######## get_height ########
Figure 1. Wiring by layer (get_height).
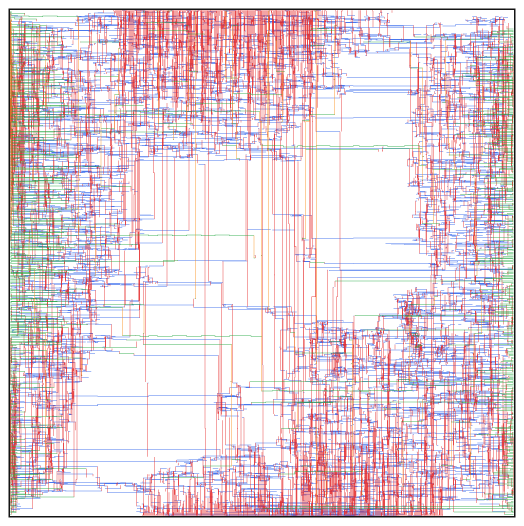
**config.mk**
```make
export PLATFORM = sky130hd
export DESIGN_NAME = get_height
export DESIGN_NICKNAME = d
export VERILOG_FILES = /design/src/rtl/get_height.sv
export SDC_FILE = /design/constraint.sdc
export NUM_CORES = 1
export LEC_CHECK = 0
export CAP_MARGIN = 30
export CORE_AREA = 2 2 474 476
export DETAILED_ROUTE_END_ITERATION = 10
export DIE_AREA = 0 0 476 478
export PLACE_DENSITY = 0.36
export SLEW_MARGIN = 20
export SYNTH_ARGS = -nofsm -noshare
export SYNTH_HDL_FRONTEND = slang
export SYNTH_SLANG_ARGS = --single-unit
```
**constraint.sdc**
```tcl
create_clock -name clk -period 6.5 [get_ports clk]
set_input_delay 0.975 -clock clk [delete_from_list [all_inputs] [get_ports clk]]
set_output_delay 0.975 -clock clk [all_outputs]
set_load 0.1 [all_outputs]
```
**src/rtl/get_height.sv**
```systemverilog
// get_height: zero-crossing pitch estimator producing a 16-frame smoothed sprite height.
// Optional GET_HEIGHT_SILENCE_EN gates frames whose peak |sample| is below SILENCE_LEVEL to height 0.
module get_height #(
    parameter int FRAME_LEN    = 64,
    parameter int HYST         = 64,
    parameter int HEIGHT_SCALE = 10
`ifdef GET_HEIGHT_SILENCE_EN
    ,
    parameter int SILENCE_LEVEL = 128
`endif
) (
    input  logic                        clk,
    input  logic                        reset,
    input  logic                        mic_valid,
    input  logic [11:0]                 mic_data,
    output logic [FRAME_LEN-1:0][15:0]  mic_data_shift,
    output logic [15:0][9:0]            height_history,
    output logic [13:0]                 sum_of_heights,
    output logic [9:0]                  height,
    output logic                        height_valid
);

    localparam int SCW = $clog2(FRAME_LEN);
    localparam logic [SCW-1:0]     LAST_SAMPLE = SCW'(FRAME_LEN - 1);
    localparam logic signed [15:0] HYST_POS    = 16'(HYST);
    localparam logic signed [15:0] HYST_NEG    = 16'(-HYST);

    typedef enum logic {
        NEG = 1'b0,
        POS = 1'b1
    } schmitt_e;

    logic [11:0]        w_sampleOffset;
    logic signed [15:0] w_sample;
    schmitt_e           r_schmitt;
    schmitt_e           w_schmittNext;
    logic               w_crossing;
    logic [6:0]         r_crossCount;
    logic [6:0]         w_crossCountNext;
    logic [6:0]         r_frameCross;
    logic [SCW-1:0]     r_sampleCount;
    logic               w_frameEnd;
    logic               r_frameDone;
    logic [31:0]        w_product;
    logic [9:0]         w_raw;
    logic [13:0]        w_sumNext;

    // Subtracting midscale is just an MSB flip; then sign-extend to 16 bits.
    assign w_sampleOffset = {~mic_data[11], mic_data[10:0]};
    assign w_sample       = {{4{w_sampleOffset[11]}}, w_sampleOffset};
    assign w_frameEnd     = (r_sampleCount == LAST_SAMPLE);

    always_comb begin
        w_schmittNext = r_schmitt;
        w_crossing    = 1'b0;
        if (r_schmitt == NEG) begin
            if (w_sample >= HYST_POS) begin
                w_schmittNext = POS;
                w_crossing    = 1'b1;
            end
        end else begin
            if (w_sample <= HYST_NEG) begin
                w_schmittNext = NEG;
                w_crossing    = 1'b1;
            end
        end
        w_crossCountNext = r_crossCount;
        if (w_crossing && (r_crossCount != 7'd127)) begin
            w_crossCountNext = r_crossCount + 7'd1;
        end
    end

    // The latched frame count includes the frame's last sample; Schmitt state carries across frames.
    always_ff @(posedge clk or negedge reset) begin
        if (!reset) begin
            mic_data_shift <= '0;
            r_schmitt      <= NEG;
            r_crossCount   <= '0;
            r_frameCross   <= '0;
            r_sampleCount  <= '0;
            r_frameDone    <= 1'b0;
        end else begin
            r_frameDone <= 1'b0;
            if (mic_valid) begin
                mic_data_shift <= {mic_data_shift[FRAME_LEN-2:0], w_sample};
                r_schmitt      <= w_schmittNext;
                if (w_frameEnd) begin
                    r_sampleCount <= '0;
                    r_frameCross  <= w_crossCountNext;
                    r_crossCount  <= '0;
                    r_frameDone   <= 1'b1;
                end else begin
                    r_sampleCount <= r_sampleCount + SCW'(1);
                    r_crossCount  <= w_crossCountNext;
                end
            end
        end
    end

`ifdef GET_HEIGHT_SILENCE_EN
    logic [11:0] w_magnitude;
    logic [11:0] w_peakNext;
    logic [11:0] r_peak;
    logic [11:0] r_framePeak;

    assign w_magnitude = w_sample[15] ? 12'(-w_sample) : w_sample[11:0];
    assign w_peakNext  = (w_magnitude > r_peak) ? w_magnitude : r_peak;

    always_ff @(posedge clk or negedge reset) begin
        if (!reset) begin
            r_peak      <= '0;
            r_framePeak <= '0;
        end else if (mic_valid) begin
            if (w_frameEnd) begin
                r_framePeak <= w_peakNext;
                r_peak      <= '0;
            end else begin
                r_peak <= w_peakNext;
            end
        end
    end
`endif

    always_comb begin
        w_product = 32'(r_frameCross) * 32'(HEIGHT_SCALE);
        w_raw     = (w_product > 32'd1023) ? 10'd1023 : w_product[9:0];
`ifdef GET_HEIGHT_SILENCE_EN
        if (r_framePeak < 12'(SILENCE_LEVEL)) begin
            w_raw = 10'd0;
        end
`endif
        // Running sum: add the newest raw height and drop the one falling off the history.
        w_sumNext = sum_of_heights + {4'd0, w_raw} - {4'd0, height_history[15]};
    end

    always_ff @(posedge clk or negedge reset) begin
        if (!reset) begin
            height_history <= '0;
            sum_of_heights <= '0;
            height         <= '0;
            height_valid   <= 1'b0;
        end else begin
            height_valid <= 1'b0;
            if (r_frameDone) begin
                height_history <= {height_history[14:0], w_raw};
                sum_of_heights <= w_sumNext;
                height         <= w_sumNext[13:4];
                height_valid   <= 1'b1;
            end
        end
    end

endmodule

```
==> results.sh <==
# implementation run metrics
export IMPL_io_buffers=1223
export IMPL_critPathRequiredTime_ns=7.12
export IMPL_path_buffers=2
export IMPL_clock_area_share_pct=6.17
export IMPL_whs_ns=0.206
export IMPL_numCtsBuffers=121
export IMPL_met1_usage_pct=16.0
export IMPL_max_vdd_ir_drop_v=0.000542
export IMPL_global_route_peak_usage_layer="met2"
export IMPL_tritoncts="done"
export IMPL_buffers_excl_clock=1631
export IMPL_grt_start_max_net_pins=140
export IMPL_maxSlewHeadroom_pct=28.7
export IMPL_outcome="complete, no violations"
export IMPL_top_area_share_pct=61.9
export IMPL_synthArstFlopShare_pct=100
export IMPL_top_layer="met4"
export IMPL_clock_root_buffer="clkbuf_16"
export IMPL_antenna_found_initial=13
export IMPL_synth_top_cells_by_count="dfrtp_1 (965), mux2_2 (918), buf_4 (268)"
export IMPL_area_growth_synth_to_final_pct=72.6
export IMPL_ys_top_cells_by_area="dfrtp_1 (62%), mux2_2 (27%), buf_4 (5.2%)"
export IMPL_seq_cell_count=965
export IMPL_period_used_pct=73.0
export IMPL_cpMaxStageDelayCell="fa_1"
export IMPL_fmax_ghz=0.211
export IMPL_hold_violations=0
export IMPL_clkbuf_count=178
About Figure 1:
- green: metal 3 (wire length 16200 um)
- orange: metal 4 (wire length 4430 um)
- red: metal 2 (wire length 75.9 mm)
- blue: metal 1 (wire length 61.9 mm)

cells in the final DEF, fill, tap and decap left out, types with 28 or more instances in the layout:
master and instances:
clkbuf_16 122, mux2_2 918, buf_4 52, clkdlybuf4s50_1 1185
nor2_1 32, nand2_1 28, clkbuf_8 30, buf_16 378
dfrtp_1 964, inv_1 44
power by group:
part | leakage [nW] | switching, mW | internal (mW)
Sequential | 12.9 | 1.27 | 6.98
Combinational | 14.6 | 11.8 | 5.23
Clock | 2.04 | 2.88 | 4.15
Total | 29.5 | 16.0 | 16.4

######## stm32_bus_interface ########
Figure 2. Layout detail (stm32_bus_interface).
Window x 48 to 88, y 21 to 61 um. Cells in grey, sequential cells in the stronger grey; small squares are vias.
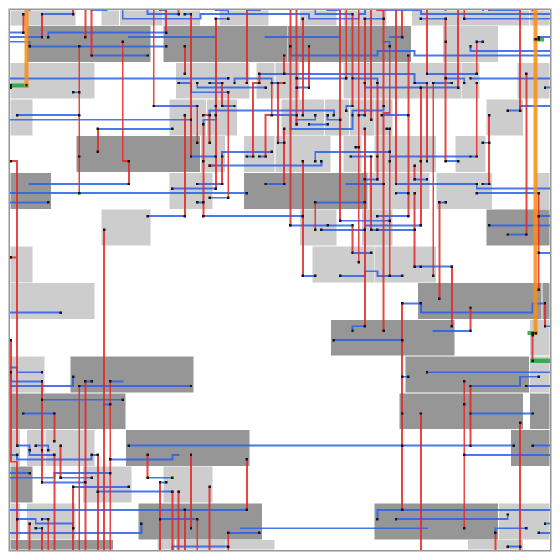
Figure 3. Wiring by layer (stm32_bus_interface).
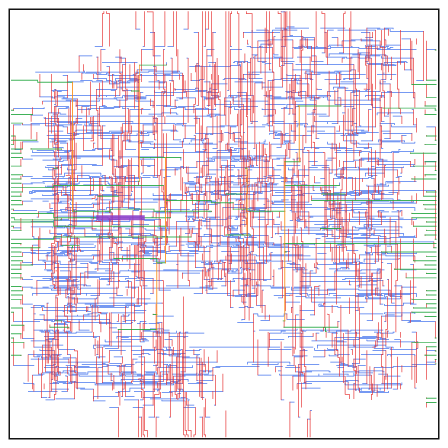
Figure 4. Placement view (stm32_bus_interface).
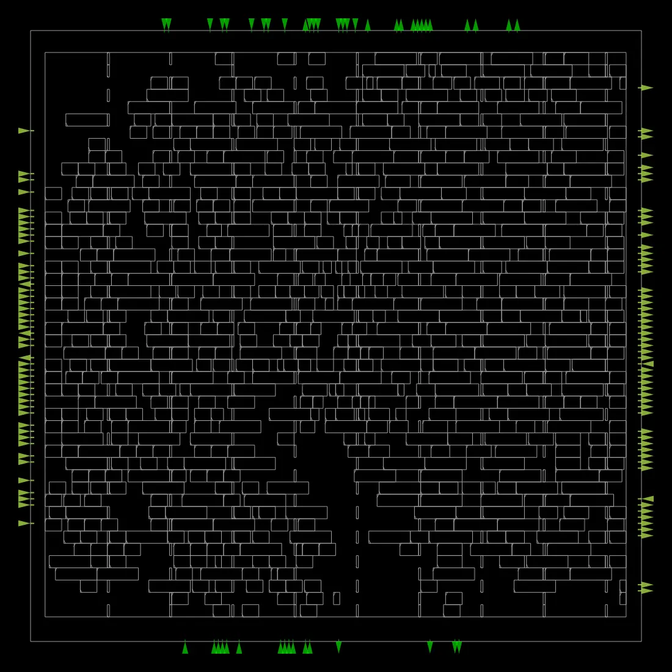
## src/rtl/stm32_bus_interface.sv

```systemverilog
// stm32_bus_interface
//   Parallel-bus slave between the STM32 MCU and the DDC/DUC datapath.
//   Every clk_in cycle is one bus beat. A beat with DATA_SYNC high carries an
//   opcode and starts a new transaction, abandoning any transaction that was
//   still in progress without committing it.
//
//   state  | meaning
//   -------+-----------------------------------------------------------
//   IDLE   | no transaction; non-sync beats are ignored
//   PARAMS | flags beat, then frequency word MSB beat first; commit on last
//   STATUS | one beat returning {tx, rx_new, otr_sticky}
//   TX_IQ  | Q then I sample shifted in; TX_I/TX_Q update on last beat
//   RX_IQ  | RX snapshot shifted out, ch0 Q, ch0 I, ch1 Q, ... MSB first
//   TEST   | four beats of DATA_IN looped back to DATA_OUT
//
// Ports
//   clk_in, reset_n         clock, asynchronous active-low reset
//   DATA_IN, DATA_SYNC      MCU-to-FPGA beat and command marker
//   ADC_OTR                 ADC overrange, held in a sticky flag
//   rx_i, rx_q, rx_valid    RX samples per channel (ch0 in LSBs), new-set flag
//   DATA_OUT                registered FPGA-to-MCU beat
//   freq_out, preamp_enable, rx, tx   committed radio parameters
//   TX_I, TX_Q, tx_valid    TX sample pair and one-cycle update strobe
//   cmd_error               one-cycle strobe on an unknown opcode
//   stage_debug             current state encoding
module stm32_bus_interface #(
    parameter int BUS_WIDTH    = 4,
    parameter int SAMPLE_WIDTH = 16,
    parameter int FREQ_WIDTH   = 22,
    parameter int RX_CHANNELS  = 2,
    parameter logic [FREQ_WIDTH-1:0] FREQ_RESET = FREQ_WIDTH'(620407)
) (
    input  logic                                clk_in,
    input  logic                                reset_n,
    input  logic [BUS_WIDTH-1:0]                DATA_IN,
    input  logic                                DATA_SYNC,
    input  logic                                ADC_OTR,
    input  logic [RX_CHANNELS*SAMPLE_WIDTH-1:0] rx_i,
    input  logic [RX_CHANNELS*SAMPLE_WIDTH-1:0] rx_q,
    input  logic                                rx_valid,
    output logic [BUS_WIDTH-1:0]                DATA_OUT,
    output logic [FREQ_WIDTH-1:0]               freq_out,
    output logic                                preamp_enable,
    output logic                                rx,
    output logic                                tx,
    output logic [SAMPLE_WIDTH-1:0]             TX_I,
    output logic [SAMPLE_WIDTH-1:0]             TX_Q,
    output logic                                tx_valid,
    output logic                                cmd_error,
    output logic [7:0]                          stage_debug
);

    localparam int FB          = (FREQ_WIDTH + BUS_WIDTH - 1) / BUS_WIDTH;
    localparam int SB          = SAMPLE_WIDTH / BUS_WIDTH;
    localparam int IQ_W        = 2 * SAMPLE_WIDTH;
    localparam int SNAP_W      = 2 * RX_CHANNELS * SAMPLE_WIDTH;
    localparam int PARAM_BEATS = 1 + FB;
    localparam int TXIQ_BEATS  = 2 * SB;
    localparam int RXIQ_BEATS  = 2 * SB * RX_CHANNELS;
    localparam int TEST_BEATS  = 4;
    localparam int MAX_A       = (PARAM_BEATS > RXIQ_BEATS) ? PARAM_BEATS : RXIQ_BEATS;
    localparam int MAX_BEATS   = (MAX_A > TEST_BEATS) ? MAX_A : TEST_BEATS;
    localparam int CNT_W       = $clog2(MAX_BEATS + 1);

    typedef enum logic [2:0] {
        IDLE   = 3'd0,
        PARAMS = 3'd1,
        STATUS = 3'd2,
        TX_IQ  = 3'd3,
        RX_IQ  = 3'd4,
        TEST   = 3'd5
    } state_e;

    state_e                  state_q, state_d;
    logic [CNT_W-1:0]        beats_q, beats_d;
    logic [FREQ_WIDTH-1:0]   freq_sh_q, freq_sh_d;
    logic                    tx_sh_q, tx_sh_d;
    logic                    pre_sh_q, pre_sh_d;
    logic [IQ_W-1:0]         iq_sh_q, iq_sh_d;
    logic [SNAP_W-1:0]       snap_q, snap_d;
    logic [FREQ_WIDTH-1:0]   freq_q, freq_d;
    logic                    pre_q, pre_d;
    logic                    tx_q, tx_d;
    logic [SAMPLE_WIDTH-1:0] txi_q, txi_d;
    logic [SAMPLE_WIDTH-1:0] txq_q, txq_d;
    logic                    txv_q, txv_d;
    logic                    err_q, err_d;
    logic [BUS_WIDTH-1:0]    dout_q, dout_d;
    logic                    otr_q, otr_d;
    logic                    rx_new_q, rx_new_d;

    logic [SNAP_W-1:0]       snap_pack;
    logic [FREQ_WIDTH-1:0]   freq_shift;
    logic [IQ_W-1:0]         iq_shift;
    logic                    last_beat;

    // Bits of the oversized top frequency beat fall off the MSB end of the
    // shift, which leaves exactly the low remainder bits of that beat.
    assign freq_shift = (freq_sh_q << BUS_WIDTH) | FREQ_WIDTH'(DATA_IN);
    assign iq_shift   = (iq_sh_q << BUS_WIDTH) | IQ_W'(DATA_IN);
    assign last_beat  = (beats_q == CNT_W'(1));

    // Snapshot laid out in transmit order so the top beat is always next out.
    always_comb begin
        snap_pack = '0;
        for (int ch = 0; ch < RX_CHANNELS; ch++) begin
            snap_pack[SNAP_W-1-(2*ch)*SAMPLE_WIDTH -: SAMPLE_WIDTH]   = rx_q[ch*SAMPLE_WIDTH +: SAMPLE_WIDTH];
            snap_pack[SNAP_W-1-(2*ch+1)*SAMPLE_WIDTH -: SAMPLE_WIDTH] = rx_i[ch*SAMPLE_WIDTH +: SAMPLE_WIDTH];
        end
    end

    always_comb begin
        state_d   = state_q;
        beats_d   = beats_q;
        freq_sh_d = freq_sh_q;
        tx_sh_d   = tx_sh_q;
        pre_sh_d  = pre_sh_q;
        iq_sh_d   = iq_sh_q;
        snap_d    = snap_q;
        freq_d    = freq_q;
        pre_d     = pre_q;
        tx_d      = tx_q;
        txi_d     = txi_q;
        txq_d     = txq_q;
        dout_d    = dout_q;
        txv_d     = 1'b0;
        err_d     = 1'b0;
        otr_d     = otr_q | ADC_OTR;
        rx_new_d  = rx_new_q | rx_valid;

        if (DATA_SYNC) begin
            beats_d = '0;
            case (DATA_IN[3:0])
                4'h1: begin state_d = PARAMS; beats_d = CNT_W'(PARAM_BEATS); end
                4'h2: begin state_d = STATUS; beats_d = CNT_W'(1); end
                4'h3: begin state_d = TX_IQ;  beats_d = CNT_W'(TXIQ_BEATS); end
                4'h4: begin
                    state_d = RX_IQ;
                    beats_d = CNT_W'(RXIQ_BEATS);
                    snap_d  = snap_pack;
                end
                4'hA: begin state_d = TEST;   beats_d = CNT_W'(TEST_BEATS); end
                default: begin
                    state_d = IDLE;
                    err_d   = 1'b1;
                end
            endcase
        end else if (state_q != IDLE) begin
            beats_d = beats_q - CNT_W'(1);
            if (last_beat) begin
                state_d = IDLE;
            end
            case (state_q)
                PARAMS: begin
                    if (beats_q == CNT_W'(PARAM_BEATS)) begin
                        tx_sh_d  = DATA_IN[3];
                        pre_sh_d = DATA_IN[2];
                    end else begin
                        freq_sh_d = freq_shift;
                        if (last_beat) begin
                            freq_d = freq_shift;
                            pre_d  = pre_sh_q;
                            tx_d   = tx_sh_q;
                        end
                    end
                end
                STATUS: begin
                    dout_d = BUS_WIDTH'({tx_q, rx_new_q, otr_q});
                    otr_d  = ADC_OTR;
                end
                TX_IQ: begin
                    iq_sh_d = iq_shift;
                    if (last_beat) begin
                        txq_d = iq_shift[IQ_W-1 -: SAMPLE_WIDTH];
                        txi_d = iq_shift[SAMPLE_WIDTH-1:0];
                        txv_d = 1'b1;
                    end
                end
                RX_IQ: begin
                    dout_d = snap_q[SNAP_W-1 -: BUS_WIDTH];
                    snap_d = snap_q << BUS_WIDTH;
                    if (beats_q == CNT_W'(RXIQ_BEATS)) begin
                        rx_new_d = rx_valid;
                    end
                end
                TEST: begin
                    dout_d = DATA_IN;
                end
                default: begin
                end
            endcase
        end
    end

    always_ff @(posedge clk_in or negedge reset_n) begin
        if (!reset_n) begin
            state_q   <= IDLE;
            beats_q   <= '0;
            freq_sh_q <= '0;
            tx_sh_q   <= 1'b0;
            pre_sh_q  <= 1'b0;
            iq_sh_q   <= '0;
            snap_q    <= '0;
            freq_q    <= FREQ_RESET;
            pre_q     <= 1'b0;
            tx_q      <= 1'b0;
            txi_q     <= '0;
            txq_q     <= '0;
            txv_q     <= 1'b0;
            err_q     <= 1'b0;
            dout_q    <= '0;
            otr_q     <= 1'b0;
            rx_new_q  <= 1'b0;
        end else begin
            state_q   <= state_d;
            beats_q   <= beats_d;
            freq_sh_q <= freq_sh_d;
            tx_sh_q   <= tx_sh_d;
            pre_sh_q  <= pre_sh_d;
            iq_sh_q   <= iq_sh_d;
            snap_q    <= snap_d;
            freq_q    <= freq_d;
            pre_q     <= pre_d;
            tx_q      <= tx_d;
            txi_q     <= txi_d;
            txq_q     <= txq_d;
            txv_q     <= txv_d;
            err_q     <= err_d;
            dout_q    <= dout_d;
            otr_q     <= otr_d;
            rx_new_q  <= rx_new_d;
        end
    end

    assign DATA_OUT      = dout_q;
    assign freq_out      = freq_q;
    assign preamp_enable = pre_q;
    assign tx            = tx_q;
    assign rx            = ~tx_q;
    assign TX_I          = txi_q;
    assign TX_Q          = txq_q;
    assign tx_valid      = txv_q;
    assign cmd_error     = err_q;
    assign stage_debug   = {5'b0, state_q};

endmodule

```

## config.mk

```make
export PLATFORM = sky130hd
export DESIGN_NAME = stm32_bus_interface
export DESIGN_NICKNAME = d
export VERILOG_FILES = /design/src/rtl/stm32_bus_interface.sv
export SDC_FILE = /design/constraint.sdc
export NUM_CORES = 1
export LEC_CHECK = 0
export ABC_CLOCK_PERIOD_IN_PS = 4560
export CORE_MARGIN = 3
export CORE_UTILIZATION = 53
export DETAILED_ROUTE_END_ITERATION = 6
export PLACE_DENSITY = 0.84
export SYNTH_ARGS = -nofsm -noshare
export SYNTH_HDL_FRONTEND = slang
export SYNTH_SLANG_ARGS = --single-unit
```

## constraint.sdc

```tcl
create_clock -name clk_in -period 4.56 [get_ports clk_in]
set_input_delay 0.912 -clock clk_in [delete_from_list [all_inputs] [get_ports clk_in]]
set_output_delay 0.912 -clock clk_in [all_outputs]
set_load 0.02 [all_outputs]
```

==> results.sh <==
# implementation run metrics
export IMPL_outcome="complete, no violations"
export IMPL_clock_area_share_pct=5.45
export IMPL_nFillCells=1130
export IMPL_global_route_peak_usage_layer="met2"
export IMPL_yosys_warnings=0
export IMPL_drcViolationCount=0
export IMPL_io_buffers=138
export IMPL_worstPathMaxFanout=19
export IMPL_fp_dieArea_sq_um=18300
export IMPL_drv_cap=0
export IMPL_met3_usage_pct=5.05
export IMPL_worst_pin_slew_ns=1.20
export IMPL_antenna_found_initial=1
export IMPL_largest_area_cell="dfrtp_1"
export IMPL_buf_share_pct=13.3
export IMPL_tritoncts="done"
export IMPL_rsz0062_at_grt="false"
export IMPL_wl_met3_um=934
export IMPL_max_vdd_ir_drop_v=0.000293
## Picture notes: Figure 2
- blue: metal 1
- red: metal 2
- green: metal 3
- orange: metal 4
- netlist names of flops here include: `beats_q` (4), `snap_q` (4), `freq_sh_q` (3)
- most frequent: dfrtp_1 (15), mux2i_1 (5), mux2_2 (4)
- cells with their middle in the window: 52
- sequential cells in the window: 15

## Picture notes: Figure 3
- purple: metal 5 (wire length 13.8 um)
- red: metal 2 (wire length 8310 um)
- orange: metal 4 (wire length 221 um)
- blue: metal 1 (wire length 8170 um)
- green: metal 3 (wire length 934 um)

## Picture notes: Figure 4
FP Rows: 46
Cell Count, Final, Fillers Out: 965
Core Box Area: 16100 sq um

[report_power, final]
part	internal, mW	switching [mW]	leakage (nW)
sequential	2.07	0.363	2.32
clock	0.751	0.714	0.286
combinational	0.612	0.478	2.51
[critical path, stage by stage]
cell and delay [ns]:
clkdlybuf4s50_1 0.74, or4b_1 1.12, mux2i_1 0.36, mux2i_1 0.11
[logic make-up (layout without fill, tap and decap cells)]
family          Yosys count  after routing
xor+xnor                  3              3
other cells               1              5
buf+inv                  52            182
compound gates           28             28
mux                     293            293
simple gates             51             51
flops                   184            184
fa+ha+maj                 3              3

######## turn_req_ctrl ########
Figure 5. Placement view (turn_req_ctrl).
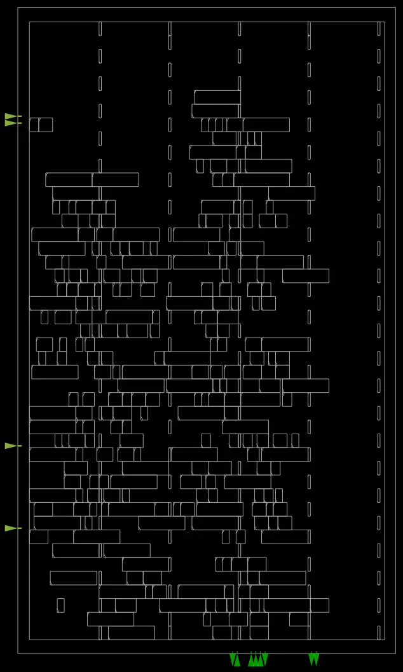
[config.mk]
export PLATFORM = sky130hd
export DESIGN_NAME = turn_req_ctrl
export DESIGN_NICKNAME = d
export VERILOG_FILES = /design/src/rtl/turn_pkg.sv /design/src/rtl/btn_debounce.sv /design/src/rtl/turn_req_ctrl.sv
export SDC_FILE = /design/constraint.sdc
export NUM_CORES = 1
export LEC_CHECK = 0
export ABC_CLOCK_PERIOD_IN_PS = 5200
export CAP_MARGIN = 10
export CORE_ASPECT_RATIO = 1.75
export CORE_MARGIN = 2
export CORE_UTILIZATION = 30
export CTS_BUF_LIST = sky130_fd_sc_hd__clkbuf_2
export CTS_CLUSTER_SIZE = 12
export DETAILED_ROUTE_END_ITERATION = 7
export GPL_ROUTABILITY_DRIVEN = 0
export HOLD_SLACK_MARGIN = 0.02
export PLACE_DENSITY = 0.56
export SKIP_CTS_REPAIR_TIMING = 1
export SYNTH_ARGS = -nofsm -noshare
export SYNTH_HDL_FRONTEND = slang
export SYNTH_SLANG_ARGS = --single-unit
export TNS_END_PERCENT = 20
[constraint.sdc]
create_clock -name clk -period 5.2 [get_ports clk]
set_input_delay 0.52 -clock clk [delete_from_list [all_inputs] [get_ports clk]]
set_output_delay 0.52 -clock clk [all_outputs]
set_load 0.02 [all_outputs]
[src/rtl/turn_pkg.sv]
// ---------------------------------------------------------------------------
// turn_pkg : state codes and light-face codes shared with the light sequencer
// Rev 1.0
// ---------------------------------------------------------------------------
`default_nettype none

package turn_pkg;

   localparam logic [3:0] ST_MG      = 4'd0;
   localparam logic [3:0] ST_MY      = 4'd1;
   localparam logic [3:0] ST_ALLRED1 = 4'd2;
   localparam logic [3:0] ST_SG      = 4'd3;
   localparam logic [3:0] ST_SY      = 4'd4;
   localparam logic [3:0] ST_ALLRED2 = 4'd5;
   localparam logic [3:0] ST_MTG     = 4'd6;
   localparam logic [3:0] ST_MTY     = 4'd7;
   localparam logic [3:0] ST_STG     = 4'd8;
   localparam logic [3:0] ST_STY     = 4'd9;
   localparam logic [3:0] ST_INITOFF = 4'd10;
   localparam logic [3:0] ST_INITON  = 4'd11;

   localparam logic [2:0] LF_OFF    = 3'b000;
   localparam logic [2:0] LF_RED    = 3'b100;
   localparam logic [2:0] LF_YELLOW = 3'b010;
   localparam logic [2:0] LF_GREEN  = 3'b001;
   localparam logic [2:0] LF_LARROW = 3'b011;

   function automatic logic is_init_state(input logic [3:0] st);
      return (st == ST_INITOFF) || (st == ST_INITON);
   endfunction

endpackage

`default_nettype wire

[src/rtl/btn_debounce.sv]
// ---------------------------------------------------------------------------
// btn_debounce : 2-flop synchronizer, stability counter, debounced level, rise pulse
// Rev 1.0
// ---------------------------------------------------------------------------
`default_nettype none

module btn_debounce #(
   parameter logic [31:0] DEB_CYCLES = 32'd1000000
) (
   input  logic clk,
   input  logic res_i,     // asynchronous, active-low
   input  logic btn_i,
   output logic rise_o
);

   localparam int CW = (DEB_CYCLES > 32'd1) ? $clog2(DEB_CYCLES) : 1;
   localparam logic [CW-1:0] DEB_LAST = CW'(DEB_CYCLES - 32'd1);

   logic [1:0]    sync_q;
   logic [1:0]    vld_q;
   logic          armed_q;
   logic          level_q;
   logic          rise_q;
   logic [CW-1:0] cnt_q;

   // A rise is only reported once the button has been seen released after
   // reset, so a press held across reset never produces a request.
   always_ff @(posedge clk or negedge res_i) begin
      if (!res_i) begin
         sync_q  <= 2'b00;
         vld_q   <= 2'b00;
         armed_q <= 1'b0;
         level_q <= 1'b0;
         rise_q  <= 1'b0;
         cnt_q   <= '0;
      end else begin
         sync_q <= {sync_q[0], btn_i};
         vld_q  <= {vld_q[0], 1'b1};
         rise_q <= 1'b0;
         if (vld_q[1] && !sync_q[1] && !level_q)
            armed_q <= 1'b1;
         if (sync_q[1] != level_q) begin
            if (cnt_q == DEB_LAST) begin
               level_q <= sync_q[1];
               cnt_q   <= '0;
               rise_q  <= sync_q[1] & armed_q;
            end else begin
               cnt_q <= cnt_q + CW'(1);
            end
         end else begin
            cnt_q <= '0;
         end
      end
   end

   assign rise_o = rise_q;

endmodule

`default_nettype wire

[src/rtl/turn_req_ctrl.sv]
// ---------------------------------------------------------------------------
// turn_req_ctrl : latches left-turn requests for the sequencer, clears on service.
// Optional request expiry when TURN_REQ_EXPIRE_EN is defined.  Rev 1.0
// ---------------------------------------------------------------------------
`default_nettype none

module turn_req_ctrl
   import turn_pkg::*;
#(
   parameter logic [31:0] DEB_CYCLES    = 32'd1000000,
   parameter logic [31:0] EXPIRE_CYCLES = 32'd3000000000
) (
   input  logic       clk,
   input  logic       res,
   input  logic       mlt_btn,
   input  logic       slt_btn,
   input  logic [3:0] state,
   output logic       MLTReg,
   output logic       SLTReg,
   output logic       mlt_served,
   output logic       slt_served
);

   logic [1:0] rise_w;
   logic [1:0] req_w;
   logic [1:0] srv_w;

   btn_debounce #(.DEB_CYCLES(DEB_CYCLES)) u_mlt_deb (
      .clk    (clk),
      .res_i  (res),
      .btn_i  (mlt_btn),
      .rise_o (rise_w[0])
   );

   btn_debounce #(.DEB_CYCLES(DEB_CYCLES)) u_slt_deb (
      .clk    (clk),
      .res_i  (res),
      .btn_i  (slt_btn),
      .rise_o (rise_w[1])
   );

   // Index 0 is the main road, index 1 the side road.
   for (genvar d = 0; d < 2; d++) begin : g_dir
      localparam logic [3:0] TG = (d == 0) ? ST_MTG : ST_STG;
      localparam logic [3:0] TY = (d == 0) ? ST_MTY : ST_STY;

      logic req_q, req_d, srv_q;
      logic clr_w, set_w, exp_hit_w;

      assign clr_w = req_q && (state == TG);
      assign set_w = rise_w[d] && (state != TG) && (state != TY);

`ifdef TURN_REQ_EXPIRE_EN
      logic [31:0] exp_q;

      assign exp_hit_w = req_q && (exp_q == EXPIRE_CYCLES - 32'd1);

      always_ff @(posedge clk or negedge res) begin
         if (!res)
            exp_q <= 32'd0;
         else if (!req_q || set_w)
            exp_q <= 32'd0;
         else
            exp_q <= exp_q + 32'd1;
      end
`else
      assign exp_hit_w = 1'b0;
`endif

      always_comb begin
         req_d = req_q;
         if (is_init_state(state))
            req_d = 1'b0;
         else if (clr_w)
            req_d = 1'b0;
         else if (set_w)
            req_d = 1'b1;
         else if (exp_hit_w)
            req_d = 1'b0;
      end

      always_ff @(posedge clk or negedge res) begin
         if (!res) begin
            req_q <= 1'b0;
            srv_q <= 1'b0;
         end else begin
            req_q <= req_d;
            srv_q <= clr_w;
         end
      end

      assign req_w[d] = req_q;
      assign srv_w[d] = srv_q;
   end

`ifndef TURN_REQ_EXPIRE_EN
   logic unused_expire;
   assign unused_expire = ^EXPIRE_CYCLES;
`endif

   assign MLTReg     = req_w[0];
   assign SLTReg     = req_w[1];
   assign mlt_served = srv_w[0];
   assign slt_served = srv_w[1];

endmodule

`default_nettype wire

==> results.sh <==
# implementation run metrics
export IMPL_outcome="complete, no violations"
export IMPL_ys_seq_share_pct=53.2
export IMPL_crit_cells=6
export IMPL_core_util_floorplan_pct=30.6
export IMPL_drive_above_1_share_pct=8.55
export IMPL_dominant_cells="sequential cells"
export IMPL_clock_root_buffer="clkbuf_2"
export IMPL_final_nets=278
export IMPL_nFillCells=858
export IMPL_die_y_um=128
export IMPL_dp_slack_ns=3.00
export IMPL_wl_met2_um=2750
export IMPL_crit_chain="ha_1 > nand3_1 > nand2b_1 > o31ai_2 > buf_4 > nor2_1"
export IMPL_worst_pin_slew_ns=0.703
export IMPL_post_dp_hpwl_um=3570
export IMPL_n_all_inverters=8
export IMPL_ys_top_cells_by_area="dfrtp_1 (53%), nor2_1 (4.7%), xor2_1 (4.7%)"
export IMPL_leakage_nw=1.17
export IMPL_powerDensity_nw_per_um2=238
export IMPL_clock_area_share_pct=2.33
export IMPL_setup_tns_ns=0
export IMPL_coreArea_sq_um=8610
export IMPL_report_final_setup_viol=0
export IMPL_vias_per_cell=4.83
Notes on Figure 5 above:
Seq/total area: 47.4%
fin util: 34.3%

-- cells by family (layout without fill, tap and decap cells) --
logic type	after synthesis	after routing	synth area share, %
flops	56	56	53.2
xor+xnor	26	26	8.64
other cells	1	1	0.142
fa+ha+maj	2	2	0.950
buf+inv	14	30	2.37
simple gates	120	120	26.2
compound gates	32	32	7.69
mux	2	2	0.855
-- power breakdown --
part	switching [mW]	leakage, nW	internal, mW	total (mW)
Sequential	0.00591	0.753	0.443	0.449
Combinational	0.0198	0.375	0.0111	0.0308
Clock	0.140	0.0436	0.0850	0.225
Total	0.166	1.17	0.539	0.705

######## cpri_tx_pkt_packer_flat ########
### config.mk
export PLATFORM = sky130hd
export DESIGN_NAME = cpri_tx_pkt_packer_flat
export DESIGN_NICKNAME = d
export VERILOG_FILES = /design/src/rtl/cpri_tx_pkt_packer_if.sv /design/src/rtl/cpri_tx_pkt_packer.sv /design/src/flat_wrapper.sv
export SDC_FILE = /design/constraint.sdc
export NUM_CORES = 1
export LEC_CHECK = 0
export CELL_PAD_IN_SITES_DETAIL_PLACEMENT = 1
export CELL_PAD_IN_SITES_GLOBAL_PLACEMENT = 1
export CORE_MARGIN = 5
export CORE_UTILIZATION = 49
export DETAILED_ROUTE_END_ITERATION = 10
export PLACE_DENSITY_LB_ADDON = 0.2
export SETUP_SLACK_MARGIN = 0.5
export SLEW_MARGIN = 0
export SYNTH_ARGS = -nofsm -noshare
export SYNTH_HDL_FRONTEND = slang
export SYNTH_SLANG_ARGS = --single-unit
### constraint.sdc
create_clock -name clk -period 2.9 [get_ports clk]
set_input_delay 0.58 -clock clk [delete_from_list [all_inputs] [get_ports clk]]
set_output_delay 0.58 -clock clk [all_outputs]
set_load 0.03 [all_outputs]
### src/rtl/cpri_tx_pkt_packer_if.sv
// cpri_tx_pkt_packer_if: sample-in / packet-out bundle.
// master drives samples and observes packets; slave is the packer.
interface cpri_tx_pkt_packer_if;
  logic [31:0] i_din;
  logic        i_din_vld;
  logic        o_din_rdy;
  logic [31:0] o_dout;
  logic        o_dout_vld;
  logic        o_sop;
  logic        o_eop;
  logic [7:0]  o_seq;

  modport master (
    output i_din,
    output i_din_vld,
    input  o_din_rdy,
    input  o_dout,
    input  o_dout_vld,
    input  o_sop,
    input  o_eop,
    input  o_seq
  );

  modport slave (
    input  i_din,
    input  i_din_vld,
    output o_din_rdy,
    output o_dout,
    output o_dout_vld,
    output o_sop,
    output o_eop,
    output o_seq
  );
endinterface

### src/rtl/cpri_tx_pkt_packer.sv
// cpri_tx_pkt_packer: FIFO-buffered IQ packetiser (header + payload).
// Define CPRI_TX_PKT_CHKSUM_EN to append an XOR checksum trailer word.
module cpri_tx_pkt_packer #(
  parameter int PKT_LEN = 16,
  parameter int FIFO_AW = 5
) (
  input logic                clk,
  input logic                rst_n,
  cpri_tx_pkt_packer_if.slave bus
);

  localparam int DEPTH = 1 << FIFO_AW;
  localparam logic [FIFO_AW:0] DEPTH_C =
    (FIFO_AW+1)'(DEPTH);
  localparam logic [FIFO_AW:0] LEN_C =
    (FIFO_AW+1)'(PKT_LEN);
  localparam logic [7:0] LEN8 = 8'(PKT_LEN);
  localparam logic [7:0] LAST = 8'(PKT_LEN-1);

`ifdef CPRI_TX_PKT_CHKSUM_EN
  typedef enum logic [1:0] {
    IDLE, HDR, PAYLOAD, TRL
  } state_t;
`else
  typedef enum logic [1:0] {
    IDLE, HDR, PAYLOAD
  } state_t;
`endif

  state_t state;

  logic [31:0]        mem [DEPTH];
  logic [FIFO_AW-1:0] wr_ptr;
  logic [FIFO_AW-1:0] rd_ptr;
  logic [FIFO_AW:0]   count;
  logic               run_q;
  logic               wr_en;
  logic               rd_en;
  logic [31:0]        rd_data;

  logic [7:0]  seq;
  logic [7:0]  idx;
  logic [31:0] dout_q;
  logic        vld_q;
  logic        sop_q;
  logic        eop_q;
`ifdef CPRI_TX_PKT_CHKSUM_EN
  logic [31:0] chk;
`endif

  // run_q keeps the FIFO closed until the first clock out of reset
  assign bus.o_din_rdy = run_q & (count != DEPTH_C);
  assign wr_en   = bus.i_din_vld & bus.o_din_rdy;
  assign rd_en   = (state == PAYLOAD);
  assign rd_data = mem[rd_ptr];

  assign bus.o_dout     = dout_q;
  assign bus.o_dout_vld = vld_q;
  assign bus.o_sop      = sop_q;
  assign bus.o_eop      = eop_q;
  assign bus.o_seq      = seq;

  // sample storage; contents need no reset
  always_ff @(posedge clk) begin
    if (wr_en) mem[wr_ptr] <= bus.i_din;
  end

  // FIFO pointers and occupancy
  always_ff @(posedge clk or negedge rst_n) begin
    if (!rst_n) begin
      wr_ptr <= '0;
      rd_ptr <= '0;
      count  <= '0;
      run_q  <= 1'b0;
    end else begin
      run_q <= 1'b1;
      if (wr_en) wr_ptr <= wr_ptr + 1'b1;
      if (rd_en) rd_ptr <= rd_ptr + 1'b1;
      case ({wr_en, rd_en})
        2'b10:   count <= count + 1'b1;
        2'b01:   count <= count - 1'b1;
        default: count <= count;
      endcase
    end
  end

  // packet FSM with registered outputs
  always_ff @(posedge clk or negedge rst_n) begin
    if (!rst_n) begin
      state  <= IDLE;
      seq    <= 8'd0;
      idx    <= 8'd0;
      dout_q <= 32'd0;
      vld_q  <= 1'b0;
      sop_q  <= 1'b0;
      eop_q  <= 1'b0;
`ifdef CPRI_TX_PKT_CHKSUM_EN
      chk    <= 32'd0;
`endif
    end else begin
      vld_q <= 1'b0;
      sop_q <= 1'b0;
      eop_q <= 1'b0;
      unique case (state)
        IDLE: begin
          if (count >= LEN_C) state <= HDR;
        end
        HDR: begin
          dout_q <= {8'hA5, seq, 8'h00, LEN8};
          vld_q  <= 1'b1;
          sop_q  <= 1'b1;
          idx    <= 8'd0;
          state  <= PAYLOAD;
        end
        PAYLOAD: begin
          dout_q <= rd_data;
          vld_q  <= 1'b1;
          idx    <= idx + 8'd1;
`ifdef CPRI_TX_PKT_CHKSUM_EN
          chk <= (idx == 8'd0) ? rd_data
                               : (chk ^ rd_data);
          if (idx == LAST) state <= TRL;
`else
          if (idx == LAST) begin
            eop_q <= 1'b1;
            seq   <= seq + 8'd1;
            state <= IDLE;
          end
`endif
        end
`ifdef CPRI_TX_PKT_CHKSUM_EN
        TRL: begin
          dout_q <= chk;
          vld_q  <= 1'b1;
          eop_q  <= 1'b1;
          seq    <= seq + 8'd1;
          state  <= IDLE;
        end
`endif
        default: state <= IDLE;
      endcase
    end
  end

endmodule

### src/flat_wrapper.sv
// flat-port wrapper written by rule: the top's interface ports become plain ports
module cpri_tx_pkt_packer_flat 
#(
  parameter int PKT_LEN = 16,
  parameter int FIFO_AW = 5
)
  (clk, rst_n, bus_i_din, bus_i_din_vld, bus_o_din_rdy, bus_o_dout, bus_o_dout_vld, bus_o_sop, bus_o_eop, bus_o_seq);
  cpri_tx_pkt_packer_if bus_i ();
  input logic clk;
  input logic rst_n;
  input wire logic [$bits(bus_i.i_din)-1:0] bus_i_din;
  input wire logic [$bits(bus_i.i_din_vld)-1:0] bus_i_din_vld;
  output wire logic [$bits(bus_i.o_din_rdy)-1:0] bus_o_din_rdy;
  output wire logic [$bits(bus_i.o_dout)-1:0] bus_o_dout;
  output wire logic [$bits(bus_i.o_dout_vld)-1:0] bus_o_dout_vld;
  output wire logic [$bits(bus_i.o_sop)-1:0] bus_o_sop;
  output wire logic [$bits(bus_i.o_eop)-1:0] bus_o_eop;
  output wire logic [$bits(bus_i.o_seq)-1:0] bus_o_seq;
  assign bus_i.i_din = bus_i_din;
  assign bus_i.i_din_vld = bus_i_din_vld;
  assign bus_o_din_rdy = bus_i.o_din_rdy;
  assign bus_o_dout = bus_i.o_dout;
  assign bus_o_dout_vld = bus_i.o_dout_vld;
  assign bus_o_sop = bus_i.o_sop;
  assign bus_o_eop = bus_i.o_eop;
  assign bus_o_seq = bus_i.o_seq;
  cpri_tx_pkt_packer #(.PKT_LEN(PKT_LEN), .FIFO_AW(FIFO_AW)) u_core (.clk(clk), .rst_n(rst_n), .bus(bus_i));
endmodule
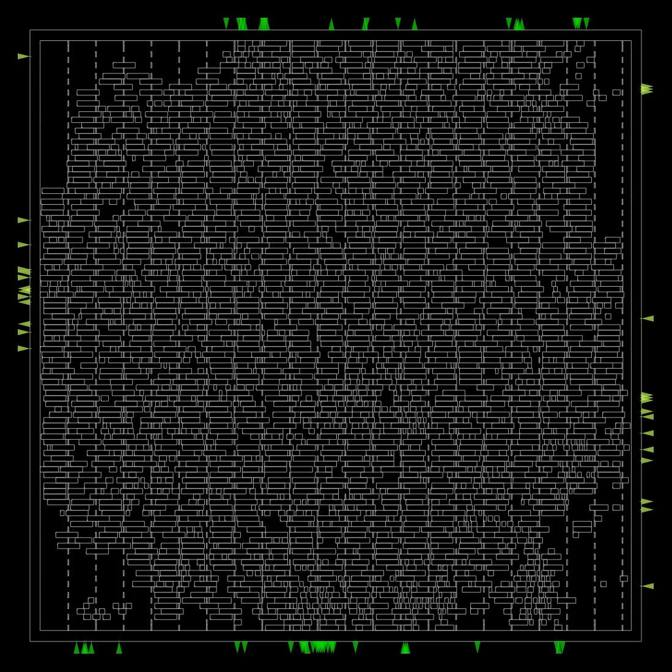
Figure 6: cpri_tx_pkt_packer_flat, placement view.
FP Rows: 108
fin util: 58.6%
Cell Count, Final, Fillers Out: 3652
seq_cells: 1094

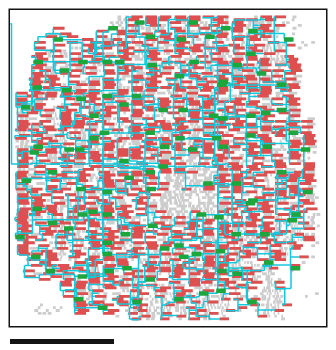
Figure 7: cpri_tx_pkt_packer_flat, clock distribution.
Scale bar: 100 um.
- red: flip-flops (count 1094)
- cyan: clock wires (length 12400 um)
- green: clock drivers (count 109)
- flops lie: all over the die

==> results.sh <==
# implementation run metrics
export IMPL_global_route_peak_usage_layer="met2"
export IMPL_post_dp_hpwl_um=68700
export IMPL_hold_violations=0
export IMPL_yosysUniqueCellTypes=61
export IMPL_drive_above_1_share_pct=26.8
export IMPL_layout_setup_ws_ns=0.454
export IMPL_cts_clk_slew_worst_paths_ns=0.06
export IMPL_clock_sinks=1094
export IMPL_r2r_end="u_core.bus.o_dout[24]"
export IMPL_fp_dieArea_sq_um=92700
export IMPL_outcome="complete, no violations"
export IMPL_placed_area_sq_um=46300
export IMPL_clkbuf_count=132
export IMPL_fin_crit_ns=2.45
export IMPL_drtIter0Drc=1966
export IMPL_coreArea_sq_um=86500
export IMPL_leakage_nw=16.9
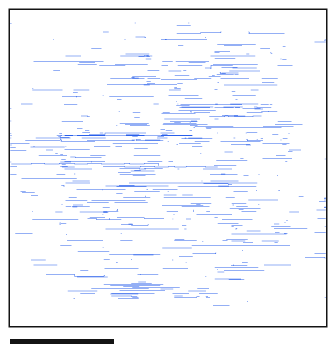
Figure 8: cpri_tx_pkt_packer_flat, the metal 3 layer.
Scale bar: 100 um.
- longest straight run: 123 um
- nets with wire on the layer: 240
- share of all routed wire: 6.3%
- wire length on this layer: 7310 um
- main direction: horizontal
drt total wl: 116000 um
DR vias: 22300
GR met3 Demand/Resource: 4.00%

-- state kept, by name, summed over array words and instances, names as in the netlist --
register,count
u_core.rd_ptr,5
u_core.state,2
u_core.count,6
u_core.bus.o_sop,1
u_core.mem,1024
u_core.bus.o_eop,1
u_core.idx,8
u_core.bus.o_dout_vld,1
u_core.wr_ptr,5
u_core.bus.o_seq,8
u_core.run_q,1
u_core.bus.o_dout,32
-- where the power goes --
group	internal (mW)	switching, mW	leakage [nW]
combinational	6.39	7.85	5.05
sequential	18.0	0.549	10.1
clock	8.20	5.94	1.77
total	32.6	14.3	16.9

######## elbeth_pipeline_ctrl ########
Figure 9. Wiring by layer (elbeth_pipeline_ctrl).
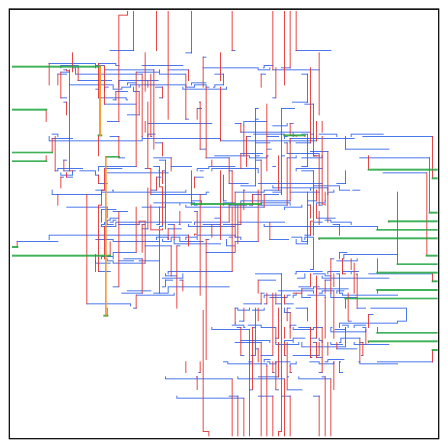
Figure 10. Clock distribution (elbeth_pipeline_ctrl).
Scale bar: 20 um.
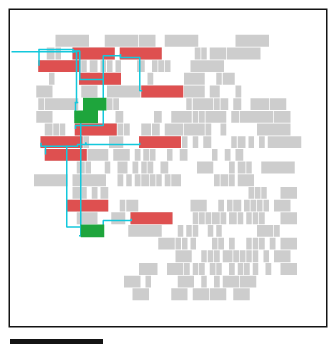
### src/rtl/elbeth_pipeline_ctrl_pkg.sv
// Shared types and encodings for the ELBETH pipeline controller.
// The PC select codes are also consumed by the fetch unit.
package elbeth_pipeline_ctrl_pkg;

   typedef enum logic [1:0] {
      ST_RUN           = 2'd0,
      ST_TRAP_DRAIN    = 2'd1,
      ST_TRAP_REDIRECT = 2'd2
   } state_e;

   localparam logic [1:0] PC_SEL_PLUS4  = 2'b00;
   localparam logic [1:0] PC_SEL_BRANCH = 2'b01;
   localparam logic [1:0] PC_SEL_TRAP   = 2'b10;
   localparam logic [1:0] PC_SEL_EPC    = 2'b11;

   typedef struct packed {
      logic       pc_stall;
      logic       ifid_stall;
      logic       idex_stall;
      logic       exmem_stall;
      logic       ifid_flush;
      logic       idex_flush;
      logic       exmem_flush;
      logic [1:0] pc_sel;
      logic       trap_valid;
      logic [3:0] trap_cause;
      logic       trap_timeout;
   } ctrl_t;

   localparam ctrl_t CTRL_IDLE = '0;

endpackage

### src/rtl/elbeth_hazard_detect.sv
// Load-use hazard compare between the load in EX and the source registers of ID.
// Loads to x0 never create a dependency.
module elbeth_hazard_detect (
   input  logic [4:0] i_rs1_addr,
   input  logic [4:0] i_rs2_addr,
   input  logic       i_uses_rs1,
   input  logic       i_uses_rs2,
   input  logic [4:0] i_rd_addr,
   input  logic       i_mem_read,
   output logic       o_load_use
);

   logic w_rs1_hit;
   logic w_rs2_hit;

   always_comb begin
      w_rs1_hit  = i_uses_rs1 & (i_rs1_addr == i_rd_addr);
      w_rs2_hit  = i_uses_rs2 & (i_rs2_addr == i_rd_addr);
      o_load_use = i_mem_read & (i_rd_addr != 5'd0) & (w_rs1_hit | w_rs2_hit);
   end

endmodule

### src/rtl/elbeth_pipeline_ctrl.sv
// Stall/flush/redirect controller for the 5-stage ELBETH core.
// Sequences precise traps: drain older instructions, then redirect to the trap vector.
module elbeth_pipeline_ctrl
   import elbeth_pipeline_ctrl_pkg::*;
#(
   parameter int DRAIN_TIMEOUT = 15,
   parameter int TMO_W         = 4
) (
   input  logic       clk,
   input  logic       rst_n,
   input  logic [4:0] id_rs1_addr,
   input  logic [4:0] id_rs2_addr,
   input  logic       id_uses_rs1,
   input  logic       id_uses_rs2,
   input  logic       id_except_illegal_instruction,
   input  logic [3:0] id_except_src,
   input  logic [4:0] ex_rd_addr,
   input  logic       ex_mem_read,
   input  logic       ex_branch_taken,
   input  logic       ex_xret,
   input  logic       mem_dmem_req,
   input  logic       dmem_ready,
   input  logic       imem_ready,
   output logic       pc_stall,
   output logic       ifid_stall,
   output logic       idex_stall,
   output logic       exmem_stall,
   output logic       ifid_flush,
   output logic       idex_flush,
   output logic       exmem_flush,
   output logic [1:0] pc_sel,
   output logic       csr_trap_valid,
   output logic [3:0] csr_trap_cause,
   output logic       trap_timeout
);

   localparam logic [TMO_W-1:0] TMO_LAST = TMO_W'(DRAIN_TIMEOUT - 1);

   state_e            r_state;
   state_e            w_state_nxt;
   logic [3:0]        r_cause;
   logic [3:0]        w_cause_nxt;
   logic [TMO_W-1:0]  r_cnt;
   logic [TMO_W-1:0]  w_cnt_nxt;
   logic              r_tmo;
   logic              w_tmo_nxt;
   logic              w_mem_wait;
   logic              w_load_use;
   ctrl_t             w_ctrl;
   ctrl_t             w_ctrl_out;

   elbeth_hazard_detect u_hazard (
      .i_rs1_addr (id_rs1_addr),
      .i_rs2_addr (id_rs2_addr),
      .i_uses_rs1 (id_uses_rs1),
      .i_uses_rs2 (id_uses_rs2),
      .i_rd_addr  (ex_rd_addr),
      .i_mem_read (ex_mem_read),
      .o_load_use (w_load_use)
   );

   always_comb begin
      w_mem_wait  = mem_dmem_req & ~dmem_ready;
      w_ctrl      = CTRL_IDLE;
      w_state_nxt = r_state;
      w_cause_nxt = r_cause;
      w_cnt_nxt   = r_cnt;
      w_tmo_nxt   = r_tmo;
      case (r_state)
         ST_RUN: begin
            if (w_mem_wait) begin
               w_ctrl.pc_stall    = 1'b1;
               w_ctrl.ifid_stall  = 1'b1;
               w_ctrl.idex_stall  = 1'b1;
               w_ctrl.exmem_stall = 1'b1;
            end else if (ex_branch_taken | ex_xret) begin
               // A same-cycle ID exception is on the wrong path and is dropped here.
               w_ctrl.pc_sel     = ex_xret ? PC_SEL_EPC : PC_SEL_BRANCH;
               w_ctrl.ifid_flush = 1'b1;
               w_ctrl.idex_flush = 1'b1;
            end else if (id_except_illegal_instruction) begin
               w_ctrl.pc_stall   = 1'b1;
               w_ctrl.ifid_stall = 1'b1;
               w_ctrl.idex_flush = 1'b1;
               w_cause_nxt       = id_except_src;
               w_cnt_nxt         = '0;
               w_tmo_nxt         = 1'b0;
               w_state_nxt       = ST_TRAP_DRAIN;
            end else if (w_load_use) begin
               w_ctrl.pc_stall   = 1'b1;
               w_ctrl.ifid_stall = 1'b1;
               w_ctrl.idex_flush = 1'b1;
            end else if (!imem_ready) begin
               w_ctrl.pc_stall   = 1'b1;
               w_ctrl.ifid_flush = 1'b1;
            end else begin
               w_ctrl = CTRL_IDLE;
            end
         end
         ST_TRAP_DRAIN: begin
            w_ctrl.pc_stall   = 1'b1;
            w_ctrl.ifid_stall = 1'b1;
            w_ctrl.idex_flush = 1'b1;
            if (!w_mem_wait) begin
               w_state_nxt = ST_TRAP_REDIRECT;
            end else if (r_cnt == TMO_LAST) begin
               // Hung access: kill it in EX/MEM and redirect anyway.
               w_ctrl.exmem_flush = 1'b1;
               w_tmo_nxt          = 1'b1;
               w_state_nxt        = ST_TRAP_REDIRECT;
            end else begin
               w_ctrl.exmem_stall = 1'b1;
               w_cnt_nxt          = r_cnt + TMO_W'(1);
            end
         end
         ST_TRAP_REDIRECT: begin
            w_ctrl.pc_sel       = PC_SEL_TRAP;
            w_ctrl.trap_valid   = 1'b1;
            w_ctrl.trap_cause   = r_cause;
            w_ctrl.trap_timeout = r_tmo;
            w_ctrl.ifid_flush   = 1'b1;
            w_ctrl.idex_flush   = 1'b1;
            w_cnt_nxt           = '0;
            w_tmo_nxt           = 1'b0;
            w_state_nxt         = ST_RUN;
         end
         default: begin
            w_cnt_nxt   = '0;
            w_tmo_nxt   = 1'b0;
            w_state_nxt = ST_RUN;
         end
      endcase
   end

   // Outputs are forced quiet while reset is asserted, independent of inputs.
   always_comb begin
      if (rst_n) begin
         w_ctrl_out = w_ctrl;
      end else begin
         w_ctrl_out = CTRL_IDLE;
      end
      pc_stall       = w_ctrl_out.pc_stall;
      ifid_stall     = w_ctrl_out.ifid_stall;
      idex_stall     = w_ctrl_out.idex_stall;
      exmem_stall    = w_ctrl_out.exmem_stall;
      ifid_flush     = w_ctrl_out.ifid_flush;
      idex_flush     = w_ctrl_out.idex_flush;
      exmem_flush    = w_ctrl_out.exmem_flush;
      pc_sel         = w_ctrl_out.pc_sel;
      csr_trap_valid = w_ctrl_out.trap_valid;
      csr_trap_cause = w_ctrl_out.trap_cause;
      trap_timeout   = w_ctrl_out.trap_timeout;
   end

   always_ff @(posedge clk or negedge rst_n) begin
      if (!rst_n) begin
         r_state <= ST_RUN;
         r_cause <= 4'd0;
         r_cnt   <= '0;
         r_tmo   <= 1'b0;
      end else begin
         r_state <= w_state_nxt;
         r_cause <= w_cause_nxt;
         r_cnt   <= w_cnt_nxt;
         r_tmo   <= w_tmo_nxt;
      end
   end

endmodule

### config.mk
export PLATFORM = sky130hd
export DESIGN_NAME = elbeth_pipeline_ctrl
export DESIGN_NICKNAME = d
export VERILOG_FILES = /design/src/rtl/elbeth_pipeline_ctrl_pkg.sv /design/src/rtl/elbeth_hazard_detect.sv /design/src/rtl/elbeth_pipeline_ctrl.sv
export SDC_FILE = /design/constraint.sdc
export NUM_CORES = 1
export LEC_CHECK = 0
export ABC_AREA = 1
export CORE_MARGIN = 5
export CORE_UTILIZATION = 30
export CTS_BUF_LIST = sky130_fd_sc_hd__clkbuf_8
export DETAILED_ROUTE_END_ITERATION = 12
export SLEW_MARGIN = 20
export SYNTH_ARGS = -nofsm -noshare
export SYNTH_HDL_FRONTEND = slang
export SYNTH_SLANG_ARGS = --single-unit
### constraint.sdc
create_clock -name clk -period 3.9 [get_ports clk]
set_input_delay 0.975 -clock clk [delete_from_list [all_inputs] [get_ports clk]]
set_output_delay 0.975 -clock clk [all_outputs]
set_load 0.05 [all_outputs]
==> results.sh <==
# implementation run metrics
export IMPL_outcome="complete, no violations"
export IMPL_rsz0062_at_grt="false"
export IMPL_cp_endpoint="idex_flush"
export IMPL_cp_slowest_stage_delay_ns=0.52
export IMPL_first_global_vias=1025
export IMPL_numSynthFlops=11
export IMPL_gp_congestion=0.771
export IMPL_setup_tns_ns=0
export IMPL_sequentialPower_mw=0.165
export IMPL_yosys_cell_count_top_type="nand2_1"
export IMPL_ant_nets=0
export IMPL_crit_chain="clkdlybuf4s50_1 > inv_1 > nand2_1 > nand2_1 > nor2_1 > nand3_1 > nand2_1 > nand2_1 > nand3_1 > nand2_1 > a21oi_1 > buf_12"
export IMPL_clkbuf_count=3
export IMPL_endpoint_kind="primary output"
export IMPL_nFillCells=340
export IMPL_reg2reg_depth=7
export IMPL_synthArstFlopShare_pct=100
export IMPL_grt_use_total_pct=12.0
export IMPL_seq_cell_count=11
export IMPL_n_tap_cell=46
export IMPL_maxSlewHeadroom_pct=74.6
export IMPL_htree_num_levels=1
## Picture notes: Figure 9
- red: metal 2 (wire length 1190 um)
- blue: metal 1 (wire length 1180 um)
- orange: metal 4 (wire length 36.0 um)
- green: metal 3 (wire length 175 um)

## Picture notes: Figure 10
- red: flip-flops (count 11)
- green: clock drivers (count 3)
- cyan: clock wires (length 182 um)
- routed clock nets: 4
Clk Latency, worst-skew pair: 0.24 ns
Clk pwr share: 14.1%
clk_skew: 0.00171 ns
clock distribution power: 0.113 mW

==> cell families after synthesis <==
kind of cell    Yosys count  share of synthesized area, %
xor+xnor                  2                          1.75
flops                    11                          27.5
simple gates             90                          38.8
buf+inv                  37                          13.9
fa+ha+maj                 7                          8.74
compound gates           18                          9.36
==> state kept, by name, indices dropped and copies added, names as in the netlist <==
register / count
r_cnt: 4
r_state: 2
r_tmo: 1
r_cause: 4
==> layer usage <==
metal	vias up	GRT usage (%)	routed length (um)
li1	599	-	-
met1	454	15.0	1180
met2	27	20.8	1190
met3	4	1.66	174
met4	0	4.71	36
met5	-	0	0

######## hba_arbiter_rr ########
### config.mk
export PLATFORM = sky130hd
export DESIGN_NAME = hba_arbiter_rr
export DESIGN_NICKNAME = d
export VERILOG_FILES = /design/src/rtl/hba_arbiter_rr.sv
export SDC_FILE = /design/constraint.sdc
export NUM_CORES = 1
export LEC_CHECK = 0
export CAP_MARGIN = 0
export CORE_MARGIN = 2
export CORE_UTILIZATION = 45
export DETAILED_ROUTE_END_ITERATION = 10
export PLACE_DENSITY = 0.75
export SLEW_MARGIN = 0
export SYNTH_ARGS = -nofsm -noshare
export SYNTH_HDL_FRONTEND = slang
export SYNTH_SLANG_ARGS = --single-unit
export TNS_END_PERCENT = 5
### constraint.sdc
create_clock -name hba_clk -period 3.2 [get_ports hba_clk]
set_clock_uncertainty 0.1 [all_clocks]
set_input_delay 0.8 -clock hba_clk [delete_from_list [all_inputs] [get_ports hba_clk]]
set_output_delay 0.8 -clock hba_clk [all_outputs]
set_load 0.01 [all_outputs]
### src/rtl/hba_arbiter_rr.sv
// rtl/hba_arbiter_rr.sv - round-robin bus arbiter with transfer timeout and forced ack
module hba_arbiter_rr #(
    parameter  int NUM_MASTERS    = 4,
    parameter  int TIMEOUT_CYCLES = 255,
    parameter  int ERRCNT_WIDTH   = 8,
    localparam int IDW            = (NUM_MASTERS > 1) ? $clog2(NUM_MASTERS) : 1
) (
    input  logic                    hba_clk,
    input  logic                    hba_reset,
    input  logic [NUM_MASTERS-1:0]  hba_mrequest,
    input  logic                    hba_select,
    input  logic                    hba_xferack,
    output logic [NUM_MASTERS-1:0]  hba_mgrant,
    output logic                    hba_xferack_to,
    output logic                    bus_error,
    output logic [ERRCNT_WIDTH-1:0] error_count,
    output logic [IDW-1:0]          grant_id
);

    localparam int             CNTW     = $clog2(TIMEOUT_CYCLES);
    localparam logic [CNTW-1:0] CNT_LAST = CNTW'(TIMEOUT_CYCLES - 1);
    localparam logic [IDW-1:0]  LAST_RST = IDW'(NUM_MASTERS - 1);

    typedef enum logic [1:0] {
        S_IDLE,
        S_GRANT,
        S_BUSY,
        S_RELEASE
    } state_t;

    state_t                  state, state_nx;
    logic [CNTW-1:0]         cnt, cnt_nx;
    logic [IDW-1:0]          last, last_nx;
    logic [IDW-1:0]          gid_nx;
    logic [NUM_MASTERS-1:0]  mgrant_nx;
    logic                    ack_to_nx;
    logic                    err_nx;
    logic [ERRCNT_WIDTH-1:0] ecount_nx;

    logic                    found;
    logic [IDW-1:0]          pick;
    logic [NUM_MASTERS-1:0]  probe;

    // Round-robin search: first requester at or after last+1, wrapping
    always_comb begin
        found = 1'b0;
        pick  = '0;
        probe = '0;
        for (int i = 1; i <= NUM_MASTERS; i++) begin
            probe = NUM_MASTERS'(1) << ((int'(last) + i) % NUM_MASTERS);
            if (!found && ((hba_mrequest & probe) != '0)) begin
                found = 1'b1;
                pick  = IDW'((int'(last) + i) % NUM_MASTERS);
            end
        end
    end

    // Next-state and next-output logic; pulses default low every cycle
    always_comb begin
        state_nx  = state;
        cnt_nx    = cnt;
        last_nx   = last;
        gid_nx    = grant_id;
        mgrant_nx = hba_mgrant;
        ack_to_nx = 1'b0;
        err_nx    = 1'b0;
        ecount_nx = error_count;
        case (state)
            S_IDLE: begin
                mgrant_nx = '0;
                if (found) begin
                    gid_nx    = pick;
                    mgrant_nx = NUM_MASTERS'(1) << pick;
                    state_nx  = S_GRANT;
                end
            end
            S_GRANT: begin
                if (hba_select) begin
                    cnt_nx   = '0;
                    state_nx = S_BUSY;
                end else if ((hba_mrequest & hba_mgrant) == '0) begin
                    // grantee withdrew before starting a transfer
                    mgrant_nx = '0;
                    last_nx   = grant_id;
                    state_nx  = S_IDLE;
                end
            end
            S_BUSY: begin
                if (hba_xferack) begin
                    state_nx = S_RELEASE;
                end else if (cnt == CNT_LAST) begin
                    ack_to_nx = 1'b1;
                    err_nx    = 1'b1;
                    if (error_count != '1) begin
                        ecount_nx = error_count + 1'b1;
                    end
                    state_nx = S_RELEASE;
                end else begin
                    cnt_nx = cnt + 1'b1;
                end
            end
            S_RELEASE: begin
                if (!hba_select) begin
                    mgrant_nx = '0;
                    last_nx   = grant_id;
                    state_nx  = S_IDLE;
                end
            end
            default: begin
                state_nx  = S_IDLE;
                mgrant_nx = '0;
            end
        endcase
    end

    // State and registered outputs; reset wins from any state
    always_ff @(posedge hba_clk) begin
        if (hba_reset) begin
            state          <= S_IDLE;
            cnt            <= '0;
            last           <= LAST_RST;
            grant_id       <= '0;
            hba_mgrant     <= '0;
            hba_xferack_to <= 1'b0;
            bus_error      <= 1'b0;
            error_count    <= '0;
        end else begin
            state          <= state_nx;
            cnt            <= cnt_nx;
            last           <= last_nx;
            grant_id       <= gid_nx;
            hba_mgrant     <= mgrant_nx;
            hba_xferack_to <= ack_to_nx;
            bus_error      <= err_nx;
            error_count    <= ecount_nx;
        end
    end

endmodule

==> results.sh <==
# implementation run metrics
export IMPL_worst_pin_slew_ns=0.512
export IMPL_outcome="complete, no violations"
export IMPL_grt_pass1_wl_um=6020
export IMPL_comb_share_pct=52.0
export IMPL_ff_type="dfxtp_1"
export IMPL_numCtsBuffers=3
export IMPL_clock_area_share_pct=1.56
export IMPL_buf_share_pct=13.6
export IMPL_antenna_found_initial=0
export IMPL_final_nets=231
export IMPL_synth_cells=184
export IMPL_criticalPathCategory="in2reg"
export IMPL_post_cts_buffers=0
export IMPL_drtIter0Drc=49
export IMPL_worstHoldEndpoint="last[0]"
export IMPL_dominant_cells="multi-input combinational cells"
export IMPL_drive_above_1_share_pct=5.71
export IMPL_yosys_stat_cells=184
export IMPL_switchingPower_mw=0.583
export IMPL_yosys_cell_count_top_type="dfxtp_1"
export IMPL_io_buffers=23
export IMPL_r2r_slack_ns=0.65
export IMPL_rsz0062_at_grt="false"
export IMPL_avgSynthCellArea_sq_um=8.66
export IMPL_n_all_inverters=9
export IMPL_total_power_mw=1.37
==> metal layers <==
layer  up-vias  track usage, %
li1        733               -
met1       669            20.9
met2        34            33.7
met3         5            2.32
met4         0            7.88
met5         -               0
==> worst max-delay path: stages <==
cell	delay, ns
clkdlybuf4s50_1	0.49
a22o_1	0.27
a221o_1	0.29
or4_4	0.50
o211ai_1	0.19
mux2_1	0.34
==> logic make-up after synthesis <==
family	synth area share, %
AND-OR/OR-AND	24.7
XOR/XNOR	7.14
adder cells (fa/ha/maj)	9.42
buffers and inverters	3.53
flip-flops	33.9
multiplexers	2.67
AND/OR/NAND/NOR	18.6
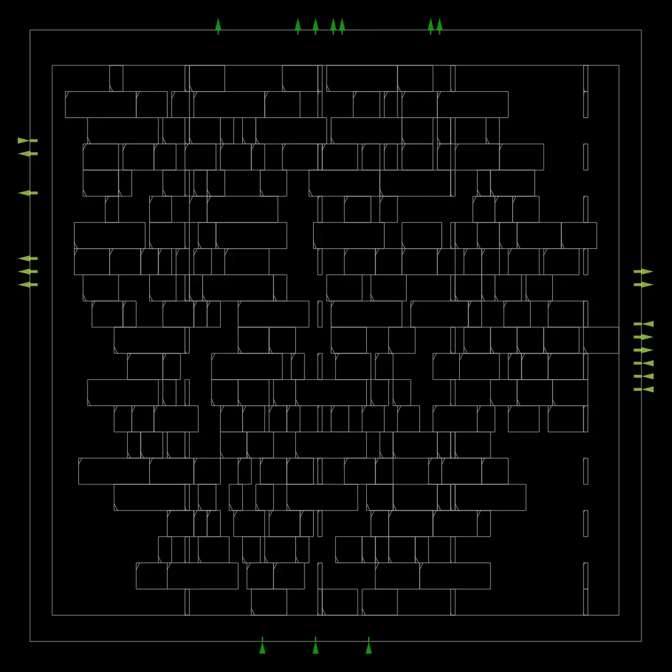
Figure 11: hba_arbiter_rr, placement view.
Core Box Area: 3360 sq um
FP Rows: 21
n_taps: 46
seq_cells: 27


######## tdm_slot_sequencer ########
Figure 12. Clock distribution (tdm_slot_sequencer).
Scale bar: 10 um.
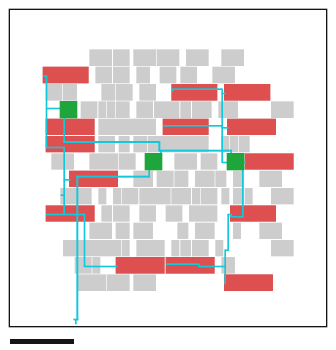
Figure 13. Where the registers sit (tdm_slot_sequencer).
Other sequential cells in the stronger grey, the rest of the logic in the fainter grey.
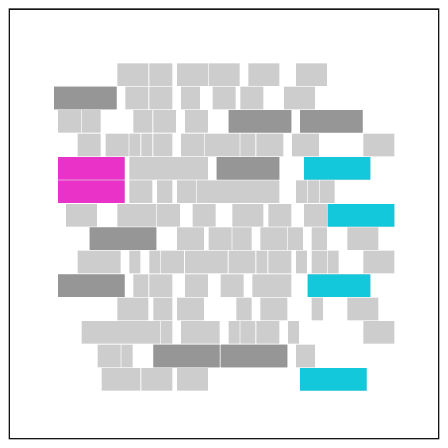
Figure 14. The metal 3 layer (tdm_slot_sequencer).
Scale bar: 10 um.
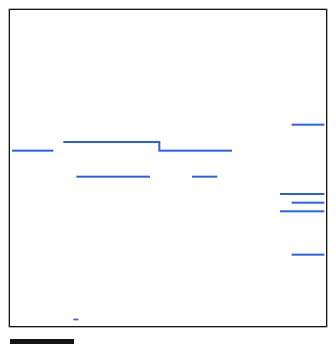
--- config.mk ---
export PLATFORM = sky130hd
export DESIGN_NAME = tdm_slot_sequencer
export DESIGN_NICKNAME = d
export VERILOG_FILES = /design/src/rtl/tdm_seq_pkg.sv /design/src/rtl/tdm_slot_sequencer_inc4.sv /design/src/rtl/tdm_slot_sequencer.sv
export SDC_FILE = /design/constraint.sdc
export NUM_CORES = 1
export LEC_CHECK = 0
export ABC_CLOCK_PERIOD_IN_PS = 1600
export CORE_MARGIN = 5
export CORE_UTILIZATION = 41
export DETAILED_ROUTE_END_ITERATION = 12
export PLACE_DENSITY = 0.7
export SYNTH_ARGS = -nofsm -noshare
export SYNTH_HDL_FRONTEND = slang
export SYNTH_SLANG_ARGS = --single-unit
--- constraint.sdc ---
create_clock -name clk -period 1.6 [get_ports clk]
set_clock_uncertainty 0.05 [all_clocks]
set_input_delay 0.24 -clock clk [delete_from_list [all_inputs] [get_ports clk]]
set_output_delay 0.24 -clock clk [all_outputs]
set_load 0.01 [all_outputs]
--- src/rtl/tdm_seq_pkg.sv ---
// Shared types and widths for the TDM slot sequencer.
package tdm_seq_pkg;

   typedef enum logic [1:0] {IDLE, RUN, PAUSE, DONE} seq_state_t;

   localparam int SLOT_W = 4;
   localparam int CYC_W  = 4;

endpackage

--- src/rtl/tdm_slot_sequencer_inc4.sv ---
// 4-bit enabled incrementer; carry out of bit 3 is dropped so 15 wraps to 0.
module inc4EnComb (
   input  logic       i_en,
   input  logic [3:0] i_val,
   output logic [3:0] o_val
);

   assign o_val = i_en ? i_val + 4'd1 : i_val;

endmodule

--- src/rtl/tdm_slot_sequencer.sv ---
// Frame sequencer: walks NUM_SLOTS slots of SLOT_CYCLES clocks each, with
// stall/abort control and registered strobes for the per-slot datapath.
//
//   state | meaning
//   IDLE  | waiting for start, counters parked at 0
//   RUN   | advancing cyc/slot counters every clock
//   PAUSE | stalled; position held, advance deferred until stall drops
//   DONE  | single clock, frame_done pulse, then RUN or IDLE
module tdm_slot_sequencer
   import tdm_seq_pkg::*;
#(
   parameter int NUM_SLOTS    = 16,
   parameter int SLOT_CYCLES  = 4,
   parameter int AUTO_RESTART = 0
) (
   input  logic              clk,
   input  logic              rst,
   input  logic              start,
   input  logic              stall,
   input  logic              abort,
   output logic              busy,
   output logic [SLOT_W-1:0] slot_idx,
   output logic [CYC_W-1:0]  cyc_idx,
   output logic              slot_stb,
   output logic              frame_start,
   output logic              frame_done
);

   if (NUM_SLOTS < 1 || NUM_SLOTS > 16 || SLOT_CYCLES < 1 || SLOT_CYCLES > 16 ||
       AUTO_RESTART < 0 || AUTO_RESTART > 1) begin : g_param_err
      $error("tdm_slot_sequencer: illegal NUM_SLOTS/SLOT_CYCLES/AUTO_RESTART");
   end

   localparam logic [SLOT_W-1:0] SLOT_LAST = SLOT_W'(NUM_SLOTS - 1);
   localparam logic [CYC_W-1:0]  CYC_LAST  = CYC_W'(SLOT_CYCLES - 1);

   seq_state_t        r_state, w_state_nxt;
   logic [SLOT_W-1:0] r_slot_idx, w_slot_nxt, w_slot_inc;
   logic [CYC_W-1:0]  r_cyc_idx, w_cyc_nxt, w_cyc_inc;
   logic              r_busy, r_slot_stb, r_frame_start, r_frame_done;
   logic              w_slot_stb_nxt, w_frame_start_nxt, w_frame_done_nxt;
   logic              w_adv, w_cyc_last, w_slot_last;

   // Terminal compares use the pre-increment value, so a full 16 wraps cleanly.
   assign w_cyc_last  = (r_cyc_idx == CYC_LAST);
   assign w_slot_last = (r_slot_idx == SLOT_LAST);
   assign w_adv       = ((r_state == RUN) || (r_state == PAUSE)) && !abort && !stall;

   inc4EnComb u_cyc_inc (
      .i_en  (w_adv),
      .i_val (r_cyc_idx),
      .o_val (w_cyc_inc)
   );

   inc4EnComb u_slot_inc (
      .i_en  (w_adv && w_cyc_last),
      .i_val (r_slot_idx),
      .o_val (w_slot_inc)
   );

   always_comb begin
      w_state_nxt       = r_state;
      w_slot_nxt        = r_slot_idx;
      w_cyc_nxt         = r_cyc_idx;
      w_slot_stb_nxt    = 1'b0;
      w_frame_start_nxt = 1'b0;
      w_frame_done_nxt  = 1'b0;
      case (r_state)
         IDLE: begin
            w_slot_nxt = '0;
            w_cyc_nxt  = '0;
            if (!abort && start) begin
               w_state_nxt       = RUN;
               w_slot_stb_nxt    = 1'b1;
               w_frame_start_nxt = 1'b1;
            end
         end
         RUN, PAUSE: begin
            if (abort) begin
               w_state_nxt = IDLE;
               w_slot_nxt  = '0;
               w_cyc_nxt   = '0;
            end else if (stall) begin
               w_state_nxt = PAUSE;
            end else if (w_cyc_last && w_slot_last) begin
               w_state_nxt      = DONE;
               w_slot_nxt       = '0;
               w_cyc_nxt        = '0;
               w_frame_done_nxt = 1'b1;
            end else begin
               // A resume from PAUSE takes the deferred step, so no strobe repeats.
               w_state_nxt    = RUN;
               w_cyc_nxt      = w_cyc_last ? '0 : w_cyc_inc;
               w_slot_nxt     = w_slot_inc;
               w_slot_stb_nxt = w_cyc_last;
            end
         end
         DONE: begin
            w_slot_nxt = '0;
            w_cyc_nxt  = '0;
            if (abort) begin
               w_state_nxt = IDLE;
            end else if ((AUTO_RESTART != 0) || start) begin
               w_state_nxt       = RUN;
               w_slot_stb_nxt    = 1'b1;
               w_frame_start_nxt = 1'b1;
            end else begin
               w_state_nxt = IDLE;
            end
         end
         default: begin
            w_state_nxt = IDLE;
            w_slot_nxt  = '0;
            w_cyc_nxt   = '0;
         end
      endcase
   end

   always_ff @(posedge clk) begin
      if (rst) begin
         r_state       <= IDLE;
         r_slot_idx    <= '0;
         r_cyc_idx     <= '0;
         r_busy        <= 1'b0;
         r_slot_stb    <= 1'b0;
         r_frame_start <= 1'b0;
         r_frame_done  <= 1'b0;
      end else begin
         r_state       <= w_state_nxt;
         r_slot_idx    <= w_slot_nxt;
         r_cyc_idx     <= w_cyc_nxt;
         r_busy        <= (w_state_nxt != IDLE);
         r_slot_stb    <= w_slot_stb_nxt;
         r_frame_start <= w_frame_start_nxt;
         r_frame_done  <= w_frame_done_nxt;
      end
   end

   assign busy        = r_busy;
   assign slot_idx    = r_slot_idx;
   assign cyc_idx     = r_cyc_idx;
   assign slot_stb    = r_slot_stb;
   assign frame_start = r_frame_start;
   assign frame_done  = r_frame_done;

endmodule
==> results.sh <==
# implementation run metrics
export IMPL_r2r_end="slot_stb"
export IMPL_met2_usage_pct=20.1
export IMPL_maxSlewHeadroom_pct=81.4
export IMPL_synth_top_cells_by_count="dfxtp_1 (14), nor2_1 (8), a21oi_1 (5)"
export IMPL_clock_area_share_pct=3.54
export IMPL_met1_usage_pct=14.8
export IMPL_antenna_cells=0
export IMPL_worstPathMaxFanout=5
export IMPL_ff_type="dfxtp_1"
export IMPL_cp_endpoint="slot_stb"
export IMPL_comb_power_mw=0.122
export IMPL_hold_start="slot_idx[1]"
export IMPL_max_vdd_ir_drop_v=0.000547
export IMPL_slew_viol_final=0
export IMPL_outcome="complete, no violations"
export IMPL_synthArstFlopShare_pct=0
export IMPL_p_int_mw=0.571
export IMPL_hold_violations=0
export IMPL_switchingPower_mw=0.170
export IMPL_layout_setup_ws_ns=0.00724
export IMPL_post_cts_buffers=0
export IMPL_ys_chip_area_sq_um=644
export IMPL_antenna_found_initial=0
export IMPL_buffers_excl_clock=31
export IMPL_report_final_setup_viol=0
## Picture notes: Figure 12
- cyan: clock wires (length 188 um)
- green: clock drivers (count 3)
- red: flip-flops (count 14)
- routed clock nets: 4
Clk pwr share: 34.2%
clock distribution power: 0.253 mW
Clk Latency, worst-skew pair: 0.28 ns

## Picture notes: Figure 13
- cyan: `slot_idx` (sequential cells 4)
- magenta: `r_state` (sequential cells 2)
P_seq: 0.365 mW
Seq/total area: 28.4%

## Picture notes: Figure 14
- wire length on this layer: 76.8 um
- nets with wire on the layer: 9
- main direction: horizontal
- share of all routed wire: 4.9%
GR met3 Demand/Resource: 5.42%
drt total wl: 1560 um
DR vias: 634

critical path, cell delays in order, from the launching register on:
cell	delay, ns
dfxtp_2	0.36
ha_4	0.13
or4b_4	0.50
a311o_1	0.35
a21oi_2	0.14
logic make-up (layout without fill, tap and decap cells):
logic type      Yosys count  after routing  synth area share [%]
compound gates           15             15                  16.1
fa+ha+maj                 4              4                  7.77
xor+xnor                  2              2                  2.72
simple gates             28             28                  24.3
mux                       1              1                  1.55
flops                    14             14                  43.5
buf+inv                   5             38                  4.08

######## board_drop ########
Figure 15. Clock distribution (board_drop).
Scale bar: 20 um.
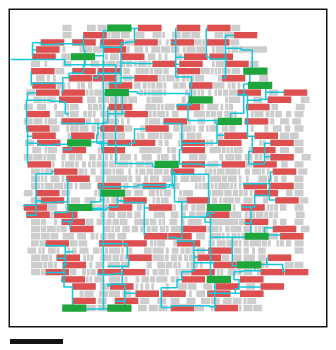
Figure 16. Wiring by layer (board_drop).
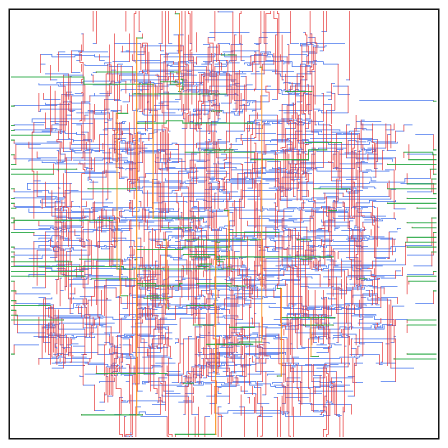
===== src/rtl/board_drop.sv =====
// Connect Four board register and move sequencer.
// Places pieces, alternates turns, and detects game over from win_check.
module board_drop (
    input  logic        clk,
    input  logic        rst,
    input  logic        new_game,
    input  logic        drop_valid,
    input  logic [2:0]  drop_col,
    input  logic [1:0]  win,
    output logic [11:0] col1,
    output logic [11:0] col2,
    output logic [11:0] col3,
    output logic [11:0] col4,
    output logic [11:0] col5,
    output logic [11:0] col6,
    output logic [11:0] col7,
    output logic        drop_ready,
    output logic        drop_ack,
    output logic        drop_err,
    output logic        turn,
    output logic [2:0]  last_row,
    output logic [2:0]  last_col,
    output logic [5:0]  moves,
    output logic [1:0]  winner,
    output logic        draw,
    output logic        game_over
);

    typedef enum logic [1:0] {PLAY, PLACE, SETTLE, OVER} state_t;

    state_t            state_q, state_d;
    logic [6:0][11:0]  board_q, board_d;
    logic [6:0][2:0]   height_q, height_d;
    logic [2:0]        col_q, col_d;
    logic [2:0]        last_row_q, last_row_d;
    logic [2:0]        last_col_q, last_col_d;
    logic [5:0]        moves_q, moves_d;
    logic [1:0]        winner_q, winner_d;
    logic              draw_q, draw_d;
    logic              turn_q, turn_d;
    logic              ack_q, ack_d;
    logic              err_q, err_d;
    logic              req_full;

    // Column-indexed lookups are unrolled so out-of-range columns never index the arrays.
    always_comb begin
        req_full = 1'b1;
        for (int i = 0; i < 7; i++) begin
            if (drop_col == 3'(i)) req_full = (height_q[i] == 3'd6);
        end
    end

    always_comb begin
        state_d    = state_q;
        board_d    = board_q;
        height_d   = height_q;
        col_d      = col_q;
        last_row_d = last_row_q;
        last_col_d = last_col_q;
        moves_d    = moves_q;
        winner_d   = winner_q;
        draw_d     = draw_q;
        turn_d     = turn_q;
        ack_d      = 1'b0;
        err_d      = 1'b0;
        if (new_game) begin
            state_d    = PLAY;
            board_d    = '0;
            height_d   = '0;
            col_d      = '0;
            last_row_d = '0;
            last_col_d = '0;
            moves_d    = '0;
            winner_d   = '0;
            draw_d     = 1'b0;
            turn_d     = 1'b0;
        end else begin
            case (state_q)
                PLAY: begin
                    if (drop_valid) begin
                        if (req_full) begin
                            err_d = 1'b1;
                        end else begin
                            col_d   = drop_col;
                            state_d = PLACE;
                        end
                    end
                end
                PLACE: begin
                    for (int i = 0; i < 7; i++) begin
                        if (col_q == 3'(i)) begin
                            board_d[i][{height_q[i], 1'b0} +: 2] = turn_q ? 2'b10 : 2'b01;
                            last_row_d  = height_q[i];
                            height_d[i] = height_q[i] + 3'd1;
                        end
                    end
                    last_col_d = col_q;
                    moves_d    = moves_q + 6'd1;
                    state_d    = SETTLE;
                end
                SETTLE: begin
                    ack_d = 1'b1;
                    // A win on the final move outranks the draw; turn keeps the last mover.
                    if (win != 2'b00) begin
                        winner_d = win;
                        state_d  = OVER;
                    end else if (moves_q == 6'd42) begin
                        draw_d  = 1'b1;
                        state_d = OVER;
                    end else begin
                        turn_d  = ~turn_q;
                        state_d = PLAY;
                    end
                end
                default: ;
            endcase
        end
    end

    always_ff @(posedge clk or posedge rst) begin
        if (rst) begin
            state_q    <= PLAY;
            board_q    <= '0;
            height_q   <= '0;
            col_q      <= '0;
            last_row_q <= '0;
            last_col_q <= '0;
            moves_q    <= '0;
            winner_q   <= '0;
            draw_q     <= 1'b0;
            turn_q     <= 1'b0;
            ack_q      <= 1'b0;
            err_q      <= 1'b0;
        end else begin
            state_q    <= state_d;
            board_q    <= board_d;
            height_q   <= height_d;
            col_q      <= col_d;
            last_row_q <= last_row_d;
            last_col_q <= last_col_d;
            moves_q    <= moves_d;
            winner_q   <= winner_d;
            draw_q     <= draw_d;
            turn_q     <= turn_d;
            ack_q      <= ack_d;
            err_q      <= err_d;
        end
    end

    assign col1       = board_q[0];
    assign col2       = board_q[1];
    assign col3       = board_q[2];
    assign col4       = board_q[3];
    assign col5       = board_q[4];
    assign col6       = board_q[5];
    assign col7       = board_q[6];
    assign drop_ready = (state_q == PLAY);
    assign game_over  = (state_q == OVER);
    assign drop_ack   = ack_q;
    assign drop_err   = err_q;
    assign turn       = turn_q;
    assign last_row   = last_row_q;
    assign last_col   = last_col_q;
    assign moves      = moves_q;
    assign winner     = winner_q;
    assign draw       = draw_q;

endmodule


===== config.mk =====
export PLATFORM = sky130hd
export DESIGN_NAME = board_drop
export DESIGN_NICKNAME = d
export VERILOG_FILES = /design/src/rtl/board_drop.sv
export SDC_FILE = /design/constraint.sdc
export NUM_CORES = 1
export LEC_CHECK = 0
export CORE_MARGIN = 5
export CORE_UTILIZATION = 58
export DETAILED_ROUTE_END_ITERATION = 10
export PLACE_DENSITY = 0.86
export SLEW_MARGIN = 20
export SYNTH_ARGS = -nofsm -noshare
export SYNTH_HDL_FRONTEND = slang
export SYNTH_SLANG_ARGS = --single-unit
export TNS_END_PERCENT = 20

===== constraint.sdc =====
create_clock -name clk -period 9.2 [get_ports clk]
set_input_delay 2.3 -clock clk [delete_from_list [all_inputs] [get_ports clk]]
set_output_delay 2.3 -clock clk [all_outputs]
set_load 0.1 [all_outputs]

==> results.sh <==
# implementation run metrics
export IMPL_outcome="complete, no violations"
export IMPL_r2r_end="col5[8]"
export IMPL_total_power_mw=1.71
export IMPL_path_buffers=2
export IMPL_power_share_switching_pct=34.0
export IMPL_worstHoldEndpoint="draw"
export IMPL_slew_viol_final=0
export IMPL_crit_cells=3
export IMPL_grt_start_max_net_pins=98
export IMPL_yosys_warnings=0
export IMPL_post_dp_hpwl_um=11600
export IMPL_mux_share_pct=9.39
export IMPL_dp_slack_ns=4.81
export IMPL_largestPowerGroup="clock"
export IMPL_cp_slowest_stage_delay_ns=1.22
export IMPL_ys_top_cells_by_area="dfrtp_1 (46%), mux2i_1 (8.7%), ha_1 (7.7%)"
Notes on Figure 15 above:
- red: flip-flops (count 128)
- green: clock drivers (count 17)
- cyan: clock wires (length 1630 um)
- flops lie: all over the die
- routed clock nets: 18
clock distribution power: 0.640 mW
Clk pwr share: 37.4%
Clk Latency, worst-skew pair: 0.42 ns
clk_skew: 0.00862 ns

Notes on Figure 16 above:
- orange: metal 4 (wire length 419 um)
- red: metal 2 (wire length 8160 um)
- green: metal 3 (wire length 993 um)
- blue: metal 1 (wire length 7370 um)

## through the flow
| step | hold WS [ns] | std cells | cell area [sq um] | util (%) |
|---|---|---|---|---|
| 6_report | 0.511 | 974 | 8730 | 73.3 |
| 5_1_grt | 0.531 | 974 | 8730 | 73.3 |
| 4_1_cts | 0.514 | 974 | 8730 | 73.3 |
| 3_5_place_dp | 0.494 | 945 | 8180 | 68.7 |
| 3_3_place_gp | 0.491 | 945 | 8170 | 68.6 |
| 2_1_floorplan | 0.556 | 719 | 6980 | - |
## worst min-delay path, cell delays in order, from the launching register on
cell	delay, ns
dfrtp_1	0.34
a31oi_1	0.05
nor2_1	0.08

######## ring_nic_flat ########
Figure 17. Clock distribution (ring_nic_flat).
Scale bar: 20 um.
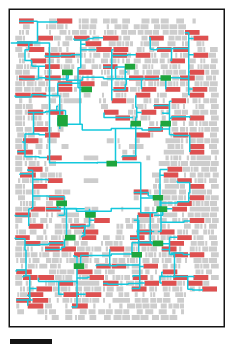
**src/rtl/ring_nic_if.sv**
```systemverilog
// rtl/ring_nic_if.sv - processor register bus and router PE-port handshake bundle for ring_nic
interface ring_nic_if #(
    parameter int DATA_W = 64
);
    logic [1:0]        addr;
    logic [DATA_W-1:0] d_in;
    logic [DATA_W-1:0] d_out;
    logic              nicEn;
    logic              nicWrEn;
    logic              net_so;
    logic              net_ro;
    logic [DATA_W-1:0] net_do;
    logic              net_polarity;
    logic              net_si;
    logic              net_ri;
    logic [DATA_W-1:0] net_di;

    modport master (
        output addr, d_in, nicEn, nicWrEn, net_ro, net_polarity, net_si, net_di,
        input  d_out, net_so, net_do, net_ri
    );

    modport slave (
        input  addr, d_in, nicEn, nicWrEn, net_ro, net_polarity, net_si, net_di,
        output d_out, net_so, net_do, net_ri
    );
endinterface

```
**src/rtl/ring_nic.sv**
```systemverilog
// rtl/ring_nic.sv - one-deep in/out packet buffers between a PE and a gold-ring router (option: RING_NIC_POLARITY_EN)
module ring_nic #(
    parameter int DATA_W = 64
) (
    input  logic     clk,
    input  logic     reset,
    ring_nic_if.slave bus
);
    localparam logic [1:0] ADDR_IN_BUF  = 2'b00;
    localparam logic [1:0] ADDR_IN_STAT = 2'b01;
    localparam logic [1:0] ADDR_OUT_BUF = 2'b10;
    localparam logic [1:0] ADDR_OUT_STAT = 2'b11;

    logic [DATA_W-1:0] out_buf_q, out_buf_d;
    logic [DATA_W-1:0] in_buf_q, in_buf_d;
    logic              out_full_q, out_full_d;
    logic              in_full_q, in_full_d;
    logic              rd_en, wr_en, pol_ok, send;

    assign rd_en = bus.nicEn & ~bus.nicWrEn;
    assign wr_en = bus.nicEn & bus.nicWrEn;

`ifdef RING_NIC_POLARITY_EN
    // vc bit selects the ring phase in which this packet may enter
    assign pol_ok = (out_buf_q[DATA_W-1] == bus.net_polarity);
`else
    logic unused_polarity;
    assign unused_polarity = bus.net_polarity;
    assign pol_ok = 1'b1;
`endif

    assign send       = out_full_q & bus.net_ro & pol_ok;
    assign bus.net_so = send;
    assign bus.net_do = out_buf_q;
    assign bus.net_ri = ~in_full_q;

    always_comb begin
        out_buf_d  = out_buf_q;
        out_full_d = out_full_q;
        in_buf_d   = in_buf_q;
        in_full_d  = in_full_q;
        // send and accepted write are exclusive: one needs full, the other empty
        if (send) begin
            out_full_d = 1'b0;
        end else if (wr_en && bus.addr == ADDR_OUT_BUF && !out_full_q) begin
            out_buf_d  = bus.d_in;
            out_full_d = 1'b1;
        end
        if (rd_en && bus.addr == ADDR_IN_BUF) begin
            in_full_d = 1'b0;
        end
        // arrival only possible while empty, so it never races a consuming read
        if (bus.net_si && !in_full_q) begin
            in_buf_d  = bus.net_di;
            in_full_d = 1'b1;
        end
    end

    always_comb begin
        bus.d_out = '0;
        if (rd_en) begin
            case (bus.addr)
                ADDR_IN_BUF:   bus.d_out = in_buf_q;
                ADDR_IN_STAT:  bus.d_out = {{(DATA_W-1){1'b0}}, in_full_q};
                ADDR_OUT_BUF:  bus.d_out = '0;
                ADDR_OUT_STAT: bus.d_out = {{(DATA_W-1){1'b0}}, out_full_q};
                default:       bus.d_out = '0;
            endcase
        end
    end

    always_ff @(posedge clk) begin
        if (!reset) begin
            out_buf_q  <= '0;
            out_full_q <= 1'b0;
            in_buf_q   <= '0;
            in_full_q  <= 1'b0;
        end else begin
            out_buf_q  <= out_buf_d;
            out_full_q <= out_full_d;
            in_buf_q   <= in_buf_d;
            in_full_q  <= in_full_d;
        end
    end
endmodule

```
**src/flat_wrapper.sv**
```systemverilog
// flat-port wrapper written by rule: the top's interface ports become plain ports
module ring_nic_flat 
#(
    parameter int DATA_W = 64
)
  (clk, reset, bus_addr, bus_d_in, bus_nicEn, bus_nicWrEn, bus_net_ro, bus_net_polarity, bus_net_si, bus_net_di, bus_d_out, bus_net_so, bus_net_do, bus_net_ri);
  ring_nic_if #(.DATA_W(DATA_W)) bus_i ();
  input  logic clk;
  input  logic reset;
  input wire logic [$bits(bus_i.addr)-1:0] bus_addr;
  input wire logic [$bits(bus_i.d_in)-1:0] bus_d_in;
  input wire logic [$bits(bus_i.nicEn)-1:0] bus_nicEn;
  input wire logic [$bits(bus_i.nicWrEn)-1:0] bus_nicWrEn;
  input wire logic [$bits(bus_i.net_ro)-1:0] bus_net_ro;
  input wire logic [$bits(bus_i.net_polarity)-1:0] bus_net_polarity;
  input wire logic [$bits(bus_i.net_si)-1:0] bus_net_si;
  input wire logic [$bits(bus_i.net_di)-1:0] bus_net_di;
  output wire logic [$bits(bus_i.d_out)-1:0] bus_d_out;
  output wire logic [$bits(bus_i.net_so)-1:0] bus_net_so;
  output wire logic [$bits(bus_i.net_do)-1:0] bus_net_do;
  output wire logic [$bits(bus_i.net_ri)-1:0] bus_net_ri;
  assign bus_i.addr = bus_addr;
  assign bus_i.d_in = bus_d_in;
  assign bus_i.nicEn = bus_nicEn;
  assign bus_i.nicWrEn = bus_nicWrEn;
  assign bus_i.net_ro = bus_net_ro;
  assign bus_i.net_polarity = bus_net_polarity;
  assign bus_i.net_si = bus_net_si;
  assign bus_i.net_di = bus_net_di;
  assign bus_d_out = bus_i.d_out;
  assign bus_net_so = bus_i.net_so;
  assign bus_net_do = bus_i.net_do;
  assign bus_net_ri = bus_i.net_ri;
  ring_nic #(.DATA_W(DATA_W)) u_core (.clk(clk), .reset(reset), .bus(bus_i));
endmodule
```
**config.mk**
```make
export PLATFORM = sky130hd
export DESIGN_NAME = ring_nic_flat
export DESIGN_NICKNAME = d
export VERILOG_FILES = /design/src/rtl/ring_nic_if.sv /design/src/rtl/ring_nic.sv /design/src/flat_wrapper.sv
export SDC_FILE = /design/constraint.sdc
export NUM_CORES = 1
export LEC_CHECK = 0
export CORE_ASPECT_RATIO = 1.5
export CORE_MARGIN = 2
export CORE_UTILIZATION = 38
export CTS_BUF_LIST = sky130_fd_sc_hd__clkbuf_8
export CTS_CLUSTER_DIAMETER = 30
export CTS_CLUSTER_SIZE = 10
export DETAILED_ROUTE_END_ITERATION = 12
export PLACE_DENSITY = 0.79
export SLEW_MARGIN = 20
export SYNTH_ARGS = -nofsm -noshare
export SYNTH_HDL_FRONTEND = slang
export SYNTH_SLANG_ARGS = --single-unit
```
**constraint.sdc**
```tcl
create_clock -name clk -period 1.3 [get_ports clk]
set_input_delay 0.26 -clock clk [delete_from_list [all_inputs] [get_ports clk]]
set_output_delay 0.26 -clock clk [all_outputs]
set_load 0.005 [all_outputs]
```
==> results.sh <==
# implementation run metrics
export IMPL_vias_per_cell=4.58
export IMPL_die_y_um=151
export IMPL_worst_pin_slew_ns=0.288
export IMPL_cts_clk_slew_worst_paths_ns=0.08
export IMPL_met2_usage_pct=37.6
export IMPL_postCtsHoldBufs=0
export IMPL_report_final_setup_viol=65
export IMPL_outcome="finished, violations left"
export IMPL_edf_count=0
export IMPL_first_global_vias=5071
export IMPL_reg2reg_from="u_core.out_full_q"
export IMPL_comb_power_mw=1.18
export IMPL_powerDensity_nw_per_um2=983
export IMPL_hold_start="reset"
export IMPL_hold_depth=2
export IMPL_core_util_floorplan_pct=38.8
export IMPL_dp_slack_ns=-1.01
export IMPL_worstHoldEndpoint="u_core.in_buf_q[45]"
export IMPL_max_vdd_ir_drop_v=0.000692
export IMPL_crit_top_cell="buf_6"
export IMPL_crit_chain="buf_6 > nor4b_4 > buf_6 > buf_12 > buf_16 > buf_6 > and2_4 > buf_6"
export IMPL_crit_cells=8
export IMPL_critPathRequiredTime_ns=1.04
export IMPL_layout_setup_ws_ns=-0.344
export IMPL_failed_checks="negative setup slack"
export IMPL_global_route_peak_usage_layer="met2"
export IMPL_wl_met2_um=9030
export IMPL_clock_area_share_pct=4.37
export IMPL_fin_crit_ns=1.64
export IMPL_antenna_found_initial=0
Notes on Figure 17 above:
- red: flip-flops (count 130)
- green: clock drivers (count 17)
- cyan: clock wires (length 1650 um)
- routed clock nets: 18
Clk Latency, worst-skew pair: 0.43 ns
clock distribution power: 3.50 mW

synthesized netlist by cell type, types with 2 or more instances:
library cell  instances
and2_1               64
buf_8                 5
mux2i_1              65
nor2b_1               2
clkbuf_1             26
dfxtp_1             130
nand2_1             256
buf_2                15
nor2_1                2
o21a_1                2
a21boi_0             64
logic make-up (layout without fill, tap and decap cells):
logic type | Yosys count | after routing | share of synthesized area [%]
AND-OR/OR-AND | 67 | 67 | 9.17
buffers and inverters | 49 | 338 | 4.95
flip-flops | 130 | 130 | 47.7
multiplexers | 65 | 65 | 11.9
AND/OR/NAND/NOR | 329 | 329 | 26.3

######## mips_cpu_lsu_flat ########
Figure 18. Layout detail (mips_cpu_lsu_flat).
Window x 61 to 101, y 29 to 69 um. Cells in grey, sequential cells in the stronger grey; small squares are vias.
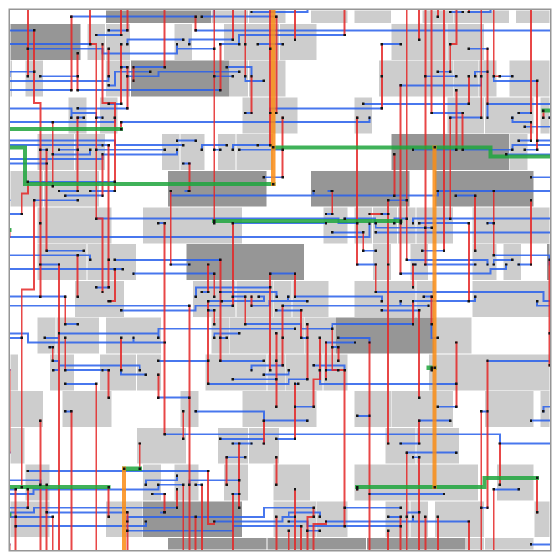
`src/rtl/mips_cpu_lsu_if.sv`:
```
// Signal bundle around the load/store unit: the core-side request/response
// and the Avalon-MM data bus.
// master : the LSU's view (it masters the Avalon bus and answers the core)
// slave  : the surroundings' view (core control FSM plus memory)
interface mips_cpu_lsu_if;
  // core side
  logic        start;
  logic [5:0]  op;
  logic [31:0] addr;
  logic [31:0] store_data;
  logic [31:0] rt_old;
  logic        busy;
  logic        done;
  logic        err;
  logic [31:0] result;
  // Avalon-MM side
  logic [31:0] address;
  logic        read;
  logic        write;
  logic        waitrequest;
  logic [31:0] writedata;
  logic [3:0]  byteenable;
  logic [31:0] readdata;

  modport master (
    input  start, op, addr, store_data, rt_old, waitrequest, readdata,
    output busy, done, err, result, address, read, write, writedata, byteenable
  );

  modport slave (
    output start, op, addr, store_data, rt_old, waitrequest, readdata,
    input  busy, done, err, result, address, read, write, writedata, byteenable
  );
endinterface

```
`src/rtl/mips_cpu_lsu.sv`:
```
// MIPS load/store unit: one memory instruction per request, Avalon-MM master
// with waitrequest, store lane steering, load extension and LWL/LWR merge.
module mips_cpu_lsu #(
  parameter logic [31:0] RESET_RESULT = 32'h00000000
) (
  input logic           clk,
  input logic           reset,
  mips_cpu_lsu_if.master bus
);

  localparam logic [5:0] OP_LB  = 6'b100000;
  localparam logic [5:0] OP_LH  = 6'b100001;
  localparam logic [5:0] OP_LWL = 6'b100010;
  localparam logic [5:0] OP_LW  = 6'b100011;
  localparam logic [5:0] OP_LBU = 6'b100100;
  localparam logic [5:0] OP_LHU = 6'b100101;
  localparam logic [5:0] OP_LWR = 6'b100110;
  localparam logic [5:0] OP_SB  = 6'b101000;
  localparam logic [5:0] OP_SH  = 6'b101001;
  localparam logic [5:0] OP_SW  = 6'b101011;

  typedef enum logic [1:0] {S_IDLE, S_REQ, S_RDATA, S_DONE} state_t;

  state_t      state_q, state_d;
  logic [5:0]  op_q;
  logic [31:0] addr_q;
  logic [31:0] rt_q;
  logic [31:0] wdata_q;
  logic [3:0]  be_q;
  logic        err_q;
  logic        is_store_q;
  logic [31:0] result_q;

  // decode of the incoming request (only consumed in IDLE)
  logic        dec_legal;
  logic        dec_misalign;
  logic        dec_store;
  logic [3:0]  dec_be;
  logic [31:0] dec_wdata;
  logic        dec_err;

  // load datapath
  logic [7:0]  rd_byte [4];
  logic [7:0]  sel_byte;
  logic [15:0] sel_half;
  logic [31:0] load_result;

  // Split the read word into byte lanes so a lane can be picked by addr[1:0].
  generate
    for (genvar gi = 0; gi < 4; gi++) begin : g_lane
      assign rd_byte[gi] = bus.readdata[8*gi +: 8];
    end
  endgenerate

  // Classify the request, and build store lanes/byteenables up front so they
  // are registered once and stay frozen while the bus stalls.
  always_comb begin
    dec_legal    = 1'b0;
    dec_misalign = 1'b0;
    dec_store    = 1'b0;
    dec_be       = 4'b0000;
    dec_wdata    = 32'h0;
    case (bus.op)
      OP_LB, OP_LBU: begin
        dec_legal = 1'b1;
        dec_be    = 4'b0001 << bus.addr[1:0];
      end
      OP_LH, OP_LHU: begin
        dec_legal    = 1'b1;
        dec_misalign = bus.addr[0];
        dec_be       = bus.addr[1] ? 4'b1100 : 4'b0011;
      end
      OP_LW: begin
        dec_legal    = 1'b1;
        dec_misalign = (bus.addr[1:0] != 2'b00);
        dec_be       = 4'b1111;
      end
      OP_LWL, OP_LWR: begin
        dec_legal = 1'b1;
        dec_be    = 4'b1111;
      end
      OP_SB: begin
        dec_legal = 1'b1;
        dec_store = 1'b1;
        dec_be    = 4'b0001 << bus.addr[1:0];
        dec_wdata = {4{bus.store_data[7:0]}};
      end
      OP_SH: begin
        dec_legal    = 1'b1;
        dec_store    = 1'b1;
        dec_misalign = bus.addr[0];
        dec_be       = bus.addr[1] ? 4'b1100 : 4'b0011;
        dec_wdata    = {2{bus.store_data[15:0]}};
      end
      OP_SW: begin
        dec_legal    = 1'b1;
        dec_store    = 1'b1;
        dec_misalign = (bus.addr[1:0] != 2'b00);
        dec_be       = 4'b1111;
        dec_wdata    = bus.store_data;
      end
      default: ;
    endcase
    dec_err = !dec_legal || dec_misalign;
  end

  // Extract, extend or merge the returned word according to the latched op.
  always_comb begin
    sel_byte    = rd_byte[addr_q[1:0]];
    sel_half    = addr_q[1] ? bus.readdata[31:16] : bus.readdata[15:0];
    load_result = result_q;
    case (op_q)
      OP_LB:  load_result = {{24{sel_byte[7]}}, sel_byte};
      OP_LBU: load_result = {24'h0, sel_byte};
      OP_LH:  load_result = {{16{sel_half[15]}}, sel_half};
      OP_LHU: load_result = {16'h0, sel_half};
      OP_LW:  load_result = bus.readdata;
      OP_LWL: begin
        case (addr_q[1:0])
          2'd0:    load_result = {bus.readdata[7:0],  rt_q[23:0]};
          2'd1:    load_result = {bus.readdata[15:0], rt_q[15:0]};
          2'd2:    load_result = {bus.readdata[23:0], rt_q[7:0]};
          default: load_result = bus.readdata;
        endcase
      end
      OP_LWR: begin
        case (addr_q[1:0])
          2'd0:    load_result = bus.readdata;
          2'd1:    load_result = {rt_q[31:24], bus.readdata[31:8]};
          2'd2:    load_result = {rt_q[31:16], bus.readdata[31:16]};
          default: load_result = {rt_q[31:8],  bus.readdata[31:24]};
        endcase
      end
      default: ;
    endcase
  end

  // Next-state: errors skip the bus, stores finish on acceptance, loads
  // take one more cycle to capture readdata.
  always_comb begin
    state_d = state_q;
    case (state_q)
      S_IDLE:  if (bus.start) state_d = dec_err ? S_DONE : S_REQ;
      S_REQ:   if (!bus.waitrequest) state_d = is_store_q ? S_DONE : S_RDATA;
      S_RDATA: state_d = S_DONE;
      S_DONE:  state_d = S_IDLE;
      default: state_d = S_IDLE;
    endcase
  end

  // State register; reset aborts any in-flight access without a done pulse.
  always_ff @(posedge clk) begin
    if (reset) state_q <= S_IDLE;
    else       state_q <= state_d;
  end

  // Request capture in IDLE and result capture in RDATA.
  always_ff @(posedge clk) begin
    if (reset) begin
      op_q       <= 6'h0;
      addr_q     <= 32'h0;
      rt_q       <= 32'h0;
      wdata_q    <= 32'h0;
      be_q       <= 4'h0;
      err_q      <= 1'b0;
      is_store_q <= 1'b0;
      result_q   <= RESET_RESULT;
    end else begin
      if (state_q == S_IDLE && bus.start) begin
        op_q       <= bus.op;
        addr_q     <= bus.addr;
        rt_q       <= bus.rt_old;
        wdata_q    <= dec_wdata;
        be_q       <= dec_be;
        err_q      <= dec_err;
        is_store_q <= dec_store;
      end
      if (state_q == S_RDATA) result_q <= load_result;
    end
  end

  assign bus.busy       = (state_q != S_IDLE);
  assign bus.done       = (state_q == S_DONE);
  assign bus.err        = (state_q == S_DONE) && err_q;
  assign bus.result     = result_q;
  assign bus.address    = {addr_q[31:2], 2'b00};
  assign bus.read       = (state_q == S_REQ) && !is_store_q;
  assign bus.write      = (state_q == S_REQ) && is_store_q;
  assign bus.writedata  = wdata_q;
  assign bus.byteenable = be_q;

endmodule

```
`src/flat_wrapper.sv`:
```
// flat-port wrapper written by rule: the top's interface ports become plain ports
module mips_cpu_lsu_flat 
#(
  parameter logic [31:0] RESET_RESULT = 32'h00000000
)
  (clk, reset, bus_start, bus_op, bus_addr, bus_store_data, bus_rt_old, bus_waitrequest, bus_readdata, bus_busy, bus_done, bus_err, bus_result, bus_address, bus_read, bus_write, bus_writedata, bus_byteenable);
  mips_cpu_lsu_if bus_i ();
  input logic clk;
  input logic reset;
  input wire logic [$bits(bus_i.start)-1:0] bus_start;
  input wire logic [$bits(bus_i.op)-1:0] bus_op;
  input wire logic [$bits(bus_i.addr)-1:0] bus_addr;
  input wire logic [$bits(bus_i.store_data)-1:0] bus_store_data;
  input wire logic [$bits(bus_i.rt_old)-1:0] bus_rt_old;
  input wire logic [$bits(bus_i.waitrequest)-1:0] bus_waitrequest;
  input wire logic [$bits(bus_i.readdata)-1:0] bus_readdata;
  output wire logic [$bits(bus_i.busy)-1:0] bus_busy;
  output wire logic [$bits(bus_i.done)-1:0] bus_done;
  output wire logic [$bits(bus_i.err)-1:0] bus_err;
  output wire logic [$bits(bus_i.result)-1:0] bus_result;
  output wire logic [$bits(bus_i.address)-1:0] bus_address;
  output wire logic [$bits(bus_i.read)-1:0] bus_read;
  output wire logic [$bits(bus_i.write)-1:0] bus_write;
  output wire logic [$bits(bus_i.writedata)-1:0] bus_writedata;
  output wire logic [$bits(bus_i.byteenable)-1:0] bus_byteenable;
  assign bus_i.start = bus_start;
  assign bus_i.op = bus_op;
  assign bus_i.addr = bus_addr;
  assign bus_i.store_data = bus_store_data;
  assign bus_i.rt_old = bus_rt_old;
  assign bus_i.waitrequest = bus_waitrequest;
  assign bus_i.readdata = bus_readdata;
  assign bus_busy = bus_i.busy;
  assign bus_done = bus_i.done;
  assign bus_err = bus_i.err;
  assign bus_result = bus_i.result;
  assign bus_address = bus_i.address;
  assign bus_read = bus_i.read;
  assign bus_write = bus_i.write;
  assign bus_writedata = bus_i.writedata;
  assign bus_byteenable = bus_i.byteenable;
  mips_cpu_lsu #(.RESET_RESULT(RESET_RESULT)) u_core (.clk(clk), .reset(reset), .bus(bus_i));
endmodule
```
`config.mk`:
```
export PLATFORM = sky130hd
export DESIGN_NAME = mips_cpu_lsu_flat
export DESIGN_NICKNAME = d
export VERILOG_FILES = /design/src/rtl/mips_cpu_lsu_if.sv /design/src/rtl/mips_cpu_lsu.sv /design/src/flat_wrapper.sv
export SDC_FILE = /design/constraint.sdc
export NUM_CORES = 1
export LEC_CHECK = 0
export CORE_MARGIN = 3
export CORE_UTILIZATION = 30
export DETAILED_ROUTE_END_ITERATION = 8
export SETUP_SLACK_MARGIN = 0.15
export SYNTH_ARGS = -nofsm -noshare
export SYNTH_HDL_FRONTEND = slang
export SYNTH_SLANG_ARGS = --single-unit
```
`constraint.sdc`:
```
create_clock -name clk -period 2.1 [get_ports clk]
set_clock_uncertainty 0.2 [all_clocks]
set_input_delay 0.315 -clock clk [delete_from_list [all_inputs] [get_ports clk]]
set_output_delay 0.315 -clock clk [all_outputs]
set_load 0.02 [all_outputs]
```
==> results.sh <==
# implementation run metrics
export IMPL_n_all_inverters=8
export IMPL_layout_setup_ws_ns=-0.0173
export IMPL_via_count=7681
export IMPL_dp_cells=1448
export IMPL_utilization_pct=48.6
export IMPL_worst_pin_slew_ns=0.590
export IMPL_cp_endpoint="u_core.bus.result[28]"
export IMPL_largestPowerGroup="sequential cells"
export IMPL_yosys_warnings=0
export IMPL_report_final_setup_viol=8
export IMPL_hold_violations=0
export IMPL_hold_depth=2
export IMPL_endpoint_kind="register"
export IMPL_largest_area_cell="dfxtp_1"
export IMPL_htree_num_levels=4
export IMPL_numCtsBuffers=17
export IMPL_sh_seq_area_pct=24.8
export IMPL_wl_met1_um=11800
export IMPL_setup_tns_ns=-0.0380
export IMPL_power_frac_clock_pct=32.2
export IMPL_failed_checks="negative setup slack"
export IMPL_outcome="finished, violations left"
export IMPL_grt_pass1_wl_um=41800
export IMPL_drcViolationCount=0
export IMPL_ff_latch_area_sq_um=2850
export IMPL_p_comb_share_pct=33.9
export IMPL_wl_um=27100
export IMPL_worstHoldEndpoint="u_core.bus.writedata[5]"
About Figure 18:
- blue: metal 1
- red: metal 2
- orange: metal 4
- green: metal 3
- cells with their middle in the window: 100
- most frequent: nand2_1 (15), buf_4 (13), a21oi_1 (10)
- sequential cells in the window: 9
- netlist names of flops here include: `u_core.op_q` (3), `u_core.state_q` (2)

## Yosys cell counts (all sizes together), types with 7 or more instances
library cell,instances
a22o,18
a21oi,100
nor3b,9
dfxtp,142
or3,9
a211oi,13
inv,8
nor2b,9
nor3,17
nand2,168
mux2i,33
o21ai,32
buf,60
a22oi,38
nor2,72
mux2,10
a221oi,9
clkbuf,47
a311oi,24
mux4,7
## worst max-delay path, cell delays in order, from the launching register on
cell      delay, ns
dfxtp_4        0.36
mux4_2         0.54
a2111o_1       0.47
a21oi_4        0.16
buf_12         0.16
a311oi_1       0.10

######## down_counter ########
Figure 19. Wiring by layer (down_counter).
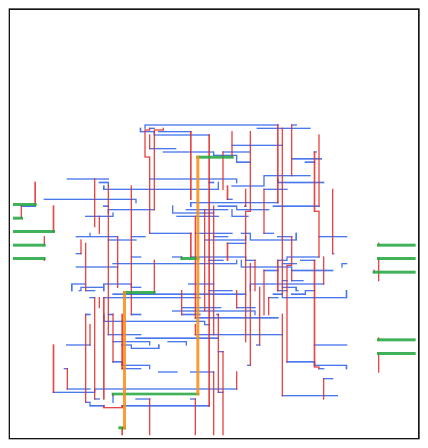
Figure 20. The metal 3 layer (down_counter).
Scale bar: 10 um.
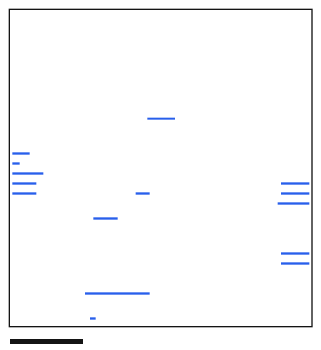
==> config.mk <==
export PLATFORM = sky130hd
export DESIGN_NAME = down_counter
export DESIGN_NICKNAME = d
export VERILOG_FILES = /design/src/rtl/down_counter.sv
export SDC_FILE = /design/constraint.sdc
export NUM_CORES = 1
export LEC_CHECK = 0
export CORE_AREA = 2 2 39 41
export DETAILED_ROUTE_END_ITERATION = 16
export DIE_AREA = 0 0 41 43
export GPL_TIMING_DRIVEN = 0
export PLACE_DENSITY = 0.68
export SLEW_MARGIN = 25
export SYNTH_ARGS = -nofsm -noshare
export SYNTH_HDL_FRONTEND = slang
export SYNTH_SLANG_ARGS = --single-unit
==> constraint.sdc <==
create_clock -name clk -period 1.84 [get_ports clk]
set_input_delay 0.184 -clock clk [delete_from_list [all_inputs] [get_ports clk]]
set_output_delay 0.184 -clock clk [all_outputs]
set_load 0.05 [all_outputs]
==> src/rtl/down_counter.sv <==
// Loadable down counter with an IDLE/RUN/DONE control FSM and a one-cycle done pulse.
// Latency: count and busy update one edge after start; done follows load_val enabled cycles later.
// Optional DOWN_COUNTER_AUTO_RELOAD_EN: DONE reloads load_val and re-enters RUN instead of IDLE.
module down_counter #(
  parameter int WIDTH = 4
) (
  input  logic             clk,
  input  logic             rst,
  input  logic             start,
  input  logic [WIDTH-1:0] load_val,
  input  logic             enable,
  output logic [WIDTH-1:0] count,
  output logic             busy,
  output logic             done,
  output logic             tc
);

  typedef enum logic [1:0] {
    IDLE = 2'd0,
    RUN  = 2'd1,
    DONE = 2'd2
  } state_t;

  state_t state;

  localparam logic [WIDTH-1:0] ONE  = WIDTH'(1);
  localparam logic [WIDTH-1:0] ZERO = '0;

  // State and count register; reset wins, start beats enable, and a zero load jumps straight to DONE.
  always_ff @(posedge clk) begin
    if (rst) begin
      state <= IDLE;
      count <= ZERO;
    end else if (start) begin
      if (load_val != ZERO) begin
        count <= load_val;
        state <= RUN;
      end else begin
        count <= ZERO;
        state <= DONE;
      end
    end else begin
      case (state)
        IDLE: begin
          state <= IDLE;
        end
        RUN: begin
          if (enable) begin
            if (count > ONE) begin
              count <= count - ONE;
            end else begin
              // count==1 finishes; count==0 cannot occur in RUN but is clamped rather than wrapped
              count <= ZERO;
              state <= DONE;
            end
          end
        end
        DONE: begin
`ifdef DOWN_COUNTER_AUTO_RELOAD_EN
          if (load_val != ZERO) begin
            count <= load_val;
            state <= RUN;
          end else begin
            state <= IDLE;
          end
`else
          state <= IDLE;
`endif
        end
        default: begin
          state <= IDLE;
          count <= ZERO;
        end
      endcase
    end
  end

  // Status outputs decoded straight from registered state/count.
  always_comb begin
    busy = (state == RUN);
    done = (state == DONE);
    tc   = (count == ZERO);
  end

endmodule

==> results.sh <==
# implementation run metrics
export IMPL_final_cell_count_no_fill=79
export IMPL_total_power_mw=0.439
export IMPL_seq_power_share_pct=34.5
export IMPL_htree_num_levels=1
export IMPL_clkbuf_count=3
export IMPL_antenna_cells=0
export IMPL_criticalPathCategory="reg2out"
export IMPL_period_used_pct=95.0
export IMPL_yosys_stat_cells=47
export IMPL_yosys_warnings=0
export IMPL_comb_share_pct=44.9
export IMPL_logic_area_sq_um=272
export IMPL_outcome="complete, no violations"
export IMPL_maxSlewHeadroom_pct=66.5
export IMPL_lay_top_count="clkdlybuf4s50_1"
export IMPL_skew_ns=0.000730
export IMPL_die_y_um=43
export IMPL_utilization_pct=43.7
export IMPL_cts_resized=1
About Figure 19:
- red: metal 2 (wire length 399 um)
- orange: metal 4 (wire length 37.4 um)
- green: metal 3 (wire length 47.8 um)
- blue: metal 1 (wire length 434 um)
WL/cell: 11.6 um
DR vias: 397

About Figure 20:
- nets with wire on the layer: 12
- main direction: horizontal
drt total wl: 917 um
GR met3 Demand/Resource: 4.71%

worst paths after layout:
kind         slack (ns)  endpoint  cells past startpoint  startpoint
max reg2reg        0.26  count[3]                      5    count[0]
max                0.09        tc                      4    count[0]
min reg2reg        0.53  count[3]                      2    count[3]
min                0.27  state[1]                      3       start
sequential cells by signal (all words and copies together) (netlist names):
| name | count |
|---|---|
| count | 4 |
| state | 2 |
layer usage:
metal	global-route usage [%]	routed length, um	vias to the layer above
met5	0	0	-
met4	12.0	37	0
met3	4.71	47	5
met2	17.5	398	15
met1	17.0	433	168
li1	-	-	209

######## el2_exu_div_receiver ########
Figure 21. Clock distribution (el2_exu_div_receiver).
Scale bar: 50 um.
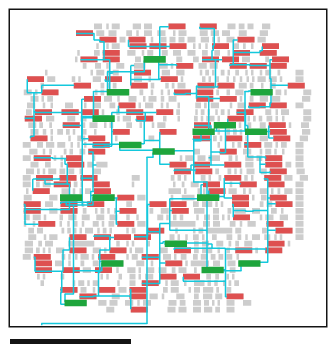
$ cat src/rtl/el2_exu_div_receiver_pkg.sv
// Shared types for the divider-side NoC receiver: divide request layout,
// flit fields, receiver FSM states and the beat-count helper.
package el2_exu_div_receiver_pkg;

  localparam logic [3:0] POS_DIV_WRAPPER    = 4'd5;
  localparam int         NOC_FLIT_DATA_BITS = 32;

  typedef struct packed {
    logic valid;
    logic unsign;
    logic rem;
  } el2_div_pkt_t;

  typedef struct packed {
    el2_div_pkt_t dp;
    logic         cancel;
    logic [31:0]  dividend;
    logic [31:0]  divisor;
  } el2_div_req_t;

  typedef struct packed {
    logic                          head;
    logic                          tail;
    logic [NOC_FLIT_DATA_BITS-1:0] data;
  } noc_flit_t;

  typedef enum logic [1:0] {
    RX_IDLE,
    RX_BODY,
    RX_DROP,
    RX_DELIVER
  } rx_state_e;

  function automatic int nb_flits(input int bits, input int flit_bits);
    return (bits + flit_bits - 1) / flit_bits;
  endfunction

endpackage

$ cat src/rtl/el2_exu_div_receiver_noc_serial_receiver.sv
// Generic NoC packet reassembler: header/body FSM with a beat buffer and a
// held output payload that survives the handoff to the consumer.
module noc_serial_receiver
  import el2_exu_div_receiver_pkg::*;
#(
  parameter int                   FLIT_DATA_BITS = 32,
  parameter int                   PACKET_BITS    = 64,
  parameter int                   PADDING_BITS   = 4,
  parameter int                   ADDR_BITS      = 4,
  parameter logic [ADDR_BITS-1:0] MY_ADDR        = '0
) (
  input  logic                                  clk_i,
  input  logic                                  rst_i,
  input  logic                                  flit_valid_i,
  input  logic                                  flit_head_i,
  input  logic                                  flit_tail_i,
  input  logic [FLIT_DATA_BITS-1:0]             flit_data_i,
  output logic                                  flit_ready_o,
  output logic                                  out_valid_o,
  input  logic                                  out_ready_i,
  output logic [PACKET_BITS+PADDING_BITS-1:0]   payload_o,
  output logic                                  err_o
);

  localparam int PAYLOAD_BITS = PACKET_BITS + PADDING_BITS;
  localparam int NB           = nb_flits(PAYLOAD_BITS, FLIT_DATA_BITS);
  localparam int CNT_W        = (NB > 1) ? $clog2(NB) : 1;
  localparam logic [CNT_W-1:0] LAST_BEAT = CNT_W'(NB - 1);

  rx_state_e                      state_q, state_d;
  rx_state_e                      hdr_state;
  logic                           hdr_err;
  logic [CNT_W-1:0]               cnt_q, cnt_d;
  logic [NB*FLIT_DATA_BITS-1:0]   beats_q, beats_d;
  logic [PAYLOAD_BITS-1:0]        payload_q, payload_d;
  logic                           err_q, err_d;
  logic                           flit_accept;

  assign flit_ready_o = !rst_i && (state_q != RX_DELIVER || out_ready_i);
  assign flit_accept  = flit_valid_i && flit_ready_o;
  assign out_valid_o  = (state_q == RX_DELIVER);
  assign payload_o    = payload_q;
  assign err_o        = err_q;

  always_ff @(posedge clk_i) begin
    if (rst_i) begin
      state_q   <= RX_IDLE;
      cnt_q     <= '0;
      beats_q   <= '0;
      payload_q <= '0;
      err_q     <= 1'b0;
    end else begin
      state_q   <= state_d;
      cnt_q     <= cnt_d;
      beats_q   <= beats_d;
      payload_q <= payload_d;
      err_q     <= err_d;
    end
  end

  // hdr_state/hdr_err give the outcome of an accepted flit under the idle rules,
  // reused when a header arrives mid-packet or during the delivery handoff.
  always_comb begin
    state_d   = state_q;
    cnt_d     = cnt_q;
    beats_d   = beats_q;
    payload_d = payload_q;
    err_d     = 1'b0;
    hdr_state = RX_IDLE;
    hdr_err   = 1'b1;

    if (flit_head_i && !flit_tail_i) begin
      if (flit_data_i[ADDR_BITS-1:0] == MY_ADDR) begin
        hdr_state = RX_BODY;
        hdr_err   = 1'b0;
      end else begin
        hdr_state = RX_DROP;
      end
    end

    if (state_q == RX_DELIVER && out_ready_i) begin
      state_d = RX_IDLE;
    end

    if (flit_accept) begin
      case (state_q)
        RX_IDLE, RX_DELIVER: begin
          state_d = hdr_state;
          err_d   = hdr_err;
          cnt_d   = '0;
        end
        RX_BODY: begin
          if (flit_head_i) begin
            state_d = hdr_state;
            err_d   = 1'b1;
            cnt_d   = '0;
          end else begin
            for (int k = 0; k < NB; k++) begin
              if (cnt_q == CNT_W'(k)) begin
                beats_d[k*FLIT_DATA_BITS +: FLIT_DATA_BITS] = flit_data_i;
              end
            end
            if (flit_tail_i) begin
              if (cnt_q == LAST_BEAT) begin
                state_d   = RX_DELIVER;
                payload_d = beats_d[PAYLOAD_BITS-1:0];
              end else begin
                state_d = RX_IDLE;
                err_d   = 1'b1;
              end
            end else if (cnt_q == LAST_BEAT) begin
              state_d = RX_DROP;
              err_d   = 1'b1;
            end else begin
              cnt_d = cnt_q + 1'b1;
            end
          end
        end
        RX_DROP: begin
          if (flit_tail_i) begin
            state_d = RX_IDLE;
          end
        end
        default: begin
          state_d = RX_IDLE;
        end
      endcase
    end
  end

endmodule

$ cat src/rtl/el2_exu_div_receiver.sv
// Divider-side NoC endpoint: reassembles divide requests from flits and holds
// one complete request for el2_exu_div until it is accepted.
module el2_exu_div_receiver
  import el2_exu_div_receiver_pkg::*;
#(
  parameter int                   FLIT_DATA_BITS = NOC_FLIT_DATA_BITS,
  parameter int                   PACKET_BITS    = 64,
  parameter int                   PADDING_BITS   = 4,
  parameter int                   ADDR_BITS      = 4,
  parameter logic [ADDR_BITS-1:0] MY_ADDR        = POS_DIV_WRAPPER
) (
  input  logic                      clk_i,
  input  logic                      rst_i,
  input  logic                      flit_valid_i,
  input  logic                      flit_head_i,
  input  logic                      flit_tail_i,
  input  logic [FLIT_DATA_BITS-1:0] flit_data_i,
  output logic                      flit_ready_o,
  output logic                      out_valid_o,
  input  logic                      out_ready_i,
  output el2_div_pkt_t              dp_o,
  output logic                      cancel_o,
  output logic [31:0]               dividend_o,
  output logic [31:0]               divisor_o,
  output logic                      err_o
);

  logic [PACKET_BITS+PADDING_BITS-1:0] payload;
  el2_div_req_t                        req;

  noc_serial_receiver #(
    .FLIT_DATA_BITS (FLIT_DATA_BITS),
    .PACKET_BITS    (PACKET_BITS),
    .PADDING_BITS   (PADDING_BITS),
    .ADDR_BITS      (ADDR_BITS),
    .MY_ADDR        (MY_ADDR)
  ) u_rx (
    .clk_i        (clk_i),
    .rst_i        (rst_i),
    .flit_valid_i (flit_valid_i),
    .flit_head_i  (flit_head_i),
    .flit_tail_i  (flit_tail_i),
    .flit_data_i  (flit_data_i),
    .flit_ready_o (flit_ready_o),
    .out_valid_o  (out_valid_o),
    .out_ready_i  (out_ready_i),
    .payload_o    (payload),
    .err_o        (err_o)
  );

  assign req        = payload;
  assign cancel_o   = req.cancel;
  assign dividend_o = req.dividend;
  assign divisor_o  = req.divisor;

  // The stored fields stay visible after handoff; only the valid qualifier drops.
  always_comb begin
    dp_o       = req.dp;
    dp_o.valid = req.dp.valid & out_valid_o;
  end

endmodule

$ cat config.mk
export PLATFORM = sky130hd
export DESIGN_NAME = el2_exu_div_receiver
export DESIGN_NICKNAME = d
export VERILOG_FILES = /design/src/rtl/el2_exu_div_receiver_pkg.sv /design/src/rtl/el2_exu_div_receiver_noc_serial_receiver.sv /design/src/rtl/el2_exu_div_receiver.sv
export SDC_FILE = /design/constraint.sdc
export NUM_CORES = 1
export LEC_CHECK = 0
export ABC_CLOCK_PERIOD_IN_PS = 4900
export CAP_MARGIN = 10
export CELL_PAD_IN_SITES_DETAIL_PLACEMENT = 1
export CELL_PAD_IN_SITES_GLOBAL_PLACEMENT = 1
export CORE_MARGIN = 5
export CORE_UTILIZATION = 42
export DETAILED_ROUTE_END_ITERATION = 12
export PLACE_DENSITY = 0.92
export SLEW_MARGIN = 5
export SYNTH_ARGS = -nofsm -noshare
export SYNTH_HDL_FRONTEND = slang
export SYNTH_SLANG_ARGS = --single-unit
$ cat constraint.sdc
create_clock -name clk_i -period 4.9 [get_ports clk_i]
set_input_delay 0.98 -clock clk_i [delete_from_list [all_inputs] [get_ports clk_i]]
set_output_delay 0.98 -clock clk_i [all_outputs]
set_load 0.02 [all_outputs]
==> results.sh <==
# implementation run metrics
export IMPL_outcome="complete, no violations"
export IMPL_utilization_pct=51.1
export IMPL_antenna_cells=0
export IMPL_dr_pass1_iters=4
export IMPL_wl_met2_um=8620
export IMPL_yosys_cell_count_top_type="dfxtp_1"
export IMPL_wl_met3_um=724
export IMPL_numCtsBuffers=17
export IMPL_clock_sinks=137
export IMPL_n_tap_cell=184
export IMPL_setup_tns_ns=0
export IMPL_wl_met1_um=6860
export IMPL_largest_area_cell="dfxtp_1"
export IMPL_most_common_layout_cells="dfxtp_1 (137), nand2_1 (135), clkdlybuf4s50_1 (107)"
export IMPL_ff_type="dfxtp_1"
export IMPL_clock_path_buffers=2
export IMPL_worst_pin_slew_ns=1.18
export IMPL_reg2reg_depth=6
export IMPL_report_final_setup_viol=0
## Picture notes: Figure 21
- green: clock drivers (count 17)
- red: flip-flops (count 137)
- cyan: clock wires (length 1750 um)
- flops lie: all over the die

power breakdown:
part           internal [mW]  switching, mW  total (mW)
registers               1.12        0.00481        1.13
logic                 0.0582         0.0840       0.142
clock network          0.847          0.465        1.31
total                   2.03          0.554        2.58
worst max-delay path, stage by stage:
cell and delay (ns):
clkdlybuf4s50_1 0.45, nor2b_1 0.32, nor2_1 0.08, clkdlybuf4s50_1 0.57
registers in the layout, indices dropped and copies added, names as in the netlist:
register and cells:
u_rx.beats_q 64, u_rx.payload_o 68, u_rx.err_o 1, u_rx.state_q 2
u_rx.cnt_q 2

######## instruction_fetch_flat ########
Figure 22. The metal 3 layer (instruction_fetch_flat).
Scale bar: 50 um.
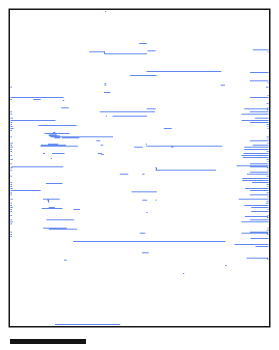
Figure 23. Wiring by layer (instruction_fetch_flat).
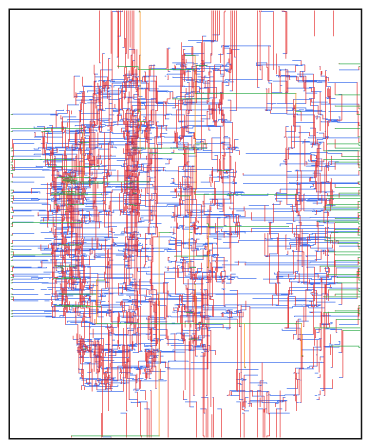
Figure 24. Layout detail (instruction_fetch_flat).
Window x 65 to 105, y 42 to 82 um. Cells in grey, sequential cells in the stronger grey; small squares are vias.
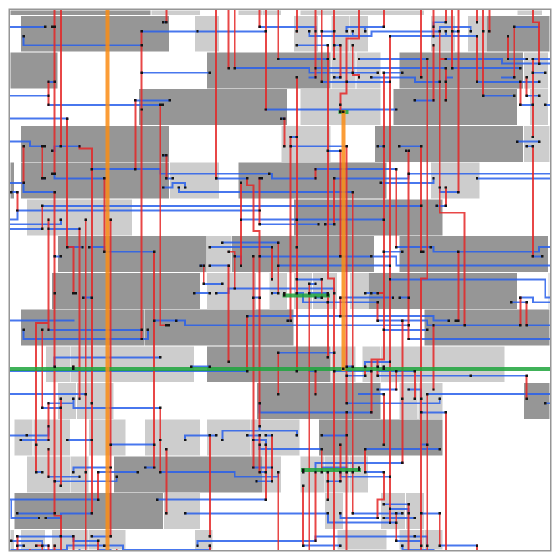
[config.mk]
export PLATFORM = sky130hd
export DESIGN_NAME = instruction_fetch_flat
export DESIGN_NICKNAME = d
export VERILOG_FILES = /design/src/rtl/rv_pkg.sv /design/src/rtl/instruction_fetch_if.sv /design/src/rtl/instruction_fetch_buffer.sv /design/src/rtl/instruction_fetch.sv /design/src/flat_wrapper.sv
export SDC_FILE = /design/constraint.sdc
export NUM_CORES = 1
export LEC_CHECK = 0
export CAP_MARGIN = 10
export CORE_ASPECT_RATIO = 1.25
export CORE_MARGIN = 10
export CORE_UTILIZATION = 36
export CTS_CLUSTER_DIAMETER = 40
export DETAILED_ROUTE_END_ITERATION = 8
export MAX_ROUTING_LAYER = met4
export PLACE_DENSITY = 0.66
export SLEW_MARGIN = 5
export SYNTH_ARGS = -nofsm -noshare
export SYNTH_HDL_FRONTEND = slang
export SYNTH_SLANG_ARGS = --single-unit
[constraint.sdc]
create_clock -name clk -period 7.15 [get_ports clk]
set_input_delay 0.715 -clock clk [delete_from_list [all_inputs] [get_ports clk]]
set_output_delay 0.715 -clock clk [all_outputs]
set_load 0.01 [all_outputs]
[src/rtl/rv_pkg.sv]
// Shared RV32 definitions used by both the fetch and the decode stages.
// Holds the canonical NOP, the base opcode map and the fetch FSM encoding.
package rv_pkg;

    localparam logic [31:0] NOP_INSTR = 32'h0000_0013;  // addi x0, x0, 0

    localparam logic [6:0] OPC_LUI      = 7'b0110111;
    localparam logic [6:0] OPC_AUIPC    = 7'b0010111;
    localparam logic [6:0] OPC_JAL      = 7'b1101111;
    localparam logic [6:0] OPC_JALR     = 7'b1100111;
    localparam logic [6:0] OPC_BRANCH   = 7'b1100011;
    localparam logic [6:0] OPC_LOAD     = 7'b0000011;
    localparam logic [6:0] OPC_STORE    = 7'b0100011;
    localparam logic [6:0] OPC_OP_IMM   = 7'b0010011;
    localparam logic [6:0] OPC_OP       = 7'b0110011;
    localparam logic [6:0] OPC_MISC_MEM = 7'b0001111;
    localparam logic [6:0] OPC_SYSTEM   = 7'b1110011;

    typedef enum logic {
        FETCH = 1'b0,
        FLUSH = 1'b1
    } fetch_state_t;

    function automatic logic [31:0] word_align(input logic [31:0] addr);
        return {addr[31:2], 2'b00};
    endfunction

    function automatic logic [6:0] opcode_of(input logic [31:0] instr);
        return instr[6:0];
    endfunction

endpackage

[src/rtl/instruction_fetch_if.sv]
// Instruction-memory request/response channel plus the fetch-to-decode handshake.
// The master side is the fetch unit; the slave side is memory and decode together.
interface instruction_fetch_if;

    logic        imem_req_valid;
    logic        imem_req_ready;
    logic [31:0] imem_req_addr;
    logic        imem_resp_valid;
    logic [31:0] imem_resp_data;
    logic        out_valid;
    logic        out_ready;
    logic [31:0] out_instr;
    logic [31:0] out_pc;

    modport master (
        output imem_req_valid,
        output imem_req_addr,
        input  imem_req_ready,
        input  imem_resp_valid,
        input  imem_resp_data,
        output out_valid,
        output out_instr,
        output out_pc,
        input  out_ready
    );

    modport slave (
        input  imem_req_valid,
        input  imem_req_addr,
        output imem_req_ready,
        output imem_resp_valid,
        output imem_resp_data,
        input  out_valid,
        input  out_instr,
        input  out_pc,
        output out_ready
    );

endinterface

[src/rtl/instruction_fetch_buffer.sv]
// In-order buffer of fetched {instr, pc} pairs between memory responses and decode.
// Control state resets asynchronously; the storage array itself is never reset.
module fetch_buffer #(
    parameter int BUF_DEPTH = 2,
    parameter int CW        = $clog2(BUF_DEPTH + 1)
) (
    input  logic          clk,
    input  logic          rst,
    input  logic          push,
    input  logic [31:0]   push_instr,
    input  logic [31:0]   push_pc,
    input  logic          pop,
    input  logic          flush,
    output logic          empty,
    output logic [CW-1:0] count,
    output logic [31:0]   head_instr,
    output logic [31:0]   head_pc
);

    localparam int IW = (BUF_DEPTH > 1) ? $clog2(BUF_DEPTH) : 1;

    logic [31:0]   instr_mem [BUF_DEPTH];
    logic [31:0]   pc_mem    [BUF_DEPTH];
    logic [IW-1:0] wr_ptr;
    logic [IW-1:0] rd_ptr;
    logic          full;
    logic          do_push;
    logic          do_pop;

    function automatic logic [IW-1:0] ptr_inc(input logic [IW-1:0] p);
        return (p == IW'(BUF_DEPTH - 1)) ? '0 : p + IW'(1);
    endfunction

    assign empty   = (count == '0);
    assign full    = (count == CW'(BUF_DEPTH));
    assign do_pop  = pop && !empty && !flush;
    // A push into a full buffer is only safe when the head leaves in the same cycle.
    assign do_push = push && !flush && (!full || do_pop);

    assign head_instr = instr_mem[rd_ptr];
    assign head_pc    = pc_mem[rd_ptr];

    always_ff @(posedge clk or posedge rst) begin
        if (rst) begin
            wr_ptr <= '0;
            rd_ptr <= '0;
            count  <= '0;
        end else if (flush) begin
            wr_ptr <= '0;
            rd_ptr <= '0;
            count  <= '0;
        end else begin
            if (do_push) wr_ptr <= ptr_inc(wr_ptr);
            if (do_pop)  rd_ptr <= ptr_inc(rd_ptr);
            case ({do_push, do_pop})
                2'b10:   count <= count + CW'(1);
                2'b01:   count <= count - CW'(1);
                default: count <= count;
            endcase
        end
    end

    always_ff @(posedge clk) begin
        if (do_push) begin
            instr_mem[wr_ptr] <= push_instr;
            pc_mem[wr_ptr]    <= push_pc;
        end
    end

endmodule

[src/rtl/instruction_fetch.sv]
// Fetch stage: issues credit-limited word requests, buffers responses in order and
// hands {instr, pc} to decode; redirects flush the buffer and drop stale responses.
module instruction_fetch
    import rv_pkg::*;
#(
    parameter logic [31:0] RESET_PC  = 32'h0000_0000,
    parameter int          BUF_DEPTH = 2
) (
    input  logic                clk,
    input  logic                rst,
    input  logic                redirect_valid,
    input  logic [31:0]         redirect_pc,
    instruction_fetch_if.master bus
);

    localparam int CW = $clog2(BUF_DEPTH + 1);

    fetch_state_t  state;
    fetch_state_t  state_nxt;
    logic [31:0]   fetch_pc;
    logic [31:0]   fetch_pc_nxt;
    logic [31:0]   resp_pc;
    logic [31:0]   resp_pc_nxt;
    logic [31:0]   last_pc;
    logic [CW-1:0] in_flight;
    logic [CW-1:0] in_flight_nxt;
    logic [CW-1:0] drop;
    logic [CW-1:0] drop_nxt;
    logic [CW-1:0] count;
    logic [CW:0]   credit_used;
    logic [CW+1:0] outstanding;
    logic          empty;
    logic [31:0]   head_instr;
    logic [31:0]   head_pc;
    logic          req_valid;
    logic          req_fire;
    logic          resp_live;
    logic          push;
    logic          pop;

    // Every in-flight request owns a buffer slot, so a response always finds room.
    assign credit_used = (CW+1)'(in_flight) + (CW+1)'(count);
    assign req_valid   = !rst && (state == FETCH) && !redirect_valid
                         && (credit_used < (CW+1)'(BUF_DEPTH));
    assign req_fire    = req_valid && bus.imem_req_ready;
    assign resp_live   = bus.imem_resp_valid && (state == FETCH) && (in_flight != '0);
    assign push        = resp_live && !redirect_valid;
    assign pop         = !empty && bus.out_ready && !redirect_valid;

    assign bus.imem_req_valid = req_valid;
    assign bus.imem_req_addr  = fetch_pc;
    assign bus.out_valid      = !empty;
    assign bus.out_instr      = empty ? NOP_INSTR : head_instr;
    assign bus.out_pc         = empty ? last_pc : head_pc;

    fetch_buffer #(
        .BUF_DEPTH (BUF_DEPTH),
        .CW        (CW)
    ) u_buffer (
        .clk        (clk),
        .rst        (rst),
        .push       (push),
        .push_instr (bus.imem_resp_data),
        .push_pc    (resp_pc),
        .pop        (pop),
        .flush      (redirect_valid),
        .empty      (empty),
        .count      (count),
        .head_instr (head_instr),
        .head_pc    (head_pc)
    );

    always_comb begin
        state_nxt     = state;
        fetch_pc_nxt  = fetch_pc;
        resp_pc_nxt   = resp_pc;
        in_flight_nxt = in_flight;
        drop_nxt      = drop;
        outstanding   = '0;

        if (redirect_valid) begin
            // Everything still owed by memory becomes stale, minus a response landing now.
            outstanding = (CW+2)'(in_flight) + (CW+2)'(drop) + (CW+2)'(req_fire);
            if (bus.imem_resp_valid && (outstanding != '0)) begin
                outstanding = outstanding - (CW+2)'(1);
            end
            fetch_pc_nxt  = word_align(redirect_pc);
            resp_pc_nxt   = word_align(redirect_pc);
            in_flight_nxt = '0;
            drop_nxt      = CW'(outstanding);
            state_nxt     = (outstanding == '0) ? FETCH : FLUSH;
        end else begin
            case (state)
                FETCH: begin
                    if (req_fire)  fetch_pc_nxt = fetch_pc + 32'd4;
                    if (resp_live) resp_pc_nxt  = resp_pc + 32'd4;
                    case ({req_fire, resp_live})
                        2'b10:   in_flight_nxt = in_flight + CW'(1);
                        2'b01:   in_flight_nxt = in_flight - CW'(1);
                        default: in_flight_nxt = in_flight;
                    endcase
                end
                FLUSH: begin
                    if (drop == '0) begin
                        state_nxt = FETCH;
                    end else if (bus.imem_resp_valid) begin
                        drop_nxt = drop - CW'(1);
                        if (drop == CW'(1)) state_nxt = FETCH;
                    end
                end
                default: state_nxt = FETCH;
            endcase
        end
    end

    always_ff @(posedge clk or posedge rst) begin
        if (rst) begin
            state     <= FETCH;
            fetch_pc  <= RESET_PC;
            resp_pc   <= RESET_PC;
            in_flight <= '0;
            drop      <= '0;
            last_pc   <= RESET_PC;
        end else begin
            state     <= state_nxt;
            fetch_pc  <= fetch_pc_nxt;
            resp_pc   <= resp_pc_nxt;
            in_flight <= in_flight_nxt;
            drop      <= drop_nxt;
            // Remembered so out_pc keeps showing the last delivered PC once drained.
            if (pop) last_pc <= head_pc;
        end
    end

    a_resp_has_request: assert property (
        @(posedge clk) disable iff (rst)
        !(bus.imem_resp_valid && (state == FETCH) && (in_flight == '0))
    );

endmodule
[src/flat_wrapper.sv]
// flat-port wrapper written by rule: the top's interface ports become plain ports
module instruction_fetch_flat import rv_pkg::*;
#(
    parameter logic [31:0] RESET_PC  = 32'h0000_0000,
    parameter int          BUF_DEPTH = 2
)
  (clk, rst, redirect_valid, redirect_pc, bus_imem_req_valid, bus_imem_req_addr, bus_imem_req_ready, bus_imem_resp_valid, bus_imem_resp_data, bus_out_valid, bus_out_instr, bus_out_pc, bus_out_ready);
  instruction_fetch_if bus_i ();
  input  logic clk;
  input  logic rst;
  input  logic redirect_valid;
  input  logic [31:0] redirect_pc;
  output wire logic [$bits(bus_i.imem_req_valid)-1:0] bus_imem_req_valid;
  output wire logic [$bits(bus_i.imem_req_addr)-1:0] bus_imem_req_addr;
  input wire logic [$bits(bus_i.imem_req_ready)-1:0] bus_imem_req_ready;
  input wire logic [$bits(bus_i.imem_resp_valid)-1:0] bus_imem_resp_valid;
  input wire logic [$bits(bus_i.imem_resp_data)-1:0] bus_imem_resp_data;
  output wire logic [$bits(bus_i.out_valid)-1:0] bus_out_valid;
  output wire logic [$bits(bus_i.out_instr)-1:0] bus_out_instr;
  output wire logic [$bits(bus_i.out_pc)-1:0] bus_out_pc;
  input wire logic [$bits(bus_i.out_ready)-1:0] bus_out_ready;
  assign bus_imem_req_valid = bus_i.imem_req_valid;
  assign bus_imem_req_addr = bus_i.imem_req_addr;
  assign bus_i.imem_req_ready = bus_imem_req_ready;
  assign bus_i.imem_resp_valid = bus_imem_resp_valid;
  assign bus_i.imem_resp_data = bus_imem_resp_data;
  assign bus_out_valid = bus_i.out_valid;
  assign bus_out_instr = bus_i.out_instr;
  assign bus_out_pc = bus_i.out_pc;
  assign bus_i.out_ready = bus_out_ready;
  instruction_fetch #(.RESET_PC(RESET_PC), .BUF_DEPTH(BUF_DEPTH)) u_core (.clk(clk), .rst(rst), .redirect_valid(redirect_valid), .redirect_pc(redirect_pc), .bus(bus_i));
endmodule
==> results.sh <==
# implementation run metrics
export IMPL_largest_area_cell="edfxtp_1"
export IMPL_fp_dieW_um=170
export IMPL_coreArea_sq_um=27700
export IMPL_outcome="complete, no violations"
export IMPL_post_dp_hpwl_um=16900
export IMPL_antenna_cells=1
export IMPL_period_used_pct=54.8
export IMPL_ys_sh_xor_pct=3.64
export IMPL_ff_latch_area_sq_um=6200
export IMPL_path_buffers=3
export IMPL_drive_above_1_share_pct=7.99
export IMPL_wl_met3_um=1490
export IMPL_seq_cell_count=223
export IMPL_max_vdd_ir_drop_v=0.000149
export IMPL_critPathLaunch="u_core.u_buffer.count[0]"
export IMPL_grt_pass1_wl_um=39100
export IMPL_io_buffers=161
export IMPL_htree_num_levels=1
export IMPL_criticalPathCategory="reg2reg"
export IMPL_whs_ns=0.518
export IMPL_reg2reg_from="u_core.u_buffer.count[0]"
export IMPL_clkLatencyLatePin_ns=0.53
About Figure 22:
- wire length on this layer: 1490 um
- main direction: horizontal
- longest straight run: 99.8 um
drt total wl: 24600 um
DR vias: 7081

About Figure 23:
- red: metal 2 (wire length 11700 um)
- blue: metal 1 (wire length 11000 um)
- orange: metal 4 (wire length 409 um)
- green: metal 3 (wire length 1490 um)
All-Layer GR Usage: 14.0%
WL/cell: 17.7 um

About Figure 24:
- red: metal 2
- orange: metal 4
- green: metal 3
- blue: metal 1
- sequential cells in the window: 24
- netlist names of flops here include: `u_core.u_buffer.pc_mem` (15), `u_core.last_pc` (7)
- cells with their middle in the window: 78
- most frequent: nor2_1 (15), edfxtp_1 (15), a21oi_1 (14)

sequential cells by signal, indices dropped and copies added (netlist names):
name and flops:
u_core.u_buffer.wr_ptr 1, u_core.u_buffer.instr_mem 64, u_core.in_flight 2, u_core.bus.imem_req_addr 30
u_core.u_buffer.count 2, u_core.resp_pc 30, u_core.last_pc 30, u_core.u_buffer.pc_mem 60
u_core.drop 2, u_core.u_buffer.rd_ptr 1, u_core.state 1
report_power, final:
group	leakage [nW]	switching [mW]	internal, mW
registers	2.37	0.0821	1.43
clock network	0.454	0.545	0.799
logic	1.85	0.210	0.221
total	4.67	0.838	2.46

######## alu32_ref ########
**src/rtl/alu32_pkg.sv**
```systemverilog
// Shared definitions for the ALU32 result checker: op encodings,
// FSM state type and the default vector/counter width.
package alu32_pkg;

  localparam int VEC_W_DEF = 12;

  // One-hot ALU operation codes as driven on in_f.
  localparam logic [5:0] OP_ADD = 6'b100000;
  localparam logic [5:0] OP_SUB = 6'b010000;
  localparam logic [5:0] OP_AND = 6'b001000;
  localparam logic [5:0] OP_OR  = 6'b000100;
  localparam logic [5:0] OP_XOR = 6'b000010;
  localparam logic [5:0] OP_NOR = 6'b000001;

  typedef enum logic [1:0] {
    IDLE  = 2'd0,
    RUN   = 2'd1,
    DRAIN = 2'd2,
    DONE  = 2'd3
  } state_t;

endpackage

```
**src/rtl/alu32_ref.sv**
```systemverilog
// Combinational golden ALU: expected result, zero and overflow for one
// beat, plus a flag telling whether the op code is a legal one-hot value.
module alu32_ref
  import alu32_pkg::*;
(
  input  logic [31:0] a,
  input  logic [31:0] b,
  input  logic [5:0]  f,
  output logic [31:0] out,
  output logic        zero,
  output logic        ov,
  output logic        is_onehot
);

  logic [31:0] sum;
  logic [31:0] diff;

  assign sum  = a + b;
  assign diff = a - b;

  // Pick the expected result and signed overflow for the selected op.
  always_comb begin
    // NOTE: every output gets a default first so no path leaves it
    // unassigned; a missing default here would infer a latch.
    out = '0;
    ov  = 1'b0;
    case (f)
      OP_ADD: begin
        out = sum;
        ov  = (a[31] == b[31]) && (sum[31] != a[31]);
      end
      OP_SUB: begin
        out = diff;
        ov  = (a[31] != b[31]) && (diff[31] != a[31]);
      end
      OP_AND:  out = a & b;
      OP_OR:   out = a | b;
      OP_XOR:  out = a ^ b;
      OP_NOR:  out = ~(a | b);
      default: begin
        out = '0;
        ov  = 1'b0;
      end
    endcase
  end

  assign zero      = (out == '0);
  assign is_onehot = $onehot(f);

endmodule

```
**config.mk**
```make
export PLATFORM = sky130hd
export DESIGN_NAME = alu32_ref
export DESIGN_NICKNAME = d
export VERILOG_FILES = /design/src/rtl/alu32_pkg.sv /design/src/rtl/alu32_ref.sv
export SDC_FILE = /design/constraint.sdc
export NUM_CORES = 1
export LEC_CHECK = 0
export CAP_MARGIN = 10
export CORE_MARGIN = 8
export CORE_UTILIZATION = 31
export DETAILED_ROUTE_END_ITERATION = 8
export PLACE_DENSITY = 0.55
export SKIP_LAST_GASP = 1
export SLEW_MARGIN = 30
export SYNTH_ARGS = -nofsm -noshare
export SYNTH_HDL_FRONTEND = slang
export SYNTH_SLANG_ARGS = --single-unit
```
**constraint.sdc**
```tcl
create_clock -name vclk -period 15.4
set_clock_uncertainty 0.2 [all_clocks]
set_input_delay 3.08 -clock vclk [all_inputs]
set_output_delay 3.08 -clock vclk [all_outputs]
set_load 0.02 [all_outputs]
```
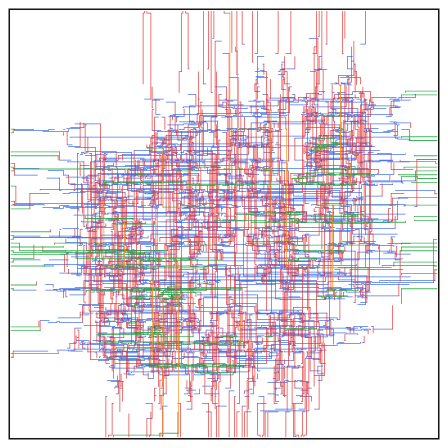
Figure 25: alu32_ref, wiring by layer.
- blue: metal 1 (wire length 10100 um)
- green: metal 3 (wire length 2050 um)
- red: metal 2 (wire length 10300 um)
- orange: metal 4 (wire length 526 um)

==> results.sh <==
# implementation run metrics
export IMPL_max_vdd_ir_drop_v=0.0000156
export IMPL_layout_setup_ws_ns=3.75
export IMPL_io_pins=105
export IMPL_fp_nets=1074
export IMPL_vias_per_cell=5.88
export IMPL_post_dp_hpwl_um=18200
export IMPL_setup_tns_ns=0
export IMPL_wl_um=23000
export IMPL_outcome="complete, no violations"
export IMPL_worst_pin_slew_ns=0.790
export IMPL_p_int_mw=0.0943
export IMPL_met3_usage_pct=3.35
export IMPL_criticalPathCategory="in2out"
export IMPL_wl_met3_um=2050
export IMPL_ys_sh_aoi_pct=36.2
export IMPL_hold_start="a[31]"
export IMPL_rsz0062_at_grt="false"
export IMPL_drtIter0Drc=646
export IMPL_warnings=108
export IMPL_final_cell_count_no_fill=1188
export IMPL_ys_sh_xor_pct=0.601
export IMPL_slew_viol_final=0
export IMPL_die_y_um=153
export IMPL_met2_usage_pct=30.9
export IMPL_hold_violations=0
export IMPL_grt_pass1_wl_um=36100
export IMPL_worstHoldPathType="in2out"
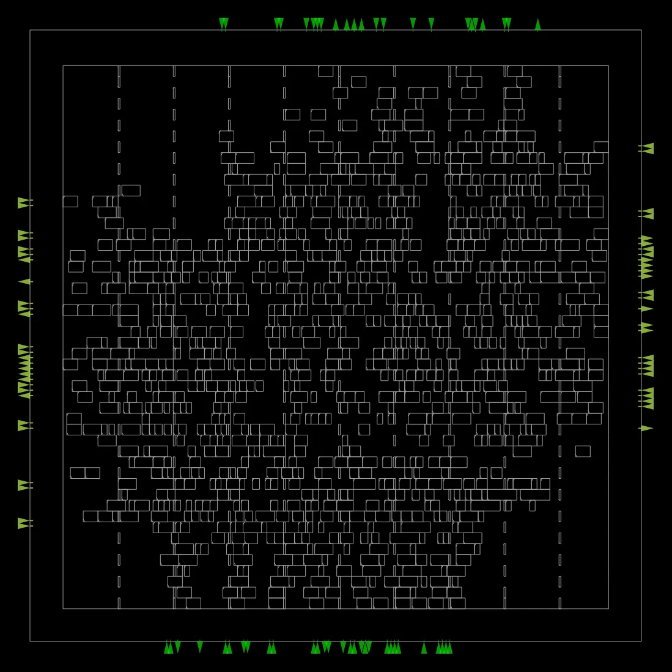
Figure 26: alu32_ref, placement view.
fin util: 37.8%
Seq/total area: 0%

==> area by class of cell <==
class / count / area (sq um)
fill: 2001 / 11600
timing repair buffer: 113 / 1110
tap: 234 / 293
inverter: 105 / 394
multi-input combinational: 736 / 5230
==> critical path, cell delays in order <==
cell,delay [ns]
clkdlybuf4s50_1,0.56
inv_1,0.11
ha_1,0.34
a21o_1,0.20
and4_1,0.25
or2_2,0.31
a31oi_1,0.34
mux2_2,0.38
a2111o_1,0.37
nor4_1,0.29
nand3b_1,0.11
or4_1,0.53
or4_1,0.61
nor4_2,0.23
clkdlybuf4s50_1,0.65

######## fifo_serial_tx_flat ########
`src/rtl/fifo_serial_tx_if.sv`:
```
// ============================================================================
// Module   : fifo_serial_tx_if
// Purpose  : FIFO read-side bundle (pop / q / empty) shared by FIFO and reader.
// Revision : 1.0
// ============================================================================
`default_nettype none

interface fifo_serial_tx_if #(
    parameter int DATA_W = 4
);
    logic              empty;
    logic [DATA_W-1:0] q;
    logic              pop;

    // master = the reader that drains the FIFO
    modport master (output pop, input empty, input q);
    modport slave  (input pop, output empty, output q);
endinterface

`default_nettype wire

```
`src/rtl/fifo_serial_tx.sv`:
```
// ============================================================================
// Module   : fifo_serial_tx
// Purpose  : Drains a FIFO and sends each word as start / LSB-first data / stop.
// Revision : 1.0
// ============================================================================
`default_nettype none

module fifo_serial_tx #(
    parameter int DATA_W       = 4,
    parameter int CLKS_PER_BIT = 4
) (
    input  wire logic               clk,
    input  wire logic               reset,
    input  wire logic               enable,
    fifo_serial_tx_if.master        fifo,
    output logic                    tx,
    output logic                    busy,
    output logic                    frame_done,
    output logic [7:0]              frame_cnt
);

    localparam int c_CNT_W = $clog2(CLKS_PER_BIT + 1);
    localparam int c_BIT_W = $clog2(DATA_W + 1);
    localparam logic [c_CNT_W-1:0] c_CNT_LAST = c_CNT_W'(CLKS_PER_BIT - 1);
    // Only reached when CLKS_PER_BIT >= 2; single-cycle stop bits are handled on entry.
    localparam logic [c_CNT_W-1:0] c_CNT_PRE  = c_CNT_W'(CLKS_PER_BIT - 2);
    localparam logic [c_BIT_W-1:0] c_BIT_LAST = c_BIT_W'(DATA_W - 1);
    localparam bit                 c_STOP_ONE = (CLKS_PER_BIT == 1);

    typedef enum logic [2:0] {
        S_IDLE  = 3'd0,
        S_POP   = 3'd1,
        S_LOAD  = 3'd2,
        S_START = 3'd3,
        S_DATA  = 3'd4,
        S_STOP  = 3'd5
    } state_t;

    state_t              r_state;
    logic [c_CNT_W-1:0]  r_cnt;
    logic [c_BIT_W-1:0]  r_bit;
    logic [DATA_W-1:0]   r_shift;
    logic                r_tx;
    logic                r_pop;
    logic                r_busy;
    logic                r_frame_done;
    logic [7:0]          r_frame_cnt;
    logic [DATA_W-1:0]   w_shift_nxt;

    assign w_shift_nxt = r_shift >> 1;

    always_ff @(posedge clk or negedge reset) begin
        if (!reset) begin
            r_state      <= S_IDLE;
            r_cnt        <= '0;
            r_bit        <= '0;
            r_shift      <= '0;
            r_tx         <= 1'b1;
            r_pop        <= 1'b0;
            r_busy       <= 1'b0;
            r_frame_done <= 1'b0;
            r_frame_cnt  <= 8'd0;
        end else begin
            r_pop        <= 1'b0;
            r_frame_done <= 1'b0;
            case (r_state)
                S_IDLE: begin
                    r_tx  <= 1'b1;
                    r_cnt <= '0;
                    r_bit <= '0;
                    if (enable && !fifo.empty) begin
                        r_state <= S_POP;
                        r_pop   <= 1'b1;
                        r_busy  <= 1'b1;
                    end
                end
                S_POP: begin
                    r_state <= S_LOAD;
                end
                S_LOAD: begin
                    r_shift <= fifo.q;
                    r_tx    <= 1'b0;
                    r_cnt   <= '0;
                    r_state <= S_START;
                end
                S_START: begin
                    if (r_cnt == c_CNT_LAST) begin
                        r_cnt   <= '0;
                        r_tx    <= r_shift[0];
                        r_state <= S_DATA;
                    end else begin
                        r_cnt <= r_cnt + 1'b1;
                    end
                end
                S_DATA: begin
                    if (r_cnt == c_CNT_LAST) begin
                        r_cnt <= '0;
                        if (r_bit == c_BIT_LAST) begin
                            r_bit   <= '0;
                            r_tx    <= 1'b1;
                            r_state <= S_STOP;
                            if (c_STOP_ONE) begin
                                r_frame_done <= 1'b1;
                                r_frame_cnt  <= r_frame_cnt + 8'd1;
                            end
                        end else begin
                            r_bit   <= r_bit + 1'b1;
                            r_shift <= w_shift_nxt;
                            r_tx    <= w_shift_nxt[0];
                        end
                    end else begin
                        r_cnt <= r_cnt + 1'b1;
                    end
                end
                S_STOP: begin
                    r_tx <= 1'b1;
                    if (r_cnt == c_CNT_LAST) begin
                        r_cnt   <= '0;
                        r_busy  <= 1'b0;
                        r_state <= S_IDLE;
                    end else begin
                        r_cnt <= r_cnt + 1'b1;
                        // Registered pulse must land in the final stop cycle.
                        if (r_cnt == c_CNT_PRE) begin
                            r_frame_done <= 1'b1;
                            r_frame_cnt  <= r_frame_cnt + 8'd1;
                        end
                    end
                end
                default: begin
                    r_state <= S_IDLE;
                    r_tx    <= 1'b1;
                    r_busy  <= 1'b0;
                    r_cnt   <= '0;
                    r_bit   <= '0;
                end
            endcase
        end
    end

    assign fifo.pop   = r_pop;
    assign tx         = r_tx;
    assign busy       = r_busy;
    assign frame_done = r_frame_done;
    assign frame_cnt  = r_frame_cnt;

endmodule

`default_nettype wire

```
`src/flat_wrapper.sv`:
```
// flat-port wrapper written by rule: the top's interface ports become plain ports
module fifo_serial_tx_flat 
#(
    parameter int DATA_W       = 4,
    parameter int CLKS_PER_BIT = 4
)
  (clk, reset, enable, tx, busy, frame_done, frame_cnt, fifo_pop, fifo_empty, fifo_q);
  fifo_serial_tx_if #(.DATA_W(DATA_W)) fifo_i ();
  input  wire logic clk;
  input  wire logic reset;
  input  wire logic enable;
  output logic tx;
  output logic busy;
  output logic frame_done;
  output logic [7:0] frame_cnt;
  output wire logic [$bits(fifo_i.pop)-1:0] fifo_pop;
  input wire logic [$bits(fifo_i.empty)-1:0] fifo_empty;
  input wire logic [$bits(fifo_i.q)-1:0] fifo_q;
  assign fifo_pop = fifo_i.pop;
  assign fifo_i.empty = fifo_empty;
  assign fifo_i.q = fifo_q;
  fifo_serial_tx #(.DATA_W(DATA_W), .CLKS_PER_BIT(CLKS_PER_BIT)) u_core (.clk(clk), .reset(reset), .enable(enable), .fifo(fifo_i), .tx(tx), .busy(busy), .frame_done(frame_done), .frame_cnt(frame_cnt));
endmodule
```
`config.mk`:
```
export PLATFORM = sky130hd
export DESIGN_NAME = fifo_serial_tx_flat
export DESIGN_NICKNAME = d
export VERILOG_FILES = /design/src/rtl/fifo_serial_tx_if.sv /design/src/rtl/fifo_serial_tx.sv /design/src/flat_wrapper.sv
export SDC_FILE = /design/constraint.sdc
export NUM_CORES = 1
export LEC_CHECK = 0
export CORE_ASPECT_RATIO = 1.2
export CORE_UTILIZATION = 56
export DETAILED_ROUTE_END_ITERATION = 7
export HOLD_SLACK_MARGIN = 0.02
export PLACE_DENSITY = 0.79
export SETUP_SLACK_MARGIN = 0.05
export SYNTH_ARGS = -nofsm -noshare
export SYNTH_HDL_FRONTEND = slang
export SYNTH_SLANG_ARGS = --single-unit
```
`constraint.sdc`:
```
create_clock -name clk -period 2.85 [get_ports clk]
set_clock_uncertainty 0.1 [all_clocks]
set_input_delay 0.855 -clock clk [delete_from_list [all_inputs] [get_ports clk]]
set_output_delay 0.855 -clock clk [all_outputs]
set_load 0.02 [all_outputs]
```
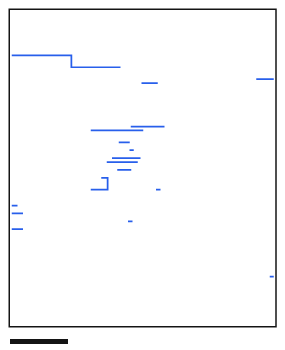
Figure 27: fifo_serial_tx_flat, the metal 3 layer.
Scale bar: 10 um.
- longest straight run: 10.1 um
- main direction: horizontal
drt total wl: 2460 um
GR met3 Demand/Resource: 3.30%
DR vias: 995

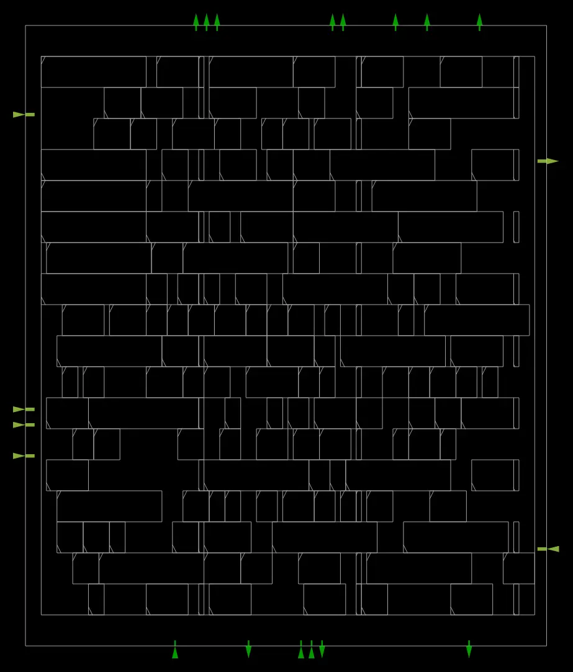
Figure 28: fifo_serial_tx_flat, placement view.
Cell Count, Final, Fillers Out: 170
n_taps: 30
Seq/total area: 41.4%

==> results.sh <==
# implementation run metrics
export IMPL_ys_sh_xor_pct=4.79
export IMPL_ant_nets=0
export IMPL_clock_root_buffer="clkbuf_4"
export IMPL_outcome="complete, no violations"
export IMPL_design_area_sq_um=1510
export IMPL_cpMaxStageDelayCell="clkdlybuf4s50_1"
export IMPL_fp_dieW_um=45.7
export IMPL_avgSynthCellArea_sq_um=10.6
export IMPL_nFillCells=184
export IMPL_met1_usage_pct=27.2
export IMPL_drive_above_1_share_pct=9.29
export IMPL_p_int_mw=0.683
export IMPL_setup_tns_ns=0
export IMPL_global_route_peak_usage_layer="met2"
export IMPL_lay_top_count="dfrtp_1"
export IMPL_tritoncts="done"
export IMPL_synth_top_cells_by_count="dfrtp_1 (24), a21oi_1 (7), inv_1 (7)"
export IMPL_htree_num_levels=1
export IMPL_clock_sinks=25
export IMPL_io_pins=20
export IMPL_io_buffers=19
export IMPL_mux_share_pct=1.76
export IMPL_post_dp_hpwl_um=1780
export IMPL_warnings=27
export IMPL_fmax_ghz=0.415
export IMPL_leakage_nw=0.657
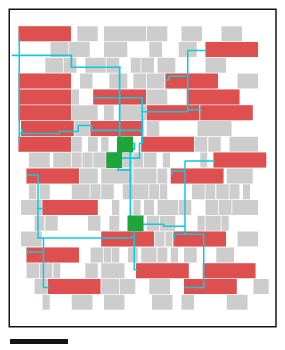
Figure 29: fifo_serial_tx_flat, clock distribution.
Scale bar: 10 um.
- green: clock drivers (count 3)
- cyan: clock wires (length 253 um)
- red: flip-flops (count 25)
- routed clock nets: 4
Clk Latency, worst-skew pair: 0.31 ns
Clk pwr share: 13.9%
clock distribution power: 0.154 mW

-- registers in the layout, indices dropped and copies added, names as in the netlist --
signal             cells
u_core.frame_cnt       8
u_core.r_shift         4
u_core.r_bit           3
u_core.r_cnt           3
u_core.r_state         3
u_core.busy            1
u_core.fifo.pop        1
u_core.frame_done      1
u_core.tx              1
-- layout make-up --
type                            instances  share of cell area (%)
Clock inverter                          1                   0.331
Clock buffer                            3                    1.49
Sequential cell                        25                    41.4
Tap cell                               30                    2.48
Multi-Input combinational cell         84                    39.5
Inverter                                7                    1.74
Timing Repair Buffer                   20                    13.1

######## vga_pixel_to_cell ########
$ cat config.mk
export PLATFORM = sky130hd
export DESIGN_NAME = vga_pixel_to_cell
export DESIGN_NICKNAME = d
export VERILOG_FILES = /design/src/rtl/vga_cell_pkg.sv /design/src/rtl/vga_pixel_to_cell_tracker.sv /design/src/rtl/vga_pixel_to_cell.sv
export SDC_FILE = /design/constraint.sdc
export NUM_CORES = 1
export LEC_CHECK = 0
export ABC_AREA = 1
export CAP_MARGIN = 20
export CORE_UTILIZATION = 30
export DETAILED_ROUTE_END_ITERATION = 7
export DONT_BUFFER_PORTS = 1
export GPL_TIMING_DRIVEN = 0
export MAX_ROUTING_LAYER = met4
export PLACE_DENSITY = 0.43
export SLEW_MARGIN = 20
export SYNTH_ARGS = -nofsm -noshare
export SYNTH_HDL_FRONTEND = slang
export SYNTH_HIERARCHICAL = 1
export SYNTH_SLANG_ARGS = --single-unit
$ cat constraint.sdc
create_clock -name clk -period 3.79 [get_ports clk]
set_input_delay 0.758 -clock clk [delete_from_list [all_inputs] [get_ports clk]]
set_output_delay 0.758 -clock clk [all_outputs]
set_load 0.02 [all_outputs]
$ cat src/rtl/vga_cell_pkg.sv
// vga_cell_pkg: geometry defaults and index types shared by the pixel-to-cell mapper
package vga_cell_pkg;
  localparam int DEF_GRID_W   = 41;
  localparam int DEF_GRID_H   = 41;
  localparam int DEF_CELL_PX  = 8;
  localparam int DEF_X_ORIGIN = 8;
  localparam int DEF_Y_ORIGIN = 8;
  localparam int DEF_ADDR_W   = 11;
  localparam int IDX_W        = 6;
  localparam int PIX_W        = 10;
  typedef logic [IDX_W-1:0] idx_t;
  typedef logic [PIX_W-1:0] pix_t;
endpackage

$ cat src/rtl/vga_pixel_to_cell_tracker.sv
// cell_axis_tracker: incremental cell index counter for one raster axis
module cell_axis_tracker
  import vga_cell_pkg::*;
#(
  parameter int N           = DEF_GRID_W,
  parameter int CELL_PX     = DEF_CELL_PX,
  parameter bit ORIGIN_ZERO = 1'b0
) (
  input  logic clk,
  input  logic reset,
  input  logic step,
  input  logic restart,
  input  logic origin_hit,
  input  logic seq_ok,
  output logic active,
  output idx_t idx,
  output logic wrap
);
  localparam int SW = $clog2(CELL_PX);
  logic [SW-1:0] sub;
  always_comb wrap = step && seq_ok && active && !restart && !origin_hit && sub == SW'(CELL_PX - 1);
  always_ff @(posedge clk) begin
    if (reset) begin
      active <= 1'b0;
      idx    <= '0;
      sub    <= '0;
    end else if (restart || origin_hit) begin
      active <= restart ? ORIGIN_ZERO : 1'b1;
      idx    <= '0;
      sub    <= '0;
    end else if (step && !seq_ok) begin
      active <= 1'b0;
    end else if (step && active) begin
      sub <= wrap ? '0 : sub + SW'(1);
      if (wrap) begin
        idx    <= idx + IDX_W'(1);
        active <= idx != IDX_W'(N - 1);
      end
    end
  end
endmodule

$ cat src/rtl/vga_pixel_to_cell.sv
// vga_pixel_to_cell: maps the raster pixel stream to heat-map cell indices and RAM address
module vga_pixel_to_cell
  import vga_cell_pkg::*;
#(
  parameter int GRID_W   = DEF_GRID_W,
  parameter int GRID_H   = DEF_GRID_H,
  parameter int CELL_PX  = DEF_CELL_PX,
  parameter int X_ORIGIN = DEF_X_ORIGIN,
  parameter int Y_ORIGIN = DEF_Y_ORIGIN,
  parameter int ADDR_W   = DEF_ADDR_W
) (
  input  logic              clk,
  input  logic              reset,
  input  pix_t              pix_x,
  input  pix_t              pix_y,
  input  logic              pix_valid,
  output logic              out_valid,
  output logic              in_grid,
  output idx_t              cell_col,
  output idx_t              cell_row,
  output logic [ADDR_W-1:0] cell_addr,
  output logic              seq_err
);
  pix_t last_x, last_y;
  idx_t col, row;
  logic [ADDR_W-1:0] row_base;
  logic synced, x_ok, v1, err1;
  logic col_active, row_active, col_wrap, row_wrap;
  logic line_start, frame_start, x_next, y_next;
  logic col_step, col_err, col_origin, row_step, row_err, row_origin, hit;
  always_comb begin
    line_start  = pix_valid && pix_x == '0;
    frame_start = line_start && pix_y == '0;
    x_next      = pix_x == last_x + PIX_W'(1);
    y_next      = pix_y == last_y + PIX_W'(1);
    col_step    = pix_valid && pix_x != '0;
    col_err     = col_step && !x_next;
    col_origin  = col_step && x_next && pix_x == PIX_W'(X_ORIGIN);
    row_step    = line_start && !frame_start;
    row_err     = row_step && !y_next;
    row_origin  = line_start && pix_y == PIX_W'(Y_ORIGIN);
    hit         = v1 && synced && x_ok && row_active && col_active;
  end
  cell_axis_tracker #(.N(GRID_W), .CELL_PX(CELL_PX), .ORIGIN_ZERO(X_ORIGIN == 0)) u_col (
    .clk(clk), .reset(reset), .step(col_step), .restart(line_start),
    .origin_hit(col_origin), .seq_ok(x_next), .active(col_active), .idx(col), .wrap(col_wrap)
  );
  cell_axis_tracker #(.N(GRID_H), .CELL_PX(CELL_PX), .ORIGIN_ZERO(Y_ORIGIN == 0)) u_row (
    .clk(clk), .reset(reset), .step(row_step), .restart(frame_start),
    .origin_hit(row_origin), .seq_ok(y_next), .active(row_active), .idx(row), .wrap(row_wrap)
  );
  // row_base follows the row tracker so stage 2 needs only an add, never a multiply
  always_ff @(posedge clk) begin
    if (reset) begin
      last_x    <= '0;
      last_y    <= '0;
      synced    <= 1'b0;
      x_ok      <= 1'b0;
      v1        <= 1'b0;
      err1      <= 1'b0;
      row_base  <= '0;
      out_valid <= 1'b0;
      in_grid   <= 1'b0;
      cell_col  <= '0;
      cell_row  <= '0;
      cell_addr <= '0;
      seq_err   <= 1'b0;
    end else begin
      v1   <= pix_valid;
      err1 <= synced && (row_err || col_err);
      if (pix_valid) begin
        last_x <= pix_x;
        synced <= frame_start || (synced && !row_err);
        x_ok   <= line_start || (x_ok && !col_err);
      end
      if (line_start) last_y <= pix_y;
      if (frame_start || row_origin) row_base <= '0;
      else if (row_wrap) row_base <= row_base + ADDR_W'(GRID_W);
      out_valid <= v1;
      in_grid   <= hit;
      cell_col  <= hit ? col : '0;
      cell_row  <= hit ? row : '0;
      cell_addr <= hit ? row_base + ADDR_W'(col) : '0;
      seq_err   <= err1;
    end
  end
endmodule

==> results.sh <==
# implementation run metrics
export IMPL_htree_num_levels=3
export IMPL_power_frac_clock_pct=47.0
export IMPL_clkLatencyLatePin_ns=0.34
export IMPL_die_y_um=124
export IMPL_clock_sinks=81
export IMPL_outcome="complete, no violations"
export IMPL_utilization_pct=34.3
export IMPL_ys_sh_xor_pct=4.70
export IMPL_antenna_cells=0
export IMPL_leakage_nw=2.10
export IMPL_p_comb_share_pct=5.0
export IMPL_setup_tns_ns=0
export IMPL_grt_use_total_pct=14.9
export IMPL_numCtsBuffers=9
export IMPL_synth_area_sq_um=4470
export IMPL_largestPowerGroup="sequential cells"
export IMPL_synth_cells=637
export IMPL_core_util_floorplan_pct=30.8
export IMPL_io_buffers=0
export IMPL_ant_nets=0
export IMPL_synth_top_cells_by_count="nand2_1 (146), inv_1 (92), dfxtp_1 (81)"
export IMPL_comb_power_mw=0.0903
export IMPL_clkbuf_count=10
export IMPL_worstHoldEndpoint="seq_err"
export IMPL_dr_pass1_iters=5
export IMPL_yosys_warnings=6
export IMPL_grt_start_max_net_pins=14
export IMPL_top_area_share_pct=36.3
export IMPL_synthArstFlopShare_pct=0
export IMPL_antenna_found_initial=0
per-layer routing:
metal | GRT usage (%) | vias to the layer above | share of wire [%]
met2 | 23.6 | 47 | 46
li1 | - | 2036 | -
met3 | 4.30 | 6 | 3.3
met1 | 18.5 | 1752 | 50
met5 | - | - | 0
met4 | 3.72 | 0 | 0.53
stage by stage:
stage	power [mW]	worst slack, ns	hold slack [ns]	std cells
floorplan	0.959	0.908	0.388	637
global placement	0.977	0.290	0.391	821
detailed placement	0.979	0.312	0.397	821
CTS	1.84	0.576	0.405	836
global route	1.89	0.284	0.425	836
finish	1.81	0.630	0.404	836
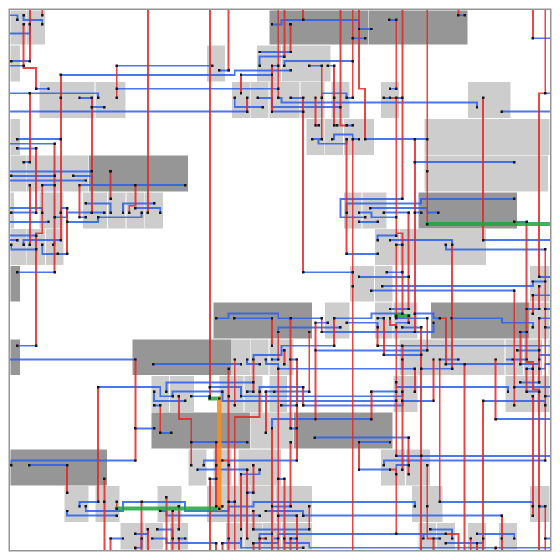
Figure 30: vga_pixel_to_cell, layout detail.
Window x 42 to 82, y 17 to 57 um. Cells in grey, sequential cells in the stronger grey; small squares are vias.
- red: metal 2
- blue: metal 1
- green: metal 3
- orange: metal 4
- most frequent: nand2_1 (19), inv_1 (10), dfxtp_1 (10)
- netlist names of flops here include: `last_x` (7)
- cells with their middle in the window: 89
- sequential cells in the window: 10

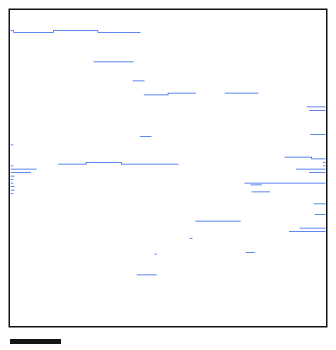
Figure 31: vga_pixel_to_cell, the metal 3 layer.
Scale bar: 20 um.
- wire length on this layer: 342 um
- share of all routed wire: 3.3%
- longest straight run: 31.5 um
drt total wl: 10500 um
GR met3 Demand/Resource: 4.30%
DR vias: 3841

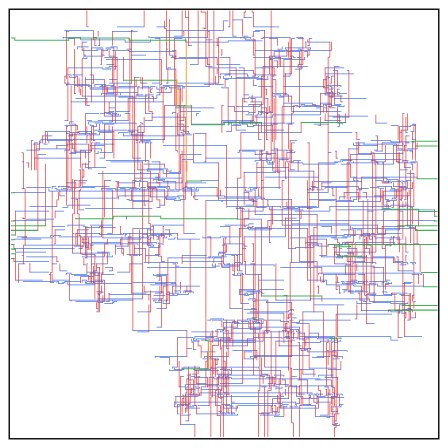
Figure 32: vga_pixel_to_cell, wiring by layer.
- green: metal 3 (wire length 342 um)
- red: metal 2 (wire length 4850 um)
- orange: metal 4 (wire length 56.4 um)
- blue: metal 1 (wire length 5270 um)


######## pipe_buf_flat ########
Figure 33. The metal 3 layer (pipe_buf_flat).
Scale bar: 20 um.
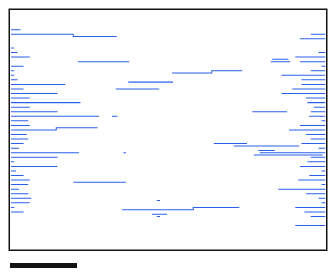
Figure 34. Placement view (pipe_buf_flat).
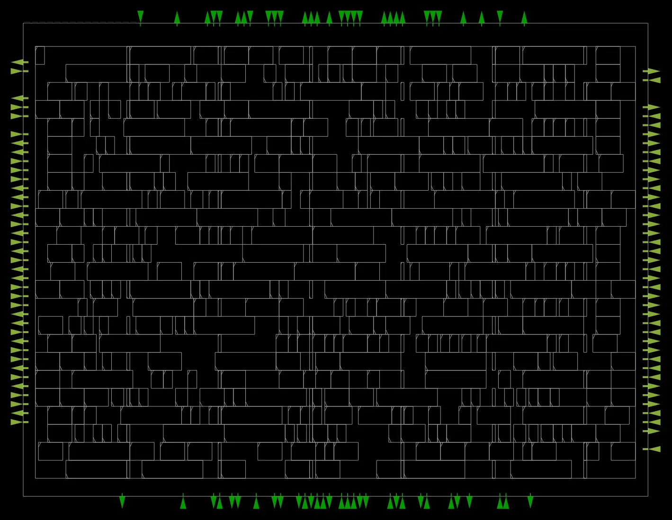
Figure 35. Layout detail (pipe_buf_flat).
Window x 27 to 67, y 1 to 41 um. Cells in grey, sequential cells in the stronger grey; small squares are vias.
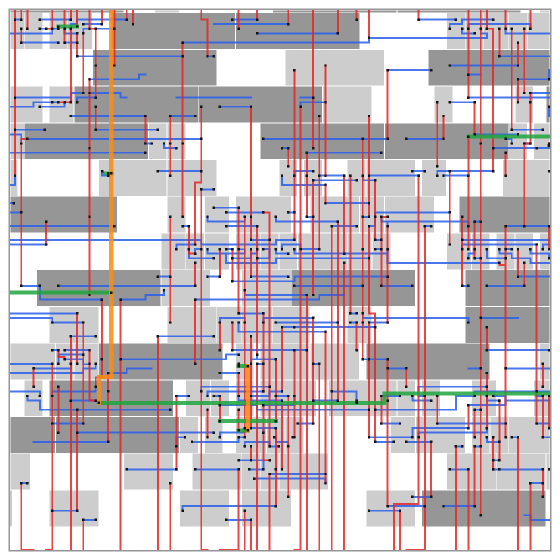
<file path="config.mk">
export PLATFORM = sky130hd
export DESIGN_NAME = pipe_buf_flat
export DESIGN_NICKNAME = d
export VERILOG_FILES = /design/src/rtl/pipe_buf_pkg.sv /design/src/rtl/pipe_buf_if.sv /design/src/rtl/pipe_buf_entry.sv /design/src/rtl/pipe_buf.sv /design/src/flat_wrapper.sv
export SDC_FILE = /design/constraint.sdc
export NUM_CORES = 1
export LEC_CHECK = 0
export ABC_AREA = 1
export CORE_ASPECT_RATIO = 0.75
export CORE_MARGIN = 1.5
export CORE_UTILIZATION = 43
export DETAILED_ROUTE_END_ITERATION = 16
export PLACE_DENSITY_LB_ADDON = 0.05
export SYNTH_ARGS = -nofsm -noshare
export SYNTH_HDL_FRONTEND = slang
export SYNTH_HIERARCHICAL = 1
export SYNTH_SLANG_ARGS = --single-unit
</file>
<file path="constraint.sdc">
create_clock -name clk -period 3 [get_ports clk]
set_input_delay 0.45 -clock clk [delete_from_list [all_inputs] [get_ports clk]]
set_output_delay 0.45 -clock clk [all_outputs]
set_load 0.01 [all_outputs]
</file>
<file path="src/rtl/pipe_buf_pkg.sv">
// Shared types for the pipe_buf pipeline buffer: storage state encoding,
// occupancy count type and the default reset payload.
package pipe_pkg;

  typedef enum logic [1:0] {
    EMPTY = 2'd0,
    HEAD  = 2'd1,
    FULL  = 2'd2
  } state_t;

  typedef logic [1:0] count_t;

  localparam logic [63:0] DEF_RST_VAL = 64'd0;

  // The state encoding doubles as the number of held beats.
  function automatic count_t stateCount(input state_t s);
    return count_t'(s);
  endfunction

endpackage

</file>
<file path="src/rtl/pipe_buf_if.sv">
// Handshake bundle between upstream producer, pipe_buf and downstream consumer.
// The buffer connects through the slave modport; the driving side uses master.
interface pipe_buf_if #(
  parameter int DATA_W = 64
);
  import pipe_pkg::*;

  logic              i_valid;
  logic              o_ready;
  logic [DATA_W-1:0] i_data;
  logic              i_int;
  logic              i_flush;
  logic              o_valid;
  logic              i_ready;
  logic [DATA_W-1:0] o_data;
  logic              o_int;
  count_t            o_count;

  modport master (
    output i_valid, i_data, i_int, i_flush, i_ready,
    input  o_ready, o_valid, o_data, o_int, o_count
  );

  modport slave (
    input  i_valid, i_data, i_int, i_flush, i_ready,
    output o_ready, o_valid, o_data, o_int, o_count
  );

endinterface

</file>
<file path="src/rtl/pipe_buf_entry.sv">
// One storage slot of pipe_buf: valid flag, payload and interrupt tag.
// Clear wins over load and returns the slot to the reset payload.
module pipe_buf_entry #(
  parameter int                DATA_W  = 64,
  parameter logic [DATA_W-1:0] RST_VAL = '0
) (
  input  logic              clk,
  input  logic              rst,
  input  logic              load_i,
  input  logic              clear_i,
  input  logic [DATA_W-1:0] data_i,
  input  logic              int_i,
  output logic              valid_o,
  output logic [DATA_W-1:0] data_o,
  output logic              int_o
);

  logic              valid_q;
  logic [DATA_W-1:0] data_q;
  logic              int_q;

  // An empty slot always holds RST_VAL and a cleared tag, so the owner can
  // drive its outputs straight from the registers.
  always_ff @(posedge clk or negedge rst) begin
    if (!rst) begin
      valid_q <= 1'b0;
      data_q  <= RST_VAL;
      int_q   <= 1'b0;
    end else if (clear_i) begin
      valid_q <= 1'b0;
      data_q  <= RST_VAL;
      int_q   <= 1'b0;
    end else if (load_i) begin
      valid_q <= 1'b1;
      data_q  <= data_i;
      int_q   <= int_i;
    end
  end

  assign valid_o = valid_q;
  assign data_o  = data_q;
  assign int_o   = int_q;

endmodule

</file>
<file path="src/rtl/pipe_buf.sv">
// Pipeline buffer carrying {data, int} beats with valid/ready handshakes.
// Define PIPE_BUF_SKID_EN for a registered-ready two-entry skid buffer.
module pipe_buf
  import pipe_pkg::*;
#(
  parameter int                DATA_W  = 64,
  parameter logic [DATA_W-1:0] RST_VAL = DATA_W'(DEF_RST_VAL)
) (
  input logic       clk,
  input logic       rst,
  pipe_buf_if.slave bus
);

  state_t            state_q;
  state_t            state_d;
  logic              accept;
  logic              deq;
  logic              headLoad;
  logic              headClear;
  logic              headValid;
  logic [DATA_W-1:0] headData;
  logic              headInt;
  logic [DATA_W-1:0] headDataIn;
  logic              headIntIn;

  assign accept = bus.i_valid && bus.o_ready;
  assign deq    = headValid && bus.i_ready;

  always_ff @(posedge clk or negedge rst) begin
    if (!rst) begin
      state_q <= EMPTY;
    end else begin
      state_q <= state_d;
    end
  end

`ifdef PIPE_BUF_SKID_EN
  logic              skidLoad;
  logic              skidClear;
  logic              headFromSkid;
  logic              skidValid;
  logic [DATA_W-1:0] skidData;
  logic              skidInt;

  always_comb begin
    state_d = state_q;
    if (bus.i_flush) begin
      state_d = EMPTY;
    end else begin
      case (state_q)
        EMPTY:   if (accept) state_d = HEAD;
        HEAD: begin
          if (deq && !accept) state_d = EMPTY;
          else if (accept && !deq) state_d = FULL;
        end
        FULL:    if (deq) state_d = HEAD;
        default: state_d = EMPTY;
      endcase
    end
  end

  // Skid is only ever filled behind a stalled head; it drains into the head
  // on the same edge the head leaves, so arrival order is kept.
  always_comb begin
    headLoad     = 1'b0;
    headClear    = 1'b0;
    headFromSkid = 1'b0;
    skidLoad     = 1'b0;
    skidClear    = 1'b0;
    if (bus.i_flush) begin
      headClear = 1'b1;
      skidClear = 1'b1;
    end else begin
      case (state_q)
        EMPTY: headLoad = accept;
        HEAD: begin
          if (accept && deq) headLoad = 1'b1;
          else if (accept) skidLoad = 1'b1;
          else if (deq) headClear = 1'b1;
        end
        FULL: begin
          if (deq) begin
            headLoad     = 1'b1;
            headFromSkid = 1'b1;
            skidClear    = 1'b1;
          end
        end
        default: ;
      endcase
    end
  end

  assign headDataIn = headFromSkid ? skidData : bus.i_data;
  assign headIntIn  = headFromSkid ? skidInt  : bus.i_int;

  pipe_buf_entry #(
    .DATA_W  (DATA_W),
    .RST_VAL (RST_VAL)
  ) u_skid (
    .clk     (clk),
    .rst     (rst),
    .load_i  (skidLoad),
    .clear_i (skidClear),
    .data_i  (bus.i_data),
    .int_i   (bus.i_int),
    .valid_o (skidValid),
    .data_o  (skidData),
    .int_o   (skidInt)
  );

  assign bus.o_ready = !skidValid;
`else
  always_comb begin
    state_d = state_q;
    if (bus.i_flush) begin
      state_d = EMPTY;
    end else begin
      case (state_q)
        EMPTY:   if (accept) state_d = HEAD;
        HEAD:    if (deq && !accept) state_d = EMPTY;
        default: state_d = EMPTY;
      endcase
    end
  end

  // With a single slot an accept in HEAD implies the head is leaving too.
  always_comb begin
    headLoad  = 1'b0;
    headClear = 1'b0;
    if (bus.i_flush) begin
      headClear = 1'b1;
    end else begin
      case (state_q)
        EMPTY: headLoad = accept;
        HEAD: begin
          if (accept) headLoad = 1'b1;
          else if (deq) headClear = 1'b1;
        end
        default: ;
      endcase
    end
  end

  assign headDataIn  = bus.i_data;
  assign headIntIn   = bus.i_int;
  assign bus.o_ready = bus.i_ready || !headValid;
`endif

  pipe_buf_entry #(
    .DATA_W  (DATA_W),
    .RST_VAL (RST_VAL)
  ) u_head (
    .clk     (clk),
    .rst     (rst),
    .load_i  (headLoad),
    .clear_i (headClear),
    .data_i  (headDataIn),
    .int_i   (headIntIn),
    .valid_o (headValid),
    .data_o  (headData),
    .int_o   (headInt)
  );

  assign bus.o_valid = headValid;
  assign bus.o_data  = headData;
  assign bus.o_int   = headInt;
  assign bus.o_count = stateCount(state_q);

endmodule

</file>
<file path="src/flat_wrapper.sv">
// flat-port wrapper written by rule: the top's interface ports become plain ports
module pipe_buf_flat import pipe_pkg::*;
#(
  parameter int                DATA_W  = 64,
  parameter logic [DATA_W-1:0] RST_VAL = DATA_W'(DEF_RST_VAL)
)
  (clk, rst, bus_i_valid, bus_i_data, bus_i_int, bus_i_flush, bus_i_ready, bus_o_ready, bus_o_valid, bus_o_data, bus_o_int, bus_o_count);
  pipe_buf_if #(.DATA_W(DATA_W)) bus_i ();
  input logic clk;
  input logic rst;
  input wire logic [$bits(bus_i.i_valid)-1:0] bus_i_valid;
  input wire logic [$bits(bus_i.i_data)-1:0] bus_i_data;
  input wire logic [$bits(bus_i.i_int)-1:0] bus_i_int;
  input wire logic [$bits(bus_i.i_flush)-1:0] bus_i_flush;
  input wire logic [$bits(bus_i.i_ready)-1:0] bus_i_ready;
  output wire logic [$bits(bus_i.o_ready)-1:0] bus_o_ready;
  output wire logic [$bits(bus_i.o_valid)-1:0] bus_o_valid;
  output wire logic [$bits(bus_i.o_data)-1:0] bus_o_data;
  output wire logic [$bits(bus_i.o_int)-1:0] bus_o_int;
  output wire logic [$bits(bus_i.o_count)-1:0] bus_o_count;
  assign bus_i.i_valid = bus_i_valid;
  assign bus_i.i_data = bus_i_data;
  assign bus_i.i_int = bus_i_int;
  assign bus_i.i_flush = bus_i_flush;
  assign bus_i.i_ready = bus_i_ready;
  assign bus_o_ready = bus_i.o_ready;
  assign bus_o_valid = bus_i.o_valid;
  assign bus_o_data = bus_i.o_data;
  assign bus_o_int = bus_i.o_int;
  assign bus_o_count = bus_i.o_count;
  pipe_buf #(.DATA_W(DATA_W), .RST_VAL(RST_VAL)) u_core (.clk(clk), .rst(rst), .bus(bus_i));
endmodule
</file>
==> results.sh <==
# implementation run metrics
export IMPL_r2r_end="u_core/u_head/data_o[25]"
export IMPL_outcome="complete, no violations"
export IMPL_period_used_pct=71.4
export IMPL_maxSlewHeadroom_pct=29.1
export IMPL_dp_slack_ns=0.567
export IMPL_met2_usage_pct=34.5
export IMPL_vias_per_cell=4.91
export IMPL_wl_per_cell_um=14.2
export IMPL_yosys_cell_count_top_type="nand2_1"
export IMPL_largest_reg_flops=64
export IMPL_setup_tns_ns=0
export IMPL_crit_cells=7
export IMPL_fp_nets=371
export IMPL_numSynthFlops=67
export IMPL_area_growth_synth_to_final_pct=57.7
export IMPL_cp_slowest_stage_delay_ns=0.80
export IMPL_whs_ns=0.0370
export IMPL_nFillCells=464
export IMPL_first_global_vias=2360
export IMPL_drive_above_1_share_pct=5.06
export IMPL_grt_remaining_overflow=0
export IMPL_skew_ns=0.00503
export IMPL_grt_use_total_pct=22.7
export IMPL_design_area_sq_um=4240
export IMPL_layout_setup_ws_ns=0.859
export IMPL_lay_top_count="clkdlybuf4s50_1"
export IMPL_drcViolationCount=0
Notes on Figure 33 above:
- nets with wire on the layer: 87
- wire length on this layer: 720 um
GR met3 Demand/Resource: 10.6%
drt total wl: 7290 um
DR vias: 2521

Notes on Figure 34 above:
FP Rows: 24
n_taps: 78
Cell Count, Final, Fillers Out: 513
Core Box Area: 5920 sq um

Notes on Figure 35 above:
- red: metal 2
- green: metal 3
- blue: metal 1
- orange: metal 4
- netlist names of flops here include: `u_core/u_head/data_o` (17)
- cells with their middle in the window: 113
- sequential cells in the window: 20
- most frequent: nand2_1 (33), clkdlybuf4s50_1 (26), dfrtp_1 (20)

==> report_power, final <==
group	switching (mW)	total (mW)	internal, mW
logic	0.151	0.335	0.184
registers	0.0258	0.974	0.948
clock network	0.312	0.626	0.314
==> area by class of cell <==
class	count	area [sq um]	area share (%)
clock buffer	12	145	3.42
sequential	67	1680	39.5
inverter	5	18.8	0.442
clock inverter	3	15.0	0.354
tap	78	97.6	2.30
multi-input combinational	207	882	20.8
timing repair buffer	141	1410	33.2

######## imem_boot_loader ########
Figure 36. Layout detail (imem_boot_loader).
Window x 29 to 69, y 9 to 49 um. Cells in grey, sequential cells in the stronger grey; small squares are vias.
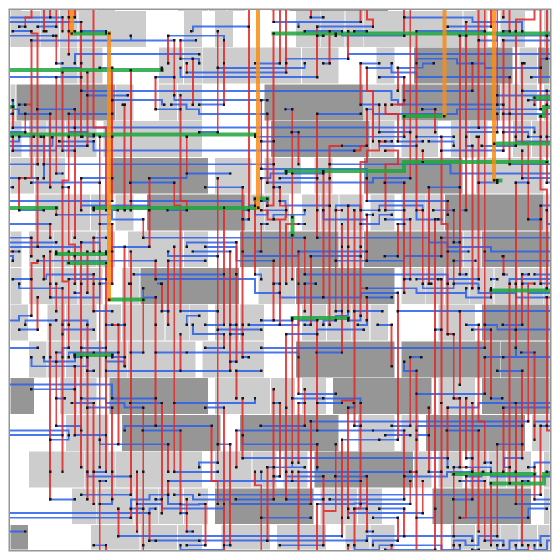
`src/rtl/imem_boot_loader.sv`:
```
// Boot loader: assembles a length-prefixed byte stream into 32-bit words, writes
// them to instruction memory and releases the CPU reset once the program is loaded.
module imem_boot_loader #(
  parameter int DEPTH  = 32,
  parameter int ADDR_W = 32
) (
  input  logic              clk_i,
  input  logic              rst_n,
  input  logic [7:0]        byte_i,
  input  logic              byte_valid_i,
  output logic              byte_ready_o,
  output logic              im_we_o,
  output logic [ADDR_W-1:0] im_addr_o,
  output logic [31:0]       im_data_o,
  output logic              cpu_rst_n_o,
  output logic              done_o,
  output logic              err_o
);

  typedef enum logic [2:0] {
    S_LEN_HI,
    S_LEN_LO,
    S_DATA,
    S_DONE,
    S_ERR
  } state_t;

  localparam logic [15:0] DEPTH_W = 16'(DEPTH);

  state_t              state_q, state_d;
  logic [15:0]         len_q, len_d;
  logic [15:0]         widx_q, widx_d;
  logic [1:0]          bcnt_q, bcnt_d;
  logic [23:0]         asm_q, asm_d;
  logic                we_q, we_d;
  logic [ADDR_W-1:0]   addr_q, addr_d;
  logic [31:0]         data_q, data_d;
  logic                done_q, done_d;
  logic                err_q, err_d;

  logic                xfer;
  logic [15:0]         len_full;
  logic                word_last;
  logic [ADDR_W-1:0]   word_addr;

  assign xfer      = byte_valid_i && byte_ready_o;
  assign len_full  = {len_q[15:8], byte_i};
  assign word_last = (bcnt_q == 2'd3) && (widx_q == len_q - 16'd1);
  assign word_addr = ADDR_W'({widx_q, 2'b00});

  // State register
  always_ff @(posedge clk_i) begin
    if (!rst_n) begin
      state_q <= S_LEN_HI;
    end else begin
      state_q <= state_d;
    end
  end

  // Next-state logic
  always_comb begin
    state_d = state_q;
    case (state_q)
      S_LEN_HI: begin
        if (xfer) state_d = S_LEN_LO;
      end
      S_LEN_LO: begin
        if (xfer) begin
          if (len_full == 16'd0)        state_d = S_DONE;
          else if (len_full > DEPTH_W)  state_d = S_ERR;
          else                          state_d = S_DATA;
        end
      end
      S_DATA: begin
        if (xfer && word_last) state_d = S_DONE;
      end
      S_DONE:  state_d = S_DONE;
      S_ERR:   state_d = S_ERR;
      default: state_d = S_LEN_HI;
    endcase
  end

  // Outputs: ready is masked while reset is held so no byte is lost to a reset edge
  always_comb begin
    byte_ready_o = rst_n && ((state_q == S_LEN_HI) ||
                             (state_q == S_LEN_LO) ||
                             (state_q == S_DATA));
    im_we_o      = we_q;
    im_addr_o    = addr_q;
    im_data_o    = data_q;
    done_o       = done_q;
    err_o        = err_q;
    cpu_rst_n_o  = done_q;
  end

  // Datapath next-state
  always_comb begin
    len_d  = len_q;
    widx_d = widx_q;
    bcnt_d = bcnt_q;
    asm_d  = asm_q;
    we_d   = 1'b0;
    addr_d = addr_q;
    data_d = data_q;
    case (state_q)
      S_LEN_HI: begin
        if (xfer) len_d = {byte_i, len_q[7:0]};
      end
      S_LEN_LO: begin
        if (xfer) begin
          len_d  = len_full;
          widx_d = 16'd0;
          bcnt_d = 2'd0;
        end
      end
      S_DATA: begin
        if (xfer) begin
          asm_d  = {asm_q[15:0], byte_i};
          bcnt_d = bcnt_q + 2'd1;
          if (bcnt_q == 2'd3) begin
            we_d   = 1'b1;
            data_d = {asm_q, byte_i};
            addr_d = word_addr;
            widx_d = widx_q + 16'd1;
          end
        end
      end
      default: begin
      end
    endcase
    // Delayed one cycle behind the state so the CPU wakes after the last strobe
    done_d = (state_q == S_DONE);
    err_d  = (state_q == S_ERR);
  end

  always_ff @(posedge clk_i) begin
    if (!rst_n) begin
      len_q  <= 16'd0;
      widx_q <= 16'd0;
      bcnt_q <= 2'd0;
      asm_q  <= 24'd0;
      we_q   <= 1'b0;
      addr_q <= '0;
      data_q <= 32'd0;
      done_q <= 1'b0;
      err_q  <= 1'b0;
    end else begin
      len_q  <= len_d;
      widx_q <= widx_d;
      bcnt_q <= bcnt_d;
      asm_q  <= asm_d;
      we_q   <= we_d;
      addr_q <= addr_d;
      data_q <= data_d;
      done_q <= done_d;
      err_q  <= err_d;
    end
  end

endmodule

```
`config.mk`:
```
export PLATFORM = sky130hd
export DESIGN_NAME = imem_boot_loader
export DESIGN_NICKNAME = d
export VERILOG_FILES = /design/src/rtl/imem_boot_loader.sv
export SDC_FILE = /design/constraint.sdc
export NUM_CORES = 1
export LEC_CHECK = 0
export ABC_AREA = 1
export CAP_MARGIN = 20
export CORE_MARGIN = 2
export CORE_UTILIZATION = 55
export CTS_CLUSTER_SIZE = 16
export DETAILED_ROUTE_END_ITERATION = 7
export PLACE_DENSITY = 0.93
export SYNTH_ARGS = -nofsm -noshare
export SYNTH_HDL_FRONTEND = slang
export SYNTH_SLANG_ARGS = --single-unit
```
`constraint.sdc`:
```
create_clock -name clk_i -period 3 [get_ports clk_i]
set_clock_uncertainty 0.2 [all_clocks]
set_input_delay 0.75 -clock clk_i [delete_from_list [all_inputs] [get_ports clk_i]]
set_output_delay 0.75 -clock clk_i [all_outputs]
set_load 0.01 [all_outputs]
```
==> results.sh <==
# implementation run metrics
export IMPL_clock_root_buffer="clkbuf_8"
export IMPL_powerDensity_nw_per_um2=465
export IMPL_ys_sh_xor_pct=2.25
export IMPL_worstHoldEndpoint="bcnt_q[0]"
export IMPL_met1_usage_pct=32.0
export IMPL_design_area_sq_um=5740
export IMPL_rsz0062_at_grt="false"
export IMPL_path_buffers=2
export IMPL_grt_use_total_pct=24.1
export IMPL_fmax_ghz=0.351
export IMPL_final_cell_count_no_fill=802
export IMPL_buf_share_pct=11.9
export IMPL_cpMaxStageDelayCell="clkdlybuf4s50_1"
export IMPL_nFillCells=707
export IMPL_top_area_share_pct=45.9
export IMPL_yosysUniqueCellTypes=42
export IMPL_worst_setup_path_start_kind="register"
export IMPL_ff_type="dfxtp_1"
export IMPL_antenna_found_initial=0
export IMPL_ys_sh_simple_pct=21.5
export IMPL_die_y_um=98.3
export IMPL_outcome="complete, no violations"
export IMPL_cts_resized=0
export IMPL_maxSlewHeadroom_pct=53.8
export IMPL_clock_area_share_pct=3.42
export IMPL_hold_start="bcnt_q[0]"
export IMPL_first_global_vias=4126
export IMPL_synthArstFlopShare_pct=0
export IMPL_drive_above_1_share_pct=6.48
export IMPL_seq_power_share_pct=56.8
Notes on Figure 36 above:
- red: metal 2
- green: metal 3
- orange: metal 4
- blue: metal 1
- cells with their middle in the window: 160
- most frequent: dfxtp_1 (26), a21oi_1 (23), o21ai_0 (19)
- sequential cells in the window: 26
- netlist names of flops here include: `asm_q` (16), `im_data_o` (6), `bcnt_q` (2)

how the worst max path moves through the flow:
stage                    to  slack (ns)  cells past startpoint
6_report       byte_ready_o        0.15                      5
5_1_grt        byte_ready_o        0.04                      6
4_1_cts        byte_ready_o        0.06                      6
3_5_place_dp     widx_q[14]        0.16                      9
3_3_place_gp     widx_q[14]        0.24                      9
2_1_floorplan  byte_ready_o        0.72                      3
registers in the layout, summed over array words and instances, names as in the netlist:
signal,cells
state_q,3
im_data_o,32
asm_q,24
len_q,16
cpu_rst_n_o,1
widx_q,16
im_we_o,1
im_addr_o,16
bcnt_q,2
err_o,1

######## wb_arbiter ########
Figure 37. Layout detail (wb_arbiter).
Window x 21 to 61, y 17 to 57 um. Cells in grey, sequential cells in the stronger grey; small squares are vias.
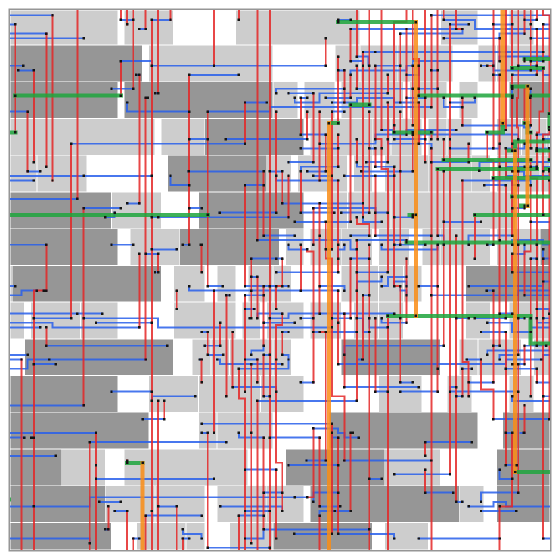
Figure 38. The metal 3 layer (wb_arbiter).
Scale bar: 20 um.
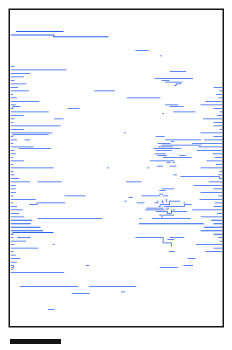
`src/rtl/wb_arbiter_pkg.sv`:
```
// Shared types and constants for the writeback arbiter.
package wb_arbiter_pkg;

  localparam int unsigned XLEN  = 32;
  localparam int unsigned NREG  = 32;
  localparam int unsigned REG_W = 5;

  // One buffered long-latency result headed for the register file
  typedef struct packed {
    logic [REG_W-1:0] rd;
    logic [XLEN-1:0]  data;
  } wb_req_t;

endpackage

```
`src/rtl/wb_fifo.sv`:
```
// Synchronous in-order FIFO of writeback requests; no write-to-read bypass.
module wb_fifo
  import wb_arbiter_pkg::*;
#(
  parameter int unsigned DEPTH = 2
) (
  input  logic                     clk,
  input  logic                     rst,
  input  logic                     push_i,
  input  wb_req_t                  din_i,
  input  logic                     pop_i,
  output logic                     full_o,
  output logic                     empty_o,
  output logic [$clog2(DEPTH):0]   count_o,
  output wb_req_t                  head_o
);

  localparam int unsigned AW = $clog2(DEPTH);
  localparam int unsigned CW = AW + 1;

  wb_req_t        mem_q [DEPTH];
  logic [AW-1:0]  wr_ptr_q, wr_ptr_d;
  logic [AW-1:0]  rd_ptr_q, rd_ptr_d;
  logic [CW-1:0]  count_q, count_d;
  logic           do_push, do_pop;

  assign full_o  = (count_q == CW'(DEPTH));
  assign empty_o = (count_q == '0);
  assign count_o = count_q;
  assign head_o  = mem_q[rd_ptr_q];

  // Next pointer/occupancy; pointers wrap naturally since DEPTH is a power of 2
  always_comb begin
    do_push  = push_i && !full_o;
    do_pop   = pop_i && !empty_o;
    wr_ptr_d = wr_ptr_q + AW'(do_push);
    rd_ptr_d = rd_ptr_q + AW'(do_pop);
    count_d  = count_q + CW'(do_push) - CW'(do_pop);
  end

  // Pointer and occupancy registers
  always_ff @(posedge clk) begin
    if (rst) begin
      wr_ptr_q <= '0;
      rd_ptr_q <= '0;
      count_q  <= '0;
    end else begin
      wr_ptr_q <= wr_ptr_d;
      rd_ptr_q <= rd_ptr_d;
      count_q  <= count_d;
    end
  end

  // Entry storage; contents are don't-care until pushed
  always_ff @(posedge clk) begin
    if (do_push && !rst) mem_q[wr_ptr_q] <= din_i;
  end

endmodule

```
`src/rtl/wb_arbiter.sv`:
```
// Writeback arbiter: ALU results win, LL results queue in a FIFO, and a
// scoreboard tracks registers with LL writes still in flight.
module wb_arbiter
  import wb_arbiter_pkg::*;
#(
  parameter int unsigned LL_DEPTH   = 2,
  parameter int unsigned STARVE_MAX = 4
) (
  input  logic             clk,
  input  logic             rst,
  input  logic             alu_valid,
  input  logic [REG_W-1:0] alu_rd,
  input  logic [XLEN-1:0]  alu_data,
  input  logic             ll_valid,
  output logic             ll_ready,
  input  logic [REG_W-1:0] ll_rd,
  input  logic [XLEN-1:0]  ll_data,
  input  logic             issue_valid,
  input  logic [REG_W-1:0] issue_rd,
  output logic             rf_we,
  output logic [REG_W-1:0] rf_rd,
  output logic [XLEN-1:0]  rf_wdata,
  output logic [NREG-1:0]  busy_mask,
  output logic             stall_alu
);

  localparam int unsigned FCW = $clog2(LL_DEPTH) + 1;
  localparam int unsigned SW  = $clog2(STARVE_MAX + 1);

  logic            fifo_full, fifo_empty, fifo_push, pop;
  logic [FCW-1:0]  fifo_count;
  wb_req_t         fifo_din, head;
  logic            alu_win, empty_next;
  logic [SW-1:0]   starve_q, starve_d;
  logic            stall_alu_q, stall_alu_d;
  logic [NREG-1:0] busy_q, busy_d;

  assign ll_ready  = !fifo_full && !rst;
  assign fifo_push = ll_valid && ll_ready;
  assign fifo_din  = '{rd: ll_rd, data: ll_data};
  assign alu_win   = alu_valid && (alu_rd != '0);
  assign busy_mask = busy_q;
  assign stall_alu = stall_alu_q;

  wb_fifo #(.DEPTH(LL_DEPTH)) u_fifo (
    .clk     (clk),
    .rst     (rst),
    .push_i  (fifo_push),
    .din_i   (fifo_din),
    .pop_i   (pop),
    .full_o  (fifo_full),
    .empty_o (fifo_empty),
    .count_o (fifo_count),
    .head_o  (head)
  );

  // Write select, starvation tracking and scoreboard next state
  always_comb begin
    rf_we       = 1'b0;
    rf_rd       = '0;
    rf_wdata    = '0;
    pop         = 1'b0;
    starve_d    = starve_q;
    stall_alu_d = stall_alu_q;
    busy_d      = busy_q;

    if (!rst) begin
      if (alu_win) begin
        rf_we    = 1'b1;
        rf_rd    = alu_rd;
        rf_wdata = alu_data;
      end else if (!fifo_empty) begin
        pop      = 1'b1;
        rf_we    = (head.rd != '0);
        rf_rd    = head.rd;
        rf_wdata = head.data;
      end
    end

    if (fifo_empty || pop) begin
      starve_d = '0;
    end else if (alu_win && (starve_q != SW'(STARVE_MAX))) begin
      starve_d = starve_q + SW'(1);
    end

    empty_next = ((fifo_count == '0) && !fifo_push) ||
                 ((fifo_count == FCW'(1)) && pop && !fifo_push);
    if (empty_next) begin
      stall_alu_d = 1'b0;
    end else if (starve_d == SW'(STARVE_MAX)) begin
      stall_alu_d = 1'b1;
    end

    // Clear first so a same-cycle reissue of the same register keeps it busy
    if (pop && (head.rd != '0)) busy_d[head.rd] = 1'b0;
    if (issue_valid && (issue_rd != '0)) busy_d[issue_rd] = 1'b1;
    busy_d[0] = 1'b0;
  end

  // State registers
  always_ff @(posedge clk) begin
    if (rst) begin
      starve_q    <= '0;
      stall_alu_q <= 1'b0;
      busy_q      <= '0;
    end else begin
      starve_q    <= starve_d;
      stall_alu_q <= stall_alu_d;
      busy_q      <= busy_d;
    end
  end

  // Upstream must hold off ALU results while stalled
  assert property (@(posedge clk) disable iff (rst) !(stall_alu_q && alu_valid));

endmodule

```
`config.mk`:
```
export PLATFORM = sky130hd
export DESIGN_NAME = wb_arbiter
export DESIGN_NICKNAME = d
export VERILOG_FILES = /design/src/rtl/wb_arbiter_pkg.sv /design/src/rtl/wb_fifo.sv /design/src/rtl/wb_arbiter.sv
export SDC_FILE = /design/constraint.sdc
export NUM_CORES = 1
export LEC_CHECK = 0
export CAP_MARGIN = 5
export CORE_ASPECT_RATIO = 1.5
export CORE_UTILIZATION = 50
export DETAILED_ROUTE_END_ITERATION = 10
export GPL_TIMING_DRIVEN = 1
export PLACE_DENSITY = 0.86
export SYNTH_ARGS = -nofsm -noshare
export SYNTH_HDL_FRONTEND = slang
export SYNTH_SLANG_ARGS = --single-unit
```
`constraint.sdc`:
```
create_clock -name clk -period 4.5 [get_ports clk]
set_clock_uncertainty 0.05 [all_clocks]
set_input_delay 0.45 -clock clk [delete_from_list [all_inputs] [get_ports clk]]
set_output_delay 0.45 -clock clk [all_outputs]
set_load 0.01 [all_outputs]
```
==> results.sh <==
# implementation run metrics
export IMPL_fp_dieW_um=82.6
export IMPL_drive_above_1_share_pct=8.93
export IMPL_drcViolationCount=0
export IMPL_outcome="complete, no violations"
export IMPL_maxSlewHeadroom_pct=26.3
export IMPL_max_vdd_ir_drop_v=0.000386
export IMPL_first_global_vias=4252
export IMPL_core_util_floorplan_pct=52.1
export IMPL_r2r_end="busy_mask[9]"
export IMPL_ff_type="edfxtp_1"
export IMPL_seq_power_share_pct=38.8
export IMPL_wl_per_cell_um=19.2
export IMPL_synth_top_cells_by_count="edfxtp_1 (74), nand2_1 (66), o21ai_0 (62)"
export IMPL_ys_top_cells_by_area="edfxtp_1 (46%), dfxtp_1 (16%), mux2i_1 (7.2%)"
export IMPL_cts_resized=0
export IMPL_die_y_um=123
export IMPL_critPathRequiredTime_ns=4.00
export IMPL_switchingPower_mw=0.786
export IMPL_cpMaxStageDelayCell="clkdlybuf4s50_1"
About Figure 37:
- green: metal 3
- red: metal 2
- orange: metal 4
- blue: metal 1
- sequential cells in the window: 23
- most frequent: edfxtp_1 (13), inv_1 (9), dfxtp_1 (9)
- cells with their middle in the window: 115
- netlist names of flops here include: `u_fifo.mem_q` (13), `busy_mask` (3), `starve_q` (2)

About Figure 38:
- main direction: horizontal
- share of all routed wire: 8.0%
GR met3 Demand/Resource: 8.49%
drt total wl: 13800 um
DR vias: 4170

==> per-layer routing <==
metal / share of wire [%] / vias up
met5: 0 / -
li1: - / 1916
met4: 3.5 / 0
met2: 53 / 252
met1: 35 / 1960
met3: 8.0 / 42
==> area by class of cell <==
class,count,area [sq um]
repair buffers,160,1590
clock buffers,17,425
clock inverters,15,208
multi-input cells,286,1740
flip-flops and latches,113,3000
fillers,610,2210
well taps,112,140
inverters,14,52.6
==> worst max-delay path, delay by kind of cell <==
kind                   cells  cell delay, ns
and+or+nand+nor            2            0.66
AOI/OAI and AO/OA          2            0.61
buffers and inverters      3            1.27

######## rob_ptr_ctrl ########
Figure 39. Layout detail (rob_ptr_ctrl).
Window x 21 to 61, y 4 to 44 um. Cells in grey, sequential cells in the stronger grey; small squares are vias.
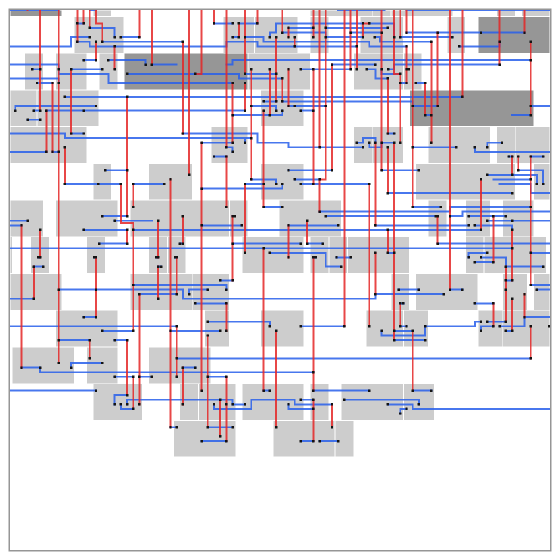
Figure 40. Placement view (rob_ptr_ctrl).
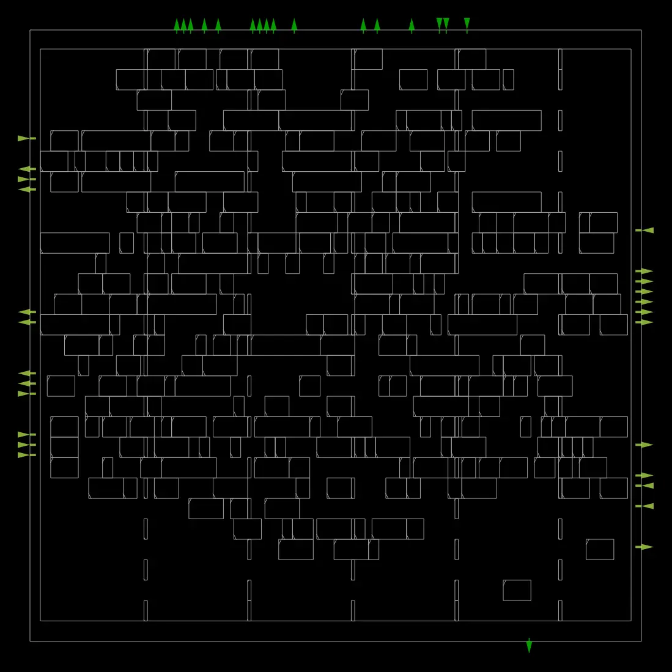
[src/rtl/rob_ptr_ctrl.sv]
// Reorder-buffer head/tail pointer controller.
// Tracks the oldest entry (head), the next free slot (tail) and an explicit
// occupancy count so that full and empty stay unambiguous when head == tail.
// Supports multi-entry allocation and retirement per cycle, branch rollback
// of the tail and a full-window flush.
module rob_ptr_ctrl #(
  parameter int ROBsize     = 16,
  parameter int addrSize    = $clog2(ROBsize),
  parameter int allocWidth  = 2,
  parameter int commitWidth = 2,
  localparam int ACW = $clog2(allocWidth + 1),
  localparam int CCW = $clog2(commitWidth + 1),
  localparam int CW  = addrSize + 1
) (
  input  logic                           clk_i,
  input  logic                           reset_i,
  input  logic [ACW-1:0]                 allocCnt_i,
  input  logic [CCW-1:0]                 commitCnt_i,
  input  logic                           rollback_i,
  input  logic [addrSize-1:0]            rollbackIdx_i,
  input  logic                           flush_i,
  output logic [addrSize-1:0]            head_o,
  output logic [addrSize-1:0]            tail_o,
  output logic [allocWidth*addrSize-1:0] allocIdx_o,
  output logic [CW-1:0]                  count_o,
  output logic [CW-1:0]                  freeCnt_o,
  output logic                           full_o,
  output logic                           empty_o,
  output logic                           stall_o
);

  localparam logic [CW-1:0] DEPTH = CW'(ROBsize);

  logic [addrSize-1:0] head_q, head_d;
  logic [addrSize-1:0] tail_q, tail_d;
  logic [CW-1:0]       count_q, count_d;
  logic                full_q, full_d;
  logic                empty_q, empty_d;

  logic [CW-1:0]       alloc_ext;
  logic [CW-1:0]       commit_ext;
  logic [CW-1:0]       eff_commit;
  logic [CW-1:0]       alloc_acc;
  logic [CW-1:0]       free_cnt;
  logic [addrSize-1:0] rb_off;
  logic [CW-1:0]       rb_off_ext;
  logic [addrSize-1:0] head_adv;
  logic                stall;

  // Request decode: clamp the commit to what is occupied and decide whether
  // the allocation fits in the space left by the registered count.
  always_comb begin
    alloc_ext  = CW'(allocCnt_i);
    commit_ext = CW'(commitCnt_i);
    free_cnt   = DEPTH - count_q;
    eff_commit = (commit_ext < count_q) ? commit_ext : count_q;
    stall      = (alloc_ext > free_cnt) & ~flush_i & ~rollback_i;
    alloc_acc  = (stall | flush_i | rollback_i) ? '0 : alloc_ext;
    rb_off     = rollbackIdx_i - head_q;
    rb_off_ext = {1'b0, rb_off};
    head_adv   = head_q + eff_commit[addrSize-1:0];
  end

  // Next-state: flush beats rollback, rollback beats normal alloc/commit.
  // An unoccupied rollback index is ignored and only the commit is applied.
  always_comb begin
    head_d  = head_adv;
    tail_d  = tail_q;
    count_d = count_q - eff_commit;
    if (flush_i) begin
      head_d  = '0;
      tail_d  = '0;
      count_d = '0;
    end else if (rollback_i) begin
      if (rb_off_ext >= count_q) begin
        tail_d = tail_q;
      end else if (rb_off_ext < eff_commit) begin
        // Surviving entry retires this cycle, so the window becomes empty.
        tail_d  = head_adv;
        count_d = '0;
      end else begin
        tail_d  = rollbackIdx_i + addrSize'(1);
        count_d = rb_off_ext + CW'(1) - eff_commit;
      end
    end else begin
      tail_d  = tail_q + alloc_acc[addrSize-1:0];
      count_d = count_q + alloc_acc - eff_commit;
    end
    full_d  = (count_d == DEPTH);
    empty_d = (count_d == '0);
  end

  // Pointer, count and status registers with asynchronous reset.
  always_ff @(posedge clk_i or posedge reset_i) begin
    if (reset_i) begin
      head_q  <= '0;
      tail_q  <= '0;
      count_q <= '0;
      full_q  <= 1'b0;
      empty_q <= 1'b1;
    end else begin
      head_q  <= head_d;
      tail_q  <= tail_d;
      count_q <= count_d;
      full_q  <= full_d;
      empty_q <= empty_d;
    end
  end

  // Allocation slot indices: consecutive entries starting at the tail.
  always_comb begin
    allocIdx_o = '0;
    for (int k = 0; k < allocWidth; k++) begin
      allocIdx_o[k*addrSize +: addrSize] = tail_q + addrSize'(k);
    end
  end

  assign head_o    = head_q;
  assign tail_o    = tail_q;
  assign count_o   = count_q;
  assign freeCnt_o = free_cnt;
  assign full_o    = full_q;
  assign empty_o   = empty_q;
  assign stall_o   = stall;

endmodule
[config.mk]
export PLATFORM = sky130hd
export DESIGN_NAME = rob_ptr_ctrl
export DESIGN_NICKNAME = d
export VERILOG_FILES = /design/src/rtl/rob_ptr_ctrl.sv
export SDC_FILE = /design/constraint.sdc
export NUM_CORES = 1
export LEC_CHECK = 0
export CAP_MARGIN = 30
export CORE_UTILIZATION = 32
export CTS_CLUSTER_DIAMETER = 30
export DETAILED_ROUTE_END_ITERATION = 16
export PLACE_DENSITY = 0.54
export SYNTH_ARGS = -nofsm -noshare
export SYNTH_HDL_FRONTEND = slang
export SYNTH_SLANG_ARGS = --single-unit
export TNS_END_PERCENT = 30
[constraint.sdc]
create_clock -name clk_i -period 9 [get_ports clk_i]
set_input_delay 0.9 -clock clk_i [delete_from_list [all_inputs] [get_ports clk_i]]
set_output_delay 0.9 -clock clk_i [all_outputs]
set_load 0.03 [all_outputs]
==> results.sh <==
# implementation run metrics
export IMPL_cts_clk_slew_worst_paths_ns=0.07
export IMPL_ff_type="dfrtp_1"
export IMPL_dp_slack_ns=4.43
export IMPL_ant_nets=0
export IMPL_outcome="complete, no violations"
export IMPL_fp_dieArea_sq_um=6630
export IMPL_drive_above_1_share_pct=4.89
export IMPL_design_area_sq_um=2500
export IMPL_comb_cells=167
export IMPL_ys_chip_area_sq_um=2020
export IMPL_coreArea_sq_um=5990
export IMPL_synth_area_sq_um=2020
export IMPL_cpMaxStageDelayCell="clkdlybuf4s50_1"
export IMPL_fin_crit_ns=4.33
export IMPL_ys_sh_aoi_pct=17.5
export IMPL_criticalPathCategory="in2reg"
## Picture notes: Figure 39
- blue: metal 1
- red: metal 2
- cells with their middle in the window: 73
- netlist names of flops here include: `count_o` (2), `head_o` (1)
- most frequent: ha_1 (19), inv_1 (14), fa_1 (4)
- sequential cells in the window: 3

## Picture notes: Figure 40
Fill cells: 604
Seq/total area: 15.1%

[cells in the mapped netlist, types with 2 or more instances]
master    number
dfrtp_1       14
fa_1           7
conb_1         2
clkbuf_1       4
nor3_1         6
a31oi_1        2
nand2_1        9
o221ai_1       3
nor2b_1        5
buf_4          5
ha_1          37
a211o_1        2
a21o_1         6
xor2_1         9
xnor2_1       11
o21ai_0        8
nor4_1         2
mux2i_1        3
a21oi_1        9
a211oi_1       2
or3_1          2
inv_1         39
nor2_1        11
buf_2          4
nand3_1        5

######## mult_seq_param ########
Figure 41. Placement view (mult_seq_param).
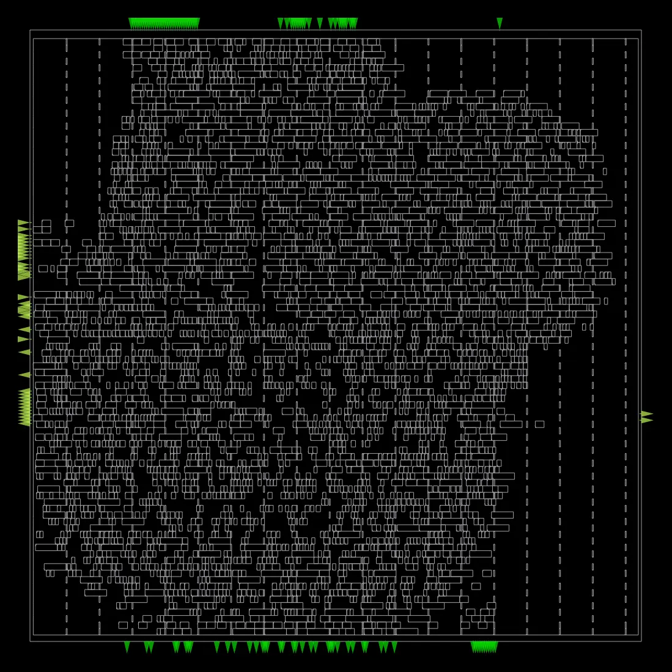
Figure 42. Layout detail (mult_seq_param).
Window x 108 to 148, y 57 to 97 um. Cells in grey, sequential cells in the stronger grey; small squares are vias.
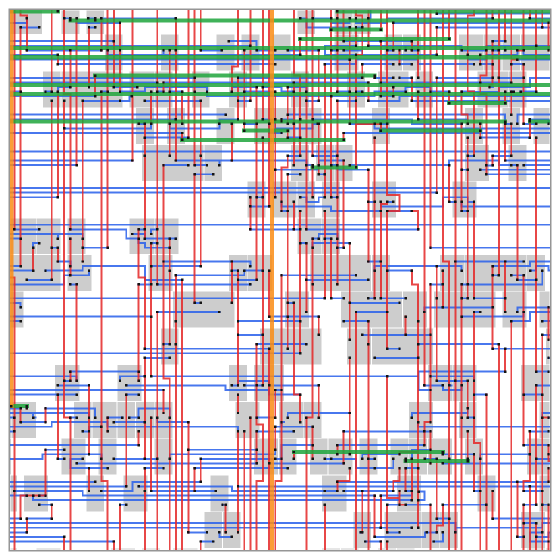
**config.mk**
```make
export PLATFORM = sky130hd
export DESIGN_NAME = mult_seq_param
export DESIGN_NICKNAME = d
export VERILOG_FILES = /design/src/rtl/mult_seq_param.sv
export SDC_FILE = /design/constraint.sdc
export NUM_CORES = 1
export LEC_CHECK = 0
export ABC_AREA = 1
export CORE_UTILIZATION = 35
export DETAILED_ROUTE_END_ITERATION = 6
export HOLD_SLACK_MARGIN = 0.08
export MAX_ROUTING_LAYER = met4
export SLEW_MARGIN = 5
export SYNTH_ARGS = -nofsm -noshare
export SYNTH_HDL_FRONTEND = slang
export SYNTH_SLANG_ARGS = --single-unit
export TNS_END_PERCENT = 50
```
**constraint.sdc**
```tcl
create_clock -name clk -period 16.45 [get_ports clk]
set_clock_uncertainty 0.2 [all_clocks]
set_input_delay 3.29 -clock clk [delete_from_list [all_inputs] [get_ports clk]]
set_output_delay 3.29 -clock clk [all_outputs]
set_load 0.005 [all_outputs]
```
**src/rtl/mult_seq_param.sv**
```systemverilog
// Sequential WIDTH x WIDTH signed/unsigned multiplier built from CHUNK x CHUNK partial products.
// Latency N*N+2 cycles from accepted start to done; start is ignored while busy, abort cancels.
module mult_seq_param #(
  parameter int WIDTH = 32,
  parameter int CHUNK = 16
) (
  input  logic                 clk,
  input  logic                 reset,
  input  logic                 start,
  input  logic                 is_signed,
  input  logic                 abort,
  input  logic [WIDTH-1:0]     a,
  input  logic [WIDTH-1:0]     b,
  output logic                 busy,
  output logic                 done,
  output logic [2*WIDTH-1:0]   product
);

  localparam int N  = WIDTH / CHUNK;
  localparam int PW = 2 * WIDTH;
  localparam int KW = (N * N > 1) ? $clog2(N * N) : 1;
  localparam int IW = (N > 1) ? $clog2(N) : 1;

  localparam logic [KW-1:0] K_LAST = KW'(N * N - 1);
  localparam logic [IW-1:0] C_LAST = IW'(N - 1);

  localparam logic [1:0] S_IDLE = 2'd0;
  localparam logic [1:0] S_MULT = 2'd1;
  localparam logic [1:0] S_FIX  = 2'd2;

  logic [1:0]       state_q, state_d;
  logic [WIDTH-1:0] a_q, a_d;
  logic [WIDTH-1:0] b_q, b_d;
  logic             neg_q, neg_d;
  logic [KW-1:0]    k_q, k_d;
  logic [IW-1:0]    i_q, i_d;
  logic [IW-1:0]    j_q, j_d;
  logic [PW-1:0]    prod_q, prod_d;
  logic             busy_q, busy_d;
  logic             done_q, done_d;

  logic [CHUNK-1:0]   a_ch [N];
  logic [CHUNK-1:0]   b_ch [N];
  logic [2*CHUNK-1:0] pp;
  logic [PW-1:0]      pp_sh;

  for (genvar g = 0; g < N; g++) begin : g_chunk
    assign a_ch[g] = a_q[g*CHUNK +: CHUNK];
    assign b_ch[g] = b_q[g*CHUNK +: CHUNK];
  end

  // i walks the multiplicand chunks slowly, j the multiplier chunks quickly; k = i*N + j
  assign pp    = (2*CHUNK)'(a_ch[i_q]) * (2*CHUNK)'(b_ch[j_q]);
  assign pp_sh = PW'(pp) << (CHUNK * (int'(i_q) + int'(j_q)));

  always_comb begin
    state_d = state_q;
    a_d     = a_q;
    b_d     = b_q;
    neg_d   = neg_q;
    k_d     = k_q;
    i_d     = i_q;
    j_d     = j_q;
    prod_d  = prod_q;
    done_d  = 1'b0;

    case (state_q)
      S_IDLE: begin
        if (start) begin
          // magnitude of the most-negative value still fits unsigned in WIDTH bits
          a_d     = (is_signed && a[WIDTH-1]) ? -a : a;
          b_d     = (is_signed && b[WIDTH-1]) ? -b : b;
          neg_d   = is_signed & (a[WIDTH-1] ^ b[WIDTH-1]);
          prod_d  = '0;
          k_d     = '0;
          i_d     = '0;
          j_d     = '0;
          state_d = S_MULT;
        end
      end
      S_MULT: begin
        prod_d = prod_q + pp_sh;
        if (j_q == C_LAST) begin
          j_d = '0;
          i_d = (i_q == C_LAST) ? '0 : i_q + IW'(1);
        end else begin
          j_d = j_q + IW'(1);
        end
        if (k_q == K_LAST) begin
          k_d     = '0;
          state_d = S_FIX;
        end else begin
          k_d = k_q + KW'(1);
        end
      end
      S_FIX: begin
        prod_d  = neg_q ? -prod_q : prod_q;
        done_d  = 1'b1;
        state_d = S_IDLE;
      end
      default: state_d = S_IDLE;
    endcase

    // abort outranks any transition, but only cancels work already in flight
    if (abort && state_q != S_IDLE) begin
      state_d = S_IDLE;
      prod_d  = '0;
      done_d  = 1'b0;
      k_d     = '0;
      i_d     = '0;
      j_d     = '0;
    end
  end

  assign busy_d = (state_d == S_MULT) || (state_d == S_FIX);

  always_ff @(posedge clk or posedge reset) begin
    if (reset) begin
      state_q <= S_IDLE;
      a_q     <= '0;
      b_q     <= '0;
      neg_q   <= 1'b0;
      k_q     <= '0;
      i_q     <= '0;
      j_q     <= '0;
      prod_q  <= '0;
      busy_q  <= 1'b0;
      done_q  <= 1'b0;
    end else begin
      state_q <= state_d;
      a_q     <= a_d;
      b_q     <= b_d;
      neg_q   <= neg_d;
      k_q     <= k_d;
      i_q     <= i_d;
      j_q     <= j_d;
      prod_q  <= prod_d;
      busy_q  <= busy_d;
      done_q  <= done_d;
    end
  end

  assign busy    = busy_q;
  assign done    = done_q;
  assign product = prod_q;

endmodule

```
==> results.sh <==
# implementation run metrics
export IMPL_worst_pin_slew_ns=1.08
export IMPL_fin_crit_ns=10.56
export IMPL_drive_above_1_share_pct=3.96
export IMPL_warnings=28
export IMPL_drv_cap=0
export IMPL_worstHoldPathType="reg2reg"
export IMPL_clock_sinks=137
export IMPL_critPathRequiredTime_ns=16.67
export IMPL_avgSynthCellArea_sq_um=6.59
export IMPL_coreArea_sq_um=63500
export IMPL_numSynthFlops=137
export IMPL_yosys_warnings=0
export IMPL_critPathArrivalTime_ns=10.77
export IMPL_clock_root_buffer="clkbuf_16"
export IMPL_buf_share_pct=6.22
export IMPL_ys_top_cells_by_area="fa_1 (17%), dfrtp_1 (15%), nand2_1 (13%)"
export IMPL_first_global_vias=21900
export IMPL_design_area_sq_um=25700
export IMPL_dominant_cells="multi-input combinational cells"
export IMPL_antenna_cells=1
export IMPL_critPathLaunch="j_q"
export IMPL_antenna_found_initial=1
export IMPL_yosys_cell_count_top_type="nand2_1"
export IMPL_synthArstFlopShare_pct=100
export IMPL_via_count=22900
export IMPL_critPathTopFamily="adder cells"
export IMPL_yosysUniqueCellTypes=57
export IMPL_outcome="complete, no violations"
About Figure 41:
Seq/total area: 13.3%
Cell Count, Final, Fillers Out: 4410

About Figure 42:
- orange: metal 4
- green: metal 3
- blue: metal 1
- red: metal 2
- cells with their middle in the window: 126
- sequential cells in the window: 0
- most frequent: nor2_1 (35), nand2_1 (28), a21oi_1 (23)

[tightest hold or removal path, delay by kind of cell, from the launching register on]
family	cells	cell delay, ns
flip-flops	1	0.34
AND/OR/NAND/NOR	1	0.05
AND-OR/OR-AND	1	0.06
[layer usage]
| layer | global-route usage (%) | wire length [um] |
|---|---|---|
| met3 | 4.39 | 6120 |
| met5 | - | 0 |
| met2 | 39.7 | 37700 |
| met4 | 8.10 | 2240 |
| met1 | 35.4 | 38100 |

######## result_window_stats ########
Figure 43. The metal 3 layer (result_window_stats).
Scale bar: 20 um.
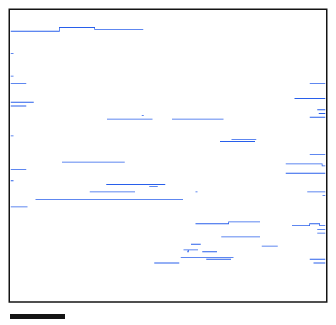
Figure 44. Placement view (result_window_stats).
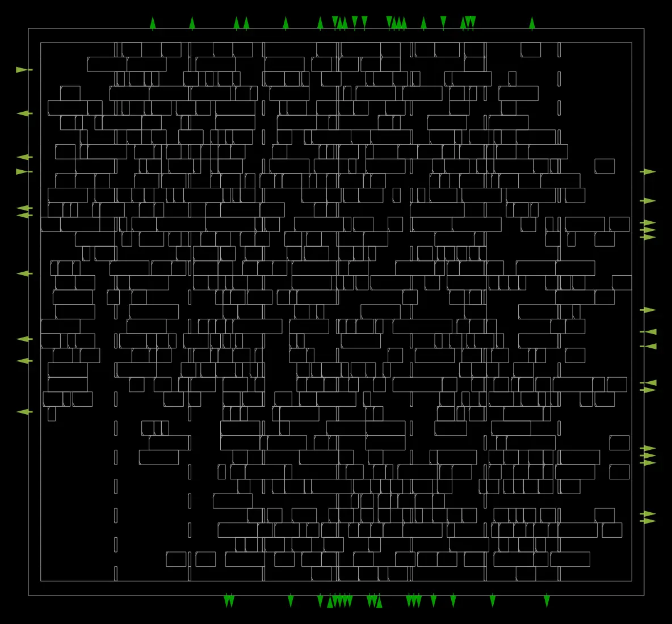
Figure 45. Wiring by layer (result_window_stats).
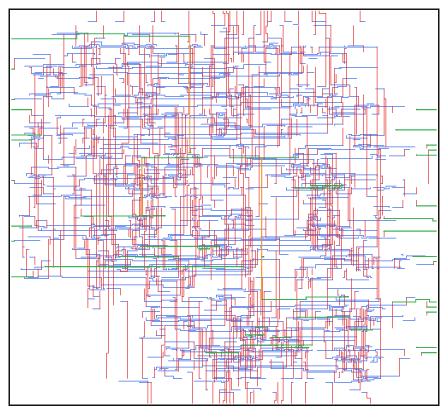
## src/rtl/result_window_stats.sv

```systemverilog
// Window statistics collector: groups valid samples into WINDOW-sample windows
// and presents sum/min/max/count on a valid/ready port, counting dropped results.
module result_window_stats #(
    parameter int DATA_WIDTH = 8,
    parameter int WINDOW     = 16,
    parameter int DROP_WIDTH = 16
) (
    input  logic                                 clk,
    input  logic                                 rst,
    input  logic [DATA_WIDTH-1:0]                in_data,
    input  logic                                 in_valid,
    input  logic                                 flush,
    input  logic                                 out_ready,
    output logic                                 out_valid,
    output logic [DATA_WIDTH+$clog2(WINDOW)-1:0] out_sum,
    output logic [DATA_WIDTH-1:0]                out_min,
    output logic [DATA_WIDTH-1:0]                out_max,
    output logic [$clog2(WINDOW+1)-1:0]          out_count,
    output logic                                 overrun,
    input  logic                                 clear_ovr,
    output logic [DROP_WIDTH-1:0]                drop_count
);

    localparam int SW = DATA_WIDTH + $clog2(WINDOW);
    localparam int CW = $clog2(WINDOW + 1);
    localparam logic [CW-1:0] WIN_CNT = CW'(WINDOW);

    typedef enum logic {ACC_EMPTY, ACC_ACCUM} acc_state_t;
    typedef enum logic {OUT_EMPTY, OUT_FULL} out_state_t;

    acc_state_t            acc_q, acc_d;
    logic [SW-1:0]         sum_q, sum_d;
    logic [DATA_WIDTH-1:0] min_q, min_d, max_q, max_d;
    logic [CW-1:0]         cnt_q, cnt_d;

    out_state_t            out_q;
    logic [SW-1:0]         res_sum_q;
    logic [DATA_WIDTH-1:0] res_min_q, res_max_q;
    logic [CW-1:0]         res_cnt_q;
    logic                  overrun_q;
    logic [DROP_WIDTH-1:0] drop_q;

    logic close, accept, drop;

    // The *_d values already fold in the current-cycle sample, so they double
    // as the closed-window result when close fires.
    always_comb begin
        acc_d = acc_q;
        sum_d = sum_q;
        min_d = min_q;
        max_d = max_q;
        cnt_d = cnt_q;
        if (in_valid) begin
            acc_d = ACC_ACCUM;
            if (acc_q == ACC_EMPTY) begin
                sum_d = SW'(in_data);
                min_d = in_data;
                max_d = in_data;
                cnt_d = CW'(1);
            end else begin
                sum_d = sum_q + SW'(in_data);
                if (in_data < min_q) min_d = in_data;
                if (in_data > max_q) max_d = in_data;
                cnt_d = cnt_q + CW'(1);
            end
        end
        close  = (in_valid && (cnt_d == WIN_CNT)) || (flush && (acc_d == ACC_ACCUM));
        accept = (out_q == OUT_EMPTY) || out_ready;
        drop   = close && !accept;
    end

    always_ff @(posedge clk) begin
        if (rst) begin
            acc_q     <= ACC_EMPTY;
            sum_q     <= '0;
            min_q     <= '0;
            max_q     <= '0;
            cnt_q     <= '0;
            out_q     <= OUT_EMPTY;
            res_sum_q <= '0;
            res_min_q <= '0;
            res_max_q <= '0;
            res_cnt_q <= '0;
            overrun_q <= 1'b0;
            drop_q    <= '0;
        end else begin
            sum_q <= sum_d;
            min_q <= min_d;
            max_q <= max_d;
            if (close) begin
                acc_q <= ACC_EMPTY;
                cnt_q <= '0;
            end else begin
                acc_q <= acc_d;
                cnt_q <= cnt_d;
            end

            if (close && accept) begin
                out_q     <= OUT_FULL;
                res_sum_q <= sum_d;
                res_min_q <= min_d;
                res_max_q <= max_d;
                res_cnt_q <= cnt_d;
            end else if ((out_q == OUT_FULL) && out_ready) begin
                out_q <= OUT_EMPTY;
            end

            // A drop in the same cycle as clear_ovr restarts the count at one.
            if (drop) begin
                overrun_q <= 1'b1;
                if (clear_ovr)        drop_q <= DROP_WIDTH'(1);
                else if (drop_q != '1) drop_q <= drop_q + DROP_WIDTH'(1);
            end else if (clear_ovr) begin
                overrun_q <= 1'b0;
                drop_q    <= '0;
            end
        end
    end

    assign out_valid  = (out_q == OUT_FULL);
    assign out_sum    = res_sum_q;
    assign out_min    = res_min_q;
    assign out_max    = res_max_q;
    assign out_count  = res_cnt_q;
    assign overrun    = overrun_q;
    assign drop_count = drop_q;

endmodule
```

## config.mk

```make
export PLATFORM = sky130hd
export DESIGN_NAME = result_window_stats
export DESIGN_NICKNAME = d
export VERILOG_FILES = /design/src/rtl/result_window_stats.sv
export SDC_FILE = /design/constraint.sdc
export NUM_CORES = 1
export LEC_CHECK = 0
export CAP_MARGIN = 20
export CORE_AREA = 2 2 113 104
export DETAILED_ROUTE_END_ITERATION = 16
export DIE_AREA = 0 0 115 106
export SLEW_MARGIN = 20
export SYNTH_ARGS = -nofsm -noshare
export SYNTH_HDL_FRONTEND = slang
export SYNTH_SLANG_ARGS = --single-unit
```

## constraint.sdc

```tcl
create_clock -name clk -period 3 [get_ports clk]
set_input_delay 0.9 -clock clk [delete_from_list [all_inputs] [get_ports clk]]
set_output_delay 0.9 -clock clk [all_outputs]
set_load 0.02 [all_outputs]
```

==> results.sh <==
# implementation run metrics
export IMPL_fmax_ghz=0.352
export IMPL_warnings=26
export IMPL_outcome="complete, no violations"
export IMPL_comb_cells=354
export IMPL_drtIter0Drc=248
export IMPL_clock_sinks=85
export IMPL_clock_path_buffers=2
export IMPL_dominant_cells="multi-input combinational cells"
export IMPL_grt_use_total_pct=18.7
export IMPL_numCtsBuffers=9
export IMPL_antenna_cells=0
export IMPL_edf_count=0
export IMPL_post_cts_buffers=0
export IMPL_fp_nets=525
export IMPL_synth_cells=485
Notes on Figure 43 above:
- nets with wire on the layer: 40
- main direction: horizontal
- share of all routed wire: 4.1%

Notes on Figure 44 above:
fin util: 51.2%
Core Box Area: 11100 sq um
seq_cells: 85
n_taps: 136

Notes on Figure 45 above:
- green: metal 3 (wire length 443 um)
- blue: metal 1 (wire length 5380 um)
- orange: metal 4 (wire length 85.0 um)
- red: metal 2 (wire length 5020 um)

synth_stat cells, drive strengths merged (2+ instances only):
master,instances
dfxtp,85
nor2,79
a211oi,28
ha,25
mux2i,25
nand2,25
a21oi,24
inv,21
clkbuf,13
nand4,13
buf,12
nor3,12
o21ai,12
nand3,10
or4,10
o31ai,9
o211ai,7
nand2b,6
and2,5
nor2b,5
nor4,5
o21a,5
a21o,4
and3,4
a31oi,3
nor3b,3
o211a,3
o32ai,3
or2,3
xor2,3
a21boi,2
a221oi,2
and4,2
o22ai,2
o41ai,2
or3,2
xnor2,2

######## hough_pixel_sequencer ########
`config.mk`:
```
export PLATFORM = sky130hd
export DESIGN_NAME = hough_pixel_sequencer
export DESIGN_NICKNAME = d
export VERILOG_FILES = /design/src/rtl/hough_pixel_sequencer.sv
export SDC_FILE = /design/constraint.sdc
export NUM_CORES = 1
export LEC_CHECK = 0
export ABC_AREA = 1
export CELL_PAD_IN_SITES_DETAIL_PLACEMENT = 1
export CELL_PAD_IN_SITES_GLOBAL_PLACEMENT = 1
export CORE_ASPECT_RATIO = 0.7
export CORE_MARGIN = 2
export CORE_UTILIZATION = 35
export CTS_CLUSTER_DIAMETER = 60
export CTS_CLUSTER_SIZE = 24
export DETAILED_ROUTE_END_ITERATION = 16
export PLACE_DENSITY = 0.73
export SLEW_MARGIN = 25
export SYNTH_ARGS = -nofsm -noshare
export SYNTH_HDL_FRONTEND = slang
export SYNTH_SLANG_ARGS = --single-unit
```
`constraint.sdc`:
```
create_clock -name clk -period 2.6 [get_ports clk]
set_input_delay 0.52 -clock clk [delete_from_list [all_inputs] [get_ports clk]]
set_output_delay 0.52 -clock clk [all_outputs]
set_load 0.02 [all_outputs]
```
`src/rtl/hough_pixel_sequencer.sv`:
```
// hough_pixel_sequencer
//
// Walks a binary edge map stored one pixel per address, in raster order, from
// a synchronous-read block RAM. Each edge pixel is handed to the Hough
// transformer as (x, y) with a one-cycle start pulse. The sequencer then waits
// for the transformer's done pulse, or gives up after TIMEOUT_CYCLES, before it
// moves on. One frame_start scans one frame. The scan ends with a single-cycle
// frame_done pulse, and the number of edge pixels dispatched is left on
// edge_count.
//
// Ports
//   clk          system clock
//   reset        synchronous, active-high reset
//   frame_start  one-cycle request to scan a frame (honoured only when idle)
//   busy         high from the cycle after an accepted frame_start until idle
//   frame_done   one-cycle pulse when the scan completes
//   edge_count   edge pixels dispatched this frame, held after the scan
//   timeout_err  sticky per frame: some pixel was abandoned on timeout
//   mem_addr     edge-map read address (registered)
//   mem_data     edge bit, valid one cycle after mem_addr changes
//   xform_x      x coordinate to the transformer, held while waiting
//   xform_y      y coordinate to the transformer, held while waiting
//   xform_start  one-cycle start pulse to the transformer
//   xform_done   one-cycle completion pulse from the transformer
module hough_pixel_sequencer #(
    parameter int H_RES          = 640,
    parameter int V_RES          = 480,
    parameter int ADDR_W         = 19,
    parameter int TIMEOUT_CYCLES = 64
) (
    input  logic              clk,
    input  logic              reset,
    input  logic              frame_start,
    output logic              busy,
    output logic              frame_done,
    output logic [ADDR_W-1:0] edge_count,
    output logic              timeout_err,
    output logic [ADDR_W-1:0] mem_addr,
    input  logic              mem_data,
    output logic [9:0]        xform_x,
    output logic [8:0]        xform_y,
    output logic              xform_start,
    input  logic              xform_done
);

    localparam int              TO_W    = $clog2(TIMEOUT_CYCLES + 1);
    localparam logic [9:0]      X_LAST  = 10'(H_RES - 1);
    localparam logic [8:0]      Y_LAST  = 9'(V_RES - 1);
    localparam logic [TO_W-1:0] TO_LAST = TO_W'(TIMEOUT_CYCLES - 1);

    typedef enum logic [2:0] {
        IDLE,
        FETCH,
        SAMPLE,
        WAIT_XF,
        ADVANCE,
        DONE
    } state_t;

    state_t          state;
    logic [9:0]      x;
    logic [8:0]      y;
    logic [TO_W-1:0] to_cnt;

    always_ff @(posedge clk) begin
        if (reset) begin
            state       <= IDLE;
            busy        <= 1'b0;
            frame_done  <= 1'b0;
            xform_start <= 1'b0;
            timeout_err <= 1'b0;
            edge_count  <= '0;
            mem_addr    <= '0;
            xform_x     <= '0;
            xform_y     <= '0;
            x           <= '0;
            y           <= '0;
            to_cnt      <= '0;
        end else begin
            // Both pulses last one cycle unless a state sets them again.
            xform_start <= 1'b0;
            frame_done  <= 1'b0;

            case (state)
                IDLE: begin
                    if (frame_start) begin
                        state       <= FETCH;
                        busy        <= 1'b1;
                        x           <= '0;
                        y           <= '0;
                        mem_addr    <= '0;
                        edge_count  <= '0;
                        timeout_err <= 1'b0;
                    end
                end

                // The RAM registers mem_addr during this cycle, so its data
                // appears in SAMPLE.
                FETCH: begin
                    state <= SAMPLE;
                end

                SAMPLE: begin
                    if (mem_data) begin
                        xform_x     <= x;
                        xform_y     <= y;
                        xform_start <= 1'b1;
                        edge_count  <= edge_count + 1'b1;
                        to_cnt      <= '0;
                        state       <= WAIT_XF;
                    end else begin
                        state <= ADVANCE;
                    end
                end

                // The timeout counter holds k during the (k+1)-th wait cycle.
                // The last cycle allowed is therefore TO_LAST. A done pulse in
                // that same cycle is tested first, so it counts as a normal
                // completion.
                WAIT_XF: begin
                    if (xform_done) begin
                        state <= ADVANCE;
                    end else if (to_cnt == TO_LAST) begin
                        timeout_err <= 1'b1;
                        state       <= ADVANCE;
                    end else begin
                        to_cnt <= to_cnt + 1'b1;
                    end
                end

                // The address is not incremented after the last pixel, so
                // mem_addr stays within the map.
                ADVANCE: begin
                    if (x == X_LAST && y == Y_LAST) begin
                        frame_done <= 1'b1;
                        state      <= DONE;
                    end else begin
                        if (x == X_LAST) begin
                            x <= '0;
                            y <= y + 1'b1;
                        end else begin
                            x <= x + 1'b1;
                        end
                        mem_addr <= mem_addr + 1'b1;
                        state    <= FETCH;
                    end
                end

                // frame_done is high during this cycle. A frame_start seen here
                // is dropped, because only IDLE accepts one.
                DONE: begin
                    busy  <= 1'b0;
                    state <= IDLE;
                end

                default: begin
                    busy  <= 1'b0;
                    state <= IDLE;
                end
            endcase
        end
    end

endmodule

```
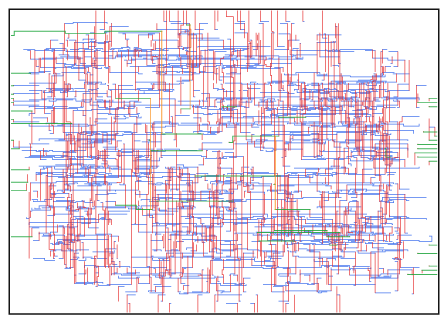
Figure 46: hough_pixel_sequencer, wiring by layer.
- red: metal 2 (wire length 5970 um)
- blue: metal 1 (wire length 6450 um)
- orange: metal 4 (wire length 120 um)
- green: metal 3 (wire length 409 um)

==> results.sh <==
# implementation run metrics
export IMPL_outcome="complete, no violations"
export IMPL_wl_met1_um=6450
export IMPL_ys_chip_area_sq_um=4450
export IMPL_sh_seq_area_pct=32.3
export IMPL_grt_remaining_overflow=0
export IMPL_cp_slowest_stage_delay_ns=0.41
export IMPL_layout_setup_ws_ns=0.451
export IMPL_max_vdd_ir_drop_v=0.000374
export IMPL_yosysUniqueCellTypes=32
export IMPL_ys_sh_aoi_pct=10.8
export IMPL_leakage_nw=2.12
export IMPL_clkLatencyLatePin_ns=0.34
export IMPL_comb_cells=474
export IMPL_wl_per_cell_um=14.3
export IMPL_cts_resized=0
export IMPL_edf_count=0
export IMPL_endpoint_kind="register"
export IMPL_hold_violations=0
export IMPL_logic_area_sq_um=2190
export IMPL_crit_chain="ha_1 > nand3_1 > nor2_2 > nand2_1 > inv_1 > nand2_2 > nand2_2 > o21ai_0 > nand2_1 > nor2_1"
export IMPL_critPathArrivalTime_ns=2.37
export IMPL_largest_area_cell="dfxtp_1"
export IMPL_io_pins=66
export IMPL_report_final_setup_viol=0
export IMPL_worstHoldEndpoint="xform_y[6]"
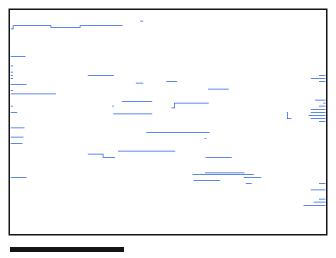
Figure 47: hough_pixel_sequencer, the metal 3 layer.
Scale bar: 50 um.
- wire length on this layer: 409 um
- nets with wire on the layer: 41
- share of all routed wire: 3.2%
- main direction: horizontal
- longest straight run: 27.6 um
DR vias: 4512
drt total wl: 12900 um

-- power breakdown --
group          total (mW)  internal (mW)  leakage (nW)  switching [mW]
registers            1.43           1.41         0.726          0.0241
clock network        1.38          0.857         0.151           0.527
logic               0.442          0.124          1.24           0.317
total                3.25           2.39          2.12           0.868
-- registers in the layout, summed over array words and instances, names as in the netlist --
name and flops:
xform_y 9, xform_start 1, to_cnt 7, frame_done 1, busy 1, xform_x 10, edge_count 19, y 9
x 10, mem_addr 19, timeout_err 1, state 3

######## backprop_pipe_reg ########
### config.mk
export PLATFORM = sky130hd
export DESIGN_NAME = backprop_pipe_reg
export DESIGN_NICKNAME = d
export VERILOG_FILES = /design/src/rtl/backprop_pipe_pkg.sv /design/src/rtl/backprop_pipe_stage.sv /design/src/rtl/backprop_pipe_reg.sv
export SDC_FILE = /design/constraint.sdc
export NUM_CORES = 1
export LEC_CHECK = 0
export CAP_MARGIN = 20
export CORE_AREA = 2 2 308 310
export CTS_CLUSTER_DIAMETER = 150
export DETAILED_ROUTE_END_ITERATION = 16
export DIE_AREA = 0 0 310 312
export HOLD_SLACK_MARGIN = 0.06
export PLACE_DENSITY = 0.4
export SLEW_MARGIN = 20
export SYNTH_ARGS = -nofsm -noshare
export SYNTH_HDL_FRONTEND = slang
export SYNTH_SLANG_ARGS = --single-unit
### constraint.sdc
create_clock -name clk -period 17.9 [get_ports clk]
set_clock_uncertainty 0.2 [all_clocks]
set_input_delay 3.58 -clock clk [delete_from_list [all_inputs] [get_ports clk]]
set_output_delay 3.58 -clock clk [all_outputs]
set_load 0.005 [all_outputs]
### src/rtl/backprop_pipe_pkg.sv
// Shared constants for the backprop elastic pipeline register: default widths,
// bus ordering inside the packed vector bundle, and the bus width helper.
package backprop_pipe_pkg;

   localparam int DEF_SIZE      = 3;
   localparam int DEF_DATA_SIZE = 16;
   localparam int DEF_NUM_BUSES = 6;
   localparam int DEF_CTRL_SIZE = 100;
   localparam int DEF_DEPTH     = 1;

   // Bus slot k occupies bits [(k+1)*bus_width-1 : k*bus_width] of the bundle.
   localparam int BUS_DIFF_TO_ALL   = 0;
   localparam int BUS_DIFF_START    = 1;
   localparam int BUS_DIFF_DENSE    = 2;
   localparam int BUS_DIFF_COST     = 3;
   localparam int BUS_Z             = 4;
   localparam int BUS_PREDICT_VALUE = 5;

   function automatic int bus_width(input int size, input int data_size);
      return size * data_size;
   endfunction

endpackage

### src/rtl/backprop_pipe_stage.sv
// One elastic pipeline stage: valid bit plus payload register. The payload only
// loads when a valid word arrives, so bubbles do not toggle the wide data flops.
module backprop_pipe_stage
   import backprop_pipe_pkg::*;
#(
   parameter int W = DEF_CTRL_SIZE
) (
   input  logic         clk,
   input  logic         rst,
   input  logic         flush,
   input  logic         adv,
   input  logic         src_valid,
   input  logic [W-1:0] src_data,
   output logic         valid,
   output logic [W-1:0] data
);

   logic         valid_q;
   logic         valid_d;
   logic [W-1:0] data_q;
   logic [W-1:0] data_d;

   always_comb begin
      valid_d = valid_q;
      data_d  = data_q;
      if (flush) begin
         valid_d = 1'b0;
      end else if (adv) begin
         valid_d = src_valid;
         if (src_valid) begin
            data_d = src_data;
         end
      end
   end

   always_ff @(posedge clk or posedge rst) begin
      if (rst) begin
         valid_q <= 1'b0;
         data_q  <= '0;
      end else begin
         valid_q <= valid_d;
         data_q  <= data_d;
      end
   end

   assign valid = valid_q;
   assign data  = data_q;

endmodule

### src/rtl/backprop_pipe_reg.sv
// Elastic DEPTH-stage pipeline register for the backprop bus bundle + control word.
// Optional registered occupancy output enabled by BACKPROP_PIPE_REG_OCC_EN.
module backprop_pipe_reg
   import backprop_pipe_pkg::*;
#(
   parameter int SIZE      = DEF_SIZE,
   parameter int DATA_SIZE = DEF_DATA_SIZE,
   parameter int NUM_BUSES = DEF_NUM_BUSES,
   parameter int CTRL_SIZE = DEF_CTRL_SIZE,
   parameter int DEPTH     = DEF_DEPTH
) (
   input  logic                                clk,
   input  logic                                rst,
   input  logic                                flush,
   input  logic                                in_valid,
   output logic                                in_ready,
   input  logic [NUM_BUSES*SIZE*DATA_SIZE-1:0] in_bus,
   input  logic [CTRL_SIZE-1:0]                in_ctrl,
   output logic                                out_valid,
   input  logic                                out_ready,
   output logic [NUM_BUSES*SIZE*DATA_SIZE-1:0] out_bus,
   output logic [CTRL_SIZE-1:0]                out_ctrl
`ifdef BACKPROP_PIPE_REG_OCC_EN
   ,
   output logic [$clog2(DEPTH+1)-1:0]          occupancy
`endif
);

   localparam int BUS_W   = NUM_BUSES * bus_width(SIZE, DATA_SIZE);
   localparam int STAGE_W = BUS_W + CTRL_SIZE;

   if (DEPTH < 1) begin : g_bad_depth
      $error("backprop_pipe_reg: DEPTH must be at least 1");
   end

   logic [DEPTH-1:0] v;
   logic [DEPTH-1:0] adv;
   logic [DEPTH-1:0] src_valid;
   logic [STAGE_W-1:0] d        [DEPTH];
   logic [STAGE_W-1:0] src_data [DEPTH];

   // adv[i] = !v[i] | adv[i+1] unrolled: a stage moves if any stage at or
   // after it is empty, or the sink takes the head word.
   always_comb begin
      adv = '0;
      for (int i = 0; i < DEPTH; i++) begin
         adv[i] = out_ready;
         for (int j = i; j < DEPTH; j++) begin
            if (!v[j]) begin
               adv[i] = 1'b1;
            end
         end
      end
   end

   for (genvar i = 0; i < DEPTH; i++) begin : g_stage
      if (i == 0) begin : g_head
         assign src_valid[i] = in_valid;
         assign src_data[i]  = {in_ctrl, in_bus};
      end else begin : g_body
         assign src_valid[i] = v[i-1];
         assign src_data[i]  = d[i-1];
      end

      backprop_pipe_stage #(
         .W (STAGE_W)
      ) u_stage (
         .clk       (clk),
         .rst       (rst),
         .flush     (flush),
         .adv       (adv[i]),
         .src_valid (src_valid[i]),
         .src_data  (src_data[i]),
         .valid     (v[i]),
         .data      (d[i])
      );
   end

   assign in_ready  = adv[0] & ~flush;
   assign out_valid = v[DEPTH-1] & ~flush;
   assign out_bus   = d[DEPTH-1][BUS_W-1:0];
   assign out_ctrl  = d[DEPTH-1][STAGE_W-1:BUS_W];

`ifdef BACKPROP_PIPE_REG_OCC_EN
   localparam int OCC_W = $clog2(DEPTH+1);

   logic             in_xfer;
   logic             out_xfer;
   logic [OCC_W-1:0] occ_q;
   logic [OCC_W-1:0] occ_d;

   assign in_xfer  = in_valid & in_ready;
   assign out_xfer = out_valid & out_ready;

   always_comb begin
      occ_d = occ_q;
      if (flush) begin
         occ_d = '0;
      end else if (in_xfer && !out_xfer) begin
         occ_d = occ_q + OCC_W'(1);
      end else if (out_xfer && !in_xfer) begin
         occ_d = occ_q - OCC_W'(1);
      end
   end

   always_ff @(posedge clk or posedge rst) begin
      if (rst) begin
         occ_q <= '0;
      end else begin
         occ_q <= occ_d;
      end
   end

   assign occupancy = occ_q;
`endif

endmodule

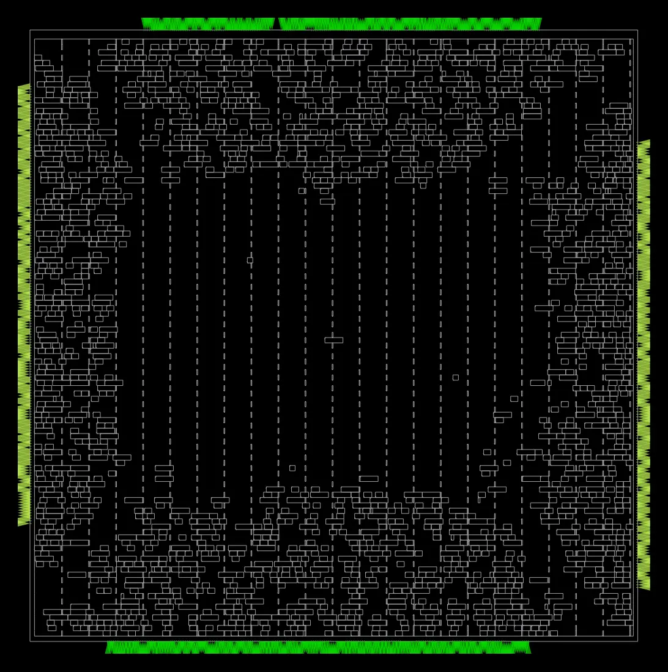
Figure 48: backprop_pipe_reg, placement view.
Core Box Area: 93000 sq um
n_taps: 1254

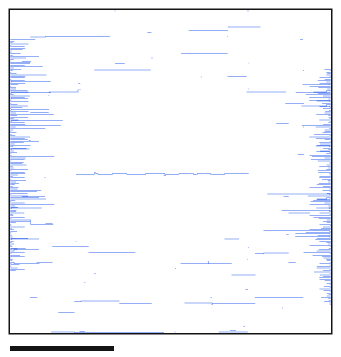
Figure 49: backprop_pipe_reg, the metal 3 layer.
Scale bar: 100 um.
- wire length on this layer: 4790 um
- share of all routed wire: 8.9%
- nets with wire on the layer: 347
- main direction: horizontal
- longest straight run: 86.5 um
drt total wl: 54000 um
DR vias: 10100

## metrics by stage
| stage | instance area (sq um) | power [mW] |
|---|---|---|
| 2_1_floorplan | 14500 | 1.31 |
| 3_3_place_gp | 23600 | 1.78 |
| 3_5_place_dp | 23600 | 1.79 |
| 4_1_cts | 25300 | 2.86 |
| 5_1_grt | 25300 | 2.95 |
| 6_report | 25300 | 2.79 |
## cells by family (layout without fill, tap and decap cells)
family | after synthesis | in the layout | synth area share, %
flops | 389 | 389 | 67.2
mux | 388 | 388 | 30.2
buf+inv | 44 | 880 | 2.31
simple gates | 6 | 6 | 0.302
other cells | 0 | 3 | 0
==> results.sh <==
# implementation run metrics
export IMPL_outcome="complete, no violations"
export IMPL_nFillCells=9686
export IMPL_r2r_slack_ns=14.22
export IMPL_utilization_pct=27.2
export IMPL_core_util_floorplan_pct=15.6
export IMPL_worstHoldEndpoint="g_stage[0].u_stage.data[94]"
export IMPL_yosys_stat_cells=827
export IMPL_sequentialPower_mw=1.11
export IMPL_seq_cell_count=389
export IMPL_largestPowerGroup="sequential cells"
export IMPL_critPathRequiredTime_ns=14.12
export IMPL_yosys_cell_count_top_type="dfrtp_1"
export IMPL_criticalPathCategory="in2out"
export IMPL_numSynthFlops=389
export IMPL_hold_violations=0
export IMPL_power_frac_clock_pct=37.2

######## mult_div ########
Figure 50. The metal 3 layer (mult_div).
Scale bar: 50 um.
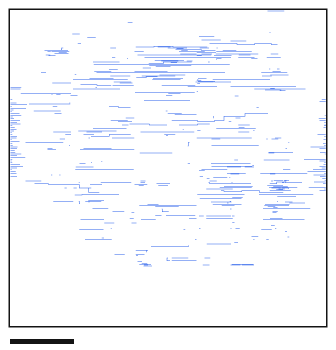
File: src/rtl/mult_div_pkg.sv
`default_nettype none
// ============================================================================
// Module      : mult_div_pkg
// Description : Shared types and constants for the multicycle signed
//               multiply/divide unit and the control unit that drives it.
//               - state_t      : iteration FSM states (IDLE, MULT, DIV)
//               - ITER_LAST    : last iteration index at the default width
//               - RES_SEL_*    : HI/LO result-select codes for the datapath
//               - iter_last()  : last iteration index for any width
// Revision    : 1.0 - initial release
// ============================================================================
package mult_div_pkg;

    localparam int WIDTH_DEFAULT = 32;

    // One partial product / quotient bit per cycle, so the last count
    // index is one below the operand width.
    localparam int ITER_LAST = WIDTH_DEFAULT - 1;

    // Result-select codes used by the control unit for mfhi/mflo.
    localparam logic RES_SEL_LO = 1'b0;
    localparam logic RES_SEL_HI = 1'b1;

    typedef enum logic [1:0] {
        IDLE = 2'd0,
        MULT = 2'd1,
        DIV  = 2'd2
    } state_t;

    function automatic int iter_last(input int w);
        return w - 1;
    endfunction

endpackage : mult_div_pkg
`default_nettype wire

File: src/rtl/abs_neg.sv
`default_nettype none
// ============================================================================
// Module      : abs_neg
// Description : Conditional two's-complement negate.
//               Ports:
//                 in_val  [W-1:0]  value to pass or negate
//                 neg              1 = output -in_val, 0 = output in_val
//                 out_val [W-1:0]  result
//               Used for operand magnitudes (neg = sign bit) and for the
//               final sign correction of product, quotient and remainder.
// Revision    : 1.0 - initial release
// ============================================================================
module abs_neg #(
    parameter int W = 32
) (
    input  logic [W-1:0] in_val,
    input  logic         neg,
    output logic [W-1:0] out_val
);

    assign out_val = neg ? ({W{1'b0}} - in_val) : in_val;

endmodule : abs_neg
`default_nettype wire

File: src/rtl/mult_div.sv
`default_nettype none
// ============================================================================
// Module      : mult_div
// Description : Multicycle signed multiply/divide unit for the MIPS HI/LO
//               pair. Shift-add multiply and restoring divide on operand
//               magnitudes, WIDTH iterations, sign-corrected on the last one.
//               Ports:
//                 clk, reset            clock, synchronous active-high reset
//                 mult_start, div_start one-cycle requests, sampled in IDLE
//                 a_in, b_in            multiplicand/dividend, mult./divisor
//                 hi_out, lo_out        product[2W-1:W]/[W-1:0] or rem/quot
//                 busy                  high while iterating
//                 done                  one-cycle pulse, results updated
//                 div_zero              one-cycle pulse, divide by zero
// Revision    : 1.0 - initial release
// ============================================================================
module mult_div
    import mult_div_pkg::*;
#(
    parameter int WIDTH = WIDTH_DEFAULT
) (
    input  logic             clk,
    input  logic             reset,
    input  logic             mult_start,
    input  logic             div_start,
    input  logic [WIDTH-1:0] a_in,
    input  logic [WIDTH-1:0] b_in,
    output logic [WIDTH-1:0] hi_out,
    output logic [WIDTH-1:0] lo_out,
    output logic             busy,
    output logic             done,
    output logic             div_zero
);

    localparam int                 C_CNT_W    = $clog2(WIDTH);
    localparam logic [C_CNT_W-1:0] C_CNT_LAST = C_CNT_W'(iter_last(WIDTH));
    localparam logic [C_CNT_W-1:0] C_CNT_ONE  = C_CNT_W'(1);

    state_t               r_state;
    logic [C_CNT_W-1:0]   r_cnt;
    // Mult: {partial product high, multiplier shifting out / product low}.
    // Div : {partial remainder, dividend shifting out / quotient shifting in}.
    logic [2*WIDTH-1:0]   r_acc;
    logic [WIDTH-1:0]     r_mag;      // |multiplicand| or |divisor|
    logic                 r_neg_lo;   // sign of product / quotient
    logic                 r_neg_hi;   // sign of remainder (dividend sign)

    logic [WIDTH-1:0]     w_a_mag;
    logic [WIDTH-1:0]     w_b_mag;
    logic [WIDTH:0]       w_mul_sum;
    logic [2*WIDTH-1:0]   w_mul_next;
    logic [WIDTH:0]       w_rem_shift;
    logic [WIDTH:0]       w_rem_diff;
    logic                 w_q_bit;
    logic [2*WIDTH-1:0]   w_div_next;
    logic [2*WIDTH-1:0]   w_prod_fix;
    logic [WIDTH-1:0]     w_quo_fix;
    logic [WIDTH-1:0]     w_rem_fix;

    abs_neg #(.W(WIDTH)) u_abs_a (
        .in_val (a_in),
        .neg    (a_in[WIDTH-1]),
        .out_val(w_a_mag)
    );

    abs_neg #(.W(WIDTH)) u_abs_b (
        .in_val (b_in),
        .neg    (b_in[WIDTH-1]),
        .out_val(w_b_mag)
    );

    // Shift-add step: add the multiplicand into the high half when the
    // current multiplier bit (acc LSB) is set, then shift right by one.
    assign w_mul_sum  = {1'b0, r_acc[2*WIDTH-1:WIDTH]}
                      + (r_acc[0] ? {1'b0, r_mag} : {(WIDTH+1){1'b0}});
    assign w_mul_next = {w_mul_sum, r_acc[WIDTH-1:1]};

    // Restoring step: shift next dividend bit into the remainder, try to
    // subtract the divisor, keep the difference only if it is non-negative.
    // The remainder is always below the divisor, so WIDTH+1 bits suffice.
    assign w_rem_shift = {r_acc[2*WIDTH-1:WIDTH], r_acc[WIDTH-1]};
    assign w_rem_diff  = w_rem_shift - {1'b0, r_mag};
    assign w_q_bit     = ~w_rem_diff[WIDTH];
    assign w_div_next  = {(w_q_bit ? w_rem_diff[WIDTH-1:0] : w_rem_shift[WIDTH-1:0]),
                          r_acc[WIDTH-2:0], w_q_bit};

    // Sign correction is applied to the step result so the final iteration
    // and the output register update happen on the same edge.
    abs_neg #(.W(2*WIDTH)) u_fix_prod (
        .in_val (w_mul_next),
        .neg    (r_neg_lo),
        .out_val(w_prod_fix)
    );

    abs_neg #(.W(WIDTH)) u_fix_quo (
        .in_val (w_div_next[WIDTH-1:0]),
        .neg    (r_neg_lo),
        .out_val(w_quo_fix)
    );

    abs_neg #(.W(WIDTH)) u_fix_rem (
        .in_val (w_div_next[2*WIDTH-1:WIDTH]),
        .neg    (r_neg_hi),
        .out_val(w_rem_fix)
    );

    always_ff @(posedge clk) begin
        if (reset) begin
            r_state  <= IDLE;
            r_cnt    <= '0;
            r_acc    <= '0;
            r_mag    <= '0;
            r_neg_lo <= 1'b0;
            r_neg_hi <= 1'b0;
            hi_out   <= '0;
            lo_out   <= '0;
            busy     <= 1'b0;
            done     <= 1'b0;
            div_zero <= 1'b0;
        end else begin
            done     <= 1'b0;
            div_zero <= 1'b0;
            case (r_state)
                IDLE: begin
                    r_cnt <= '0;
                    if (mult_start) begin
                        r_mag    <= w_a_mag;
                        r_acc    <= {{WIDTH{1'b0}}, w_b_mag};
                        r_neg_lo <= a_in[WIDTH-1] ^ b_in[WIDTH-1];
                        r_neg_hi <= 1'b0;
                        busy     <= 1'b1;
                        r_state  <= MULT;
                    end else if (div_start) begin
                        if (b_in != '0) begin
                            r_mag    <= w_b_mag;
                            r_acc    <= {{WIDTH{1'b0}}, w_a_mag};
                            r_neg_lo <= a_in[WIDTH-1] ^ b_in[WIDTH-1];
                            r_neg_hi <= a_in[WIDTH-1];
                            busy     <= 1'b1;
                            r_state  <= DIV;
                        end else begin
                            div_zero <= 1'b1;
                        end
                    end
                end
                MULT: begin
                    r_acc <= w_mul_next;
                    r_cnt <= r_cnt + C_CNT_ONE;
                    if (r_cnt == C_CNT_LAST) begin
                        hi_out  <= w_prod_fix[2*WIDTH-1:WIDTH];
                        lo_out  <= w_prod_fix[WIDTH-1:0];
                        busy    <= 1'b0;
                        done    <= 1'b1;
                        r_cnt   <= '0;
                        r_state <= IDLE;
                    end
                end
                DIV: begin
                    r_acc <= w_div_next;
                    r_cnt <= r_cnt + C_CNT_ONE;
                    if (r_cnt == C_CNT_LAST) begin
                        hi_out  <= w_rem_fix;
                        lo_out  <= w_quo_fix;
                        busy    <= 1'b0;
                        done    <= 1'b1;
                        r_cnt   <= '0;
                        r_state <= IDLE;
                    end
                end
                default: begin
                    busy    <= 1'b0;
                    r_state <= IDLE;
                end
            endcase
        end
    end

endmodule : mult_div
`default_nettype wire

File: config.mk
export PLATFORM = sky130hd
export DESIGN_NAME = mult_div
export DESIGN_NICKNAME = d
export VERILOG_FILES = /design/src/rtl/mult_div_pkg.sv /design/src/rtl/abs_neg.sv /design/src/rtl/mult_div.sv
export SDC_FILE = /design/constraint.sdc
export NUM_CORES = 1
export LEC_CHECK = 0
export CAP_MARGIN = 25
export CORE_UTILIZATION = 29
export DETAILED_ROUTE_END_ITERATION = 8
export PLACE_DENSITY = 0.53
export SKIP_LAST_GASP = 1
export SYNTH_ARGS = -nofsm -noshare
export SYNTH_HDL_FRONTEND = slang
export SYNTH_SLANG_ARGS = --single-unit
File: constraint.sdc
create_clock -name clk -period 7.63 [get_ports clk]
set_clock_uncertainty 0.2 [all_clocks]
set_input_delay 0.763 -clock clk [delete_from_list [all_inputs] [get_ports clk]]
set_output_delay 0.763 -clock clk [all_outputs]
set_load 0.05 [all_outputs]
==> results.sh <==
# implementation run metrics
export IMPL_reg2reg_from="r_acc[31]"
export IMPL_comb_share_pct=65.0
export IMPL_worstHoldPathType="reg2reg"
export IMPL_io_pins=135
export IMPL_n_tap_cell=765
export IMPL_post_dp_hpwl_um=56900
export IMPL_fin_crit_ns=6.18
export IMPL_worstHoldEndpoint="lo_out[16]"
export IMPL_first_global_vias=17200
export IMPL_hold_violations=0
export IMPL_path_buffers=3
export IMPL_worstPathMaxFanout=10
export IMPL_fp_dieW_um=245
export IMPL_dr_pass1_iters=5
export IMPL_period_used_pct=81.0
export IMPL_outcome="complete, no violations"
export IMPL_wl_um=73000
export IMPL_ant_nets=0
export IMPL_crit_cells=21
About Figure 50:
- longest straight run: 105 um
- wire length on this layer: 4500 um
- main direction: horizontal
DR vias: 18900
GR met3 Demand/Resource: 2.85%

-- report_power, final --
part	leakage, nW	internal, mW	switching (mW)	total, mW
sequential	1.40	0.998	0.221	1.22
clock	0.293	0.544	0.428	0.972
combinational	5.34	0.763	1.52	2.28
-- logic make-up (layout without fill, tap and decap cells) --
kind of cell               Yosys count  count (layout)  share of synthesized area [%]
and+or+nand+nor                    863             863                           23.4
AOI/OAI and AO/OA                  854             854                           32.5
buffers and inverters              266             271                           5.92
xor gates and xnor gates           189             189                           9.64
DFF                                172             172                           20.1
adders and majority gates           77              77                           5.70
muxes                               44              44                           2.81


==> layout pictures side by side <==
Clock distribution.
Plate I
Scale bar: 20 um.
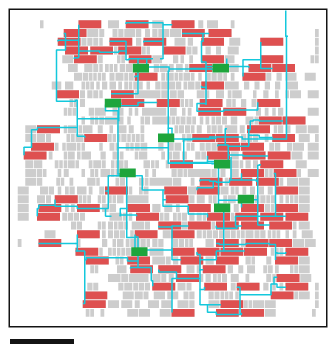
Plate II
Scale bar: 50 um.
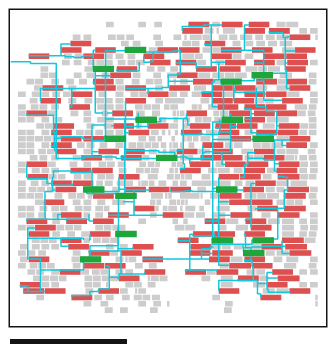
Plate III
Scale bar: 20 um.
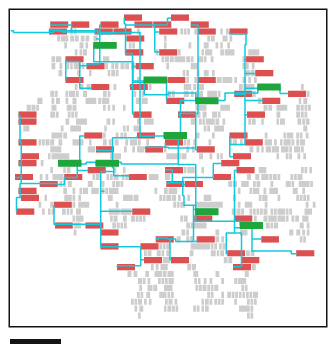
Plate IV
Scale bar: 20 um.
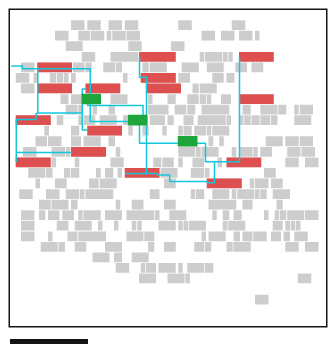
Plate V
Scale bar: 50 um.
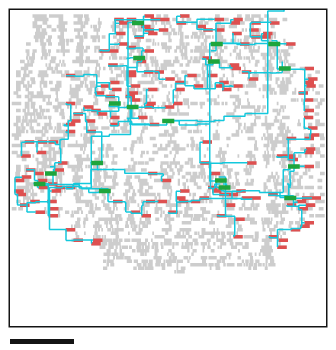
Plate VI
Scale bar: 100 um.
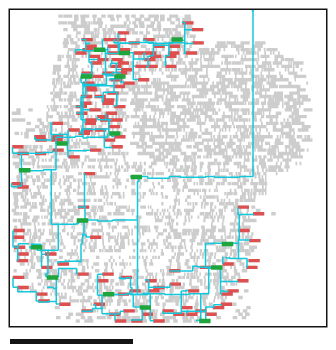
| picture | from |
|---|---|
| Plate I | imem_boot_loader |
| Plate IV | rob_ptr_ctrl |
| Plate VI | mult_seq_param |
| Plate III | vga_pixel_to_cell |
| Plate II | stm32_bus_interface |
| Plate V | mult_div |


## Gallery

Where the registers sit.
picture 1
Other cells in grey.
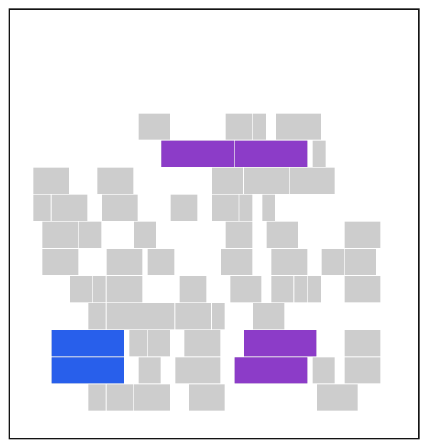
picture 2
Other sequential cells in the stronger grey, the rest of the logic in the fainter grey.
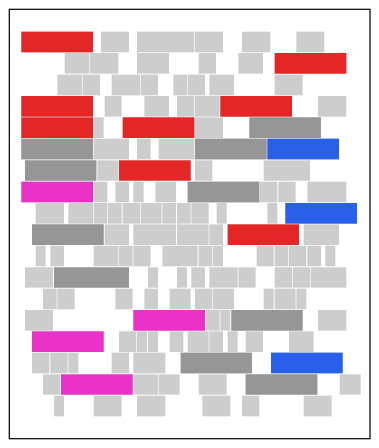
picture 3
Other sequential cells in the stronger grey, the rest of the logic in the fainter grey.
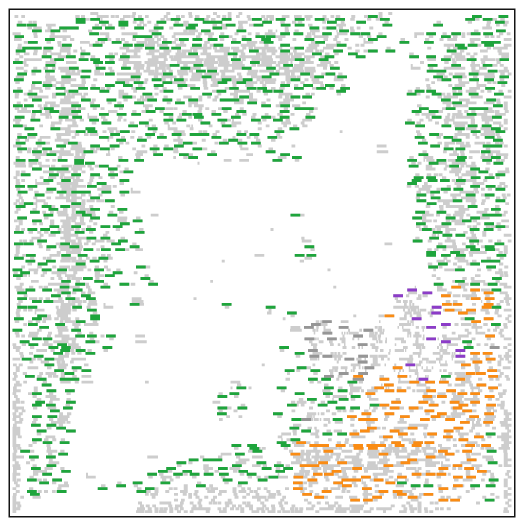
The one with the most cells is picture 3.
The one with the fewest cells is picture 1.
picture 1 -> down_counter
picture 3 -> get_height
picture 2 -> fifo_serial_tx_flat

No activity file was given, so power comes from the tool's default toggle rates.
